# ---- rv_decode_stage ----
rv_decode_stage, routing congestion map:
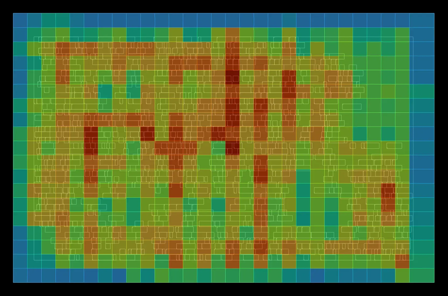

[src/rtl/rv_decode_pkg.sv]
// Shared opcodes, format codes and the decoded-instruction bundle for the RV decode stage.
package rv_decode_pkg;

  localparam int unsigned XLEN_MAX = 64;

  localparam logic [6:0] OP_REG    = 7'b0110011;
  localparam logic [6:0] OP_IMM    = 7'b0010011;
  localparam logic [6:0] OP_LOAD   = 7'b0000011;
  localparam logic [6:0] OP_JALR   = 7'b1100111;
  localparam logic [6:0] OP_SYSTEM = 7'b1110011;
  localparam logic [6:0] OP_STORE  = 7'b0100011;
  localparam logic [6:0] OP_BRANCH = 7'b1100011;
  localparam logic [6:0] OP_LUI    = 7'b0110111;
  localparam logic [6:0] OP_AUIPC  = 7'b0010111;
  localparam logic [6:0] OP_JAL    = 7'b1101111;

  typedef enum logic [2:0] {
    FMT_R   = 3'd0,
    FMT_I   = 3'd1,
    FMT_S   = 3'd2,
    FMT_B   = 3'd3,
    FMT_U   = 3'd4,
    FMT_J   = 3'd5,
    FMT_ILL = 3'd7
  } fmt_e;

  // pc/imm sized for the widest XLEN; the stage slices down to its own XLEN
  typedef struct packed {
    logic [XLEN_MAX-1:0] pc;
    logic [6:0]          opcode;
    logic [4:0]          rd;
    logic [2:0]          funct3;
    logic [4:0]          rs1;
    logic [4:0]          rs2;
    logic [6:0]          funct7;
    fmt_e                fmt;
    logic [XLEN_MAX-1:0] imm;
    logic                illegal;
  } decoded_t;

endpackage

[src/rtl/rv_imm_gen.sv]
// Combinational format classification, sign-extended immediate and illegal-opcode flag.
module rv_imm_gen
  import rv_decode_pkg::*;
#(
  parameter int unsigned XLEN = 32
) (
  input  logic [31:0]     instr,
  output fmt_e            fmt,
  output logic [XLEN-1:0] imm,
  output logic            illegal
);

  always_comb begin
    fmt     = FMT_ILL;
    imm     = '0;
    illegal = 1'b1;
    case (instr[6:0])
      OP_REG: begin
        fmt     = FMT_R;
        illegal = 1'b0;
      end
      OP_IMM, OP_LOAD, OP_JALR, OP_SYSTEM: begin
        fmt     = FMT_I;
        imm     = XLEN'($signed(instr[31:20]));
        illegal = 1'b0;
      end
      OP_STORE: begin
        fmt     = FMT_S;
        imm     = XLEN'($signed({instr[31:25], instr[11:7]}));
        illegal = 1'b0;
      end
      OP_BRANCH: begin
        fmt     = FMT_B;
        imm     = XLEN'($signed({instr[31], instr[7], instr[30:25], instr[11:8], 1'b0}));
        illegal = 1'b0;
      end
      OP_LUI, OP_AUIPC: begin
        fmt     = FMT_U;
        imm     = XLEN'($signed({instr[31:12], 12'b0}));
        illegal = 1'b0;
      end
      OP_JAL: begin
        fmt     = FMT_J;
        imm     = XLEN'($signed({instr[31], instr[19:12], instr[20], instr[30:21], 1'b0}));
        illegal = 1'b0;
      end
      default: ;
    endcase
  end

endmodule

[src/rtl/rv_decode_stage.sv]
// Instruction decode pipeline stage: valid/ready input, registered decoded output,
// optional 2-entry skid for full-throughput backpressure, synchronous flush.
module rv_decode_stage
  import rv_decode_pkg::*;
#(
  parameter int unsigned XLEN    = 32,
  parameter int unsigned ILEN    = 32,
  parameter int unsigned SKID_EN = 1
) (
  input  logic            clk,
  input  logic            rst,
  input  logic            flush,
  input  logic            in_valid,
  output logic            in_ready,
  input  logic [ILEN-1:0] instr_i,
  input  logic [XLEN-1:0] pc_i,
  output logic            out_valid,
  input  logic            out_ready,
  output logic [XLEN-1:0] pc_o,
  output logic [6:0]      opcode,
  output logic [4:0]      rd,
  output logic [2:0]      funct3,
  output logic [4:0]      rs1,
  output logic [4:0]      rs2,
  output logic [6:0]      funct7,
  output logic [2:0]      fmt,
  output logic [XLEN-1:0] imm,
  output logic            illegal
);

  fmt_e            fmt_c;
  logic [XLEN-1:0] imm_c;
  logic            ill_c;
  decoded_t        dec_c;
  decoded_t        out_q;
  logic            out_valid_q;
  logic            accept;
  logic            load;

  rv_imm_gen #(.XLEN(XLEN)) u_imm_gen (
    .instr   (instr_i[31:0]),
    .fmt     (fmt_c),
    .imm     (imm_c),
    .illegal (ill_c)
  );

  always_comb begin
    dec_c         = '0;
    dec_c.pc      = XLEN_MAX'(pc_i);
    dec_c.opcode  = instr_i[6:0];
    dec_c.rd      = instr_i[11:7];
    dec_c.funct3  = instr_i[14:12];
    dec_c.rs1     = instr_i[19:15];
    dec_c.rs2     = instr_i[24:20];
    dec_c.funct7  = instr_i[31:25];
    dec_c.fmt     = fmt_c;
    dec_c.imm     = XLEN_MAX'(imm_c);
    dec_c.illegal = ill_c;
  end

  assign accept = in_valid & in_ready;
  assign load   = ~out_valid_q | out_ready;

  generate
    if (SKID_EN != 0) begin : g_skid
      logic     skid_valid;
      decoded_t skid_q;

      // in_ready tracks the next skid occupancy so it leaves a flop directly
      always_ff @(posedge clk) begin
        if (rst) begin
          out_valid_q <= 1'b0;
          out_q       <= '0;
          skid_valid  <= 1'b0;
          skid_q      <= '0;
          in_ready    <= 1'b1;
        end else if (flush) begin
          out_valid_q <= 1'b0;
          skid_valid  <= 1'b0;
          in_ready    <= 1'b1;
        end else if (load) begin
          in_ready <= 1'b1;
          if (skid_valid) begin
            out_q       <= skid_q;
            out_valid_q <= 1'b1;
            skid_valid  <= 1'b0;
          end else if (accept) begin
            out_q       <= dec_c;
            out_valid_q <= 1'b1;
          end else begin
            out_valid_q <= 1'b0;
          end
        end else if (accept) begin
          skid_q     <= dec_c;
          skid_valid <= 1'b1;
          in_ready   <= 1'b0;
        end
      end
    end else begin : g_noskid
      assign in_ready = out_ready | ~out_valid_q;

      always_ff @(posedge clk) begin
        if (rst) begin
          out_valid_q <= 1'b0;
          out_q       <= '0;
        end else if (flush) begin
          out_valid_q <= 1'b0;
        end else if (load) begin
          if (accept) begin
            out_q       <= dec_c;
            out_valid_q <= 1'b1;
          end else begin
            out_valid_q <= 1'b0;
          end
        end
      end
    end
  endgenerate

  assign out_valid = out_valid_q;
  assign pc_o      = out_q.pc[XLEN-1:0];
  assign opcode    = out_q.opcode;
  assign rd        = out_q.rd;
  assign funct3    = out_q.funct3;
  assign rs1       = out_q.rs1;
  assign rs2       = out_q.rs2;
  assign funct7    = out_q.funct7;
  assign fmt       = out_q.fmt;
  assign imm       = out_q.imm[XLEN-1:0];
  assign illegal   = out_q.illegal;

  // upper halves of pc/imm are dead when XLEN < XLEN_MAX
  logic unused_hi;
  assign unused_hi = ^{out_q.pc, out_q.imm};

endmodule
[config.mk]
export PLATFORM = sky130hd
export DESIGN_NAME = rv_decode_stage
export DESIGN_NICKNAME = d
export VERILOG_FILES = /design/src/rtl/rv_decode_pkg.sv /design/src/rtl/rv_imm_gen.sv /design/src/rtl/rv_decode_stage.sv
export SDC_FILE = /design/constraint.sdc
export NUM_CORES = 1
export LEC_CHECK = 0
export CORE_ASPECT_RATIO = 0.6
export CORE_MARGIN = 10
export CORE_UTILIZATION = 50
export DETAILED_ROUTE_END_ITERATION = 10
export DONT_BUFFER_PORTS = 1
export PLACE_DENSITY = 0.71
export SLEW_MARGIN = 20
export SYNTH_ARGS = -nofsm -noshare
export SYNTH_HDL_FRONTEND = slang
export SYNTH_HIERARCHICAL = 1
export SYNTH_SLANG_ARGS = --single-unit
[constraint.sdc]
create_clock -name clk -period 3.4 [get_ports clk]
set_input_delay 0.68 -clock clk [delete_from_list [all_inputs] [get_ports clk]]
set_output_delay 0.68 -clock clk [all_outputs]
set_load 0.005 [all_outputs]
# ---- instr_fetch_queue ----
**src/rtl/instr_fetch_queue.sv**
```systemverilog
// instr_fetch_queue: instruction prefetch stage ahead of the IF/ID register.
// Issues in-order word fetches to a variable-latency instruction memory (one
// outstanding request), buffers {instr, pc+4} in a DEPTH-entry FIFO and hands
// the head to IF/ID under valid/ready. A redirect flushes the FIFO, discards
// any in-flight response and restarts fetch at the new target.
//
// Ports:
//   clk, rst                 clock, synchronous active-high reset
//   redirect, redirect_pc    flush + new fetch target (bits [1:0] forced to 0)
//   imem_req, imem_addr      fetch request / word address
//   imem_valid, imem_rdata   response for the outstanding request
//   out_valid, out_instr,    head entry to IF/ID (instr/pc_incr are 0 when
//   out_pc_incr, out_ready   out_valid=0); pop on out_valid & out_ready
//
// Optional feature: define FETCH_BYPASS_EN to forward a response straight to
// IF/ID in the cycle it arrives when the FIFO is empty (0-cycle latency).
module instr_fetch_queue #(
  parameter int          DEPTH    = 4,
  parameter logic [31:0] RESET_PC = 32'h0000_0000
) (
  input  logic        clk,
  input  logic        rst,
  input  logic        redirect,
  input  logic [31:0] redirect_pc,
  output logic        imem_req,
  output logic [31:0] imem_addr,
  input  logic        imem_valid,
  input  logic [31:0] imem_rdata,
  output logic        out_valid,
  output logic [31:0] out_instr,
  output logic [31:0] out_pc_incr,
  input  logic        out_ready
);
  localparam int AW = $clog2(DEPTH);
  localparam logic [AW+1:0] DEPTH_W = (AW+2)'(DEPTH);

  typedef enum logic [1:0] {IDLE, WAIT, DROP} state_t;

  state_t         state;
  logic [31:0]    fetch_pc;
  logic [31:0]    req_addr;
  logic [31:0]    q_instr [DEPTH];
  logic [31:0]    q_pc    [DEPTH];
  logic [AW-1:0]  rd_ptr, wr_ptr;
  logic [AW:0]    count;

  logic           fifo_valid, bypass, fifo_pop, push, can_issue;
  logic [AW+1:0]  occ;

  assign fifo_valid = (count != '0);

`ifdef FETCH_BYPASS_EN
  assign bypass = !rst && !redirect && (state == WAIT) && imem_valid && (count == '0);
`else
  assign bypass = 1'b0;
`endif

  assign out_valid = !rst && (fifo_valid || bypass);

  always_comb begin
    out_instr   = 32'd0;
    out_pc_incr = 32'd0;
    if (out_valid) begin
      if (fifo_valid) begin
        out_instr   = q_instr[rd_ptr];
        out_pc_incr = q_pc[rd_ptr];
      end else begin
        out_instr   = imem_rdata;
        out_pc_incr = req_addr + 32'd4;
      end
    end
  end

  // A bypassed word taken by IF/ID never enters the FIFO.
  assign fifo_pop = fifo_valid && out_ready && !redirect && !rst;
  assign push     = (state == WAIT) && imem_valid && !redirect && !(bypass && out_ready);

  // Occupancy after this cycle's pop and push; pop is counted first so a full
  // FIFO being drained can still accept the arriving word and issue again.
  assign occ       = {1'b0, count} + (AW+2)'(push) - (AW+2)'(fifo_pop);
  assign can_issue = (state == IDLE) || imem_valid;
  assign imem_req  = !rst && !redirect && can_issue && (occ < DEPTH_W);
  assign imem_addr = fetch_pc;

  always_ff @(posedge clk) begin
    if (rst) begin
      state    <= IDLE;
      fetch_pc <= RESET_PC;
      req_addr <= 32'd0;
      rd_ptr   <= '0;
      wr_ptr   <= '0;
      count    <= '0;
    end else if (redirect) begin
      rd_ptr   <= '0;
      wr_ptr   <= '0;
      count    <= '0;
      fetch_pc <= {redirect_pc[31:2], 2'b00};
      // An in-flight request not yet answered must have its word discarded.
      state    <= (state != IDLE && !imem_valid) ? DROP : IDLE;
    end else begin
      if (push) begin
        q_instr[wr_ptr] <= imem_rdata;
        q_pc[wr_ptr]    <= req_addr + 32'd4;
        wr_ptr          <= wr_ptr + 1'b1;
      end
      if (fifo_pop) rd_ptr <= rd_ptr + 1'b1;
      count <= count + (AW+1)'(push) - (AW+1)'(fifo_pop);
      if (imem_req) begin
        req_addr <= fetch_pc;
        fetch_pc <= fetch_pc + 32'd4;
        state    <= WAIT;
      end else if (state != IDLE && imem_valid) begin
        state <= IDLE;
      end
    end
  end
endmodule

```
**config.mk**
```make
export PLATFORM = sky130hd
export DESIGN_NAME = instr_fetch_queue
export DESIGN_NICKNAME = d
export VERILOG_FILES = /design/src/rtl/instr_fetch_queue.sv
export SDC_FILE = /design/constraint.sdc
export NUM_CORES = 1
export LEC_CHECK = 0
export ABC_AREA = 1
export CAP_MARGIN = 0
export CORE_UTILIZATION = 29
export CTS_BUF_LIST = sky130_fd_sc_hd__clkbuf_4 sky130_fd_sc_hd__clkbuf_8
export CTS_CLUSTER_DIAMETER = 200
export DETAILED_ROUTE_END_ITERATION = 10
export HOLD_SLACK_MARGIN = 0.06
export PLACE_DENSITY = 0.58
export SETUP_SLACK_MARGIN = 0.3
export SLEW_MARGIN = 20
export SYNTH_ARGS = -nofsm -noshare
export SYNTH_HDL_FRONTEND = slang
export SYNTH_SLANG_ARGS = --single-unit
```
**constraint.sdc**
```tcl
create_clock -name clk -period 12.35 [get_ports clk]
set_input_delay 2.47 -clock clk [delete_from_list [all_inputs] [get_ports clk]]
set_output_delay 2.47 -clock clk [all_outputs]
set_load 0.01 [all_outputs]
```
# ---- pc_sequencer ----
## src/rtl/core_pkg.sv

```systemverilog
// Shared core definitions: PC control encodings used by `pc` and the fetch
// sequencer state type.
package core_pkg;

  localparam int PC_CTRL_WIDTH = 2;

  localparam logic [PC_CTRL_WIDTH-1:0] PC_INC  = 2'd0;
  localparam logic [PC_CTRL_WIDTH-1:0] PC_SET  = 2'd1;
  localparam logic [PC_CTRL_WIDTH-1:0] PC_ADD  = 2'd2;
  localparam logic [PC_CTRL_WIDTH-1:0] PC_COND = 2'd3;

  typedef enum logic [2:0] {
    BOOT  = 3'd0,
    FETCH = 3'd1,
    WAIT  = 3'd2,
    HOLD  = 3'd3,
    DRAIN = 3'd4
  } pc_seq_state_t;

  function automatic logic is_redirect(input logic                     valid,
                                       input logic [PC_CTRL_WIDTH-1:0] ctrl,
                                       input logic                     taken);
    return valid & ((ctrl == PC_SET) | (ctrl == PC_ADD) |
                    ((ctrl == PC_COND) & taken));
  endfunction

endpackage

```

## src/rtl/pc_sequencer.sv

```systemverilog
// Fetch/PC sequencing controller: single-outstanding imem fetch handshake,
// PC increment/redirect pulses to `pc`, and wrong-path flush/drain.
module pc_sequencer
  import core_pkg::*;
#(
  parameter int unsigned BootCycles = 2
) (
  input  logic                     clk_i,
  input  logic                     rst_i,
  output logic                     imem_req_o,
  input  logic                     imem_gnt_i,
  input  logic                     imem_rvalid_i,
  input  logic                     stall_i,
  input  logic                     exe_valid_i,
  input  logic [PC_CTRL_WIDTH-1:0] exe_ctrl_i,
  input  logic                     exe_taken_i,
  output logic                     pc_en_o,
  output logic [PC_CTRL_WIDTH-1:0] pc_ctrl_o,
  output logic                     flush_o,
  output logic                     fetch_valid_o,
  output logic [31:0]              fetch_cnt_o
);

  localparam logic [3:0] BootLast = 4'(BootCycles - 1);

  pc_seq_state_t state;
  pc_seq_state_t state_nxt;
  logic [3:0]    boot_cnt;
  logic          redirect;
  logic          accept;

  assign redirect = is_redirect(exe_valid_i, exe_ctrl_i, exe_taken_i);

  // Outputs are combinational from state and inputs; reset masks them so the
  // pc block sees nothing while the sequencer is being forced back to BOOT.
  always_comb begin
    imem_req_o    = 1'b0;
    pc_en_o       = 1'b0;
    pc_ctrl_o     = PC_INC;
    flush_o       = 1'b0;
    fetch_valid_o = 1'b0;
    accept        = 1'b0;
    if (!rst_i && state != BOOT) begin
      if (redirect) begin
        pc_en_o   = 1'b1;
        pc_ctrl_o = exe_ctrl_i;
        flush_o   = 1'b1;
      end else begin
        unique case (state)
          FETCH: imem_req_o = 1'b1;
          WAIT: begin
            fetch_valid_o = imem_rvalid_i;
            accept        = imem_rvalid_i & ~stall_i;
          end
          HOLD: begin
            fetch_valid_o = 1'b1;
            accept        = ~stall_i;
          end
          default: ;
        endcase
        pc_en_o = accept;
      end
    end
  end

  always_comb begin
    state_nxt = state;
    unique case (state)
      BOOT: begin
        if (boot_cnt == BootLast) state_nxt = FETCH;
      end
      FETCH: begin
        if (!redirect && imem_gnt_i) state_nxt = WAIT;
      end
      WAIT: begin
        if (redirect)           state_nxt = imem_rvalid_i ? FETCH : DRAIN;
        else if (imem_rvalid_i) state_nxt = stall_i ? HOLD : FETCH;
      end
      HOLD: begin
        if (redirect || !stall_i) state_nxt = FETCH;
      end
      DRAIN: begin
        if (imem_rvalid_i) state_nxt = FETCH;
      end
      default: state_nxt = BOOT;
    endcase
  end

  always_ff @(posedge clk_i) begin
    if (rst_i) begin
      state       <= BOOT;
      boot_cnt    <= '0;
      fetch_cnt_o <= '0;
    end else begin
      state <= state_nxt;
      if (state == BOOT && boot_cnt != BootLast) boot_cnt <= boot_cnt + 4'd1;
      if (accept) fetch_cnt_o <= fetch_cnt_o + 32'd1;
    end
  end

endmodule

```

## config.mk

```make
export PLATFORM = sky130hd
export DESIGN_NAME = pc_sequencer
export DESIGN_NICKNAME = d
export VERILOG_FILES = /design/src/rtl/core_pkg.sv /design/src/rtl/pc_sequencer.sv
export SDC_FILE = /design/constraint.sdc
export NUM_CORES = 1
export LEC_CHECK = 0
export CELL_PAD_IN_SITES_DETAIL_PLACEMENT = 0
export CELL_PAD_IN_SITES_GLOBAL_PLACEMENT = 1
export CORE_ASPECT_RATIO = 1.4
export CORE_MARGIN = 2
export CORE_UTILIZATION = 30
export CTS_CLUSTER_SIZE = 24
export DETAILED_ROUTE_END_ITERATION = 6
export PLACE_DENSITY_LB_ADDON = 0.15
export SYNTH_ARGS = -nofsm -noshare
export SYNTH_HDL_FRONTEND = slang
export SYNTH_SLANG_ARGS = --single-unit
```

## constraint.sdc

```tcl
create_clock -name clk_i -period 3.9 [get_ports clk_i]
set_clock_uncertainty 0.15 [all_clocks]
set_input_delay 0.975 -clock clk_i [delete_from_list [all_inputs] [get_ports clk_i]]
set_output_delay 0.975 -clock clk_i [all_outputs]
set_load 0.02 [all_outputs]
```

instr_fetch_queue, signal wires on met4:
Cells faint in the background.
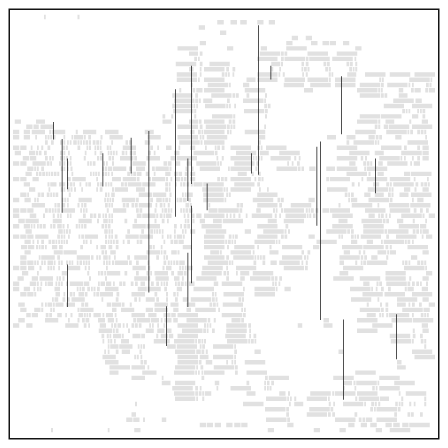
The layer carries 794 um of wire. 11 nets have wire on it. The wires run mostly vertical. The layer holds 2.2% of the routed length. The longest straight run is 92.5 um.

==> out/metrics.csv, instr_fetch_queue <==
metric;value;unit
share of the synthesized netlist area taken by xor and xnor gates;2.36;%
critical path start-end classification;input pin to primary output;
met2 layer usage reported by global route;23.4;%
number of buffers outside the clock class in the layout;174;
CP Depth;16;
Final Critical Period;9370;ps
crit path capture;imem_req;
Setup-failing EPs final;0;
Core Region;47800;um^2
drt first pass iters;6;
number of hold-repair buffers added at the cts stage;0;
area taken by multi-input logic gates;4540;um^2
multiplexer share of the synthesized area;0;%
ratio of routed vias to standard cells;4.62;
post-detailed-route DRC marker count;0;
area delta synth->final;22.8;%
clock insertion delay at the later pin of the skew report;630;ps
cell with the most instances after synthesis;sky130_fd_sc_hd__nor2_1;
MaxCap Viol Count;0;
number of register bits inferred by synthesis;319;
startpoint of the lowest-slack register-to-register path;count[1];
number of sinks driven by the clock tree;319;
first-pass GRT wire length;55800;um
routed wire length;35500;um
Final Wtd Congestion;0.817;
post-layout util;36.2;%
CP Buf/Inv Count;8;
Metal-1 WL;16300;um
I/O pin count;167;
outcome;finished clean;
syn avg cell area;9.59;um^2
## instr_fetch_queue: state kept, by name (all words and copies together), names as in the netlist, named ones only
name / flops
wr_ptr: 2
req_addr: 30
imem_addr: 30
q_instr: 128
state: 2
count: 3
rd_ptr: 2
q_pc: 120
## instr_fetch_queue: power breakdown
part	total [W]	switching (W)	internal, W	leakage, nW
combinational	0.000114	0.0000621	0.0000519	2.81
sequential	0.00119	0.0000208	0.00117	2.86
clock	0.000907	0.000426	0.000480	0.551
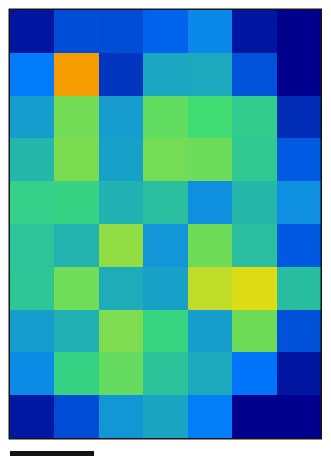
pc_sequencer: local utilization
Scale bar: 20 um. 7 x 10 tiles, from dark blue (low) to red (high), 0 to 100% covered.
1.4% of the tiles are over 75% full. The fullest tile reaches 82%. 5.7% of the tiles are nearly empty. The mean over all tiles is 35%. The emptiest ninth of the die: upper right.

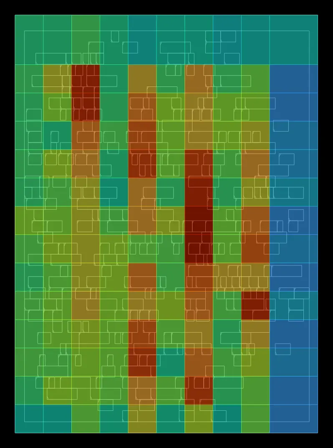
pc_sequencer: routing congestion map
met2 layer usage reported by global route: 26.4%
post-layout util: 41.9%
GR Layer Usage met3: 3.28%

==> out/metrics.csv, pc_sequencer <==
metric;value;unit
floorplan-stage core utilization;31.0;%
post-detailed-route DRC marker count;0;
biggest cell delay along the critical path;420;ps
P_comb;0.000168;W
area of the synthesized netlist per yosys stat;2050;um^2
half-perimeter wire length after detailed placement;3830;um
Vias;1987;
outcome;finished clean;
drt first pass iters;4;
type of origin of the critical path;input pin;
I/O pin count;47;
Reg2Reg Capture Point;fetch_cnt_o[28];
MaxCap Viol Count;0;
Resize count post-CTS;6;
Metal-1 WL;2260;um
fraction of post-synthesis cell area in the top cell type by area;38.1;%
cell count after synthesis;250;
Worst Hold Margin;354;ps
CP Buf/Inv Count;2;
CTS tree;done;
count of instantiated cells in the yosys netlist;250;
number of setup buffers added after CTS;0;
==> pc_sequencer: kinds of logic (layout without fill, tap and decap cells) <==
family                   Yosys count  in the layout  synth area share, %
AND/OR/NAND/NOR                  131            131                 34.3
flip-flops                        39             39                 38.1
AND-OR/OR-AND                     37             37                 11.2
XOR/XNOR                          19             19                 8.12
buffers and inverters             15             75                 3.18
multiplexers                       5              5                 2.69
adder cells (fa/ha/maj)            4              4                 2.44
==> pc_sequencer: flip-flops by register name, summed over array words and instances (netlist names) <==
name         count
boot_cnt         4
fetch_cnt_o     32
state            3
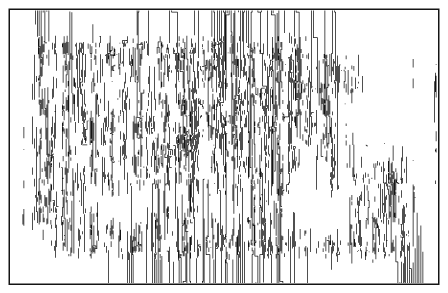
rv_decode_stage: the metal 2 layer
The longest straight run is 64.3 um. The layer carries 11,700 um of wire. 870 nets have wire on it.

About 'routing congestion map' of rv_decode_stage:
GR Layer Usage met3: 6.65%
routing usage on met1: 29.4%
layer with the highest usage: met1
post-layout util: 54.3%

==> out/metrics.csv, rv_decode_stage <==
metric;value;unit
cell with the most instances after synthesis;sky130_fd_sc_hd__dfxtp_1;
count of library flops with an enable pin;0;
CTS buffer count;20;
top cell category;multi-input combinational cells;
clock insertion delay at the later pin of the skew report;490;ps
startpoint of the lowest-slack register-to-register path;out_valid;
well-tap cell count;273;
I/O pin count;171;
final non-filler cell area;10900;um^2
routed wire length;28000;um
number of warnings reported in the yosys synthesis log;6;
type of origin of the critical path;register;
clock tree root driver cell;sky130_fd_sc_hd__clkbuf_16;
post-synth top area cell;sky130_fd_sc_hd__dfxtp_1;
cell count after synthesis;1107;
layout clock buffer count;32;
cell row count;40;
Vias;7670;
share of the synthesized netlist area taken by xor and xnor gates;0.0850;%
area share of fa/ha/maj cells after synthesis;0;%
register with the highest flop count;g_skid.skid_q;
async set-or-reset flop fraction in the synthesized netlist;0;%
Hold Startpoint;flush;
Peak Freq;459;MHz
filler cell count in the final layout;1808;
ratio of routed vias to standard cells;5.84;
max-slew headroom at the worst pin;36.3;%
Flop Count;203;
Worst Hold Margin;270;ps
GR Overflow Total;0;
syn avg cell area;9.31;um^2
reported net switching power;0.00117;W
switching share of power;23.1;%
simple-gate share of the synthesized area;20.7;%
Gate power share;7.1;%
CTS H-Tree Depth;1;
Worst Hold Path Cells;1;
setup repair after global routing missed its margin;false;
floorplan-stage core utilization;51.2;%
outcome;finished clean;
Setup-failing EPs final;0;
Largest cells by area;sky130_fd_sc_hd__dfxtp_1 (39%), sky130_fd_sc_hd__nand2b_1 (12%), sky130_fd_sc_hd__mux2_2 (11%);
biggest combinational cell group after synthesis;simple AND/OR/NAND/NOR gates;
multiplexer share of the synthesized area;20.6;%
horizontal die dimension;205;um
maximum fanout along the worst path;66;
CTS tree;done;
post-route setup TNS;0;ps
count of buffers inserted at the top-level ports;0;
fraction of power consumed by the clock network;42.3;%
post-detailed-route DRC marker count;0;
flip-flop and latch area;4070;um^2
reported sequential group power;0.00256;W
half-perimeter wire length after detailed placement;17700;um
number of hold-slack violations in the final timing report;0;
area taken by multi-input logic gates;5410;um^2
number of sinks driven by the clock tree;203;
number of logged tool warnings;32;
Min-Delay Path Class;input pin to register;
Final Critical Period;2180;ps
## rv_decode_stage: critical path: stages (launching register included)
cell and delay, ps:
sky130_fd_sc_hd__dfxtp_1 370, sky130_fd_sc_hd__nor2b_4 160, sky130_fd_sc_hd__buf_4 400, sky130_fd_sc_hd__buf_4 730, sky130_fd_sc_hd__nor4_1 150, sky130_fd_sc_hd__a211oi_1 250
## rv_decode_stage: per-layer routing
metal  share of wire [%]  GRT usage [%]  up-vias
li1                    -              -     3722
met1                  47           29.4     3684
met2                  42           27.9      228
met3                 9.2           6.65       36
met4                 1.6           3.66        0
met5                   0              0        -

==> notes/layouts.md <==
Pictures saved along the way, in no particular order.

Signal wires on met1.
Cells faint in the background.
image #1
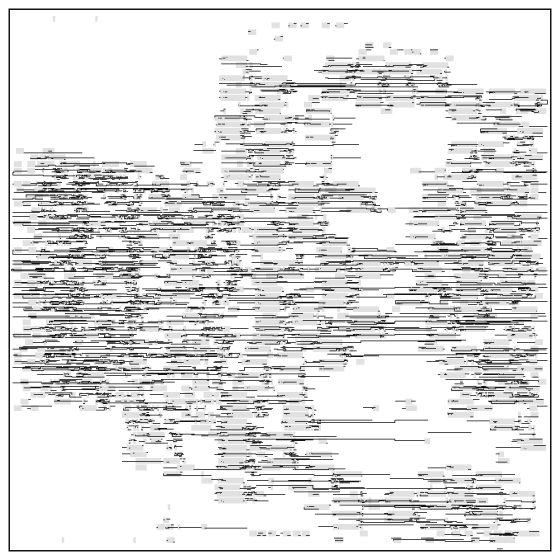
image #2
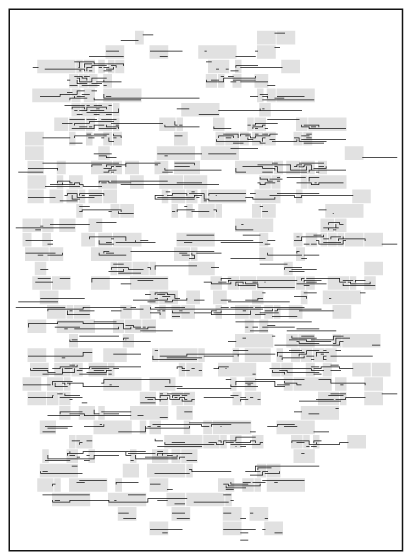
image #3
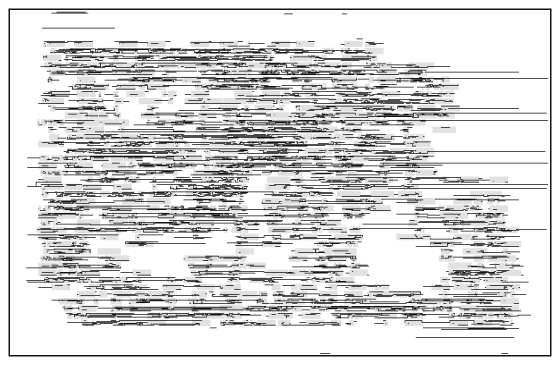
| from | picture |
|---|---|
| pc_sequencer | image #2 |
| rv_decode_stage | image #3 |
| instr_fetch_queue | image #1 |

Key to image #1:
The layer carries 16,300 um of wire. The layer holds 46% of the routed length. The longest straight run is 60.5 um.


# ---- c1_bus_arbiter_flat ----
<file path="config.mk">
export PLATFORM = sky130hd
export DESIGN_NAME = c1_bus_arbiter_flat
export DESIGN_NICKNAME = d
export VERILOG_FILES = /design/src/rtl/c1_bus_pkg.sv /design/src/rtl/c1_bus_arbiter_if.sv /design/src/rtl/c1_arb_grant.sv /design/src/rtl/c1_bus_arbiter.sv /design/src/flat_wrapper.sv
export SDC_FILE = /design/constraint.sdc
export NUM_CORES = 1
export LEC_CHECK = 0
export ABC_AREA = 1
export CORE_MARGIN = 8
export CORE_UTILIZATION = 48
export DETAILED_ROUTE_END_ITERATION = 10
export GPL_TIMING_DRIVEN = 0
export PLACE_DENSITY_LB_ADDON = 0.05
export SLEW_MARGIN = 20
export SYNTH_ARGS = -nofsm -noshare
export SYNTH_HDL_FRONTEND = slang
export SYNTH_SLANG_ARGS = --single-unit
</file>
<file path="constraint.sdc">
create_clock -name clk -period 4.1 [get_ports clk]
set_clock_uncertainty 0.15 [all_clocks]
set_input_delay 0.82 -clock clk [delete_from_list [all_inputs] [get_ports clk]]
set_output_delay 0.82 -clock clk [all_outputs]
set_load 0.03 [all_outputs]
</file>
<file path="src/rtl/c1_bus_pkg.sv">
// Shared C1 bus definitions: command codes, arbiter FSM state encoding and command classifiers.
// 3-bit code space: 7 is reserved for the cache's response, so there is no 8-bit write command.
package c1_bus_pkg;

    localparam logic [2:0] C1_NOP      = 3'd0;
    localparam logic [2:0] C1_READ8    = 3'd1;
    localparam logic [2:0] C1_READ16   = 3'd2;
    localparam logic [2:0] C1_READ32   = 3'd3;
    localparam logic [2:0] C1_INV_LINE = 3'd4;
    localparam logic [2:0] C1_WRITE16  = 3'd5;
    localparam logic [2:0] C1_WRITE32  = 3'd6;
    localparam logic [2:0] C1_RESPONSE = 3'd7;

    localparam logic [2:0] ST_IDLE = 3'd0;
    localparam logic [2:0] ST_PH1  = 3'd1;
    localparam logic [2:0] ST_PH2  = 3'd2;
    localparam logic [2:0] ST_WAIT = 3'd3;
    localparam logic [2:0] ST_RD2  = 3'd4;
    localparam logic [2:0] ST_NOP  = 3'd5;

    function automatic logic is_read(input logic [2:0] cmd);
        return cmd inside {C1_READ8, C1_READ16, C1_READ32};
    endfunction

    function automatic logic is_write(input logic [2:0] cmd);
        return cmd inside {C1_WRITE16, C1_WRITE32};
    endfunction

    function automatic logic is_32(input logic [2:0] cmd);
        return cmd inside {C1_READ32, C1_WRITE32};
    endfunction

    // NOP and RESPONSE are completed locally without touching the bus.
    function automatic logic is_bus_cmd(input logic [2:0] cmd);
        return (cmd != C1_NOP) && (cmd != C1_RESPONSE);
    endfunction

endpackage

</file>
<file path="src/rtl/c1_bus_arbiter_if.sv">
// Requester handshake plus the split C1 bus (_o/_oe/_i); master is the arbiter, slave is the environment.
interface c1_bus_arbiter_if #(
    parameter int N_REQ             = 2,
    parameter int MEM_ADDR_SIZE     = 19,
    parameter int BUS_SIZE          = 16,
    parameter int CACHE_OFFSET_SIZE = 4
);
    logic [N_REQ-1:0]                           req_valid;
    logic [N_REQ-1:0][2:0]                      req_cmd;
    logic [N_REQ-1:0][MEM_ADDR_SIZE-1:0]        req_addr;
    logic [N_REQ-1:0][2*BUS_SIZE-1:0]           req_wdata;
    logic [N_REQ-1:0]                           req_ready;
    logic [N_REQ-1:0]                           rsp_valid;
    logic [2*BUS_SIZE-1:0]                      rsp_rdata;
    logic [MEM_ADDR_SIZE-CACHE_OFFSET_SIZE-1:0] c1_addr_o;
    logic                                       c1_addr_oe;
    logic [BUS_SIZE-1:0]                        c1_data_o;
    logic                                       c1_data_oe;
    logic [BUS_SIZE-1:0]                        c1_data_i;
    logic [2:0]                                 c1_cmd_o;
    logic                                       c1_cmd_oe;
    logic [2:0]                                 c1_cmd_i;

    modport master (
        input  req_valid, req_cmd, req_addr, req_wdata, c1_data_i, c1_cmd_i,
        output req_ready, rsp_valid, rsp_rdata,
               c1_addr_o, c1_addr_oe, c1_data_o, c1_data_oe, c1_cmd_o, c1_cmd_oe
    );

    modport slave (
        output req_valid, req_cmd, req_addr, req_wdata, c1_data_i, c1_cmd_i,
        input  req_ready, rsp_valid, rsp_rdata,
               c1_addr_o, c1_addr_oe, c1_data_o, c1_data_oe, c1_cmd_o, c1_cmd_oe
    );
endinterface

</file>
<file path="src/rtl/c1_arb_grant.sv">
// One-hot grant from req_valid. C1_ARB_ROUND_ROBIN_EN selects round-robin with a rotating
// pointer; otherwise fixed priority (lowest index wins) and no pointer state exists.
module c1_arb_grant #(
    parameter int N_REQ = 2
) (
    input  logic             clk,
    input  logic             rst_n,
    input  logic [N_REQ-1:0] req_valid_i,
    input  logic             grant_en_i,
    output logic [N_REQ-1:0] grant_o
);
`ifdef C1_ARB_ROUND_ROBIN_EN
    localparam int PW = (N_REQ > 1) ? $clog2(N_REQ) : 1;

    logic [PW-1:0] ptr_q, ptr_d;

    // Walk offsets farthest-first so the valid requester nearest the pointer overwrites the rest.
    always_comb begin
        grant_o = '0;
        for (int k = N_REQ - 1; k >= 0; k--) begin
            for (int j = 0; j < N_REQ; j++) begin
                if (req_valid_i[j] && (j == (int'(ptr_q) + k) % N_REQ)) begin
                    grant_o    = '0;
                    grant_o[j] = 1'b1;
                end
            end
        end
    end

    always_comb begin
        ptr_d = ptr_q;
        for (int j = 0; j < N_REQ; j++)
            if (grant_en_i && grant_o[j]) ptr_d = PW'((j + 1) % N_REQ);
    end

    always_ff @(posedge clk or negedge rst_n) begin
        if (!rst_n) ptr_q <= '0;
        else        ptr_q <= ptr_d;
    end
`else
    logic unused_fixed;
    assign unused_fixed = ^{clk, rst_n, grant_en_i};

    always_comb begin
        grant_o = '0;
        for (int j = N_REQ - 1; j >= 0; j--) begin
            if (req_valid_i[j]) begin
                grant_o    = '0;
                grant_o[j] = 1'b1;
            end
        end
    end
`endif
endmodule

</file>
<file path="src/rtl/c1_bus_arbiter.sv">
// C1 bus master shared by N_REQ requesters: grant, two-phase address/command, wait for response,
// return data. Arbitration policy follows C1_ARB_ROUND_ROBIN_EN (see c1_arb_grant).
module c1_bus_arbiter
    import c1_bus_pkg::*;
#(
    parameter int MEM_ADDR_SIZE     = 19,
    parameter int BUS_SIZE          = 16,
    parameter int CACHE_OFFSET_SIZE = 4,
    parameter int N_REQ             = 2
) (
    input logic              clk,
    input logic              rst_n,
    c1_bus_arbiter_if.master bus
);
    localparam int AW = MEM_ADDR_SIZE - CACHE_OFFSET_SIZE;
    localparam int OW = CACHE_OFFSET_SIZE;
    localparam int DW = 2 * BUS_SIZE;

    typedef struct packed {
        logic [2:0]               cmd;
        logic [MEM_ADDR_SIZE-1:0] addr;
        logic [DW-1:0]            wdata;
    } req_t;

    // Only what is still needed after phase 1 is kept; the rest goes straight to the bus registers.
    typedef struct packed {
        logic [2:0]          cmd;
        logic [OW-1:0]       off;
        logic [BUS_SIZE-1:0] whi;
    } lat_t;

    logic [2:0]          state_q, state_d;
    lat_t                lat_q, lat_d;
    logic [N_REQ-1:0]    gnt_q, gnt_d;
    logic [N_REQ-1:0]    req_ready_q, req_ready_d;
    logic [N_REQ-1:0]    rsp_valid_q, rsp_valid_d;
    logic [DW-1:0]       rdata_q, rdata_d;
    logic [AW-1:0]       addr_o_q, addr_o_d;
    logic                addr_oe_q, addr_oe_d;
    logic [BUS_SIZE-1:0] data_o_q, data_o_d;
    logic                data_oe_q, data_oe_d;
    logic [2:0]          cmd_o_q, cmd_o_d;
    logic                cmd_oe_q, cmd_oe_d;

    logic [N_REQ-1:0]    gnt;
    logic                grant_en;
    req_t                sel;

    c1_arb_grant #(.N_REQ(N_REQ)) u_grant (
        .clk        (clk),
        .rst_n      (rst_n),
        .req_valid_i(bus.req_valid),
        .grant_en_i (grant_en),
        .grant_o    (gnt)
    );

    assign grant_en = (state_q == ST_IDLE) && (|gnt);

    always_comb begin
        sel = '0;
        for (int i = 0; i < N_REQ; i++) begin
            if (gnt[i]) begin
                sel.cmd   = bus.req_cmd[i];
                sel.addr  = bus.req_addr[i];
                sel.wdata = bus.req_wdata[i];
            end
        end
    end

    always_comb begin
        state_d     = state_q;
        lat_d       = lat_q;
        gnt_d       = gnt_q;
        req_ready_d = '0;
        rsp_valid_d = '0;
        rdata_d     = rdata_q;
        addr_o_d    = addr_o_q;
        addr_oe_d   = addr_oe_q;
        data_o_d    = data_o_q;
        data_oe_d   = data_oe_q;
        cmd_o_d     = cmd_o_q;
        cmd_oe_d    = cmd_oe_q;
        case (state_q)
            ST_IDLE: begin
                if (grant_en) begin
                    req_ready_d = gnt;
                    gnt_d       = gnt;
                    lat_d.cmd   = sel.cmd;
                    lat_d.off   = sel.addr[OW-1:0];
                    lat_d.whi   = sel.wdata[DW-1:BUS_SIZE];
                    if (is_bus_cmd(sel.cmd)) begin
                        // Phase-1 values are registered here so they appear the cycle after accept.
                        state_d   = ST_PH1;
                        cmd_oe_d  = 1'b1;
                        cmd_o_d   = sel.cmd;
                        addr_oe_d = 1'b1;
                        addr_o_d  = sel.addr[MEM_ADDR_SIZE-1:OW];
                        data_oe_d = is_write(sel.cmd);
                        if (is_write(sel.cmd)) data_o_d = sel.wdata[BUS_SIZE-1:0];
                    end else begin
                        state_d = ST_NOP;
                    end
                end
            end
            ST_PH1: begin
                state_d  = ST_PH2;
                addr_o_d = AW'(lat_q.off);
                if (is_write(lat_q.cmd) && is_32(lat_q.cmd)) data_o_d = lat_q.whi;
            end
            ST_PH2: begin
                state_d   = ST_WAIT;
                cmd_oe_d  = 1'b0;
                addr_oe_d = 1'b0;
                data_oe_d = 1'b0;
            end
            ST_WAIT: begin
                // An undriven or unknown command bus never compares equal, so WAIT simply persists.
                if (bus.c1_cmd_i == C1_RESPONSE) begin
                    if (is_read(lat_q.cmd) && is_32(lat_q.cmd)) begin
                        rdata_d = DW'(bus.c1_data_i);
                        state_d = ST_RD2;
                    end else begin
                        rdata_d = '0;
                        if (lat_q.cmd == C1_READ8)  rdata_d = DW'(bus.c1_data_i[7:0]);
                        if (lat_q.cmd == C1_READ16) rdata_d = DW'(bus.c1_data_i);
                        rsp_valid_d = gnt_q;
                        state_d     = ST_IDLE;
                    end
                end
            end
            ST_RD2: begin
                rdata_d     = {bus.c1_data_i, rdata_q[BUS_SIZE-1:0]};
                rsp_valid_d = gnt_q;
                state_d     = ST_IDLE;
            end
            ST_NOP: begin
                rdata_d     = '0;
                rsp_valid_d = gnt_q;
                state_d     = ST_IDLE;
            end
            default: state_d = ST_IDLE;
        endcase
    end

    always_ff @(posedge clk or negedge rst_n) begin
        if (!rst_n) begin
            state_q     <= ST_IDLE;
            lat_q       <= '0;
            gnt_q       <= '0;
            req_ready_q <= '0;
            rsp_valid_q <= '0;
            rdata_q     <= '0;
            addr_o_q    <= '0;
            addr_oe_q   <= 1'b0;
            data_o_q    <= '0;
            data_oe_q   <= 1'b0;
            cmd_o_q     <= '0;
            cmd_oe_q    <= 1'b0;
        end else begin
            state_q     <= state_d;
            lat_q       <= lat_d;
            gnt_q       <= gnt_d;
            req_ready_q <= req_ready_d;
            rsp_valid_q <= rsp_valid_d;
            rdata_q     <= rdata_d;
            addr_o_q    <= addr_o_d;
            addr_oe_q   <= addr_oe_d;
            data_o_q    <= data_o_d;
            data_oe_q   <= data_oe_d;
            cmd_o_q     <= cmd_o_d;
            cmd_oe_q    <= cmd_oe_d;
        end
    end

    assign bus.req_ready  = req_ready_q;
    assign bus.rsp_valid  = rsp_valid_q;
    assign bus.rsp_rdata  = rdata_q;
    assign bus.c1_addr_o  = addr_o_q;
    assign bus.c1_addr_oe = addr_oe_q;
    assign bus.c1_data_o  = data_o_q;
    assign bus.c1_data_oe = data_oe_q;
    assign bus.c1_cmd_o   = cmd_o_q;
    assign bus.c1_cmd_oe  = cmd_oe_q;

endmodule

</file>
<file path="src/flat_wrapper.sv">
// flat-port wrapper written by rule: the top's interface ports become plain ports
module c1_bus_arbiter_flat import c1_bus_pkg::*;
#(
    parameter int MEM_ADDR_SIZE     = 19,
    parameter int BUS_SIZE          = 16,
    parameter int CACHE_OFFSET_SIZE = 4,
    parameter int N_REQ             = 2
)
  (clk, rst_n, bus_req_valid, bus_req_cmd, bus_req_addr, bus_req_wdata, bus_c1_data_i, bus_c1_cmd_i, bus_req_ready, bus_rsp_valid, bus_rsp_rdata, bus_c1_addr_o, bus_c1_addr_oe, bus_c1_data_o, bus_c1_data_oe, bus_c1_cmd_o, bus_c1_cmd_oe);
  c1_bus_arbiter_if #(.N_REQ(N_REQ), .MEM_ADDR_SIZE(MEM_ADDR_SIZE), .BUS_SIZE(BUS_SIZE), .CACHE_OFFSET_SIZE(CACHE_OFFSET_SIZE)) bus_i ();
  input logic clk;
  input logic rst_n;
  input wire logic [$bits(bus_i.req_valid)-1:0] bus_req_valid;
  input wire logic [$bits(bus_i.req_cmd)-1:0] bus_req_cmd;
  input wire logic [$bits(bus_i.req_addr)-1:0] bus_req_addr;
  input wire logic [$bits(bus_i.req_wdata)-1:0] bus_req_wdata;
  input wire logic [$bits(bus_i.c1_data_i)-1:0] bus_c1_data_i;
  input wire logic [$bits(bus_i.c1_cmd_i)-1:0] bus_c1_cmd_i;
  output wire logic [$bits(bus_i.req_ready)-1:0] bus_req_ready;
  output wire logic [$bits(bus_i.rsp_valid)-1:0] bus_rsp_valid;
  output wire logic [$bits(bus_i.rsp_rdata)-1:0] bus_rsp_rdata;
  output wire logic [$bits(bus_i.c1_addr_o)-1:0] bus_c1_addr_o;
  output wire logic [$bits(bus_i.c1_addr_oe)-1:0] bus_c1_addr_oe;
  output wire logic [$bits(bus_i.c1_data_o)-1:0] bus_c1_data_o;
  output wire logic [$bits(bus_i.c1_data_oe)-1:0] bus_c1_data_oe;
  output wire logic [$bits(bus_i.c1_cmd_o)-1:0] bus_c1_cmd_o;
  output wire logic [$bits(bus_i.c1_cmd_oe)-1:0] bus_c1_cmd_oe;
  assign bus_i.req_valid = bus_req_valid;
  assign bus_i.req_cmd = bus_req_cmd;
  assign bus_i.req_addr = bus_req_addr;
  assign bus_i.req_wdata = bus_req_wdata;
  assign bus_i.c1_data_i = bus_c1_data_i;
  assign bus_i.c1_cmd_i = bus_c1_cmd_i;
  assign bus_req_ready = bus_i.req_ready;
  assign bus_rsp_valid = bus_i.rsp_valid;
  assign bus_rsp_rdata = bus_i.rsp_rdata;
  assign bus_c1_addr_o = bus_i.c1_addr_o;
  assign bus_c1_addr_oe = bus_i.c1_addr_oe;
  assign bus_c1_data_o = bus_i.c1_data_o;
  assign bus_c1_data_oe = bus_i.c1_data_oe;
  assign bus_c1_cmd_o = bus_i.c1_cmd_o;
  assign bus_c1_cmd_oe = bus_i.c1_cmd_oe;
  c1_bus_arbiter #(.MEM_ADDR_SIZE(MEM_ADDR_SIZE), .BUS_SIZE(BUS_SIZE), .CACHE_OFFSET_SIZE(CACHE_OFFSET_SIZE), .N_REQ(N_REQ)) u_core (.clk(clk), .rst_n(rst_n), .bus(bus_i));
endmodule
</file>
# ---- fetch_wide ----
[config.mk]
export PLATFORM = sky130hd
export DESIGN_NAME = fetch_wide
export DESIGN_NICKNAME = d
export VERILOG_FILES = /design/src/rtl/fetch_wide_pkg.sv /design/src/rtl/fetch_buffer.sv /design/src/rtl/fetch_wide.sv
export SDC_FILE = /design/constraint.sdc
export NUM_CORES = 2
export LEC_CHECK = 0
export CORE_UTILIZATION = 30
export CTS_BUF_LIST = sky130_fd_sc_hd__clkbuf_8
export DETAILED_ROUTE_END_ITERATION = 7
export HOLD_SLACK_MARGIN = 0.12
export PLACE_DENSITY_LB_ADDON = 0.08
export SETUP_SLACK_MARGIN = 0.05
export SYNTH_ARGS = -nofsm -noshare
export SYNTH_HDL_FRONTEND = slang
export SYNTH_SLANG_ARGS = --single-unit
[constraint.sdc]
create_clock -name clock -period 3.4 [get_ports clock]
set_input_delay 0.34 -clock clock [delete_from_list [all_inputs] [get_ports clock]]
set_output_delay 0.34 -clock clock [all_outputs]
set_load 0.01 [all_outputs]
[src/rtl/fetch_wide_pkg.sv]
// Shared types and defaults for the wide fetch stage.
// Holds the fetch packet layout and the default widths and depths used by
// fetch_wide and fetch_buffer.
package fetch_wide_pkg;

  localparam int XLEN            = 32;
  localparam int DEF_FETCH_WIDTH = 2;
  localparam int FETCH_BUF_DEPTH = 8;

  // One fetched instruction as presented to dispatch
  typedef struct packed {
    logic            valid;
    logic [31:0]     inst;
    logic [XLEN-1:0] pc;
    logic [XLEN-1:0] npc;
  } FETCH_PACKET;

  // Icache requests are always for the aligned 8-byte line holding the PC
  function automatic logic [XLEN-1:0] line_addr(input logic [XLEN-1:0] pc);
    return {pc[XLEN-1:3], 3'b000};
  endfunction

endpackage

[src/rtl/fetch_buffer.sv]
// Circular instruction buffer between fetch and dispatch.
// Accepts up to WIDTH entries per cycle at the tail, releases up to WIDTH
// entries per cycle from the head, and exposes the WIDTH oldest entries.
// The caller guarantees enq_count never exceeds the free space it sees.
module fetch_buffer
  import fetch_wide_pkg::*;
#(
  parameter int DEPTH = FETCH_BUF_DEPTH,
  parameter int WIDTH = DEF_FETCH_WIDTH,
  parameter int CW    = $clog2(WIDTH + 1),
  parameter int OW    = $clog2(DEPTH + 1)
) (
  input  logic              clock,
  input  logic              reset,
  input  logic              flush,
  input  logic [CW-1:0]     enq_count,
  input  FETCH_PACKET       enq_data [WIDTH],
  input  logic [CW-1:0]     deq_count,
  output FETCH_PACKET       head_out [WIDTH],
  output logic [CW-1:0]     avail_count,
  output logic [OW-1:0]     free_count,
  output logic              full
);

  localparam int PW = $clog2(DEPTH);

  FETCH_PACKET mem_q [DEPTH];
  FETCH_PACKET mem_d [DEPTH];
  logic [PW-1:0] head_q, head_d;
  logic [PW-1:0] tail_q, tail_d;
  logic [OW-1:0] occ_q, occ_d;
  logic [CW-1:0] deq_eff;

  // Status flags and the read window at the head, all from registered state
  always_comb begin
    logic [PW-1:0] rd_idx;
    avail_count = (occ_q >= OW'(WIDTH)) ? CW'(WIDTH) : CW'(occ_q);
    free_count  = OW'(DEPTH) - occ_q;
    full        = (occ_q == OW'(DEPTH));
    deq_eff     = (deq_count > avail_count) ? avail_count : deq_count;
    for (int i = 0; i < WIDTH; i++) begin
      rd_idx      = head_q + PW'(i);
      head_out[i] = '0;
      if (CW'(i) < avail_count) begin
        head_out[i]       = mem_q[rd_idx];
        head_out[i].valid = 1'b1;
      end
    end
  end

  // Next pointers, occupancy and storage; a flush empties the buffer outright
  always_comb begin
    logic [PW-1:0] wr_idx;
    mem_d  = mem_q;
    head_d = head_q;
    tail_d = tail_q;
    occ_d  = occ_q;
    wr_idx = '0;
    if (flush) begin
      head_d = '0;
      tail_d = '0;
      occ_d  = '0;
    end else begin
      for (int i = 0; i < WIDTH; i++) begin
        wr_idx = tail_q + PW'(i);
        if (CW'(i) < enq_count) begin
          mem_d[wr_idx] = enq_data[i];
        end
      end
      tail_d = tail_q + PW'(enq_count);
      head_d = head_q + PW'(deq_eff);
      occ_d  = occ_q + OW'(enq_count) - OW'(deq_eff);
    end
  end

  // Buffer state register; reset discards everything immediately
  always_ff @(posedge clock or negedge reset) begin
    if (!reset) begin
      head_q <= '0;
      tail_q <= '0;
      occ_q  <= '0;
      for (int i = 0; i < DEPTH; i++) begin
        mem_q[i] <= '0;
      end
    end else begin
      head_q <= head_d;
      tail_q <= tail_d;
      occ_q  <= occ_d;
      mem_q  <= mem_d;
    end
  end

endmodule

[src/rtl/fetch_wide.sv]
// Wide instruction fetch stage: PC, fetch group selection, redirect handling.
// Fetches one or two instructions per cycle from a 64-bit Icache line into
// fetch_buffer. Define FETCH_PERF_EN to add the fetch_count / stall_count
// performance counters.
module fetch_wide
  import fetch_wide_pkg::*;
#(
  parameter int FETCH_WIDTH = DEF_FETCH_WIDTH,
  parameter int BUF_DEPTH   = FETCH_BUF_DEPTH,
  parameter logic [XLEN-1:0] RESET_PC = '0,
  parameter int CW = $clog2(FETCH_WIDTH + 1)
) (
  input  logic              clock,
  input  logic              reset,
  input  logic              redirect_valid,
  input  logic [XLEN-1:0]   redirect_pc,
  input  logic [63:0]       Icache2proc_data,
  input  logic              Icache2proc_valid,
  output logic [XLEN-1:0]   proc2Icache_addr,
  input  logic [CW-1:0]     deq_count,
  output FETCH_PACKET       if_packet_out [FETCH_WIDTH],
  output logic [CW-1:0]     avail_count,
  output logic              buf_full
`ifdef FETCH_PERF_EN
  ,
  output logic [31:0]       fetch_count,
  output logic [31:0]       stall_count
`endif
);

  localparam int OW = $clog2(BUF_DEPTH + 1);

  logic [XLEN-1:0] pc_q, pc_d;
  logic            grp_two;
  logic [CW-1:0]   grp_size;
  logic            space_ok;
  logic            enq_ok;
  logic [CW-1:0]   enq_count;
  FETCH_PACKET     enq_data [FETCH_WIDTH];
  logic [OW-1:0]   free_count;

  // Choose the fetch group from the PC and decide whether it can be enqueued
  always_comb begin
    grp_two  = (FETCH_WIDTH == 2) && !pc_q[2];
    grp_size = grp_two ? CW'(2) : CW'(1);
    space_ok = free_count >= OW'(grp_size);
    enq_ok   = Icache2proc_valid && !redirect_valid && space_ok;
    enq_count = enq_ok ? grp_size : '0;
    for (int i = 0; i < FETCH_WIDTH; i++) begin
      enq_data[i] = '0;
    end
    enq_data[0].valid = 1'b1;
    enq_data[0].pc    = pc_q;
    enq_data[0].npc   = pc_q + XLEN'(4);
    enq_data[0].inst  = pc_q[2] ? Icache2proc_data[63:32] : Icache2proc_data[31:0];
    if (grp_two) begin
      enq_data[FETCH_WIDTH-1].valid = 1'b1;
      enq_data[FETCH_WIDTH-1].pc    = pc_q + XLEN'(4);
      enq_data[FETCH_WIDTH-1].npc   = pc_q + XLEN'(8);
      enq_data[FETCH_WIDTH-1].inst  = Icache2proc_data[63:32];
    end
  end

  // Next PC: redirect wins, otherwise advance past an accepted group
  always_comb begin
    pc_d = pc_q;
    if (redirect_valid) begin
      pc_d = redirect_pc;
    end else if (enq_ok) begin
      pc_d = grp_two ? pc_q + XLEN'(8) : pc_q + XLEN'(4);
    end
    proc2Icache_addr = line_addr(pc_q);
  end

  // PC register
  always_ff @(posedge clock or negedge reset) begin
    if (!reset) begin
      pc_q <= RESET_PC;
    end else begin
      pc_q <= pc_d;
    end
  end

  fetch_buffer #(
    .DEPTH (BUF_DEPTH),
    .WIDTH (FETCH_WIDTH)
  ) u_buffer (
    .clock       (clock),
    .reset       (reset),
    .flush       (redirect_valid),
    .enq_count   (enq_count),
    .enq_data    (enq_data),
    .deq_count   (deq_count),
    .head_out    (if_packet_out),
    .avail_count (avail_count),
    .free_count  (free_count),
    .full        (buf_full)
  );

`ifdef FETCH_PERF_EN
  logic [31:0] fetch_count_q, fetch_count_d;
  logic [31:0] stall_count_q, stall_count_d;

  // Saturating counts of enqueued instructions and stalled non-redirect cycles
  always_comb begin
    fetch_count_d = fetch_count_q;
    stall_count_d = stall_count_q;
    if (enq_ok && fetch_count_q <= 32'hFFFF_FFFF - 32'(grp_size)) begin
      fetch_count_d = fetch_count_q + 32'(grp_size);
    end else if (enq_ok) begin
      fetch_count_d = 32'hFFFF_FFFF;
    end
    if (!redirect_valid && (!Icache2proc_valid || !space_ok) &&
        stall_count_q != 32'hFFFF_FFFF) begin
      stall_count_d = stall_count_q + 32'd1;
    end
  end

  // Performance counter registers
  always_ff @(posedge clock or negedge reset) begin
    if (!reset) begin
      fetch_count_q <= '0;
      stall_count_q <= '0;
    end else begin
      fetch_count_q <= fetch_count_d;
      stall_count_q <= stall_count_d;
    end
  end

  assign fetch_count = fetch_count_q;
  assign stall_count = stall_count_q;
`endif

endmodule


==> screenshots <==
Local utilization.
panel A
Scale bar: 20 um. 12 x 12 tiles, from dark blue (low) to red (high), 0 to 100% covered.
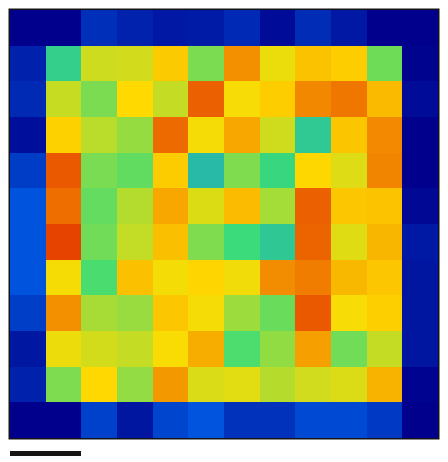
panel B
Scale bar: 100 um. 40 x 40 tiles, from dark blue (low) to red (high), 0 to 100% covered.
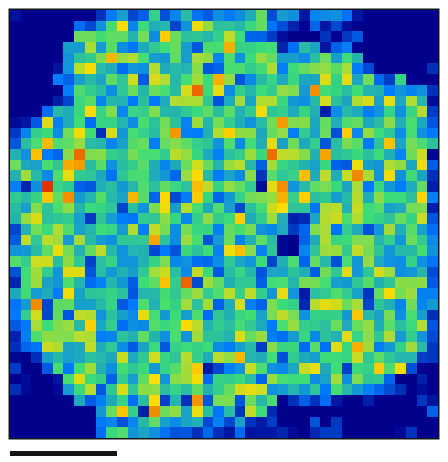
fetch_wide is panel B.
c1_bus_arbiter_flat is panel A.

fetch_wide, signal wires on met4:
Cells faint in the background.
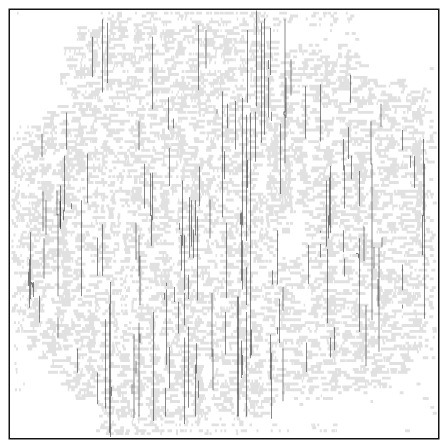
The layer carries 7,240 um of wire. The longest straight run is 229 um. The wires run mostly vertical. The layer holds 3.0% of the routed length. 105 nets have wire on it.

==> out/metrics.csv, fetch_wide <==
metric;value;unit
First DRT Iteration DRCs;4412;
Final Max Slew Viols;0;
cell with the most instances after synthesis;sky130_fd_sc_hd__nand2_1;
Leakage Power;25.5;nW
area taken by multi-input logic gates;26600;um^2
Peak Freq;278;MHz
simple-gate share of the synthesized area;12.4;%
ao+oa area frac;16.5;%
minimum setup slack in the final design;-198;ps
layer with the highest usage;met2;
post-synth top area cell;sky130_fd_sc_hd__dfrtp_1;
power consumed by the clock network;0.00985;W
maximum fanout along the worst path;6;
Metal-1 WL;102000;um
setup repair after global routing missed its margin;true;
number of hold-slack violations in the final timing report;0;
Comb area share;42.6;%
number of buffers outside the clock class in the layout;862;
Final Critical Period;3600;ps
outcome;finished, violations left;
count of inverters not on the clock network in the layout;24;
count of buffers inserted at the top-level ports;327;
highest routed layer;met5;
Total Power Consumption;0.0708;W
comb_multi_in;3118;
floorplan-stage core utilization;30.2;%
average detailed-routed wire length per instance;33.5;um
height of the die;399;um
Met3 Wirelength;17300;um
area delta synth->final;32.6;%
clock insertion delay at the later pin of the skew report;920;ps
fraction of final layout cells sized beyond drive strength 1;36.6;%
Largest cells by area;sky130_fd_sc_hd__dfrtp_1 (43%), sky130_fd_sc_hd__mux4_2 (18%), sky130_fd_sc_hd__nand2_1 (6.5%);
top cell category;multi-input combinational cells;
routing usage on met1;40.6;%
Endpoint, Worst Hold;pc_q[16];
drt first pass iters;6;
violated checks;setup timing;
CP Buf/Inv Count;5;
cell internal power dissipation;0.0406;W
Worst Reg-to-Reg Cells;10;
Top cell by count, worst path;sky130_fd_sc_hd__buf_12;
Setup-failing EPs final;110;
power density relative to cell area;1130;nW/um^2
buffer levels on the longest clock path;3;
fetch_wide: through the flow:
stage          setup WS (ps)  instances  hold WS [ps]  utilization [%]
2_1_floorplan           44.9       4471          44.4                -
3_3_place_gp             143       6627           435             35.0
3_5_place_dp             183       6627           446             35.0
4_1_cts                 -294       7081           131             38.9
5_1_grt                 -275       7150           138             40.1
6_report                -198       7152           179             40.1
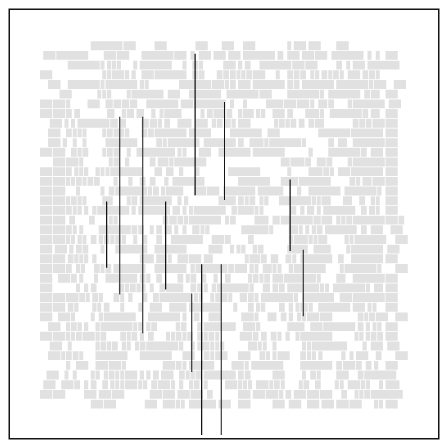
c1_bus_arbiter_flat: signal wires on met4
Cells faint in the background.
The wires run mostly vertical. The layer carries 375 um of wire. 8 nets have wire on it. The layer holds 2.3% of the routed length.

==> out/metrics.csv, c1_bus_arbiter_flat <==
metric;value;unit
number of hold-repair buffers added at the cts stage;0;
post-detailed-route DRC marker count;0;
arrival time reported for the critical path endpoint;1540;ps
critical path, cell by cell;buf_4 -> clkdlybuf4s50_1;
buffer levels on the longest clock path;2;
horizontal die dimension;120;um
routed wire length;16300;um
chip area;14400;um^2
area delta synth->final;46.1;%
ANT nets after route;0;
most frequent cells in the layout;sky130_fd_sc_hd__nand2_1 (246), sky130_fd_sc_hd__clkdlybuf4s50_1 (201), sky130_fd_sc_hd__dfrtp_1 (100);
Total Power Consumption;0.00523;W
initial antenna violation count;0;
type of origin of the critical path;register;
CP endpoint kind;primary output;
routed length on met2;8370;um
minimum setup slack in the final design;1590;ps
outcome;finished clean;
CTS tree;done;
c1_bus_arbiter_flat: area by class of cell:
type	instances	area [um^2]	share of cell area, %
flip-flops and latches	100	2500	32.9
multi-input cells	484	2240	29.4
repair buffers	203	2050	26.9
plain buffers	43	255	3.35
inverters	56	218	2.86
well taps	140	175	2.30
clock buffers	9	124	1.63
clock inverters	7	55.1	0.723
c1_bus_arbiter_flat: logic make-up after synthesis:
kind of cell | synth area share (%)
and+or+nand+nor | 33.4
DFF | 48.0
buffers and inverters | 9.08
AOI/OAI and AO/OA | 9.51

# ---- clint_timer ----
clint_timer, routing congestion map:
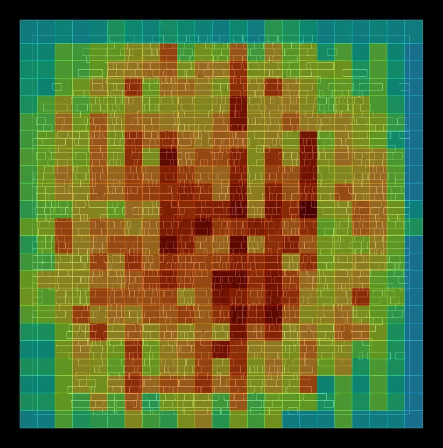

==> config.mk <==
export PLATFORM = sky130hd
export DESIGN_NAME = clint_timer
export DESIGN_NICKNAME = d
export VERILOG_FILES = /design/src/rtl/clint_timer_pkg.sv /design/src/rtl/clint_prescaler.sv /design/src/rtl/clint_timer.sv
export SDC_FILE = /design/constraint.sdc
export NUM_CORES = 1
export LEC_CHECK = 0
export CORE_AREA = 5 5 154 156
export CTS_BUF_LIST = sky130_fd_sc_hd__clkbuf_8
export CTS_CLUSTER_SIZE = 14
export DETAILED_ROUTE_END_ITERATION = 8
export DIE_AREA = 0 0 159 161
export GPL_TIMING_DRIVEN = 0
export PLACE_DENSITY = 0.75
export SLEW_MARGIN = 5
export SYNTH_ARGS = -nofsm -noshare
export SYNTH_HDL_FRONTEND = slang
export SYNTH_HIERARCHICAL = 1
export SYNTH_SLANG_ARGS = --single-unit
==> constraint.sdc <==
create_clock -name clk -period 6.9 [get_ports clk]
set_clock_uncertainty 0.05 [all_clocks]
set_input_delay 0.69 -clock clk [delete_from_list [all_inputs] [get_ports clk]]
set_output_delay 0.69 -clock clk [all_outputs]
set_load 0.03 [all_outputs]
==> src/rtl/clint_timer_pkg.sv <==
// Shared definitions for the CLINT machine timer.
//   - 16-bit register offsets decoded from wb_adr_i[15:0]
//   - default mtimecmp reset value
//   - register-select enum plus decode and byte-lane merge helpers
package clint_timer_pkg;

   localparam logic [15:0] CLINT_MTIMECMP_LO = 16'h4000;
   localparam logic [15:0] CLINT_MTIMECMP_HI = 16'h4004;
   localparam logic [15:0] CLINT_MTIME_LO    = 16'hBFF8;
   localparam logic [15:0] CLINT_MTIME_HI    = 16'hBFFC;

   // All ones so mtime >= mtimecmp cannot hold until software programs it.
   localparam logic [63:0] CLINT_MTIMECMP_RST = 64'hFFFF_FFFF_FFFF_FFFF;

   typedef enum logic [2:0] {
      RegNone,
      RegCmpLo,
      RegCmpHi,
      RegTimeLo,
      RegTimeHi
   } clint_reg_e;

   // Word-aligned decode; byte offset bits [1:0] are ignored.
   function automatic clint_reg_e clint_decode(input logic [15:0] offset);
      logic [15:0] word_off;
      word_off = {offset[15:2], 2'b00};
      case (word_off)
         CLINT_MTIMECMP_LO: clint_decode = RegCmpLo;
         CLINT_MTIMECMP_HI: clint_decode = RegCmpHi;
         CLINT_MTIME_LO:    clint_decode = RegTimeLo;
         CLINT_MTIME_HI:    clint_decode = RegTimeHi;
         default:           clint_decode = RegNone;
      endcase
   endfunction

   // Replace the bytes of old_word whose lane enable is set.
   function automatic logic [31:0] clint_merge(input logic [31:0] old_word,
                                               input logic [31:0] new_word,
                                               input logic [3:0]  sel);
      logic [31:0] res;
      res = old_word;
      for (int b = 0; b < 4; b++) begin
         if (sel[b]) begin
            res[8*b +: 8] = new_word[8*b +: 8];
         end
      end
      return res;
   endfunction

endpackage

==> src/rtl/clint_prescaler.sv <==
// Tick prescaler for the CLINT mtime counter.
//   clk, rst : clock and asynchronous active-high reset
//   tick_o   : high for one cycle out of every TICK_DIV (every cycle when TICK_DIV = 1)
// div_cnt counts 0..TICK_DIV-1 and wraps to 0 on the tick cycle.
module clint_prescaler #(
   parameter int unsigned TICK_DIV = 1
) (
   input  logic clk,
   input  logic rst,
   output logic tick_o
);

   localparam logic [15:0] LAST_CNT = 16'(TICK_DIV - 1);

   logic [15:0] div_cnt_q, div_cnt_d;
   logic        tick;

   always_comb begin
      tick      = (div_cnt_q == LAST_CNT);
      div_cnt_d = tick ? 16'd0 : div_cnt_q + 16'd1;
   end

   always_ff @(posedge clk or posedge rst) begin
      if (rst) begin
         div_cnt_q <= 16'd0;
      end else begin
         div_cnt_q <= div_cnt_d;
      end
   end

   assign tick_o = tick;

endmodule

==> src/rtl/clint_timer.sv <==
// CLINT machine timer: 64-bit free-running mtime and 64-bit mtimecmp on a Wishbone slave.
//   clk, rst           : clock and asynchronous active-high reset
//   wb_cyc_i/stb_i/we_i: Wishbone cycle, strobe, write enable
//   wb_adr_i           : byte address, only [15:0] decoded (base selected upstream)
//   wb_dat_i, wb_sel_i : write data and byte lane enables
//   wb_ack_o, wb_dat_o : one-cycle ack pulse and registered read data (0 when not acking)
//   timer_interrupt_o  : level, registered (mtime >= mtimecmp)
//   mtime_o            : current mtime, straight from the register
module clint_timer
   import clint_timer_pkg::*;
#(
   parameter int unsigned TICK_DIV     = 1,
   parameter logic [63:0] MTIMECMP_RST = CLINT_MTIMECMP_RST
) (
   input  logic        clk,
   input  logic        rst,
   input  logic        wb_cyc_i,
   input  logic        wb_stb_i,
   input  logic        wb_we_i,
   input  logic [31:0] wb_adr_i,
   input  logic [31:0] wb_dat_i,
   input  logic [3:0]  wb_sel_i,
   output logic        wb_ack_o,
   output logic [31:0] wb_dat_o,
   output logic        timer_interrupt_o,
   output logic [63:0] mtime_o
);

   logic [63:0] mtime_q, mtime_d;
   logic [63:0] mtimecmp_q, mtimecmp_d;
   logic        wb_ack_q, wb_ack_d;
   logic [31:0] wb_dat_q, wb_dat_d;
   logic        irq_q, irq_d;

   logic        tick;
   logic        req;
   logic        wr_en;
   logic        rd_en;
   logic        mtime_wr;
   clint_reg_e  reg_sel;

   // Upper address bits are decoded by the interconnect.
   logic        unused_adr;
   assign unused_adr = ^wb_adr_i[31:16];

   clint_prescaler #(
      .TICK_DIV (TICK_DIV)
   ) u_prescaler (
      .clk    (clk),
      .rst    (rst),
      .tick_o (tick)
   );

   // Accept only when no ack is outstanding: a held strobe is served every other cycle.
   always_comb begin
      reg_sel  = clint_decode(wb_adr_i[15:0]);
      req      = wb_cyc_i & wb_stb_i & ~wb_ack_q;
      wr_en    = req & wb_we_i;
      rd_en    = req & ~wb_we_i;
      mtime_wr = wr_en & ((reg_sel == RegTimeLo) | (reg_sel == RegTimeHi));
      wb_ack_d = req;
   end

   // mtime: a bus write wins over the tick and suppresses that edge's increment.
   always_comb begin
      mtime_d = mtime_q;
      if (mtime_wr) begin
         if (reg_sel == RegTimeLo) begin
            mtime_d[31:0] = clint_merge(mtime_q[31:0], wb_dat_i, wb_sel_i);
         end else begin
            mtime_d[63:32] = clint_merge(mtime_q[63:32], wb_dat_i, wb_sel_i);
         end
      end else if (tick) begin
         mtime_d = mtime_q + 64'd1;
      end
   end

   always_comb begin
      mtimecmp_d = mtimecmp_q;
      if (wr_en) begin
         case (reg_sel)
            RegCmpLo: mtimecmp_d[31:0]  = clint_merge(mtimecmp_q[31:0], wb_dat_i, wb_sel_i);
            RegCmpHi: mtimecmp_d[63:32] = clint_merge(mtimecmp_q[63:32], wb_dat_i, wb_sel_i);
            default:  mtimecmp_d = mtimecmp_q;
         endcase
      end
   end

   // Read data comes from pre-update register values and is zero whenever ack is low.
   always_comb begin
      wb_dat_d = 32'd0;
      if (rd_en) begin
         case (reg_sel)
            RegCmpLo:  wb_dat_d = mtimecmp_q[31:0];
            RegCmpHi:  wb_dat_d = mtimecmp_q[63:32];
            RegTimeLo: wb_dat_d = mtime_q[31:0];
            RegTimeHi: wb_dat_d = mtime_q[63:32];
            default:   wb_dat_d = 32'd0;
         endcase
      end
   end

   always_comb begin
      irq_d = (mtime_q >= mtimecmp_q);
   end

   always_ff @(posedge clk or posedge rst) begin
      if (rst) begin
         mtime_q    <= 64'd0;
         mtimecmp_q <= MTIMECMP_RST;
         wb_ack_q   <= 1'b0;
         wb_dat_q   <= 32'd0;
         irq_q      <= 1'b0;
      end else begin
         mtime_q    <= mtime_d;
         mtimecmp_q <= mtimecmp_d;
         wb_ack_q   <= wb_ack_d;
         wb_dat_q   <= wb_dat_d;
         irq_q      <= irq_d;
      end
   end

   assign wb_ack_o          = wb_ack_q;
   assign wb_dat_o          = wb_dat_q;
   assign timer_interrupt_o = irq_q;
   assign mtime_o           = mtime_q;

endmodule

# ---- cdc_rd_pack ----
[src/rtl/cdc_rd_pack.sv]
// cdc_rd_pack: read-side packer for the 2-entry CDC data FIFO.
// Pops narrow FIFO words, packs N_WORDS of them (first popped word in the
// least significant slot) and offers the packed word on a valid/ready
// handshake. A partial word can be emitted early through i_flush.
// Optional build macro CDC_RD_PACK_TIMEOUT_EN adds an idle counter that
// auto-flushes a partial word after TIMEOUT enabled cycles without a pop.

module cdc_rd_pack #(
    parameter int WIDTH   = 8,
    parameter int N_WORDS = 4,
    parameter int TIMEOUT = 16
) (
    input  logic                         i_clk,
    input  logic                         i_rst,
    input  logic                         i_cg,
    input  logic                         i_empty,
    input  logic [WIDTH-1:0]             i_data,
    output logic                         o_pop,
    input  logic                         i_flush,
    output logic                         o_valid,
    input  logic                         i_ready,
    output logic [WIDTH*N_WORDS-1:0]     o_data,
    output logic [$clog2(N_WORDS):0]     o_count,
    output logic                         o_busy
);

    localparam int IDX_W = $clog2(N_WORDS);
    localparam int CNT_W = $clog2(N_WORDS) + 1;

    // Reject parameter values the packing logic cannot represent.
    if (WIDTH < 1 || N_WORDS < 2 || TIMEOUT < 1) begin : g_bad_params
        $error("cdc_rd_pack: needs WIDTH>=1, N_WORDS>=2, TIMEOUT>=1");
    end

    typedef enum logic {
        ST_FILL = 1'b0,
        ST_HOLD = 1'b1
    } state_t;

    state_t                     state_q, state_d;
    logic [IDX_W-1:0]           idx_q, idx_d;
    logic [WIDTH*N_WORDS-1:0]   data_q, data_d;
    logic [CNT_W-1:0]           count_q, count_d;
    logic                       pop;
    logic                       last_slot;
    logic                       flush_req;

    // Pops only while filling; reset overrides everything so the FIFO is
    // never drained while the packer is being cleared.
    assign pop       = (state_q == ST_FILL) && !i_empty && i_cg && !i_rst;
    assign last_slot = (idx_q == IDX_W'(N_WORDS - 1));

`ifdef CDC_RD_PACK_TIMEOUT_EN
    localparam int TMR_W = $clog2(TIMEOUT + 1);

    logic [TMR_W-1:0] idle_q, idle_d;
    logic             timed_out;

    assign timed_out = (idle_q == TMR_W'(TIMEOUT));
    assign flush_req = i_flush || timed_out;

    // Idle counter: counts enabled pop-less cycles while a partial word is
    // held, saturates at TIMEOUT, and clears on a pop or on entering HOLD.
    always_comb begin
        idle_d = idle_q;
        if (i_cg) begin
            if (state_d == ST_HOLD) begin
                idle_d = '0;
            end else if (pop) begin
                idle_d = '0;
            end else if (state_q == ST_FILL && idx_q != '0 && !timed_out) begin
                idle_d = idle_q + TMR_W'(1);
            end
        end
    end

    // Idle counter register.
    always_ff @(posedge i_clk or posedge i_rst) begin
        if (i_rst) begin
            idle_q <= '0;
        end else begin
            idle_q <= idle_d;
        end
    end
`else
    assign flush_req = i_flush;
`endif

    // Next-state logic: slot capture, completion on the last slot or on a
    // flush, and release of the packed word once the consumer takes it.
    always_comb begin
        state_d = state_q;
        idx_d   = idx_q;
        data_d  = data_q;
        count_d = count_q;
        if (i_cg) begin
            case (state_q)
                ST_FILL: begin
                    if (pop) begin
                        for (int s = 0; s < N_WORDS; s++) begin
                            if (idx_q == IDX_W'(s)) begin
                                data_d[s*WIDTH +: WIDTH] = i_data;
                            end
                        end
                        if (last_slot) begin
                            state_d = ST_HOLD;
                            count_d = CNT_W'(N_WORDS);
                            idx_d   = '0;
                        end else if (flush_req) begin
                            state_d = ST_HOLD;
                            count_d = CNT_W'(idx_q) + CNT_W'(1);
                            idx_d   = '0;
                        end else begin
                            idx_d = idx_q + IDX_W'(1);
                        end
                    end else if (flush_req && idx_q != '0) begin
                        state_d = ST_HOLD;
                        count_d = CNT_W'(idx_q);
                        idx_d   = '0;
                    end
                end
                ST_HOLD: begin
                    if (i_ready) begin
                        state_d = ST_FILL;
                        data_d  = '0;
                        count_d = '0;
                        idx_d   = '0;
                    end
                end
                default: begin
                    state_d = ST_FILL;
                end
            endcase
        end
    end

    // State, slot index, packed data and word count registers.
    always_ff @(posedge i_clk or posedge i_rst) begin
        if (i_rst) begin
            state_q <= ST_FILL;
            idx_q   <= '0;
            data_q  <= '0;
            count_q <= '0;
        end else begin
            state_q <= state_d;
            idx_q   <= idx_d;
            data_q  <= data_d;
            count_q <= count_d;
        end
    end

    assign o_pop   = pop;
    assign o_valid = (state_q == ST_HOLD);
    assign o_data  = data_q;
    assign o_count = count_q;
    assign o_busy  = (state_q == ST_HOLD) || (idx_q != '0);

endmodule

[config.mk]
export PLATFORM = sky130hd
export DESIGN_NAME = cdc_rd_pack
export DESIGN_NICKNAME = d
export VERILOG_FILES = /design/src/rtl/cdc_rd_pack.sv
export SDC_FILE = /design/constraint.sdc
export NUM_CORES = 1
export LEC_CHECK = 0
export CAP_MARGIN = 20
export CORE_ASPECT_RATIO = 0.7
export CORE_MARGIN = 2
export CORE_UTILIZATION = 28
export CTS_CLUSTER_DIAMETER = 40
export CTS_CLUSTER_SIZE = 25
export DETAILED_ROUTE_END_ITERATION = 10
export SKIP_LAST_GASP = 1
export SLEW_MARGIN = 5
export SYNTH_ARGS = -nofsm -noshare
export SYNTH_HDL_FRONTEND = slang
export SYNTH_SLANG_ARGS = --single-unit
export TNS_END_PERCENT = 30
[constraint.sdc]
create_clock -name i_clk -period 3.7 [get_ports i_clk]
set_input_delay 0.555 -clock i_clk [delete_from_list [all_inputs] [get_ports i_clk]]
set_output_delay 0.555 -clock i_clk [all_outputs]
set_load 0.01 [all_outputs]

## Gallery

Local utilization.
Plate I
Scale bar: 50 um. 16 x 16 tiles, from dark blue (low) to red (high), 0 to 100% covered.
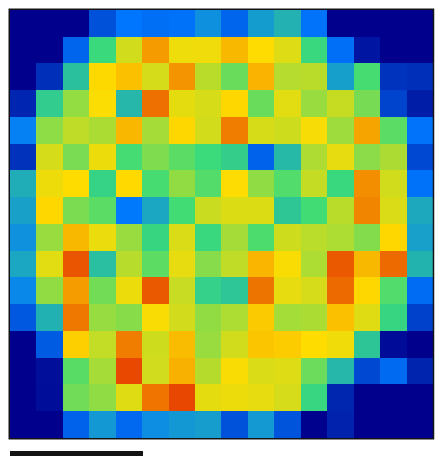
Plate II
Scale bar: 20 um. 10 x 7 tiles, from dark blue (low) to red (high), 0 to 100% covered.
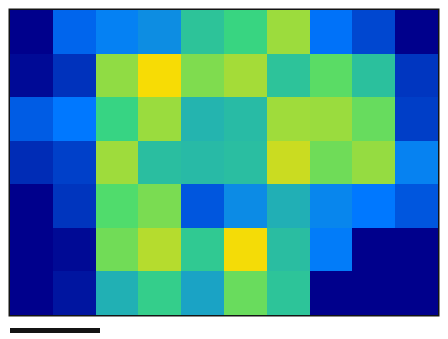
cdc_rd_pack is Plate II.
clint_timer is Plate I.

clint_timer, the metal 2 layer:
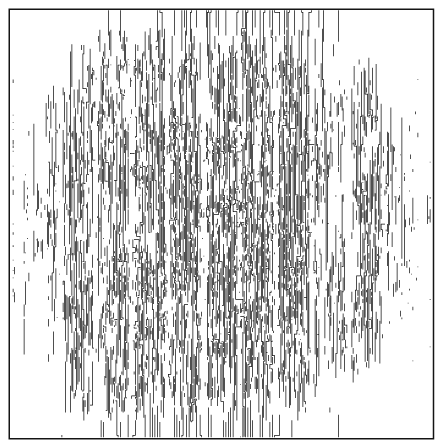
The longest straight run is 61.9 um. 1,218 nets have wire on it. The layer holds 44% of the routed length.

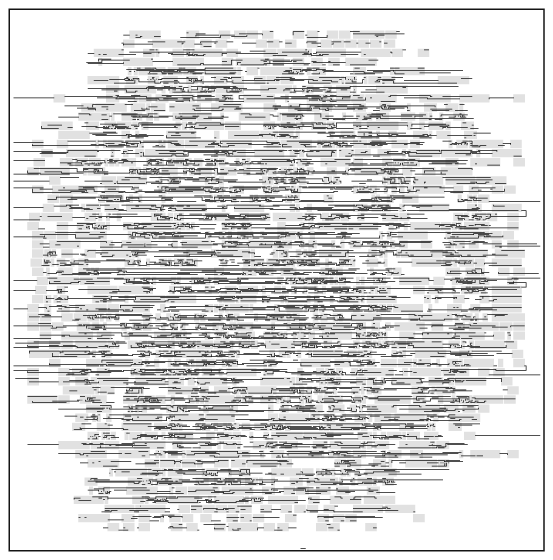
clint_timer: signal wires on met1
Cells faint in the background.
The wires run mostly horizontal. The longest straight run is 62.6 um. 1,288 nets have wire on it. The layer holds 40% of the routed length.
routing usage on met1: 39.5%
routed wire length: 37,600 um
Vias: 10,300

About 'routing congestion map' of clint_timer:
met2 layer usage reported by global route: 43.0%
post-layout util: 59.6%

==> out/metrics.csv, clint_timer <==
metric;value;unit
clock-pin slew on the worst setup and hold paths;100;ps
buffer levels on the longest clock path;2;
Met3 Wirelength;4290;um
startpoint of the lowest-slack register-to-register path;u_prescaler/div_cnt_q[2];
flip-flop and latch area;4530;um^2
most used flip-flop cell;sky130_fd_sc_hd__dfrtp_1;
final non-filler cell area;13200;um^2
post-synth design cell area;10900;um^2
Worst Reg-to-Reg Cells;9;
CP endpoint kind;register;
area delta synth->final;21.2;%
Core Region;22200;um^2
number of placed cells counting well taps;1568;
reported sequential group power;0.00109;W
number of warnings reported in the yosys synthesis log;6;
outcome;finished clean;
pin count of the biggest net entering global routing;117;
CP Buf/Inv Count;3;
number of sinks driven by the clock tree;178;
biggest cell delay along the critical path;650;ps
instance area after placement;12800;um^2
fraction of the yosys area taken by sequential cells;41.5;%
-- clint_timer: registers in the layout, summed over array words and instances (netlist names) --
name and cells:
u_prescaler/div_cnt_q 16, mtimecmp_q 64, wb_ack_o 1, timer_interrupt_o 1, wb_dat_o 32, mtime_o 64
-- clint_timer: cell families (layout without fill, tap and decap cells) --
logic type	Yosys count	after routing	synth area share [%]
multiplexers	98	98	10.0
flip-flops	178	178	41.5
AND-OR/OR-AND	253	253	15.9
buffers and inverters	119	302	4.49
adder cells (fa/ha/maj)	67	67	7.67
XOR/XNOR	14	14	1.12
other	0	1	0
AND/OR/NAND/NOR	403	403	19.3
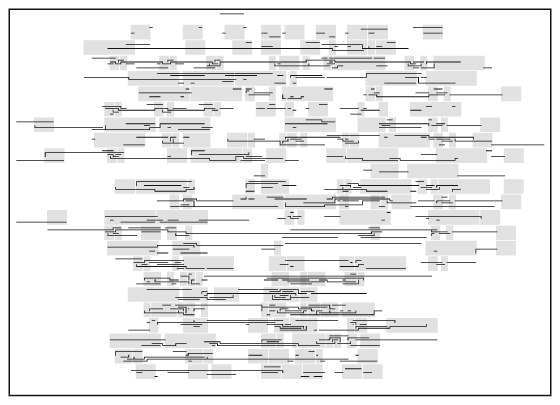
cdc_rd_pack: signal wires on met1
Cells faint in the background.
The longest straight run is 40.0 um. 203 nets have wire on it.
routing usage on met1: 19.0%
Vias: 1,308
routed wire length: 3890 um

==> out/metrics.csv, cdc_rd_pack <==
metric;value;unit
dominant logic cell type in the layout;sky130_fd_sc_hd__clkdlybuf4s50_1;
first-pass GRT wire length;6310;um
CTS H-Tree Depth;2;
Largest cells by area;sky130_fd_sc_hd__dfrtp_1 (58%), sky130_fd_sc_hd__nand2_1 (9.9%), sky130_fd_sc_hd__o21ai_0 (8.3%);
cell row count;23;
syn avg cell area;10.1;um^2
number of hold-repair buffers added at the cts stage;0;
Worst Reg-to-Reg Cells;5;
cell internal power dissipation;0.00108;W
Core Region;5670;um^2
Final Max Slew Viols;0;
critical path, cell by cell;clkdlybuf4s50_1 -> or4b_4 -> inv_1 -> clkdlybuf4s50_1;
crit path capture;o_pop;
I/O pin count;52;
cell family contributing the most delay on the critical path;buffers and inverters;
outcome;finished clean;
Worst Hold Margin;480;ps
post-layout util;40.1;%
MaxCap Viol Count;0;
part of the total power dissipated in sequential elements;40.8;%
maximum fanout along the worst path;9;
CP Buf/Inv Count;3;
type of origin of the critical path;input pin;
area delta synth->final;39.5;%
buffer levels on the longest clock path;2;
reported sequential group power;0.000683;W
biggest cell delay along the critical path;700;ps
Peak Freq;336;MHz
worst vdd ir;0.213;mV
post-synth top area cell;sky130_fd_sc_hd__dfrtp_1;
First DRT Iteration DRCs;77;
post-synth design cell area;1630;um^2
Antenna Diode Count;0;
power consumed by the clock network;0.000266;W
final cell count without fillers;289;
cell with the most instances after synthesis;sky130_fd_sc_hd__nand2_1;
CTS tree;done;
CP Depth;4;
clock tree root driver cell;sky130_fd_sc_hd__clkbuf_8;
power density relative to cell area;737;nW/um^2
Worst Hold Path Cells;2;
-- cdc_rd_pack: area by class of cell --
type	instances	area (um^2)	share of cell area, %
Multi-Input combinational cell	112	612	26.9
Clock buffer	5	68.8	3.03
Tap cell	75	93.8	4.13
Sequential cell	38	951	41.9
Inverter	5	18.8	0.826
Timing Repair Buffer	52	518	22.8
Clock inverter	2	10.0	0.441
-- cdc_rd_pack: cell families after synthesis --
group | after synthesis | synth area share, %
AND/OR/NAND/NOR | 61 | 17.4
AND-OR/OR-AND | 47 | 17.1
flip-flops | 38 | 58.4
buffers and inverters | 12 | 4.07
adder cells (fa/ha/maj) | 4 | 3.07

# ---- write_test_sequencer_flat ----
write_test_sequencer_flat, signal wires on met1:
Cells faint in the background.
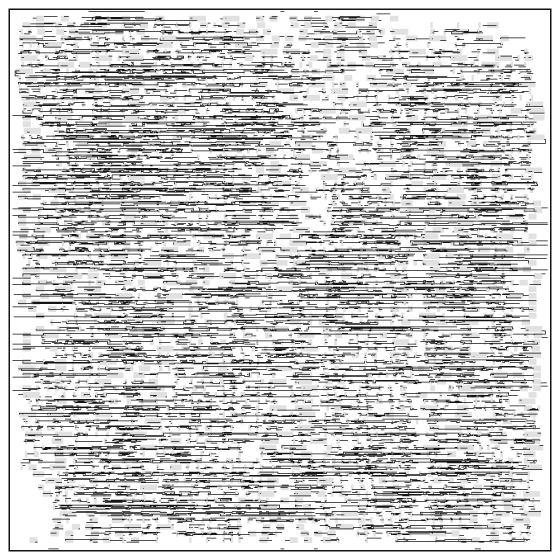

**src/rtl/write_test_pkg.sv**
```systemverilog
// Shared definitions for the pipe write-test sequencer: FSM states, status
// byte layout and counter widths.
package write_test_pkg;

    typedef enum logic [2:0] {
        S_IDLE  = 3'd0,
        S_FLUSH = 3'd1,
        S_ARMED = 3'd2,
        S_RUN   = 3'd3,
        S_DRAIN = 3'd4,
        S_DONE  = 3'd5
    } state_t;

    localparam int CLK_W    = 64;
    localparam int WORD_W   = 32;
    localparam int TMR_W    = 32;
    localparam int STATUS_W = 8;

    // Bit positions inside status; bit 0 is reserved and reads as zero
    localparam int STAT_BUSY     = 7;
    localparam int STAT_DONE     = 6;
    localparam int STAT_PASS     = 5;
    localparam int STAT_TIMEOUT  = 4;
    localparam int STAT_OVERRUN  = 3;
    localparam int STAT_CFG_ERR  = 2;
    localparam int STAT_ABORTED  = 1;

    function automatic logic is_active(input state_t s);
        return (s == S_FLUSH) || (s == S_ARMED) || (s == S_RUN) || (s == S_DRAIN);
    endfunction

endpackage

```
**src/rtl/write_test_sequencer_if.sv**
```systemverilog
// Control, pipe/FIFO event and result signals between a host and the
// write-test sequencer.
interface write_test_sequencer_if;
    import write_test_pkg::*;

    logic                start;
    logic                abort;
    logic [WORD_W-1:0]   word_target;
    logic                pipe_write;
    logic                fifo_valid;
    logic                fifo_empty;
    logic [31:0]         err_count;
    logic                fifo_rst;
    logic                pattern_rst;
    logic                timer_run;
    logic [CLK_W-1:0]    clk_counts;
    logic [WORD_W-1:0]   words_in;
    logic [WORD_W-1:0]   words_checked;
    logic [STATUS_W-1:0] status;

    modport slave (
        input  start, abort, word_target, pipe_write, fifo_valid, fifo_empty, err_count,
        output fifo_rst, pattern_rst, timer_run, clk_counts, words_in, words_checked, status
    );

    modport master (
        output start, abort, word_target, pipe_write, fifo_valid, fifo_empty, err_count,
        input  fifo_rst, pattern_rst, timer_run, clk_counts, words_in, words_checked, status
    );

endinterface

```
**src/rtl/write_test_sequencer_sat_counter.sv**
```systemverilog
// Up-counter with synchronous clear that sticks at all-ones instead of wrapping.
module sat_counter #(
    parameter int WIDTH = 32
) (
    input  logic             clk,
    input  logic             clr,
    input  logic             en,
    output logic [WIDTH-1:0] q
);

    always_ff @(posedge clk) begin
        if (clr) begin
            q <= '0;
        end else if (en && (q != {WIDTH{1'b1}})) begin
            q <= q + WIDTH'(1);
        end
    end

endmodule

```
**src/rtl/write_test_sequencer.sv**
```systemverilog
// Sequences one pipe write throughput test: flush, wait for first write,
// time the transfer until every word is checked, then report status.
module write_test_sequencer
    import write_test_pkg::*;
#(
    parameter int RST_CYCLES    = 4,
    parameter int DRAIN_TIMEOUT = 4096
) (
    input logic              okClk,
    input logic              reset,
    write_test_sequencer_if.slave bus
);

    localparam int FW = (RST_CYCLES > 1) ? $clog2(RST_CYCLES) : 1;
    localparam logic [FW-1:0]    FLUSH_LAST = FW'(RST_CYCLES - 1);
    localparam logic [TMR_W-1:0] DRAIN_LAST = TMR_W'(DRAIN_TIMEOUT - 1);

    state_t            state;
    logic [WORD_W-1:0] target;
    logic [FW-1:0]     flush_cnt;
    logic              pass_r, timeout_r, overrun_r, cfg_err_r, aborted_r;

    logic [CLK_W-1:0]  clk_cnt;
    logic [WORD_W-1:0] win_cnt;
    logic [WORD_W-1:0] chk_cnt;
    logic [TMR_W-1:0]  drain_tmr;

    logic              idle_or_done, start_ok, abort_ok, counting;
    logic              write_ok, clk_en, chk_en, cnt_clr;
    logic              last_write, drain_done, drain_expired, overrun_now, clean;
    logic [WORD_W:0]   chk_next;

    assign idle_or_done = (state == S_IDLE) || (state == S_DONE);
    assign start_ok     = bus.start && idle_or_done;
    assign abort_ok     = bus.abort && !idle_or_done;
    assign counting     = (state == S_RUN) || (state == S_DRAIN);
    assign cnt_clr      = reset || start_ok;

    // Abort freezes every counter in the very cycle it arrives
    assign write_ok = bus.pipe_write && ((state == S_ARMED) || counting) && !abort_ok;
    assign clk_en   = (counting || ((state == S_ARMED) && bus.pipe_write)) && !abort_ok;
    assign chk_en   = bus.fifo_valid && counting && !abort_ok;

    // Look-ahead so the write that reaches the target moves straight to DRAIN
    assign last_write    = write_ok && (({1'b0, win_cnt} + (WORD_W+1)'(1)) == {1'b0, target});
    assign chk_next      = {1'b0, chk_cnt} + (WORD_W+1)'(chk_en);
    assign drain_done    = (chk_next == {2'b00, target[WORD_W-1:1]}) && bus.fifo_empty;
    assign drain_expired = (drain_tmr == DRAIN_LAST);
    assign overrun_now   = (state == S_DRAIN) && write_ok;
    assign clean         = (bus.err_count == '0) && !overrun_r && !overrun_now;

    sat_counter #(.WIDTH(CLK_W)) u_clk_cnt (
        .clk(okClk), .clr(cnt_clr), .en(clk_en), .q(clk_cnt)
    );

    sat_counter #(.WIDTH(WORD_W)) u_win_cnt (
        .clk(okClk), .clr(cnt_clr), .en(write_ok), .q(win_cnt)
    );

    sat_counter #(.WIDTH(WORD_W)) u_chk_cnt (
        .clk(okClk), .clr(cnt_clr), .en(chk_en), .q(chk_cnt)
    );

    sat_counter #(.WIDTH(TMR_W)) u_drain_tmr (
        .clk(okClk), .clr(reset || (state != S_DRAIN)), .en(state == S_DRAIN), .q(drain_tmr)
    );

    always_ff @(posedge okClk) begin
        if (reset) begin
            state     <= S_IDLE;
            target    <= '0;
            flush_cnt <= '0;
            pass_r    <= 1'b0;
            timeout_r <= 1'b0;
            overrun_r <= 1'b0;
            cfg_err_r <= 1'b0;
            aborted_r <= 1'b0;
        end else begin
            case (state)
                S_IDLE, S_DONE: begin
                    if (bus.start) begin
                        state     <= S_FLUSH;
                        target    <= bus.word_target;
                        flush_cnt <= '0;
                        pass_r    <= 1'b0;
                        timeout_r <= 1'b0;
                        overrun_r <= 1'b0;
                        cfg_err_r <= 1'b0;
                        aborted_r <= 1'b0;
                    end
                end
                S_FLUSH: begin
                    if (bus.abort) begin
                        state     <= S_DONE;
                        aborted_r <= 1'b1;
                    end else if (flush_cnt == FLUSH_LAST) begin
                        // Odd targets cannot fill whole 64-bit FIFO words
                        if (target[0]) begin
                            state     <= S_DONE;
                            cfg_err_r <= 1'b1;
                        end else if (target == '0) begin
                            state  <= S_DONE;
                            pass_r <= (bus.err_count == '0);
                        end else begin
                            state <= S_ARMED;
                        end
                    end else begin
                        flush_cnt <= flush_cnt + FW'(1);
                    end
                end
                S_ARMED: begin
                    if (bus.abort) begin
                        state     <= S_DONE;
                        aborted_r <= 1'b1;
                    end else if (bus.pipe_write) begin
                        state <= S_RUN;
                    end
                end
                S_RUN: begin
                    if (bus.abort) begin
                        state     <= S_DONE;
                        aborted_r <= 1'b1;
                    end else if (last_write) begin
                        state <= S_DRAIN;
                    end
                end
                S_DRAIN: begin
                    if (bus.abort) begin
                        state     <= S_DONE;
                        aborted_r <= 1'b1;
                    end else begin
                        if (overrun_now) begin
                            overrun_r <= 1'b1;
                        end
                        if (drain_done) begin
                            state  <= S_DONE;
                            pass_r <= clean;
                        end else if (drain_expired) begin
                            state     <= S_DONE;
                            timeout_r <= 1'b1;
                        end
                    end
                end
                default: state <= S_IDLE;
            endcase
        end
    end

    always_comb begin
        bus.status               = '0;
        bus.status[STAT_BUSY]    = is_active(state);
        bus.status[STAT_DONE]    = (state == S_DONE);
        bus.status[STAT_PASS]    = pass_r;
        bus.status[STAT_TIMEOUT] = timeout_r;
        bus.status[STAT_OVERRUN] = overrun_r;
        bus.status[STAT_CFG_ERR] = cfg_err_r;
        bus.status[STAT_ABORTED] = aborted_r;
    end

    assign bus.fifo_rst      = reset || (state == S_FLUSH);
    assign bus.pattern_rst   = reset || (state == S_FLUSH);
    assign bus.timer_run     = counting;
    assign bus.clk_counts    = clk_cnt;
    assign bus.words_in      = win_cnt;
    assign bus.words_checked = chk_cnt;

endmodule

```
**src/flat_wrapper.sv**
```systemverilog
// flat-port wrapper written by rule: the top's interface ports become plain ports
module write_test_sequencer_flat import write_test_pkg::*;
#(
    parameter int RST_CYCLES    = 4,
    parameter int DRAIN_TIMEOUT = 4096
)
  (okClk, reset, bus_start, bus_abort, bus_word_target, bus_pipe_write, bus_fifo_valid, bus_fifo_empty, bus_err_count, bus_fifo_rst, bus_pattern_rst, bus_timer_run, bus_clk_counts, bus_words_in, bus_words_checked, bus_status);
  write_test_sequencer_if bus_i ();
  input logic okClk;
  input logic reset;
  input wire logic [$bits(bus_i.start)-1:0] bus_start;
  input wire logic [$bits(bus_i.abort)-1:0] bus_abort;
  input wire logic [$bits(bus_i.word_target)-1:0] bus_word_target;
  input wire logic [$bits(bus_i.pipe_write)-1:0] bus_pipe_write;
  input wire logic [$bits(bus_i.fifo_valid)-1:0] bus_fifo_valid;
  input wire logic [$bits(bus_i.fifo_empty)-1:0] bus_fifo_empty;
  input wire logic [$bits(bus_i.err_count)-1:0] bus_err_count;
  output wire logic [$bits(bus_i.fifo_rst)-1:0] bus_fifo_rst;
  output wire logic [$bits(bus_i.pattern_rst)-1:0] bus_pattern_rst;
  output wire logic [$bits(bus_i.timer_run)-1:0] bus_timer_run;
  output wire logic [$bits(bus_i.clk_counts)-1:0] bus_clk_counts;
  output wire logic [$bits(bus_i.words_in)-1:0] bus_words_in;
  output wire logic [$bits(bus_i.words_checked)-1:0] bus_words_checked;
  output wire logic [$bits(bus_i.status)-1:0] bus_status;
  assign bus_i.start = bus_start;
  assign bus_i.abort = bus_abort;
  assign bus_i.word_target = bus_word_target;
  assign bus_i.pipe_write = bus_pipe_write;
  assign bus_i.fifo_valid = bus_fifo_valid;
  assign bus_i.fifo_empty = bus_fifo_empty;
  assign bus_i.err_count = bus_err_count;
  assign bus_fifo_rst = bus_i.fifo_rst;
  assign bus_pattern_rst = bus_i.pattern_rst;
  assign bus_timer_run = bus_i.timer_run;
  assign bus_clk_counts = bus_i.clk_counts;
  assign bus_words_in = bus_i.words_in;
  assign bus_words_checked = bus_i.words_checked;
  assign bus_status = bus_i.status;
  write_test_sequencer #(.RST_CYCLES(RST_CYCLES), .DRAIN_TIMEOUT(DRAIN_TIMEOUT)) u_core (.okClk(okClk), .reset(reset), .bus(bus_i));
endmodule
```
**config.mk**
```make
export PLATFORM = sky130hd
export DESIGN_NAME = write_test_sequencer_flat
export DESIGN_NICKNAME = d
export VERILOG_FILES = /design/src/rtl/write_test_pkg.sv /design/src/rtl/write_test_sequencer_if.sv /design/src/rtl/write_test_sequencer_sat_counter.sv /design/src/rtl/write_test_sequencer.sv /design/src/flat_wrapper.sv
export SDC_FILE = /design/constraint.sdc
export NUM_CORES = 1
export LEC_CHECK = 0
export ABC_AREA = 1
export CELL_PAD_IN_SITES_DETAIL_PLACEMENT = 2
export CELL_PAD_IN_SITES_GLOBAL_PLACEMENT = 2
export CORE_MARGIN = 2
export CORE_UTILIZATION = 33
export CTS_BUF_LIST = sky130_fd_sc_hd__clkbuf_8
export DETAILED_ROUTE_END_ITERATION = 6
export GPL_ROUTABILITY_DRIVEN = 1
export GPL_TIMING_DRIVEN = 0
export HOLD_SLACK_MARGIN = 0.05
export PLACE_DENSITY_LB_ADDON = 0.1
export SYNTH_ARGS = -nofsm -noshare
export SYNTH_HDL_FRONTEND = slang
export SYNTH_HIERARCHICAL = 1
export SYNTH_SLANG_ARGS = --single-unit
export TNS_END_PERCENT = 5
```
**constraint.sdc**
```tcl
create_clock -name okClk -period 4.8 [get_ports okClk]
set_input_delay 0.96 -clock okClk [delete_from_list [all_inputs] [get_ports okClk]]
set_output_delay 0.96 -clock okClk [all_outputs]
set_load 0.02 [all_outputs]
```
# ---- bus_arbiter_flat ----
`config.mk`:
```
export PLATFORM = sky130hd
export DESIGN_NAME = bus_arbiter_flat
export DESIGN_NICKNAME = d
export VERILOG_FILES = /design/src/rtl/bus_arbiter_if.sv /design/src/rtl/bus_arbiter.sv /design/src/flat_wrapper.sv
export SDC_FILE = /design/constraint.sdc
export NUM_CORES = 1
export LEC_CHECK = 0
export CAP_MARGIN = 20
export CORE_MARGIN = 1
export CORE_UTILIZATION = 44
export CTS_CLUSTER_SIZE = 14
export DETAILED_ROUTE_END_ITERATION = 8
export PLACE_DENSITY = 0.77
export RECOVER_POWER = 50
export SETUP_SLACK_MARGIN = 0.1
export SLEW_MARGIN = 20
export SYNTH_ARGS = -nofsm -noshare
export SYNTH_HDL_FRONTEND = slang
export SYNTH_SLANG_ARGS = --single-unit
```
`constraint.sdc`:
```
create_clock -name clk -period 1.6 [get_ports clk]
set_input_delay 0.24 -clock clk [delete_from_list [all_inputs] [get_ports clk]]
set_output_delay 0.24 -clock clk [all_outputs]
set_load 0.005 [all_outputs]
```
`src/rtl/bus_arbiter_if.sv`:
```
// Signal bundle between the two bus masters and the bus arbiter: requests, slave selects and
// split flags toward the arbiter; grants, split status and mux selects back from it.
interface bus_arbiter_if #(
  parameter int NUM_SLAVES = 3,
  parameter int SSEL_W     = 2
);
  logic                  m1_request;
  logic [SSEL_W-1:0]     m1_slave_sel;
  logic                  m2_request;
  logic [SSEL_W-1:0]     m2_slave_sel;
  logic [NUM_SLAVES-1:0] split_en;
  logic                  m1_grant;
  logic                  m2_grant;
  logic                  m1_split;
  logic                  m2_split;
  logic                  msel;
  logic [SSEL_W-1:0]     ssel;
  logic                  bus_busy;
  logic                  decode_err;

  // Requesting side: masters plus the split flags coming back from the slave ports.
  modport master (
    output m1_request, m1_slave_sel, m2_request, m2_slave_sel, split_en,
    input  m1_grant, m2_grant, m1_split, m2_split, msel, ssel, bus_busy, decode_err
  );

  // Arbiter side.
  modport slave (
    input  m1_request, m1_slave_sel, m2_request, m2_slave_sel, split_en,
    output m1_grant, m2_grant, m1_split, m2_split, msel, ssel, bus_busy, decode_err
  );
endinterface

```
`src/rtl/bus_arbiter.sv`:
```
// Two-master serial bus arbiter with split-transaction parking and one turnaround cycle per release.
// Define ARB_ROUND_ROBIN_EN to break simultaneous-request ties toward the master not granted last.
module bus_arbiter #(
  parameter int NUM_SLAVES = 3,
  parameter int SSEL_W     = 2
) (
  input  logic         clk,
  input  logic         reset,
  bus_arbiter_if.slave bus
);

  typedef enum logic [1:0] {IDLE, GRANT, SPLIT_IDLE, SPLIT_GRANT} state_t;

  state_t                state_q, state_n;
  logic                  owner_q, owner_n;   // current/last owner, drives msel
  logic [SSEL_W-1:0]     ssel_q, ssel_n;
  logic                  pk_m_q, pk_m_n;
  logic [SSEL_W-1:0]     pk_s_q, pk_s_n;
  logic                  resume_q, resume_n;
  logic [NUM_SLAVES-1:0] split_q;
  logic [1:0]            req_q;

  logic                  m1_grant_q, m2_grant_q, m1_split_q, m2_split_q;
  logic                  busy_q, derr_q;
  logic                  m1_grant_n, m2_grant_n, m1_split_n, m2_split_n, derr_n;

  logic [1:0]            req, sel_ok, valid;
  logic [SSEL_W-1:0]     sel [2];
  logic                  pick, other, fall, tie_pick, owned_n, parked_n;

  assign req    = {bus.m2_request, bus.m1_request};
  assign sel[0] = bus.m1_slave_sel;
  assign sel[1] = bus.m2_slave_sel;
  assign sel_ok = {int'(sel[1]) < NUM_SLAVES, int'(sel[0]) < NUM_SLAVES};
  assign valid  = req & sel_ok;

`ifdef ARB_ROUND_ROBIN_EN
  logic last_q;

  always_ff @(posedge clk or negedge reset) begin
    if (!reset) begin
      last_q <= 1'b1;
    end else if ((m1_grant_n || m2_grant_n) && !(m1_grant_q || m2_grant_q)) begin
      last_q <= owner_n;
    end
  end

  assign tie_pick = ~last_q;
`else
  assign tie_pick = 1'b0;
`endif

  assign pick  = (valid == 2'b11) ? tie_pick : valid[1];
  assign other = ~pk_m_q;
  // Resume is the falling edge of the parked slave's split flag.
  assign fall  = split_q[pk_s_q] & ~bus.split_en[pk_s_q];

  // NOTE: every combinational output gets a default before the case so no latch is inferred.
  always_comb begin
    state_n  = state_q;
    owner_n  = owner_q;
    ssel_n   = ssel_q;
    pk_m_n   = pk_m_q;
    pk_s_n   = pk_s_q;
    resume_n = resume_q;
    case (state_q)
      IDLE: begin
        if (|valid) begin
          state_n = GRANT;
          owner_n = pick;
          ssel_n  = sel[pick];
        end
      end
      GRANT: begin
        if (!req[owner_q]) begin
          state_n = IDLE;
        end else if (bus.split_en[ssel_q]) begin
          state_n  = SPLIT_IDLE;
          pk_m_n   = owner_q;
          pk_s_n   = ssel_q;
          resume_n = 1'b0;
        end
      end
      SPLIT_IDLE: begin
        if (!req[pk_m_q]) begin
          state_n  = IDLE;
          resume_n = 1'b0;
        end else if (resume_q || fall) begin
          state_n  = GRANT;
          owner_n  = pk_m_q;
          ssel_n   = pk_s_q;
          resume_n = 1'b0;
        end else if (valid[other] && sel[other] != pk_s_q) begin
          state_n = SPLIT_GRANT;
          owner_n = other;
          ssel_n  = sel[other];
        end
      end
      SPLIT_GRANT: begin
        if (!req[pk_m_q]) begin
          state_n  = req[owner_q] ? GRANT : IDLE;
          resume_n = 1'b0;
        end else if (!req[owner_q]) begin
          state_n  = SPLIT_IDLE;
          resume_n = resume_q | fall;
        end else if (fall) begin
          resume_n = 1'b1;
        end
      end
      default: state_n = IDLE;
    endcase
  end

  assign owned_n    = (state_n == GRANT) || (state_n == SPLIT_GRANT);
  assign parked_n   = (state_n == SPLIT_IDLE) || (state_n == SPLIT_GRANT);
  assign m1_grant_n = owned_n && !owner_n;
  assign m2_grant_n = owned_n && owner_n;
  assign m1_split_n = parked_n && !pk_m_n;
  assign m2_split_n = parked_n && pk_m_n;
  assign derr_n     = |(req & ~req_q & ~sel_ok);

  // NOTE: sequential state uses non-blocking assignments so every flop samples pre-edge values.
  always_ff @(posedge clk or negedge reset) begin
    if (!reset) begin
      state_q    <= IDLE;
      owner_q    <= 1'b0;
      ssel_q     <= '0;
      pk_m_q     <= 1'b0;
      pk_s_q     <= '0;
      resume_q   <= 1'b0;
      split_q    <= '0;
      req_q      <= '0;
      m1_grant_q <= 1'b0;
      m2_grant_q <= 1'b0;
      m1_split_q <= 1'b0;
      m2_split_q <= 1'b0;
      busy_q     <= 1'b0;
      derr_q     <= 1'b0;
    end else begin
      state_q    <= state_n;
      owner_q    <= owner_n;
      ssel_q     <= ssel_n;
      pk_m_q     <= pk_m_n;
      pk_s_q     <= pk_s_n;
      resume_q   <= resume_n;
      split_q    <= bus.split_en;
      req_q      <= req;
      m1_grant_q <= m1_grant_n;
      m2_grant_q <= m2_grant_n;
      m1_split_q <= m1_split_n;
      m2_split_q <= m2_split_n;
      busy_q     <= owned_n;
      derr_q     <= derr_n;
    end
  end

  assign bus.m1_grant   = m1_grant_q;
  assign bus.m2_grant   = m2_grant_q;
  assign bus.m1_split   = m1_split_q;
  assign bus.m2_split   = m2_split_q;
  assign bus.msel       = owner_q;
  assign bus.ssel       = ssel_q;
  assign bus.bus_busy   = busy_q;
  assign bus.decode_err = derr_q;

endmodule

```
`src/flat_wrapper.sv`:
```
// flat-port wrapper written by rule: the top's interface ports become plain ports
module bus_arbiter_flat 
#(
  parameter int NUM_SLAVES = 3,
  parameter int SSEL_W     = 2
)
  (clk, reset, bus_m1_request, bus_m1_slave_sel, bus_m2_request, bus_m2_slave_sel, bus_split_en, bus_m1_grant, bus_m2_grant, bus_m1_split, bus_m2_split, bus_msel, bus_ssel, bus_bus_busy, bus_decode_err);
  bus_arbiter_if #(.NUM_SLAVES(NUM_SLAVES), .SSEL_W(SSEL_W)) bus_i ();
  input  logic clk;
  input  logic reset;
  input wire logic [$bits(bus_i.m1_request)-1:0] bus_m1_request;
  input wire logic [$bits(bus_i.m1_slave_sel)-1:0] bus_m1_slave_sel;
  input wire logic [$bits(bus_i.m2_request)-1:0] bus_m2_request;
  input wire logic [$bits(bus_i.m2_slave_sel)-1:0] bus_m2_slave_sel;
  input wire logic [$bits(bus_i.split_en)-1:0] bus_split_en;
  output wire logic [$bits(bus_i.m1_grant)-1:0] bus_m1_grant;
  output wire logic [$bits(bus_i.m2_grant)-1:0] bus_m2_grant;
  output wire logic [$bits(bus_i.m1_split)-1:0] bus_m1_split;
  output wire logic [$bits(bus_i.m2_split)-1:0] bus_m2_split;
  output wire logic [$bits(bus_i.msel)-1:0] bus_msel;
  output wire logic [$bits(bus_i.ssel)-1:0] bus_ssel;
  output wire logic [$bits(bus_i.bus_busy)-1:0] bus_bus_busy;
  output wire logic [$bits(bus_i.decode_err)-1:0] bus_decode_err;
  assign bus_i.m1_request = bus_m1_request;
  assign bus_i.m1_slave_sel = bus_m1_slave_sel;
  assign bus_i.m2_request = bus_m2_request;
  assign bus_i.m2_slave_sel = bus_m2_slave_sel;
  assign bus_i.split_en = bus_split_en;
  assign bus_m1_grant = bus_i.m1_grant;
  assign bus_m2_grant = bus_i.m2_grant;
  assign bus_m1_split = bus_i.m1_split;
  assign bus_m2_split = bus_i.m2_split;
  assign bus_msel = bus_i.msel;
  assign bus_ssel = bus_i.ssel;
  assign bus_bus_busy = bus_i.bus_busy;
  assign bus_decode_err = bus_i.decode_err;
  bus_arbiter #(.NUM_SLAVES(NUM_SLAVES), .SSEL_W(SSEL_W)) u_core (.clk(clk), .reset(reset), .bus(bus_i));
endmodule
```
# ---- memory_arbiter ----
==> src/rtl/memory_arbiter_pkg.sv <==
// Shared operation codes, FSM state and grant encodings for the memory arbiter.
// The OP_* codes match those the 16x16 memory block decodes.
package memory_arbiter_pkg;

  localparam logic [2:0] OP_IDLE  = 3'd0;
  localparam logic [2:0] OP_READ  = 3'd1;
  localparam logic [2:0] OP_WRITE = 3'd2;
  localparam logic [2:0] OP_CLEAR = 3'd3;

  typedef enum logic [1:0] {
    ARB_IDLE  = 2'd0,
    ARB_ISSUE = 2'd1,
    ARB_RESP  = 2'd2
  } arb_state_t;

  typedef enum logic {
    GRANT_A = 1'b0,
    GRANT_B = 1'b1
  } grant_t;

  function automatic logic op_legal(input logic [2:0] op);
    return (op == OP_READ) || (op == OP_WRITE) || (op == OP_CLEAR);
  endfunction

endpackage

==> src/rtl/rr_arbiter2.sv <==
// Combinational two-way round-robin pick: on a tie the requester that was
// not granted last time wins. grant_b / last_grant_b: 0 = A, 1 = B.
module rr_arbiter2 (
  input  logic req_a,
  input  logic req_b,
  input  logic last_grant_b,
  output logic grant_valid,
  output logic grant_b
);

  always_comb begin
    grant_b = 1'b0;
    if (req_a && req_b) begin
      grant_b = ~last_grant_b;
    end else if (req_b) begin
      grant_b = 1'b1;
    end
  end

  assign grant_valid = req_a | req_b;

endmodule

==> src/rtl/memory_arbiter.sv <==
// Round-robin arbiter and sequencer for two clients sharing one memory.
// Optional ISSUE watchdog enabled by defining MEM_ARB_TIMEOUT_EN.
import memory_arbiter_pkg::*;

module memory_arbiter #(
  parameter int DATA_W  = 16,
  parameter int ADDR_W  = 4,
  parameter int TIMEOUT = 8
) (
  input  logic              clk,
  input  logic              rst_n,
  input  logic              req_a,
  input  logic              req_b,
  input  logic [2:0]        op_a,
  input  logic [2:0]        op_b,
  input  logic [ADDR_W-1:0] addr_a,
  input  logic [ADDR_W-1:0] addr_b,
  input  logic [DATA_W-1:0] wdata_a,
  input  logic [DATA_W-1:0] wdata_b,
  output logic              rsp_done_a,
  output logic              rsp_done_b,
  output logic [DATA_W-1:0] rsp_rdata,
  output logic              rsp_err,
  output logic [2:0]        mem_operation,
  output logic [ADDR_W-1:0] mem_address,
  output logic [DATA_W-1:0] mem_data_in,
  input  logic [DATA_W-1:0] mem_data_out,
  input  logic              mem_done
);

  arb_state_t        state, state_n;
  grant_t            last_grant, last_grant_n;
  grant_t            owner, owner_n;
  logic              pick_valid, pick_b;
  grant_t            pick;
  logic [2:0]        pick_op;
  logic [ADDR_W-1:0] pick_addr;
  logic [DATA_W-1:0] pick_wdata;
  logic              timed_out;
  logic              enter_resp;

  logic [2:0]        mem_operation_n;
  logic [ADDR_W-1:0] mem_address_n;
  logic [DATA_W-1:0] mem_data_in_n;
  logic [DATA_W-1:0] rsp_rdata_n;
  logic              rsp_err_n;
  logic              rsp_done_a_n, rsp_done_b_n;

  rr_arbiter2 u_rr (
    .req_a        (req_a),
    .req_b        (req_b),
    .last_grant_b (last_grant == GRANT_B),
    .grant_valid  (pick_valid),
    .grant_b      (pick_b)
  );

  assign pick       = pick_b ? GRANT_B : GRANT_A;
  assign pick_op    = pick_b ? op_b    : op_a;
  assign pick_addr  = pick_b ? addr_b  : addr_a;
  assign pick_wdata = pick_b ? wdata_b : wdata_a;

`ifdef MEM_ARB_TIMEOUT_EN
  localparam int CNT_W = (TIMEOUT < 2) ? 1 : $clog2(TIMEOUT + 1);
  logic [CNT_W-1:0] to_cnt;

  // Counts ISSUE cycles; it sits at zero everywhere else, so it starts cleared on entry.
  always_ff @(posedge clk or negedge rst_n) begin
    if (!rst_n) begin
      to_cnt <= '0;
    end else if (state == ARB_ISSUE) begin
      to_cnt <= to_cnt + CNT_W'(1);
    end else begin
      to_cnt <= '0;
    end
  end

  assign timed_out = (state == ARB_ISSUE) && (to_cnt == CNT_W'(TIMEOUT));
`else
  assign timed_out = 1'b0;
`endif

  always_comb begin
    // NOTE: every value this block writes gets a default first, so no latch is inferred.
    state_n         = state;
    last_grant_n    = last_grant;
    owner_n         = owner;
    mem_operation_n = mem_operation;
    mem_address_n   = mem_address;
    mem_data_in_n   = mem_data_in;
    rsp_rdata_n     = rsp_rdata;
    rsp_err_n       = rsp_err;
    enter_resp      = 1'b0;

    case (state)
      ARB_IDLE: begin
        if (pick_valid) begin
          owner_n      = pick;
          last_grant_n = pick;
          if (op_legal(pick_op)) begin
            state_n         = ARB_ISSUE;
            mem_operation_n = pick_op;
            mem_address_n   = pick_addr;
            mem_data_in_n   = pick_wdata;
          end else begin
            // Illegal op completes immediately; the memory never sees it.
            state_n     = ARB_RESP;
            enter_resp  = 1'b1;
            rsp_err_n   = 1'b1;
            rsp_rdata_n = '0;
          end
        end
      end
      ARB_ISSUE: begin
        if (mem_done) begin
          state_n         = ARB_RESP;
          enter_resp      = 1'b1;
          mem_operation_n = OP_IDLE;
          rsp_err_n       = 1'b0;
          rsp_rdata_n     = (mem_operation == OP_READ) ? mem_data_out : '0;
        end else if (timed_out) begin
          state_n         = ARB_RESP;
          enter_resp      = 1'b1;
          mem_operation_n = OP_IDLE;
          rsp_err_n       = 1'b1;
          rsp_rdata_n     = '0;
        end
      end
      ARB_RESP: begin
        state_n = ARB_IDLE;
      end
      default: begin
        state_n         = ARB_IDLE;
        mem_operation_n = OP_IDLE;
      end
    endcase

    rsp_done_a_n = enter_resp && (owner_n == GRANT_A);
    rsp_done_b_n = enter_resp && (owner_n == GRANT_B);
  end

  always_ff @(posedge clk or negedge rst_n) begin
    if (!rst_n) begin
      state         <= ARB_IDLE;
      last_grant    <= GRANT_B;
      owner         <= GRANT_A;
      mem_operation <= OP_IDLE;
      mem_address   <= '0;
      mem_data_in   <= '0;
      rsp_rdata     <= '0;
      rsp_err       <= 1'b0;
      rsp_done_a    <= 1'b0;
      rsp_done_b    <= 1'b0;
    end else begin
      // NOTE: sequential state uses non-blocking assignments so every register updates together.
      state         <= state_n;
      last_grant    <= last_grant_n;
      owner         <= owner_n;
      mem_operation <= mem_operation_n;
      mem_address   <= mem_address_n;
      mem_data_in   <= mem_data_in_n;
      rsp_rdata     <= rsp_rdata_n;
      rsp_err       <= rsp_err_n;
      rsp_done_a    <= rsp_done_a_n;
      rsp_done_b    <= rsp_done_b_n;
    end
  end

endmodule

==> config.mk <==
export PLATFORM = sky130hd
export DESIGN_NAME = memory_arbiter
export DESIGN_NICKNAME = d
export VERILOG_FILES = /design/src/rtl/memory_arbiter_pkg.sv /design/src/rtl/rr_arbiter2.sv /design/src/rtl/memory_arbiter.sv
export SDC_FILE = /design/constraint.sdc
export NUM_CORES = 1
export LEC_CHECK = 0
export CELL_PAD_IN_SITES_DETAIL_PLACEMENT = 0
export CELL_PAD_IN_SITES_GLOBAL_PLACEMENT = 1
export CORE_UTILIZATION = 29
export DETAILED_ROUTE_END_ITERATION = 8
export GPL_ROUTABILITY_DRIVEN = 0
export PLACE_DENSITY = 0.88
export SETUP_SLACK_MARGIN = 0.15
export SYNTH_ARGS = -nofsm -noshare
export SYNTH_HDL_FRONTEND = slang
export SYNTH_HIERARCHICAL = 1
export SYNTH_SLANG_ARGS = --single-unit
==> constraint.sdc <==
create_clock -name clk -period 2.4 [get_ports clk]
set_clock_uncertainty 0.15 [all_clocks]
set_input_delay 0.48 -clock clk [delete_from_list [all_inputs] [get_ports clk]]
set_output_delay 0.48 -clock clk [all_outputs]
set_load 0.01 [all_outputs]
# ---- pipe_stage_reg ----
[src/rtl/pipe_stage_reg.sv]
// Generic elastic pipeline register: valid/ready handshake, optional two-entry skid,
// synchronous flush, and control bits masked to zero whenever the stage is empty.
module pipe_stage_reg #(
    parameter int CTRL_W = 8,
    parameter int DATA_W = 96,
    parameter int SKID   = 1
) (
    input  logic              CLK,
    input  logic              RESET_N,
    input  logic              FLUSH,
    input  logic              IN_VALID,
    output logic              IN_READY,
    input  logic [CTRL_W-1:0] IN_CTRL,
    input  logic [DATA_W-1:0] IN_DATA,
    output logic              OUT_VALID,
    input  logic              OUT_READY,
    output logic [CTRL_W-1:0] OUT_CTRL,
    output logic [DATA_W-1:0] OUT_DATA,
    output logic [1:0]        COUNT
);

    typedef enum logic [1:0] {
        ST_EMPTY = 2'd0,
        ST_BUSY  = 2'd1,
        ST_FULL  = 2'd2
    } state_t;

    state_t             state_q, state_d;
    logic [CTRL_W-1:0]  main_ctrl_q, main_ctrl_d;
    logic [DATA_W-1:0]  main_data_q, main_data_d;
    logic [CTRL_W-1:0]  skid_ctrl_q, skid_ctrl_d;
    logic [DATA_W-1:0]  skid_data_q, skid_data_d;
    logic               out_valid_q;
    logic               in_ready_q;
    logic               in_ready_s;
    logic               in_hs_s;
    logic               out_hs_s;

    // With a skid entry, ready comes straight from a flop so back-pressure never ripples upstream.
    assign in_ready_s = (SKID != 0) ? in_ready_q : (!out_valid_q || OUT_READY);
    assign in_hs_s    = IN_VALID && in_ready_s;
    assign out_hs_s   = out_valid_q && OUT_READY;

    assign IN_READY  = in_ready_s;
    assign OUT_VALID = out_valid_q;
    assign OUT_CTRL  = main_ctrl_q & {CTRL_W{out_valid_q}};
    assign OUT_DATA  = main_data_q;
    assign COUNT     = state_q;

    // Next-state and storage-load decisions for the handshake state machine.
    always_comb begin
        state_d     = state_q;
        main_ctrl_d = main_ctrl_q;
        main_data_d = main_data_q;
        skid_ctrl_d = skid_ctrl_q;
        skid_data_d = skid_data_q;
        if (FLUSH) begin
            // Flush drops anything arriving this cycle; held payloads are left in place.
            state_d = ST_EMPTY;
        end else begin
            case (state_q)
                ST_EMPTY: begin
                    if (in_hs_s) begin
                        main_ctrl_d = IN_CTRL;
                        main_data_d = IN_DATA;
                        state_d     = ST_BUSY;
                    end else begin
                        state_d = ST_EMPTY;
                    end
                end
                ST_BUSY: begin
                    if (in_hs_s && out_hs_s) begin
                        main_ctrl_d = IN_CTRL;
                        main_data_d = IN_DATA;
                        state_d     = ST_BUSY;
                    end else if (in_hs_s && (SKID != 0)) begin
                        skid_ctrl_d = IN_CTRL;
                        skid_data_d = IN_DATA;
                        state_d     = ST_FULL;
                    end else if (out_hs_s) begin
                        state_d = ST_EMPTY;
                    end else begin
                        state_d = ST_BUSY;
                    end
                end
                ST_FULL: begin
                    if (out_hs_s) begin
                        main_ctrl_d = skid_ctrl_q;
                        main_data_d = skid_data_q;
                        state_d     = ST_BUSY;
                    end else begin
                        state_d = ST_FULL;
                    end
                end
                default: begin
                    state_d = ST_EMPTY;
                end
            endcase
        end
    end

    // State, storage and registered handshake flags.
    always_ff @(posedge CLK) begin
        if (!RESET_N) begin
            state_q     <= ST_EMPTY;
            main_ctrl_q <= {CTRL_W{1'b0}};
            main_data_q <= {DATA_W{1'b0}};
            skid_ctrl_q <= {CTRL_W{1'b0}};
            skid_data_q <= {DATA_W{1'b0}};
            out_valid_q <= 1'b0;
            in_ready_q  <= 1'b1;
        end else begin
            state_q     <= state_d;
            main_ctrl_q <= main_ctrl_d;
            main_data_q <= main_data_d;
            skid_ctrl_q <= skid_ctrl_d;
            skid_data_q <= skid_data_d;
            out_valid_q <= (state_d != ST_EMPTY);
            in_ready_q  <= (state_d != ST_FULL);
        end
    end

endmodule

[config.mk]
export PLATFORM = sky130hd
export DESIGN_NAME = pipe_stage_reg
export DESIGN_NICKNAME = d
export VERILOG_FILES = /design/src/rtl/pipe_stage_reg.sv
export SDC_FILE = /design/constraint.sdc
export NUM_CORES = 1
export LEC_CHECK = 0
export ABC_CLOCK_PERIOD_IN_PS = 3400
export CORE_AREA = 2 2 145 147
export CTS_CLUSTER_SIZE = 40
export DETAILED_ROUTE_END_ITERATION = 16
export DIE_AREA = 0 0 147 149
export PLACE_DENSITY = 0.7
export SYNTH_ARGS = -nofsm -noshare
export SYNTH_HDL_FRONTEND = slang
export SYNTH_SLANG_ARGS = --single-unit
[constraint.sdc]
create_clock -name CLK -period 3.4 [get_ports CLK]
set_input_delay 0.51 -clock CLK [delete_from_list [all_inputs] [get_ports CLK]]
set_output_delay 0.51 -clock CLK [all_outputs]
set_load 0.02 [all_outputs]

==> layout pictures side by side <==
Signal wires on met1.
Cells faint in the background.
(a)
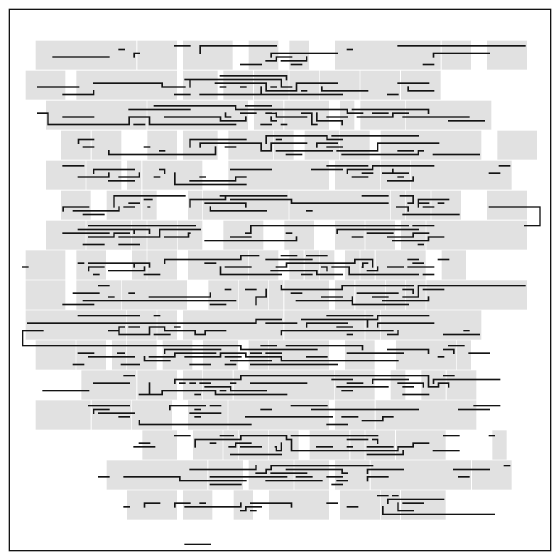
(b)
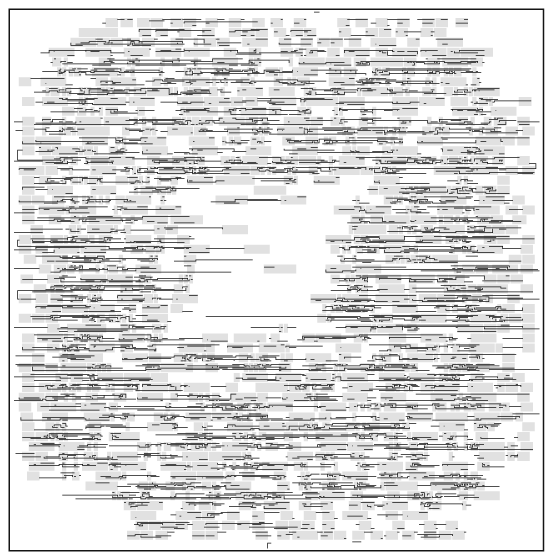
(c)
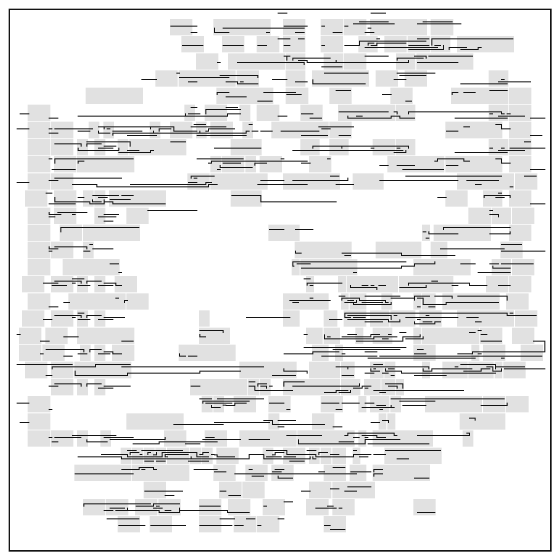
- (a) = bus_arbiter_flat
- (c) = memory_arbiter
- (b) = pipe_stage_reg

Key to (b):
1,164 nets have wire on it. The wires run mostly horizontal.

pipe_stage_reg, signal wires on met4:
Cells faint in the background.
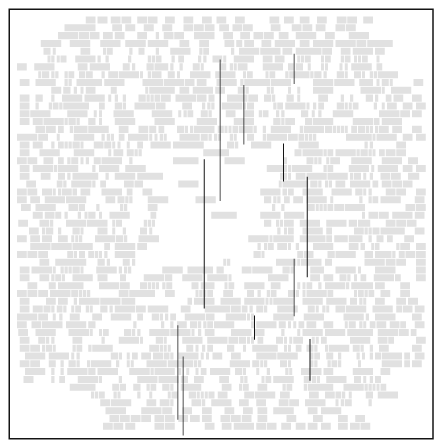
The layer carries 281 um of wire. The wires run mostly vertical. The longest straight run is 51.7 um. 7 nets have wire on it.

==> out/metrics.csv, pipe_stage_reg <==
metric;value;unit
Fin Clk Skew;10.1;ps
ratio of routed vias to standard cells;5.41;
count of buffers inserted at the top-level ports;216;
part of the total power dissipated in sequential elements;43.7;%
Final Wtd Congestion;0.783;
met2 layer usage reported by global route;36.0;%
outcome;finished clean;
slowest library cell on the worst path;sky130_fd_sc_hd__clkdlybuf4s50_1;
post-synth top area cell;sky130_fd_sc_hd__dfxtp_1;
final non-filler cell area;12100;um^2
power group with the largest share;sequential cells;
clock insertion delay at the later pin of the skew report;500;ps
fraction of final layout cells sized beyond drive strength 1;4.74;%
Final Max Slew Viols;0;
CP endpoint kind;primary output;
number of buffers outside the clock class in the layout;229;
well-tap cell count;275;
top cell category;multi-input combinational cells;
fraction of power consumed by the clock network;42.3;%
ANT nets after route;0;
Metal-1 WL;11200;um
count of instantiated cells in the yosys netlist;1080;
routed length on met2;11400;um
area taken by multi-input logic gates;4300;um^2
Min-Delay Path Class;register to register;
leading cell types by count after synthesis;sky130_fd_sc_hd__nand2_1 (418), sky130_fd_sc_hd__dfxtp_1 (212), sky130_fd_sc_hd__nand4_1 (105), sky130_fd_sc_hd__o211a_1 (104), sky130_fd_sc_hd__a21boi_1 (60);
initial antenna violation count;0;
comb_multi_in;760;
CP Buf/Inv Count;1;
most used flip-flop cell;sky130_fd_sc_hd__dfxtp_1;
routed wire length;24600;um
flip-flop and latch area;4240;um^2
fraction of area in non-clock buffers;19.7;%
MaxCap Viol Count;0;
Peak Freq;428;MHz
count of library flops with an enable pin;0;
I/O pin count;217;
pin count of the biggest net entering global routing;105;
cell with the most instances after synthesis;sky130_fd_sc_hd__nand2_1;
post-layout util;58.7;%
power density relative to cell area;509;nW/um^2
Global Route Usage Sum;21.7;%
clock tree root driver cell;sky130_fd_sc_hd__clkbuf_16;
Final Cycle Share;68.7;%
GR Layer Usage met3;4.65;%
dominant logic cell type in the layout;sky130_fd_sc_hd__nand2_1;
Endpoint, Worst Hold;skid_data_q[42];
Worst Hold Margin;452;ps
startpoint of the lowest-slack register-to-register path;COUNT[1];
floorplan-stage core utilization;43.9;%
number of logged tool warnings;32;
Worst Reg-to-Reg Cells;5;
average detailed-routed wire length per instance;16.2;um
Total Power Consumption;0.00614;W
required time at the worst-slack endpoint;2890;ps
number of warnings reported in the yosys synthesis log;0;
cell internal power dissipation;0.00464;W
Clock buffers and inverters, area share;6.63;%
## pipe_stage_reg: flip-flops by register name, summed over array words and instances (netlist names)
name,count
skid_data_q,96
skid_ctrl_q,8
main_ctrl_q,8
OUT_DATA,96
COUNT,2
OUT_VALID,1
IN_READY,1
## pipe_stage_reg: logic make-up after synthesis
family	after synthesis	synth area share, %
adders and majority gates	1	0.139
AOI/OAI and AO/OA	215	20.9
DFF	212	47.0
buffers and inverters	108	5.64
and+or+nand+nor	544	26.3
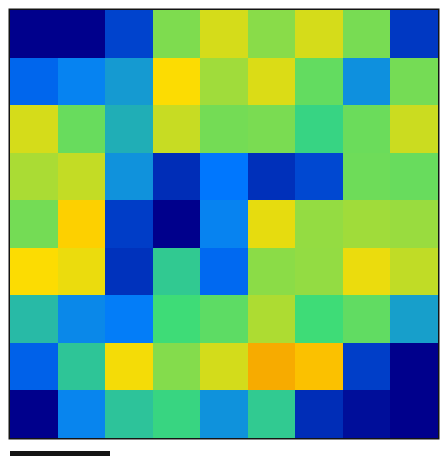
memory_arbiter: local utilization
Scale bar: 20 um. 9 x 9 tiles, from dark blue (low) to red (high), 0 to 100% covered.
The densest ninth of the die: top center. The mean over all tiles is 44%. 7.4% of the tiles are nearly empty.
post-layout util: 49.8%
floorplan-stage core utilization: 29.9%

==> out/metrics.csv, memory_arbiter <==
metric;value;unit
outcome;finished, violations left;
violated checks;hold timing;
Largest cells by area;sky130_fd_sc_hd__dfrtp_1 (55%), sky130_fd_sc_hd__mux2i_1 (11%), sky130_fd_sc_hd__o21ai_0 (10%);
transition time at the pin with the least slew margin;513;ps
number of hold-repair buffers added at the cts stage;0;
CP endpoint kind;register;
number of buffers outside the clock class in the layout;117;
count of nets after finishing;354;
Vias;1741;
Top Registers;mem_data_in: 16 flops, rsp_rdata: 16 flops, mem_address: 4 flops;
Worst Reg-to-Reg Cells;4;
slack of the worst reg-to-reg path;530;ps
buffer levels on the longest clock path;2;
area taken by multi-input logic gates;828;um^2
async set-or-reset flop fraction in the synthesized netlist;100;%
maximum fanout along the worst path;5;
number of hold-slack violations in the final timing report;3;
Worst Hold Margin;-1.18;ps
cell row count;30;
Min-Delay Path Class;input pin to asynchronous set/reset pin;
setup repair after global routing missed its margin;false;
count of library flops with an enable pin;0;
Metal-1 WL;2220;um
drt first pass iters;4;
layout clock buffer count;6;
required time at the worst-slack endpoint;2440;ps
number of distinct library cell variants in the gate-level netlist after synthesis;26;
P_comb;0.00132;W
CTS buffer count;5;
most frequent cells in the layout;sky130_fd_sc_hd__clkdlybuf4s50_1 (107), sky130_fd_sc_hd__dfrtp_1 (45), sky130_fd_sc_hd__o21ai_0 (42);
minimum setup slack in the final design;301;ps
Core Region;6790;um^2
Comb area share;24.5;%
MaxCap Viol Count;0;
type of origin of the critical path;input pin;
CP Buf/Inv Count;1;
CTS tree;done;
startpoint of the lowest-slack register-to-register path;last_grant;
Global Route Usage Sum;14.4;%
Met3 Wirelength;310;um
reported net switching power;0.000986;W
most used flip-flop cell;sky130_fd_sc_hd__dfrtp_1;
ANT nets after route;0;
memory_arbiter: cell families after synthesis:
| group | count (synthesis) | synth area share [%] |
|---|---|---|
| buffers and inverters | 12 | 3.02 |
| AND/OR/NAND/NOR | 28 | 7.76 |
| flip-flops | 46 | 56.7 |
| AND-OR/OR-AND | 63 | 20.0 |
| multiplexers | 25 | 12.4 |
memory_arbiter: worst reg2reg max path, delay by kind of cell (launching register included):
kind               cells  cell delay [ps]
DFF                    1              570
and+or+nand+nor        2              560
AOI/OAI and AO/OA      2              480
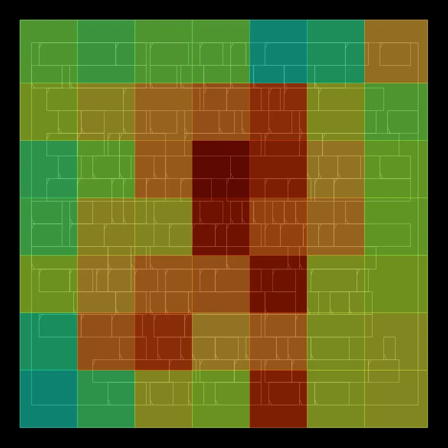
bus_arbiter_flat: routing congestion map
Global Route Usage Sum: 24.1%
met2 layer usage reported by global route: 44.2%

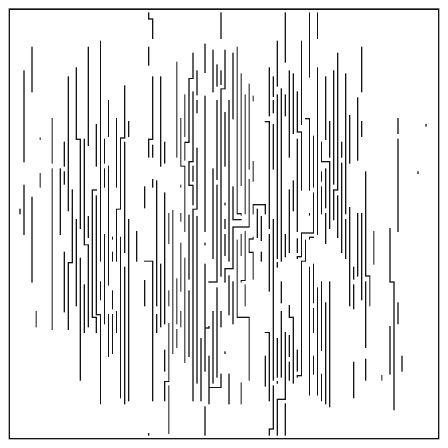
bus_arbiter_flat: the metal 2 layer
The wires run mostly vertical. The layer carries 1,610 um of wire. 144 nets have wire on it. The longest straight run is 25.2 um.
routed wire length: 3010 um
Vias: 968

==> out/metrics.csv, bus_arbiter_flat <==
metric;value;unit
outcome;finished, violations left;
violated checks;setup timing;
biggest cell delay along the critical path;440;ps
cell row count;16;
Worst Reg-to-Reg Cells;8;
number of buffers outside the clock class in the layout;50;
biggest combinational cell group after synthesis;AND-OR/OR-AND gates;
fraction of the yosys area taken by sequential cells;49.0;%
chip area;2400;um^2
pin count of the biggest net entering global routing;20;
CTS buffer count;3;
number of register bits inferred by synthesis;19;
CTS tree;done;
CTS H-Tree Depth;1;
layout clock buffer count;4;
fraction of post-synthesis cell area in the top cell type by area;49.0;%
Setup-failing EPs final;10;
Met3 Wirelength;112;um
max-slew headroom at the worst pin;30.8;%
comb_multi_in;66;
routing usage on met1;28.7;%
number of sinks driven by the clock tree;19;
CP endpoint kind;register;
number of warnings reported in the yosys synthesis log;0;
instance area after placement;1370;um^2
Peak Freq;538;MHz
area taken by multi-input logic gates;588;um^2
maximum fanout along the worst path;3;
post-detailed-route DRC marker count;0;
dominant logic cell type in the layout;sky130_fd_sc_hd__buf_4;
most used flip-flop cell;sky130_fd_sc_hd__dfrtp_1;
count of nets after finishing;158;
minimum setup slack in the final design;-260;ps
flip-flop and latch area;477;um^2
Gate power share;63.9;%
cell internal power dissipation;0.00177;W
setup repair after global routing missed its margin;true;
required time at the worst-slack endpoint;1800;ps
## bus_arbiter_flat: registers in the layout, indices dropped and copies added (netlist names)
signal,cells
u_core.bus.decode_err,1
u_core.bus.m1_grant,1
u_core.bus.m1_split,1
u_core.bus.m2_grant,1
u_core.bus.m2_split,1
u_core.bus.msel,1
u_core.bus.ssel,2
u_core.pk_m_q,1
u_core.pk_s_q,2
u_core.req_q,2
u_core.resume_q,1
u_core.split_q,3
u_core.state_q,2
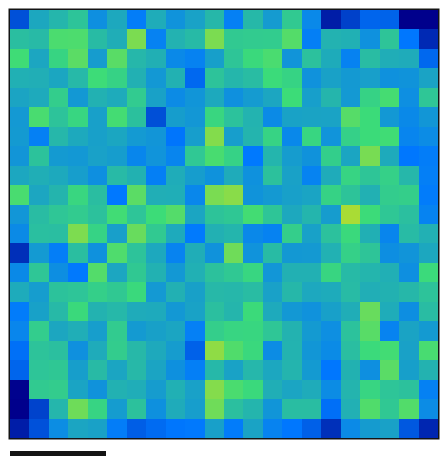
write_test_sequencer_flat: local utilization
Scale bar: 50 um. 22 x 22 tiles, from dark blue (low) to red (high), 0 to 100% covered.
The fullest tile reaches 64%. 0.80% of the tiles are nearly empty. The mean over all tiles is 38%.
Core Region: 47,400 um^2
post-layout util: 41.1%

About 'signal wires on met1' of write_test_sequencer_flat:
The layer carries 31.5 mm of wire. The layer holds 43% of the routed length.
Vias: 18,800
routed wire length: 72,800 um
routing usage on met1: 35.0%

==> out/metrics.csv, write_test_sequencer_flat <==
metric;value;unit
Worst Reg-to-Reg Cells;26;
Flop Count;202;
syn avg cell area;5.93;um^2
count of instantiated cells in the yosys netlist;2655;
CP endpoint kind;register;
height of the die;222;um
top cell category;multi-input combinational cells;
most used flip-flop cell;sky130_fd_sc_hd__dfxtp_1;
CP Depth;26;
filler cell count in the final layout;6050;
CTS tree;done;
type of origin of the critical path;register;
cell count after synthesis;2655;
fraction of post-synthesis cell area in the top cell type by area;25.7;%
Post-Place Setup Slack;-78.6;ps
initial antenna violation count;2;
final non-filler cell area;19500;um^2
I/O pin count;210;
arrival time reported for the critical path endpoint;5020;ps
sequential fraction of total cell area;20.7;%
buffer levels on the longest clock path;3;
required time at the worst-slack endpoint;5320;ps
Leakage Power;7.74;nW
ratio of routed vias to standard cells;5.29;
critical path start-end classification;register to register;
number of buffers outside the clock class in the layout;268;
highest routed layer;met5;
setup repair after global routing missed its margin;false;
Antenna Diode Count;1;
Final Wtd Congestion;0.922;
Hold Startpoint;u_core/aborted_r;
Largest cells by area;sky130_fd_sc_hd__dfxtp_1 (26%), sky130_fd_sc_hd__nand2_1 (18%), sky130_fd_sc_hd__nor2_1 (13%);
number of warnings reported in the yosys synthesis log;6;
area delta synth->final;23.7;%
area share of fa/ha/maj cells after synthesis;0.715;%
count of library flops with an enable pin;0;
register with the highest flop count;u_core/u_clk_cnt/q;
First DRT Iteration DRCs;844;
fraction of the yosys area taken by sequential cells;25.7;%
outcome;finished clean;
dominant logic cell type in the layout;sky130_fd_sc_hd__nand2_1;
MaxCap Viol Count;0;
number of hold-slack violations in the final timing report;0;
async set-or-reset flop fraction in the synthesized netlist;0;%
Met3 Wirelength;2500;um
Global Route Usage Sum;29.2;%
ao+oa area frac;6.70;%
horizontal die dimension;222;um
area of the synthesized netlist per yosys stat;15800;um^2
average detailed-routed wire length per instance;20.5;um
startpoint of the lowest-slack register-to-register path;u_core/state[1];
final cell count without fillers;3554;
Clock buffers and inverters, area share;4.57;%
layout clock buffer count;59;
maximum fanout along the worst path;9;
Reg2Reg Capture Point;u_core/pass_r;
Total Power Consumption;0.00652;W
[write_test_sequencer_flat: power breakdown]
group          switching [W]  internal (W)  total, W  leakage, nW
registers           0.000201       0.00180   0.00201         1.63
logic                0.00172      0.000790   0.00251         5.61
clock network       0.000919       0.00109   0.00200        0.495
[write_test_sequencer_flat: routing by layer]
metal,GRT usage (%),vias up
li1,-,8961
met1,35.0,9373
met2,52.6,330
met3,4.05,131
met4,11.1,2
met5,0,-
[write_test_sequencer_flat: repair_timing]
item                       4_1_cts  5_1_grt
resized                          0        1
hold endpoints to repair         0        0
setup buffers                    0        0
setup endpoints to repair        0        5

# ---- key_scan ----
`src/rtl/key_scan.sv`:
```
// key_scan: keypad column scanner with press/release debounce plus clear/equal button debouncers
module key_scan #(
    parameter int SETTLE_CYCLES   = 4,
    parameter int DEBOUNCE_CYCLES = 16
) (
    input  logic       i_sys_clock,
    input  logic       i_sys_reset,
    input  logic [3:0] i_key_scan_hex_keypad_row,
    input  logic [3:0] i_key_scan_op_keypad_row,
    input  logic       i_key_scan_clear,
    input  logic       i_key_scan_equal,
    output logic [3:0] o_key_scan_hex_keypad_col,
    output logic [3:0] o_key_scan_op_keypad_col,
    output logic       o_key_scan_hex_valid,
    output logic [3:0] o_key_scan_hex_value,
    output logic       o_key_scan_op_valid,
    output logic [3:0] o_key_scan_op_code,
    output logic       o_key_scan_clear_pulse,
    output logic       o_key_scan_equal_pulse
);
    localparam int SW = $clog2(SETTLE_CYCLES);
    localparam int DW = $clog2(DEBOUNCE_CYCLES);
    localparam logic [SW-1:0] SETTLE_LAST = SW'(SETTLE_CYCLES - 1);
    localparam logic [DW-1:0] DEB_LAST = DW'(DEBOUNCE_CYCLES - 1);

    typedef enum logic [1:0] {SCAN, DEBOUNCE, HOLD} state_t;

    state_t        state, state_n;
    logic [1:0]    col_idx, col_idx_n;
    logic [SW-1:0] settle_cnt, settle_cnt_n;
    logic [DW-1:0] deb_cnt, deb_cnt_n;
    logic          src_op, src_op_n;
    logic [3:0]    pattern, pattern_n;
    logic          hex_valid_n, op_valid_n;
    logic [3:0]    hex_value_n, op_code_n;
    logic [3:0]    sel_row, key_code;
    logic [1:0]    row_idx;
    logic [1:0]    btn_raw, btn_level, btn_pulse;
    logic [DW-1:0] btn_cnt [2];

    assign sel_row  = src_op ? i_key_scan_op_keypad_row : i_key_scan_hex_keypad_row;
    assign row_idx  = !pattern[0] ? 2'd0 : !pattern[1] ? 2'd1 : !pattern[2] ? 2'd2 : 2'd3;
    assign key_code = {row_idx, col_idx};
    assign btn_raw  = {i_key_scan_equal, i_key_scan_clear};
    assign o_key_scan_clear_pulse = btn_pulse[0];
    assign o_key_scan_equal_pulse = btn_pulse[1];

    // Scan/debounce/hold sequencing: next state, counters and key outputs
    always_comb begin
        state_n      = state;
        col_idx_n    = col_idx;
        settle_cnt_n = settle_cnt;
        deb_cnt_n    = deb_cnt;
        src_op_n     = src_op;
        pattern_n    = pattern;
        hex_valid_n  = 1'b0;
        op_valid_n   = 1'b0;
        hex_value_n  = o_key_scan_hex_value;
        op_code_n    = o_key_scan_op_code;
        case (state)
            SCAN: begin
                if (settle_cnt == SETTLE_LAST) begin
                    deb_cnt_n = '0;
                    if (i_key_scan_hex_keypad_row != 4'hF) begin
                        src_op_n  = 1'b0;
                        pattern_n = i_key_scan_hex_keypad_row;
                        state_n   = DEBOUNCE;
                    end else if (i_key_scan_op_keypad_row != 4'hF) begin
                        src_op_n  = 1'b1;
                        pattern_n = i_key_scan_op_keypad_row;
                        state_n   = DEBOUNCE;
                    end else begin
                        col_idx_n    = col_idx + 2'd1;
                        settle_cnt_n = '0;
                    end
                end else begin
                    settle_cnt_n = settle_cnt + SW'(1);
                end
            end
            DEBOUNCE: begin
                if (sel_row != pattern) begin
                    state_n      = SCAN;
                    col_idx_n    = col_idx + 2'd1;
                    settle_cnt_n = '0;
                end else if (deb_cnt == DEB_LAST) begin
                    state_n     = HOLD;
                    deb_cnt_n   = '0;
                    hex_valid_n = !src_op;
                    op_valid_n  = src_op;
                    hex_value_n = src_op ? o_key_scan_hex_value : key_code;
                    op_code_n   = src_op ? key_code : o_key_scan_op_code;
                end else begin
                    deb_cnt_n = deb_cnt + DW'(1);
                end
            end
            HOLD: begin
                if (sel_row != 4'hF) begin
                    deb_cnt_n = '0;
                end else if (deb_cnt == DEB_LAST) begin
                    state_n      = SCAN;
                    col_idx_n    = col_idx + 2'd1;
                    settle_cnt_n = '0;
                end else begin
                    deb_cnt_n = deb_cnt + DW'(1);
                end
            end
            default: state_n = SCAN;
        endcase
    end

    // Scan FSM state register and registered key outputs
    always_ff @(posedge i_sys_clock) begin
        if (i_sys_reset) begin
            state                     <= SCAN;
            col_idx                   <= 2'd0;
            settle_cnt                <= '0;
            deb_cnt                   <= '0;
            src_op                    <= 1'b0;
            pattern                   <= 4'hF;
            o_key_scan_hex_keypad_col <= 4'b1110;
            o_key_scan_op_keypad_col  <= 4'b1110;
            o_key_scan_hex_valid      <= 1'b0;
            o_key_scan_op_valid       <= 1'b0;
            o_key_scan_hex_value      <= 4'h0;
            o_key_scan_op_code        <= 4'h0;
        end else begin
            state                     <= state_n;
            col_idx                   <= col_idx_n;
            settle_cnt                <= settle_cnt_n;
            deb_cnt                   <= deb_cnt_n;
            src_op                    <= src_op_n;
            pattern                   <= pattern_n;
            o_key_scan_hex_keypad_col <= ~(4'b0001 << col_idx_n);
            o_key_scan_op_keypad_col  <= ~(4'b0001 << col_idx_n);
            o_key_scan_hex_valid      <= hex_valid_n;
            o_key_scan_op_valid       <= op_valid_n;
            o_key_scan_hex_value      <= hex_value_n;
            o_key_scan_op_code        <= op_code_n;
        end
    end

    // Clear/equal debouncers: level follows raw after a full run of disagreement, pulse on rise
    always_ff @(posedge i_sys_clock) begin
        for (int i = 0; i < 2; i++) begin
            if (i_sys_reset) begin
                btn_cnt[i]   <= '0;
                btn_level[i] <= 1'b0;
                btn_pulse[i] <= 1'b0;
            end else if (btn_raw[i] == btn_level[i]) begin
                btn_cnt[i]   <= '0;
                btn_pulse[i] <= 1'b0;
            end else if (btn_cnt[i] == DEB_LAST) begin
                btn_cnt[i]   <= '0;
                btn_level[i] <= btn_raw[i];
                btn_pulse[i] <= btn_raw[i];
            end else begin
                btn_cnt[i]   <= btn_cnt[i] + DW'(1);
                btn_pulse[i] <= 1'b0;
            end
        end
    end
endmodule
```
`config.mk`:
```
export PLATFORM = sky130hd
export DESIGN_NAME = key_scan
export DESIGN_NICKNAME = d
export VERILOG_FILES = /design/src/rtl/key_scan.sv
export SDC_FILE = /design/constraint.sdc
export NUM_CORES = 1
export LEC_CHECK = 0
export ABC_AREA = 1
export CORE_ASPECT_RATIO = 1.5
export CORE_UTILIZATION = 58
export CTS_BUF_LIST = sky130_fd_sc_hd__clkbuf_16
export DETAILED_ROUTE_END_ITERATION = 16
export GPL_ROUTABILITY_DRIVEN = 0
export GPL_TIMING_DRIVEN = 0
export PLACE_DENSITY = 0.84
export SLEW_MARGIN = 0
export SYNTH_ARGS = -nofsm -noshare
export SYNTH_HDL_FRONTEND = slang
export SYNTH_SLANG_ARGS = --single-unit
```
`constraint.sdc`:
```
create_clock -name i_sys_clock -period 3 [get_ports i_sys_clock]
set_clock_uncertainty 0.1 [all_clocks]
set_input_delay 0.9 -clock i_sys_clock [delete_from_list [all_inputs] [get_ports i_sys_clock]]
set_output_delay 0.9 -clock i_sys_clock [all_outputs]
set_load 0.02 [all_outputs]
```
# ---- lc3_decode ----
### config.mk
export PLATFORM = sky130hd
export DESIGN_NAME = lc3_decode
export DESIGN_NICKNAME = d
export VERILOG_FILES = /design/src/rtl/lc3_decode.sv
export SDC_FILE = /design/constraint.sdc
export NUM_CORES = 1
export LEC_CHECK = 0
export CELL_PAD_IN_SITES_DETAIL_PLACEMENT = 1
export CELL_PAD_IN_SITES_GLOBAL_PLACEMENT = 1
export CORE_AREA = 2 2 104 106
export CTS_CLUSTER_DIAMETER = 30
export CTS_CLUSTER_SIZE = 8
export DETAILED_ROUTE_END_ITERATION = 10
export DIE_AREA = 0 0 106 108
export DONT_BUFFER_PORTS = 1
export MAX_ROUTING_LAYER = met4
export PLACE_DENSITY_LB_ADDON = 0.05
export SLEW_MARGIN = 20
export SYNTH_ARGS = -nofsm -noshare
export SYNTH_HDL_FRONTEND = slang
export SYNTH_SLANG_ARGS = --single-unit
### constraint.sdc
create_clock -name clk -period 2.5 [get_ports clk]
set_input_delay 0.5 -clock clk [delete_from_list [all_inputs] [get_ports clk]]
set_output_delay 0.5 -clock clk [all_outputs]
set_load 0.03 [all_outputs]
### src/rtl/lc3_decode.sv
// LC-3 decode stage: captures IR/NPC on enable_decode and decodes the execute/writeback/memory control words.
// Latency: 1 cycle from enable_decode to registered outputs; decode_valid pulses in that same cycle.
// Backpressure: none; each enable_decode is a capture, and all outputs hold while it is low.
module lc3_decode #(
  parameter int DW    = 16,
  parameter int CNT_W = 16
) (
  input  logic             clk,
  input  logic             reset,
  input  logic             enable_decode,
  input  logic [DW-1:0]    instr_dout,
  input  logic [DW-1:0]    npc_in,
  output logic [DW-1:0]    IR,
  output logic [DW-1:0]    npc_out,
  output logic [5:0]       E_Control,
  output logic [1:0]       W_Control,
  output logic             Mem_Control,
  output logic             decode_valid,
  output logic             illegal_op,
  output logic [CNT_W-1:0] decode_count,
  output logic [CNT_W-1:0] illegal_count
);

  localparam logic [3:0] OP_BR  = 4'b0000;
  localparam logic [3:0] OP_ADD = 4'b0001;
  localparam logic [3:0] OP_LD  = 4'b0010;
  localparam logic [3:0] OP_ST  = 4'b0011;
  localparam logic [3:0] OP_AND = 4'b0101;
  localparam logic [3:0] OP_LDR = 4'b0110;
  localparam logic [3:0] OP_STR = 4'b0111;
  localparam logic [3:0] OP_NOT = 4'b1001;
  localparam logic [3:0] OP_LDI = 4'b1010;
  localparam logic [3:0] OP_STI = 4'b1011;
  localparam logic [3:0] OP_JMP = 4'b1100;
  localparam logic [3:0] OP_LEA = 4'b1110;

  localparam logic [CNT_W-1:0] CNT_MAX = {CNT_W{1'b1}};

  logic [3:0]       w_opcode;
  logic [1:0]       w_alu;
  logic [1:0]       w_pcs1;
  logic             w_pcs2;
  logic             w_op2;
  logic [1:0]       w_wsel;
  logic             w_mem;
  logic             w_illegal;

  logic [DW-1:0]    r_ir;
  logic [DW-1:0]    r_npc;
  logic [5:0]       r_e_ctrl;
  logic [1:0]       r_w_ctrl;
  logic             r_mem_ctrl;
  logic             r_valid;
  logic             r_illegal;
  logic [CNT_W-1:0] r_decode_count;
  logic [CNT_W-1:0] r_illegal_count;

  assign w_opcode = instr_dout[15:12];

  // Decode the incoming instruction word; unsupported opcodes leave every control field at 0.
  always_comb begin
    w_alu     = 2'b00;
    w_pcs1    = 2'b00;
    w_pcs2    = 1'b0;
    w_op2     = 1'b0;
    w_wsel    = 2'b00;
    w_mem     = 1'b0;
    w_illegal = 1'b0;
    case (w_opcode)
      OP_ADD: w_op2 = ~instr_dout[5];
      OP_AND: begin
        w_alu = 2'b01;
        w_op2 = ~instr_dout[5];
      end
      OP_NOT: w_alu = 2'b10;
      OP_BR: begin
        w_pcs1 = 2'b01;
        w_pcs2 = 1'b1;
      end
      OP_JMP: w_pcs1 = 2'b11;
      OP_LD, OP_LDI: begin
        w_pcs1 = 2'b01;
        w_pcs2 = 1'b1;
        w_wsel = 2'b01;
        w_mem  = (w_opcode == OP_LDI);
      end
      OP_LDR: begin
        w_pcs1 = 2'b10;
        w_wsel = 2'b01;
      end
      OP_ST, OP_STI: begin
        w_pcs1 = 2'b01;
        w_pcs2 = 1'b1;
        w_mem  = (w_opcode == OP_STI);
      end
      OP_STR: w_pcs1 = 2'b10;
      OP_LEA: begin
        w_pcs1 = 2'b01;
        w_pcs2 = 1'b1;
        w_wsel = 2'b10;
      end
      default: w_illegal = 1'b1;
    endcase
  end

  // Capture instruction, NPC and decoded controls; reset overrides a simultaneous enable.
  always_ff @(posedge clk) begin
    if (reset) begin
      r_ir       <= '0;
      r_npc      <= '0;
      r_e_ctrl   <= '0;
      r_w_ctrl   <= '0;
      r_mem_ctrl <= 1'b0;
      r_illegal  <= 1'b0;
      r_valid    <= 1'b0;
    end else begin
      r_valid <= enable_decode;
      if (enable_decode) begin
        r_ir       <= instr_dout;
        r_npc      <= npc_in;
        r_e_ctrl   <= {w_alu, w_pcs1, w_pcs2, w_op2};
        r_w_ctrl   <= w_wsel;
        r_mem_ctrl <= w_mem;
        r_illegal  <= w_illegal;
      end
    end
  end

  // Saturating statistics: every capture, and every capture of an unsupported opcode.
  always_ff @(posedge clk) begin
    if (reset) begin
      r_decode_count  <= '0;
      r_illegal_count <= '0;
    end else if (enable_decode) begin
      if (r_decode_count != CNT_MAX)
        r_decode_count <= r_decode_count + CNT_W'(1);
      if (w_illegal && (r_illegal_count != CNT_MAX))
        r_illegal_count <= r_illegal_count + CNT_W'(1);
    end
  end

  assign IR            = r_ir;
  assign npc_out       = r_npc;
  assign E_Control     = r_e_ctrl;
  assign W_Control     = r_w_ctrl;
  assign Mem_Control   = r_mem_ctrl;
  assign decode_valid  = r_valid;
  assign illegal_op    = r_illegal;
  assign decode_count  = r_decode_count;
  assign illegal_count = r_illegal_count;

endmodule

lc3_decode, signal wires on met1:
Cells faint in the background.
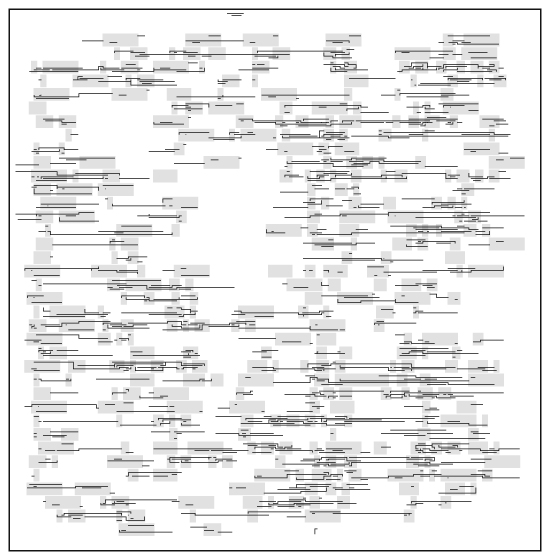
The layer holds 46% of the routed length. The wires run mostly horizontal. 378 nets have wire on it. The longest straight run is 29.9 um. The layer carries 3,880 um of wire.
routed wire length: 8460 um
routing usage on met1: 19.4%

==> out/metrics.csv, lc3_decode <==
metric;value;unit
Total Power Consumption;0.00242;W
share of the synthesized netlist area taken by xor and xnor gates;0;%
Met3 Wirelength;644;um
cell family contributing the most delay on the critical path;simple AND/OR/NAND/NOR gates;
most used flip-flop cell;sky130_fd_sc_hd__dfxtp_1;
GR Layer Usage met3;5.06;%
P_comb;0.000105;W
required time at the worst-slack endpoint;2750;ps
clock tree root driver cell;sky130_fd_sc_hd__clkbuf_8;
slowest library cell on the worst path;sky130_fd_sc_hd__dfxtp_1;
count of nets after finishing;410;
GR Overflow Total;0;
multiplexer share of the synthesized area;15.6;%
fraction of power consumed by the clock network;40.3;%
routed length on met2;3760;um
count of inverters not on the clock network in the layout;7;
simple-gate share of the synthesized area;25.5;%
final non-filler cell area;3730;um^2
fraction of area in non-clock buffers;3.02;%
max-slew headroom at the worst pin;55.5;%
Worst Reg-to-Reg Cells;4;
post-layout util;36.4;%
nets in the synthesized netlist;409;
number of setup buffers added after CTS;0;
startpoint of the lowest-slack register-to-register path;decode_count[4];
Min-Delay Path Class;input pin to register;
CP Buf/Inv Count;0;
Setup-failing EPs final;0;
reported net switching power;0.000620;W
critical path, cell by cell;nand4_2 -> or2_0 -> nor4_1 -> mux2_2;
power density relative to cell area;650;nW/um^2
post-synth design cell area;3340;um^2
CP endpoint kind;register;
area share of fa/ha/maj cells after synthesis;0.749;%
outcome;finished clean;
number of logged tool warnings;26;
area of the synthesized netlist per yosys stat;3340;um^2
number of placed cells counting well taps;498;
number of hold-repair buffers added at the cts stage;0;
Leakage Power;1.39;nW
well-tap cell count;136;
Gate power share;4.4;%
CTS buffer count;9;
met2 layer usage reported by global route;23.0;%
I/O pin count;110;
area taken by multi-input logic gates;1720;um^2
transition time at the pin with the least slew margin;662;ps
first-pass GRT wire length;13800;um
CTS H-Tree Depth;3;
final cell count without fillers;513;
number of hold-slack violations in the final timing report;0;
comb_multi_in;265;
cell with the most instances after synthesis;sky130_fd_sc_hd__dfxtp_1;
Peak Freq;476;MHz
power consumed by the clock network;0.000977;W
biggest cell delay along the critical path;610;ps
layout clock buffer count;11;
cell row count;37;
worst vdd ir;0.287;mV
number of register bits inferred by synthesis;75;
maximum fanout along the worst path;9;
Worst Hold Margin;210;ps
flip-flop and latch area;1500;um^2
initial antenna violation count;0;
Comb area share;46.0;%
-- lc3_decode: worst max-delay path by stage --
stage	start	to	slack (ps)	cells past startpoint
after floorplan	decode_count[3]	decode_count[13]	510	5
after global placement	decode_count[6]	decode_count[13]	420	4
after detailed placement	decode_count[6]	decode_count[13]	390	4
after CTS	decode_count[6]	decode_count[13]	380	4
after global routing	decode_count[0]	decode_count[15]	190	4
final	decode_count[4]	decode_count[13]	400	4
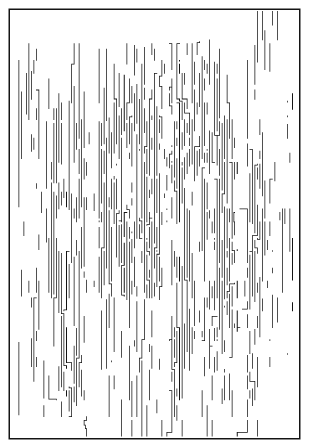
key_scan: the metal 2 layer
The layer carries 2,790 um of wire. The longest straight run is 31.1 um. The wires run mostly vertical. The layer holds 54% of the routed length.

==> out/metrics.csv, key_scan <==
metric;value;unit
outcome;finished clean;
Vias;2153;
Hold Startpoint;o_key_scan_op_code[1];
critical path, cell by cell;clkdlybuf4s50_1 -> inv_1 -> nand2_1 -> nand3_1 -> nand2_1 -> nor2_4 -> nand2_4 -> inv_4 -> nand2_1 -> nand2_1 -> nand2_1 -> nand2_1 -> nand3_1;
cell with the most instances after synthesis;sky130_fd_sc_hd__nand2_1;
dominant logic cell type in the layout;sky130_fd_sc_hd__nand2_1;
clock-pin slew on the worst setup and hold paths;60;ps
CP Buf/Inv Count;3;
worst vdd ir;0.509;mV
vias in the first global route;2142;
highest routed layer;met4;
post-detailed-route DRC marker count;0;
fraction of post-synthesis cell area in the top cell type by area;29.3;%
post-route setup TNS;0;ps
count of nets after finishing;372;
MaxCap Viol Count;0;
post-synth design cell area;2260;um^2
ANT nets after route;0;
most used flip-flop cell;sky130_fd_sc_hd__dfxtp_1;
Worst Hold Margin;344;ps
Antenna Diode Count;0;
==> key_scan: power by group <==
| group | internal [W] | total (W) | switching [W] | leakage [nW] |
|---|---|---|---|---|
| Combinational | 0.000259 | 0.000680 | 0.000422 | 0.798 |
| Sequential | 0.000627 | 0.000677 | 0.0000498 | 0.350 |
| Clock | 0.000305 | 0.000518 | 0.000214 | 0.0672 |
==> key_scan: final cells by class <==
type                    instances  share of cell area, %
plain buffers                   9                   2.07
flip-flops and latches         41                   32.4
clock inverters                 3                  0.675
repair buffers                 30                   10.8
well taps                      43                   1.93
inverters                      39                   5.53
multi-input cells             226                   42.1
clock buffers                   5                   4.50

==> layout pictures side by side <==
Local utilization.
picture 1
Scale bar: 20 um. 11 x 11 tiles, from dark blue (low) to red (high), 0 to 100% covered.
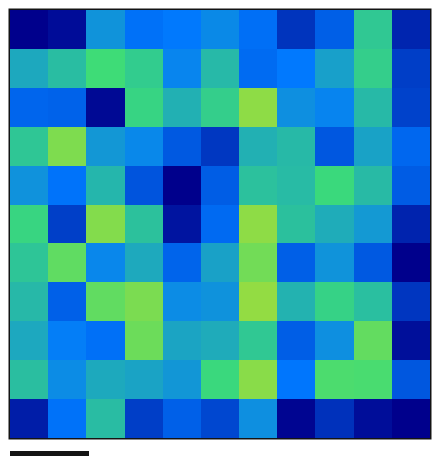
picture 2
Scale bar: 20 um. 5 x 8 tiles, from dark blue (low) to red (high), 0 to 100% covered.
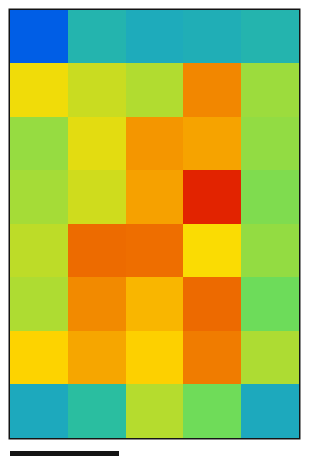
Of these, highest utilization: picture 2
key_scan -> picture 2
lc3_decode -> picture 1

Key to picture 1:
5.0% of the tiles are nearly empty. The mean over all tiles is 31%. The fullest tile reaches 61%.


# ---- serial_tx_sched ----
serial_tx_sched, the metal 2 layer:
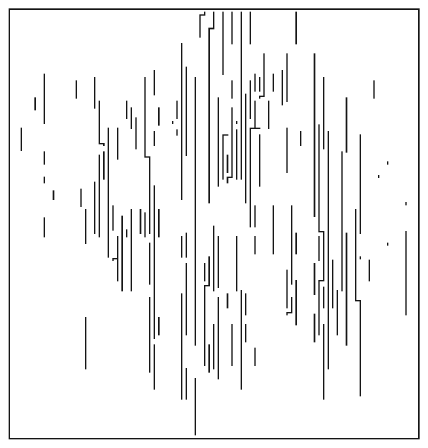

## config.mk

```make
export PLATFORM = sky130hd
export DESIGN_NAME = serial_tx_sched
export DESIGN_NICKNAME = d
export VERILOG_FILES = /design/src/rtl/serial_tx_sched_pkg.sv /design/src/rtl/ser_shift_reg.sv /design/src/rtl/serial_tx_sched.sv
export SDC_FILE = /design/constraint.sdc
export NUM_CORES = 1
export LEC_CHECK = 0
export CAP_MARGIN = 10
export CORE_AREA = 2 2 39 41
export DETAILED_ROUTE_END_ITERATION = 8
export DIE_AREA = 0 0 41 43
export GPL_ROUTABILITY_DRIVEN = 0
export PLACE_DENSITY = 0.73
export SKIP_LAST_GASP = 1
export SLEW_MARGIN = 20
export SYNTH_ARGS = -nofsm -noshare
export SYNTH_HDL_FRONTEND = slang
export SYNTH_SLANG_ARGS = --single-unit
```

## constraint.sdc

```tcl
create_clock -name clk -period 1.6 [get_ports clk]
set_input_delay 0.24 -clock clk [delete_from_list [all_inputs] [get_ports clk]]
set_output_delay 0.24 -clock clk [all_outputs]
set_load 0.01 [all_outputs]
```

## src/rtl/serial_tx_sched_pkg.sv

```systemverilog
// ============================================================================
// Module   : serial_tx_sched_pkg
// Brief    : FSM state type and round-robin grant search for serial_tx_sched.
// Revision : 1.0 - initial release
// ============================================================================
`default_nettype none

package serial_tx_sched_pkg;

`ifdef SERIAL_TX_SCHED_PARITY_EN
    typedef enum logic [1:0] {
        IDLE   = 2'd0,
        SHIFT  = 2'd1,
        PARITY = 2'd2
    } state_t;
`else
    typedef enum logic [1:0] {
        IDLE   = 2'd0,
        SHIFT  = 2'd1
    } state_t;
`endif

    localparam int c_MAX_REQ = 8;

    // Returns the first pending requester after 'last' (wrapping), or -1 if none.
    function automatic int rr_next(input logic [c_MAX_REQ-1:0] req,
                                   input int last,
                                   input int num);
        int pick;
        int idx;
        pick = -1;
        for (int k = 1; k <= c_MAX_REQ; k++) begin
            idx = (last + k) % num;
            if ((k <= num) && (pick < 0) && req[idx])
                pick = idx;
        end
        return pick;
    endfunction

endpackage

`default_nettype wire

```

## src/rtl/ser_shift_reg.sv

```systemverilog
// ============================================================================
// Module   : ser_shift_reg
// Brief    : Loadable right-shift register with asynchronous clear; LSB out.
// Revision : 1.0 - initial release
// ============================================================================
`default_nettype none

module ser_shift_reg #(
    parameter int WIDTH = 4
) (
    input  logic             clk,
    input  logic             i_clr_n,
    input  logic             i_load,
    input  logic             i_shift,
    input  logic [WIDTH-1:0] i_din,
    output logic             o_lsb
);

    logic [WIDTH-1:0] r_data;

    always_ff @(posedge clk or negedge i_clr_n) begin
        if (!i_clr_n)
            r_data <= '0;
        else if (i_load)
            r_data <= i_din;
        else if (i_shift)
            r_data <= {1'b0, r_data[WIDTH-1:1]};
    end

    assign o_lsb = r_data[0];

endmodule

`default_nettype wire

```

## src/rtl/serial_tx_sched.sv

```systemverilog
// ============================================================================
// Module   : serial_tx_sched
// Brief    : Round-robin scheduler serialising requester words LSB first.
//            Define SERIAL_TX_SCHED_PARITY_EN to append an even-parity bit.
// Revision : 1.0 - initial release
// ============================================================================
`default_nettype none

module serial_tx_sched
    import serial_tx_sched_pkg::*;
#(
    parameter int DATA_WIDTH = 4,
    parameter int NUM_REQ    = 2,
    localparam int GW        = (NUM_REQ > 1) ? $clog2(NUM_REQ) : 1
) (
    input  logic                          clk,
    input  logic                          resetn,
    input  logic [NUM_REQ-1:0]            req_valid,
    input  logic [NUM_REQ*DATA_WIDTH-1:0] req_data,
    output logic [NUM_REQ-1:0]            req_ready,
    input  logic                          shift_en,
    output logic                          sout,
    output logic                          sout_valid,
    output logic                          sout_first,
    output logic                          sout_last,
    output logic [GW-1:0]                 gnt_id,
    output logic                          busy
);

    localparam int CW = $clog2(DATA_WIDTH);

    state_t                r_state;
    logic [CW-1:0]         r_cnt;
    logic [GW-1:0]         r_last;
`ifdef SERIAL_TX_SCHED_PARITY_EN
    logic                  r_parity;
`endif

    logic [c_MAX_REQ-1:0]  w_req_pad;
    int                    w_pick;
    logic                  w_hit;
    logic [GW-1:0]         w_idx;
    logic [DATA_WIDTH-1:0] w_word;
    logic                  w_final;
    logic                  w_open;
    logic                  w_xfer;
    logic                  w_sr_bit;

    always_comb begin
        w_req_pad                 = '0;
        w_req_pad[NUM_REQ-1:0]    = req_valid;
        w_pick                    = rr_next(w_req_pad, int'(r_last), NUM_REQ);
        w_hit                     = (w_pick >= 0);
        w_idx                     = GW'(w_pick);
        w_word                    = req_data[w_idx*DATA_WIDTH +: DATA_WIDTH];
`ifdef SERIAL_TX_SCHED_PARITY_EN
        w_final                   = (r_state == PARITY);
`else
        w_final                   = (r_state == SHIFT) && (r_cnt == CW'(DATA_WIDTH-1));
`endif
        // Accept only when idle or when the last bit is actually leaving.
        w_open                    = resetn && ((r_state == IDLE) || (w_final && shift_en));
        w_xfer                    = w_open && w_hit;
        req_ready                 = w_xfer ? (NUM_REQ'(1) << w_idx) : '0;
    end

    always_ff @(posedge clk or negedge resetn) begin
        if (!resetn) begin
            r_state  <= IDLE;
            r_cnt    <= '0;
            gnt_id   <= '0;
            r_last   <= GW'(NUM_REQ-1);
`ifdef SERIAL_TX_SCHED_PARITY_EN
            r_parity <= 1'b0;
`endif
        end else if (w_xfer) begin
            r_state  <= SHIFT;
            r_cnt    <= '0;
            gnt_id   <= w_idx;
            r_last   <= w_idx;
`ifdef SERIAL_TX_SCHED_PARITY_EN
            r_parity <= ^w_word;
`endif
        end else begin
            case (r_state)
                IDLE: ;
                SHIFT: begin
                    if (shift_en) begin
                        if (r_cnt == CW'(DATA_WIDTH-1)) begin
                            r_cnt <= '0;
`ifdef SERIAL_TX_SCHED_PARITY_EN
                            r_state <= PARITY;
`else
                            r_state <= IDLE;
`endif
                        end else begin
                            r_cnt <= r_cnt + CW'(1);
                        end
                    end
                end
`ifdef SERIAL_TX_SCHED_PARITY_EN
                PARITY: begin
                    if (shift_en)
                        r_state <= IDLE;
                end
`endif
                default: r_state <= IDLE;
            endcase
        end
    end

    ser_shift_reg #(
        .WIDTH (DATA_WIDTH)
    ) u_shift (
        .clk     (clk),
        .i_clr_n (resetn),
        .i_load  (w_xfer),
        .i_shift ((r_state == SHIFT) && shift_en),
        .i_din   (w_word),
        .o_lsb   (w_sr_bit)
    );

    assign busy       = (r_state != IDLE);
    assign sout_valid = busy;
    assign sout_first = (r_state == SHIFT) && (r_cnt == '0);
    assign sout_last  = w_final;
`ifdef SERIAL_TX_SCHED_PARITY_EN
    assign sout       = ((r_state == SHIFT) && w_sr_bit) || ((r_state == PARITY) && r_parity);
`else
    assign sout       = (r_state == SHIFT) && w_sr_bit;
`endif

endmodule

`default_nettype wire
```

# ---- scroll_cam ----
File: src/rtl/scroll_cam.sv
// Camera/background scroll controller: dead-zone tracking of char_x with per-frame
// rate limit and level clamping, plus lock, one-way mode and a scripted pan-to-target.
module scroll_cam #(
  parameter int unsigned COORD_W      = 10,
  parameter int unsigned MAX_POS      = 480,
  parameter int unsigned LEFT_MARGIN  = 90,
  parameter int unsigned RIGHT_MARGIN = 270,
  parameter int unsigned MAX_STEP     = 4,
  parameter int unsigned PAN_STEP     = 8,
  parameter int unsigned ONE_WAY      = 0
) (
  input  logic               sys_clk,
  input  logic               sys_rst_n,
  input  logic               frame_tick,
  input  logic [COORD_W-1:0] char_x,
  input  logic               lock,
  input  logic               pan_req,
  input  logic [COORD_W-1:0] pan_pos,
  output logic [COORD_W-1:0] bg_pos,
  output logic [COORD_W:0]   scroll_dx,
  output logic               moved,
  output logic               busy,
  output logic               at_min,
  output logic               at_max
);

  localparam int unsigned W2 = COORD_W + 2;
  typedef logic [W2-1:0] wide_t;

  localparam wide_t MAXP  = wide_t'(MAX_POS);
  localparam wide_t LMARG = wide_t'(LEFT_MARGIN);
  localparam wide_t RMARG = wide_t'(RIGHT_MARGIN);
  localparam wide_t MSTEP = wide_t'(MAX_STEP);
  localparam wide_t PSTEP = wide_t'(PAN_STEP);
  localparam bit    ONE_WAY_EN = (ONE_WAY != 0);

  typedef enum logic [1:0] {TRACK, LOCKED, PAN} state_t;

  state_t             state;
  logic [COORD_W-1:0] target;

  wide_t              pos_w, cx_w, tgt_w, right_edge, left_edge;
  wide_t              step_w, new_pos_w, dx_w;
  logic               up, apply;
  logic [COORD_W-1:0] pan_tgt;

  function automatic wide_t min2(input wide_t a, input wide_t b);
    return (a < b) ? a : b;
  endfunction

  always_comb begin
    pos_w      = wide_t'(bg_pos);
    cx_w       = wide_t'(char_x);
    tgt_w      = wide_t'(target);
    right_edge = pos_w + RMARG;
    left_edge  = pos_w + LMARG;
    step_w     = '0;
    up         = 1'b0;
    if (state == PAN) begin
      up     = tgt_w > pos_w;
      step_w = min2(PSTEP, up ? (tgt_w - pos_w) : (pos_w - tgt_w));
    end else if (cx_w > right_edge) begin
      up     = 1'b1;
      step_w = min2(min2(cx_w - right_edge, MSTEP), MAXP - pos_w);
    end else if ((cx_w < left_edge) && !ONE_WAY_EN) begin
      step_w = min2(min2(left_edge - cx_w, MSTEP), pos_w);
    end
    new_pos_w = up ? (pos_w + step_w) : (pos_w - step_w);
    dx_w      = up ? step_w : (wide_t'(0) - step_w);
    pan_tgt   = (wide_t'(pan_pos) > MAXP) ? COORD_W'(MAX_POS) : pan_pos;
    // A pan_req cycle only latches the target; lock freezes TRACK on the cycle it is seen.
    apply     = frame_tick && !pan_req &&
                (((state == TRACK) && !lock) || ((state == PAN) && (pos_w != tgt_w)));
  end

  always_ff @(posedge sys_clk or negedge sys_rst_n) begin
    if (!sys_rst_n) begin
      state     <= TRACK;
      target    <= '0;
      bg_pos    <= '0;
      scroll_dx <= '0;
      moved     <= 1'b0;
      busy      <= 1'b0;
      at_min    <= 1'b1;
      at_max    <= 1'b0;
    end else begin
      moved <= 1'b0;
      if (frame_tick) scroll_dx <= apply ? dx_w[COORD_W:0] : '0;
      if (apply) begin
        bg_pos <= new_pos_w[COORD_W-1:0];
        moved  <= (dx_w != '0);
        at_min <= (new_pos_w == '0);
        at_max <= (new_pos_w == MAXP);
      end
      if (pan_req) begin
        target <= pan_tgt;
        state  <= PAN;
        busy   <= 1'b1;
      end else begin
        case (state)
          TRACK:   if (lock) state <= LOCKED;
          LOCKED:  if (!lock) state <= TRACK;
          PAN: begin
            if (pos_w == tgt_w) begin
              state <= lock ? LOCKED : TRACK;
              busy  <= 1'b0;
            end
          end
          default: state <= TRACK;
        endcase
      end
    end
  end

endmodule

File: config.mk
export PLATFORM = sky130hd
export DESIGN_NAME = scroll_cam
export DESIGN_NICKNAME = d
export VERILOG_FILES = /design/src/rtl/scroll_cam.sv
export SDC_FILE = /design/constraint.sdc
export NUM_CORES = 1
export LEC_CHECK = 0
export ABC_CLOCK_PERIOD_IN_PS = 20400
export CAP_MARGIN = 20
export CORE_UTILIZATION = 35
export CTS_CLUSTER_SIZE = 14
export DETAILED_ROUTE_END_ITERATION = 16
export GPL_TIMING_DRIVEN = 0
export PLACE_DENSITY = 0.57
export SYNTH_ARGS = -nofsm -noshare
export SYNTH_HDL_FRONTEND = slang
export SYNTH_SLANG_ARGS = --single-unit
export TNS_END_PERCENT = 100
File: constraint.sdc
create_clock -name sys_clk -period 20.4 [get_ports sys_clk]
set_input_delay 2.04 -clock sys_clk [delete_from_list [all_inputs] [get_ports sys_clk]]
set_output_delay 2.04 -clock sys_clk [all_outputs]
set_load 0.01 [all_outputs]
# ---- load_store_unit_flat ----
### src/rtl/load_store_unit_if.sv
// load_store_unit_if: pipeline request/response and data-memory bus bundle for the load/store unit
interface load_store_unit_if #(
  parameter int ADDR_WIDTH = 17
);
  logic                  ReqValid;
  logic                  ReqReady;
  logic                  MemWrite;
  logic [2:0]            SizeCtr;
  logic [ADDR_WIDTH-1:0] ALUResult;
  logic [31:0]           WriteData;
  logic                  RespValid;
  logic                  RespErr;
  logic [31:0]           ReadData;
  logic                  MemEn;
  logic                  MemReady;
  logic                  MemWe;
  logic [ADDR_WIDTH-3:0] MemAddr;
  logic [3:0]            MemByteEn;
  logic [31:0]           MemWData;
  logic [31:0]           MemRData;
  modport master (
    input  ReqValid, MemWrite, SizeCtr, ALUResult, WriteData, MemReady, MemRData,
    output ReqReady, RespValid, RespErr, ReadData, MemEn, MemWe, MemAddr, MemByteEn, MemWData
  );
  modport slave (
    output ReqValid, MemWrite, SizeCtr, ALUResult, WriteData, MemReady, MemRData,
    input  ReqReady, RespValid, RespErr, ReadData, MemEn, MemWe, MemAddr, MemByteEn, MemWData
  );
endinterface

### src/rtl/load_store_unit.sv
// load_store_unit: byte-enabled load/store initiator that splits word-crossing accesses
module load_store_unit #(
  parameter int DATA_WIDTH = 32,
  parameter int ADDR_WIDTH = 17
) (
  input logic               clk,
  input logic               rst,
  load_store_unit_if.master bus
);
  localparam logic [2:0] IDLE = 3'd0, ISSUE0 = 3'd1, WAIT0 = 3'd2, ISSUE1 = 3'd3, WAIT1 = 3'd4, RESP = 3'd5;
  logic [2:0]              r_state, w_next;
  logic                    r_we, r_err;
  logic [2:0]              r_size;
  logic [ADDR_WIDTH-1:0]   r_addr;
  logic [DATA_WIDTH-1:0]   r_wdata, r_lo, r_rdata;
  logic [1:0]              w_off;
  logic [3:0]              w_mask;
  logic [7:0]              w_be;
  logic [2*DATA_WIDTH-1:0] w_wd;
  logic                    w_split, w_legal, w_accept, w_issue, w_second;
  logic [DATA_WIDTH-1:0]   w_lo, w_hi, w_shr, w_ext;

  assign w_off    = r_addr[1:0];
  assign w_mask   = r_size[1] ? 4'hF : r_size[0] ? 4'h3 : 4'h1;
  assign w_split  = r_size[1] ? (w_off != 2'd0) : (r_size[0] && w_off == 2'd3);
  assign w_be     = {4'b0, w_mask} << w_off;
  assign w_wd     = {{DATA_WIDTH{1'b0}}, r_wdata} << {w_off, 3'b0};
  assign w_legal  = bus.MemWrite ? (bus.SizeCtr < 3'd3) : !(bus.SizeCtr == 3'd3 || bus.SizeCtr > 3'd5);
  assign w_accept = bus.ReqValid && r_state == IDLE;
  assign w_issue  = r_state == ISSUE0 || r_state == ISSUE1;
  assign w_second = r_state == ISSUE1;
  assign w_lo     = r_state == WAIT0 ? bus.MemRData : r_lo;
  assign w_hi     = r_state == WAIT1 ? bus.MemRData : '0;
  assign w_shr    = DATA_WIDTH'({w_hi, w_lo} >> {w_off, 3'b0});
  assign w_ext    = r_size[1] ? w_shr
                  : r_size[0] ? {{16{!r_size[2] && w_shr[15]}}, w_shr[15:0]}
                  : {{24{!r_size[2] && w_shr[7]}}, w_shr[7:0]};

  assign w_next = r_state == IDLE   ? (w_accept ? (w_legal ? ISSUE0 : RESP) : IDLE)
                : r_state == ISSUE0 ? (!bus.MemReady ? ISSUE0 : !r_we ? WAIT0 : w_split ? ISSUE1 : RESP)
                : r_state == WAIT0  ? (w_split ? ISSUE1 : RESP)
                : r_state == ISSUE1 ? (!bus.MemReady ? ISSUE1 : r_we ? RESP : WAIT1)
                : r_state == WAIT1  ? RESP
                : IDLE;

  assign bus.ReqReady  = r_state == IDLE;
  assign bus.RespValid = r_state == RESP;
  assign bus.RespErr   = r_state == RESP && r_err;
  assign bus.ReadData  = r_rdata;
  assign bus.MemEn     = w_issue;
  assign bus.MemWe     = w_issue && r_we;
  assign bus.MemAddr   = w_issue ? r_addr[ADDR_WIDTH-1:2] + (ADDR_WIDTH-2)'(w_second) : '0;
  assign bus.MemByteEn = w_issue ? (w_second ? w_be[7:4] : w_be[3:0]) : 4'b0;
  assign bus.MemWData  = w_issue ? (w_second ? w_wd[2*DATA_WIDTH-1:DATA_WIDTH] : w_wd[DATA_WIDTH-1:0]) : '0;

  always_ff @(posedge clk) begin
    if (rst) begin
      r_state <= IDLE;
      r_we    <= 1'b0;
      r_err   <= 1'b0;
      r_size  <= '0;
      r_addr  <= '0;
      r_wdata <= '0;
      r_lo    <= '0;
      r_rdata <= '0;
    end else begin
      r_state <= w_next;
      if (w_accept) begin
        r_we    <= bus.MemWrite;
        r_size  <= bus.SizeCtr;
        r_addr  <= bus.ALUResult;
        r_wdata <= bus.WriteData;
        r_err   <= !w_legal;
      end
      if (w_accept && !w_legal) r_rdata <= '0;
      if (r_state == WAIT0) r_lo <= bus.MemRData;
      if ((r_state == WAIT0 && !w_split) || r_state == WAIT1) r_rdata <= w_ext;
    end
  end
endmodule

### src/flat_wrapper.sv
// flat-port wrapper written by rule: the top's interface ports become plain ports
module load_store_unit_flat 
#(
  parameter int DATA_WIDTH = 32,
  parameter int ADDR_WIDTH = 17
)
  (clk, rst, bus_ReqValid, bus_MemWrite, bus_SizeCtr, bus_ALUResult, bus_WriteData, bus_MemReady, bus_MemRData, bus_ReqReady, bus_RespValid, bus_RespErr, bus_ReadData, bus_MemEn, bus_MemWe, bus_MemAddr, bus_MemByteEn, bus_MemWData);
  load_store_unit_if #(.ADDR_WIDTH(ADDR_WIDTH)) bus_i ();
  input logic clk;
  input logic rst;
  input wire logic [$bits(bus_i.ReqValid)-1:0] bus_ReqValid;
  input wire logic [$bits(bus_i.MemWrite)-1:0] bus_MemWrite;
  input wire logic [$bits(bus_i.SizeCtr)-1:0] bus_SizeCtr;
  input wire logic [$bits(bus_i.ALUResult)-1:0] bus_ALUResult;
  input wire logic [$bits(bus_i.WriteData)-1:0] bus_WriteData;
  input wire logic [$bits(bus_i.MemReady)-1:0] bus_MemReady;
  input wire logic [$bits(bus_i.MemRData)-1:0] bus_MemRData;
  output wire logic [$bits(bus_i.ReqReady)-1:0] bus_ReqReady;
  output wire logic [$bits(bus_i.RespValid)-1:0] bus_RespValid;
  output wire logic [$bits(bus_i.RespErr)-1:0] bus_RespErr;
  output wire logic [$bits(bus_i.ReadData)-1:0] bus_ReadData;
  output wire logic [$bits(bus_i.MemEn)-1:0] bus_MemEn;
  output wire logic [$bits(bus_i.MemWe)-1:0] bus_MemWe;
  output wire logic [$bits(bus_i.MemAddr)-1:0] bus_MemAddr;
  output wire logic [$bits(bus_i.MemByteEn)-1:0] bus_MemByteEn;
  output wire logic [$bits(bus_i.MemWData)-1:0] bus_MemWData;
  assign bus_i.ReqValid = bus_ReqValid;
  assign bus_i.MemWrite = bus_MemWrite;
  assign bus_i.SizeCtr = bus_SizeCtr;
  assign bus_i.ALUResult = bus_ALUResult;
  assign bus_i.WriteData = bus_WriteData;
  assign bus_i.MemReady = bus_MemReady;
  assign bus_i.MemRData = bus_MemRData;
  assign bus_ReqReady = bus_i.ReqReady;
  assign bus_RespValid = bus_i.RespValid;
  assign bus_RespErr = bus_i.RespErr;
  assign bus_ReadData = bus_i.ReadData;
  assign bus_MemEn = bus_i.MemEn;
  assign bus_MemWe = bus_i.MemWe;
  assign bus_MemAddr = bus_i.MemAddr;
  assign bus_MemByteEn = bus_i.MemByteEn;
  assign bus_MemWData = bus_i.MemWData;
  load_store_unit #(.DATA_WIDTH(DATA_WIDTH), .ADDR_WIDTH(ADDR_WIDTH)) u_core (.clk(clk), .rst(rst), .bus(bus_i));
endmodule
### config.mk
export PLATFORM = sky130hd
export DESIGN_NAME = load_store_unit_flat
export DESIGN_NICKNAME = d
export VERILOG_FILES = /design/src/rtl/load_store_unit_if.sv /design/src/rtl/load_store_unit.sv /design/src/flat_wrapper.sv
export SDC_FILE = /design/constraint.sdc
export NUM_CORES = 1
export LEC_CHECK = 0
export CAP_MARGIN = 0
export CORE_ASPECT_RATIO = 1.25
export CORE_MARGIN = 3
export CORE_UTILIZATION = 53
export CTS_CLUSTER_SIZE = 40
export DETAILED_ROUTE_END_ITERATION = 6
export PLACE_DENSITY = 0.85
export REMOVE_ABC_BUFFERS = 1
export SLEW_MARGIN = 15
export SYNTH_ARGS = -nofsm -noshare
export SYNTH_HDL_FRONTEND = slang
export SYNTH_SLANG_ARGS = --single-unit
### constraint.sdc
create_clock -name clk -period 4.8 [get_ports clk]
set_clock_uncertainty 0.15 [all_clocks]
set_input_delay 0.96 -clock clk [delete_from_list [all_inputs] [get_ports clk]]
set_output_delay 0.96 -clock clk [all_outputs]
set_load 0.01 [all_outputs]
scroll_cam, routing congestion map:
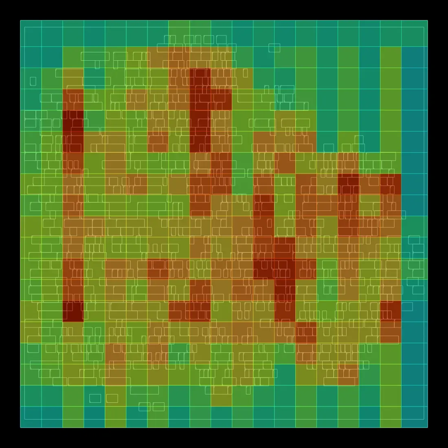
layer with the highest usage: met2
Global Route Usage Sum: 20.5%
met2 layer usage reported by global route: 33.1%
post-layout util: 41.9%

==> out/metrics.csv, scroll_cam <==
metric;value;unit
power group with the largest share;combinational cells;
clock-pin slew on the worst setup and hold paths;50;ps
well-tap cell count;220;
first-pass GRT wire length;28900;um
number of logged tool warnings;41;
half-perimeter wire length after detailed placement;14200;um
area share of fa/ha/maj cells after synthesis;17.6;%
area delta synth->final;16.5;%
drt first pass iters;5;
filler cell count in the final layout;1737;
initial antenna violation count;0;
Leakage Power;3.01;nW
cell family contributing the most delay on the critical path;AND-OR/OR-AND gates;
Post-Place Setup Slack;9490;ps
post-route setup TNS;0;ps
average detailed-routed wire length per instance;16.9;um
register with the highest flop count;scroll_dx;
cell with the most instances after synthesis;sky130_fd_sc_hd__ha_1;
final non-filler cell area;6970;um^2
count of buffers inserted at the top-level ports;49;
biggest combinational cell group after synthesis;AND-OR/OR-AND gates;
buffer levels on the longest clock path;2;
height of the die;133;um
slack of the worst reg-to-reg path;10670;ps
Min-Delay Path Class;register to register;
fraction of power consumed by the clock network;6.0;%
part of the total power dissipated in sequential elements;9.9;%
Final Max Slew Viols;0;
transition time at the pin with the least slew margin;826;ps
GR Overflow Total;0;
power density relative to cell area;192;nW/um^2
area of the synthesized netlist per yosys stat;5980;um^2
dominant logic cell type in the layout;sky130_fd_sc_hd__ha_1;
maximum fanout along the worst path;7;
reported sequential group power;0.000132;W
post-synth top area cell;sky130_fd_sc_hd__ha_1;
horizontal die dimension;133;um
Final Wtd Congestion;0.897;
type of origin of the critical path;input pin;
Peak Freq;97.6;MHz
MaxCap Viol Count;0;
number of hold-repair buffers added at the cts stage;0;
top cell category;multi-input combinational cells;
count of nets after finishing;931;
I/O pin count;50;
reported net switching power;0.000735;W
async set-or-reset flop fraction in the synthesized netlist;100;%
simple-gate share of the synthesized area;20.6;%
post-synth design cell area;5980;um^2
ao+oa area frac;31.1;%
count of instantiated cells in the yosys netlist;753;
clock tree root driver cell;sky130_fd_sc_hd__clkbuf_16;
clock insertion delay at the later pin of the skew report;280;ps
share of the synthesized netlist area taken by xor and xnor gates;6.29;%
Final Critical Period;10250;ps
post-detailed-route DRC marker count;0;
number of register bits inferred by synthesis;37;
outcome;finished clean;
biggest cell delay along the critical path;500;ps
most used flip-flop cell;sky130_fd_sc_hd__dfrtp_1;
routed wire length;17700;um
CTS tree;done;
number of sinks driven by the clock tree;37;
-- scroll_cam: final timing paths --
kind | start | to | depth (start not counted)
setup / recovery | char_x[0] | at_max | 37
hold / removal | scroll_dx[10] | scroll_dx[10] | 1
setup reg to reg | bg_pos[1] | at_max | 40
hold reg to reg | scroll_dx[10] | scroll_dx[10] | 1
max in group asynchronous | sys_rst_n | scroll_dx[6] | 1
min in group asynchronous | sys_rst_n | target[7] | 1
-- scroll_cam: routing by layer --
layer	track usage, %	vias up	wire length (um)
met1	28.8	2689	8590
met5	0	-	0
met2	33.1	164	7910
met4	6.51	0	414
met3	1.49	21	795
li1	-	2920	-
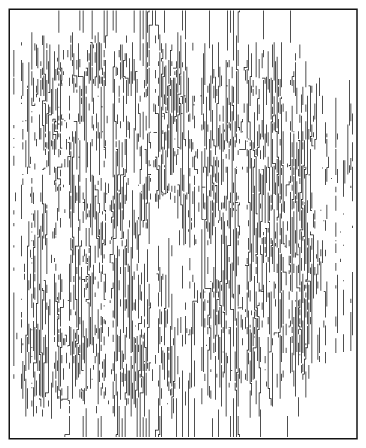
load_store_unit_flat: the metal 2 layer
866 nets have wire on it. The longest straight run is 46.6 um. The wires run mostly vertical. The layer carries 9,570 um of wire. The layer holds 48% of the routed length.

==> out/metrics.csv, load_store_unit_flat <==
metric;value;unit
outcome;finished clean;
count of instantiated cells in the yosys netlist;806;
Final Wtd Congestion;0.900;
most used flip-flop cell;sky130_fd_sc_hd__dfxtp_1;
filler cell count in the final layout;909;
reported sequential group power;0.00113;W
Endpoint, Worst Hold;u_core.bus.ReadData[5];
Vias;6620;
count of library flops with an enable pin;0;
CTS buffer count;17;
clock tree root driver cell;sky130_fd_sc_hd__clkbuf_16;
Metal-1 WL;7910;um
post-route setup TNS;0;ps
Core Region;11900;um^2
power consumed by the clock network;0.00120;W
Antenna Diode Count;0;
count of buffers inserted at the top-level ports;176;
number of logged tool warnings;25;
routed length on met2;9570;um
max-slew headroom at the worst pin;34.4;%
startpoint of the lowest-slack register-to-register path;u_core.r_addr[0];
initial antenna violation count;1;
Global Route Usage Sum;29.0;%
instance area after placement;8360;um^2
number of register bits inferred by synthesis;121;
first-pass GRT wire length;32100;um
Clock buffers and inverters, area share;6.27;%
layout clock buffer count;21;
Resize count post-CTS;0;
Total Power Consumption;0.00291;W
half-perimeter wire length after detailed placement;13200;um
final non-filler cell area;8910;um^2
number of placed cells counting well taps;1087;
flip-flop and latch area;2430;um^2
height of the die;131;um
CTS H-Tree Depth;4;
fraction of post-synthesis cell area in the top cell type by area;36.7;%
count of inverters not on the clock network in the layout;9;
reported net switching power;0.000845;W
routed wire length;19900;um
Worst Reg-to-Reg Cells;7;
worst vdd ir;0.208;mV
leading cell types by count after synthesis;sky130_fd_sc_hd__nand2_1 (156), sky130_fd_sc_hd__dfxtp_1 (121), sky130_fd_sc_hd__a21oi_1 (81), sky130_fd_sc_hd__mux2i_1 (75), sky130_fd_sc_hd__nor2_1 (75);
area delta synth->final;35.0;%
syn avg cell area;8.19;um^2
Setup-failing EPs final;0;
setup repair after global routing missed its margin;false;
cell with the most instances after synthesis;sky130_fd_sc_hd__nand2_1;
[load_store_unit_flat: registers in the layout, indices dropped and copies added, names as in the netlist]
| register | count |
|---|---|
| u_core.r_addr | 17 |
| u_core.r_we | 1 |
| u_core.r_err | 1 |
| u_core.bus.ReadData | 32 |
| u_core.r_state | 3 |
| u_core.r_wdata | 32 |
| u_core.r_size | 3 |
| u_core.r_lo | 32 |
[load_store_unit_flat: tightest hold or removal path, stage by stage, from the launching register on]
cell	delay (ps)
sky130_fd_sc_hd__dfxtp_1	310
sky130_fd_sc_hd__nand2_1	50
sky130_fd_sc_hd__o21ai_1	50
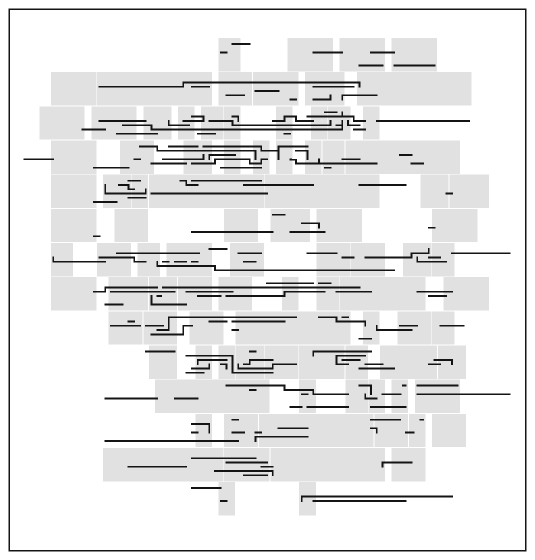
serial_tx_sched: signal wires on met1
Cells faint in the background.
The layer holds 43% of the routed length. The longest straight run is 15.6 um. The wires run mostly horizontal. The layer carries 524 um of wire. 90 nets have wire on it.

Notes on 'the metal 2 layer' of serial_tx_sched above:
93 nets have wire on it. The layer carries 650 um of wire. The wires run mostly vertical.

==> out/metrics.csv, serial_tx_sched <==
metric;value;unit
outcome;finished, violations left;
violated checks;setup timing;
First DRT Iteration DRCs;12;
fraction of the yosys area taken by sequential cells;43.9;%
height of the die;43;um
post-layout util;61.5;%
CP endpoint kind;primary output;
crit path capture;req_ready[0];
required time at the worst-slack endpoint;1360;ps
half-perimeter wire length after detailed placement;962;um
fraction of final layout cells sized beyond drive strength 1;27.7;%
buffer levels on the longest clock path;2;
worst vdd ir;0.646;mV
number of placed cells counting well taps;105;
number of warnings reported in the yosys synthesis log;0;
horizontal die dimension;41;um
nets in the synthesized netlist;72;
cell with the most instances after synthesis;sky130_fd_sc_hd__nor2_1;
post-synth design cell area;515;um^2
Final Critical Period;1630;ps
P_comb;0.000638;W
layout clock buffer count;4;
vias in the first global route;518;
Fin Clk Skew;2.48;ps
CP Depth;4;
well-tap cell count;16;
CTS buffer count;3;
post-detailed-route DRC marker count;0;
simple-gate share of the synthesized area;25.0;%
CTS H-Tree Depth;1;
routed wire length;1220;um
filler cell count in the final layout;132;
minimum setup slack in the final design;-29.7;ps
sequential fraction of total cell area;26.6;%
Clock buffers and inverters, area share;3.09;%
chip area;1760;um^2
ANT nets after route;0;
number of setup buffers added after CTS;0;
count of nets after finishing;110;
CP Buf/Inv Count;1;
initial antenna violation count;0;
fraction of power consumed by the clock network;14.2;%
clock-pin slew on the worst setup and hold paths;60;ps
Antenna Diode Count;0;
number of buffers outside the clock class in the layout;35;
transition time at the pin with the least slew margin;282;ps
Setup-failing EPs final;2;
post-synth top area cell;sky130_fd_sc_hd__dfrtp_1;
GR Overflow Total;0;
critical path start-end classification;register to primary output;
max-slew headroom at the worst pin;81.1;%
part of the total power dissipated in sequential elements;33.2;%
average detailed-routed wire length per instance;11.1;um
number of logged tool warnings;29;
async set-or-reset flop fraction in the synthesized netlist;100;%
Largest cells by area;sky130_fd_sc_hd__dfrtp_1 (39%), sky130_fd_sc_hd__nor2_1 (6.6%), sky130_fd_sc_hd__dfstp_2 (5.1%);
area taken by multi-input logic gates;272;um^2
area delta synth->final;65.0;%
switching share of power;34.8;%
==> serial_tx_sched: routing by layer <==
layer  track usage, %  vias to the layer above  part of all wire (%)  wire, um
met5                0                        -                     0         0
met1             21.0                      249                    43       523
met3             3.14                        0                   3.8        46
met2             26.6                       17                    53       649
li1                 -                      271                     -         -
met4             12.0                        0                     0         0
==> serial_tx_sched: flip-flops by register name, indices dropped and copies added, names as in the netlist <==
signal          cells
u_shift.r_data      4
r_cnt               2
gnt_id              1
r_last              1
r_state             1

## Gallery

Local utilization.
shot_01.png
Scale bar: 10 um. 8 x 9 tiles, from dark blue (low) to red (high), 0 to 100% covered.
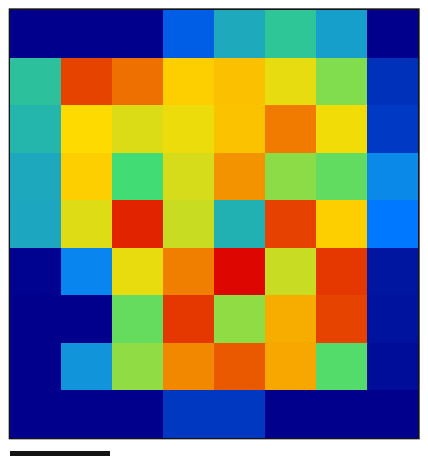
shot_02.png
Scale bar: 50 um. 13 x 13 tiles, from dark blue (low) to red (high), 0 to 100% covered.
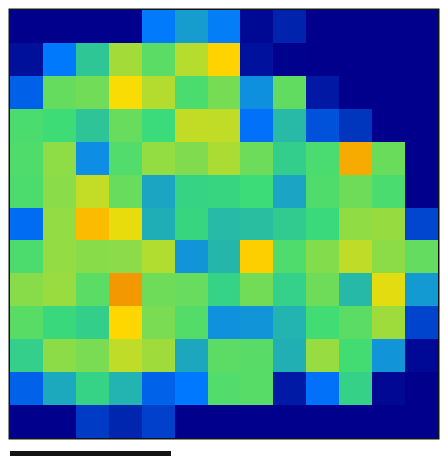
shot_03.png
Scale bar: 20 um. 11 x 13 tiles, from dark blue (low) to red (high), 0 to 100% covered.
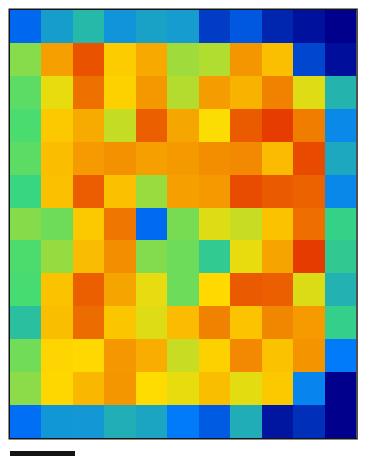
The one with the smallest die is shot_01.png.
The one with the largest die is shot_02.png.
For scroll_cam, see shot_02.png.
For load_store_unit_flat, see shot_03.png.
For serial_tx_sched, see shot_01.png.



==> layout pictures side by side <==
Local utilization.
Plate I
Scale bar: 50 um. 22 x 22 tiles, from dark blue (low) to red (high), 0 to 100% covered.
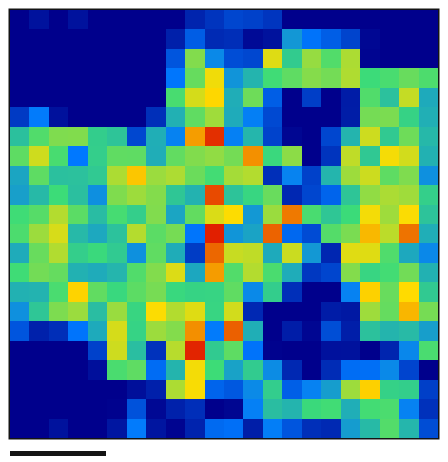
Plate II
Scale bar: 50 um. 21 x 13 tiles, from dark blue (low) to red (high), 0 to 100% covered.
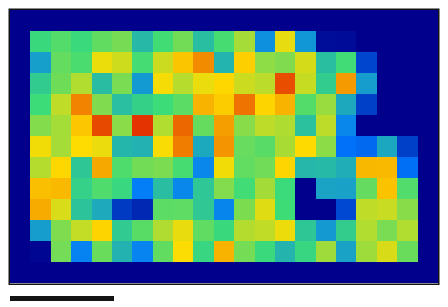
Plate III
Scale bar: 50 um. 15 x 15 tiles, from dark blue (low) to red (high), 0 to 100% covered.
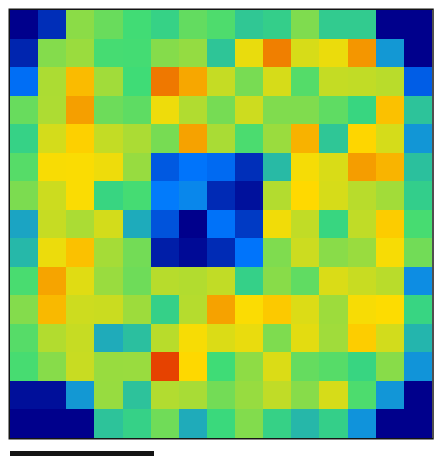
Plate IV
Scale bar: 10 um. 10 x 10 tiles, from dark blue (low) to red (high), 0 to 100% covered.
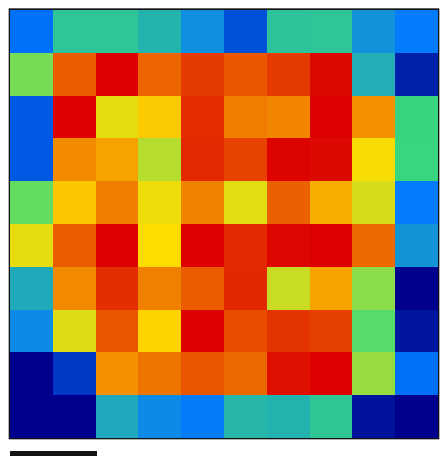
Plate II -> rv_decode_stage
Plate I -> instr_fetch_queue
Plate IV -> bus_arbiter_flat
Plate III -> pipe_stage_reg
The one with the highest utilization is Plate IV.
The one with the lowest utilization is Plate I.


==> layout pictures side by side <==
Signal wires on met1.
Cells faint in the background.
image #1
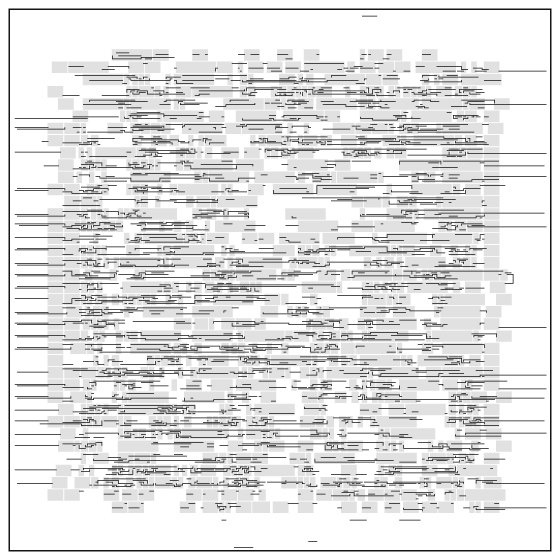
image #2
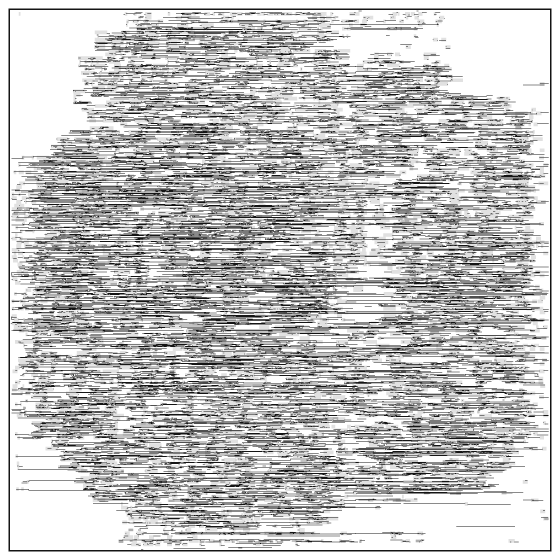
image #3
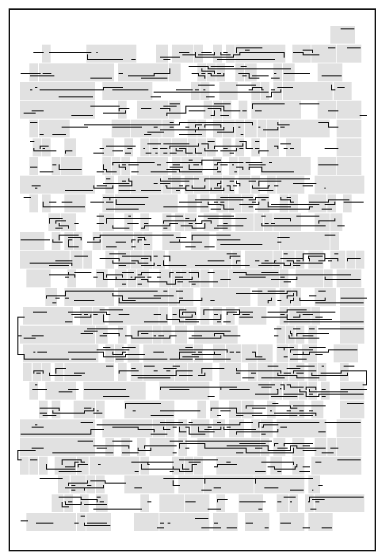
image #4
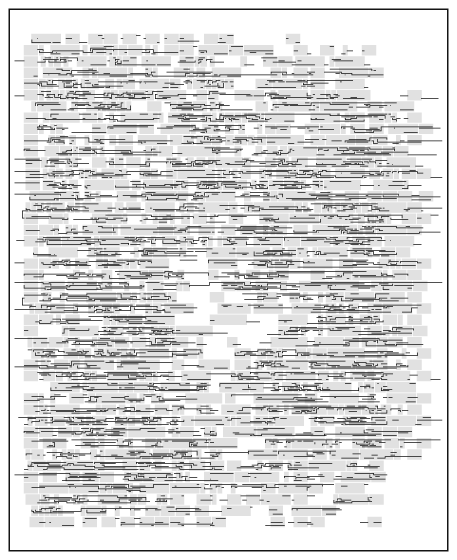
image #5
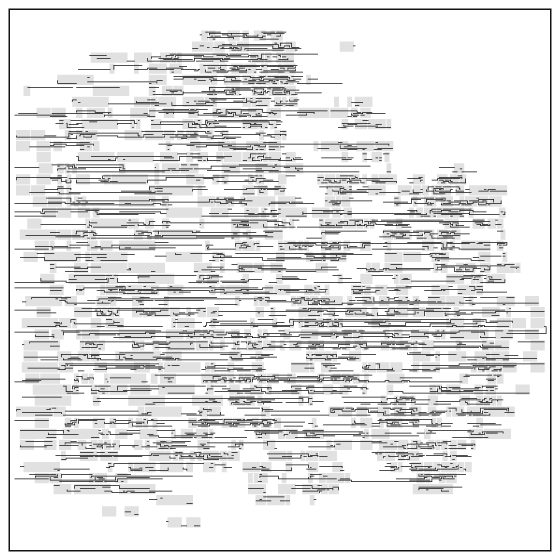
image #1 -> c1_bus_arbiter_flat
image #3 -> key_scan
image #4 -> load_store_unit_flat
image #5 -> scroll_cam
image #2 -> fetch_wide

Key to image #1:
924 nets have wire on it. The longest straight run is 40.9 um. The layer holds 40% of the routed length. The layer carries 6,530 um of wire. The wires run mostly horizontal.

Power and IR drop assume default switching activity.
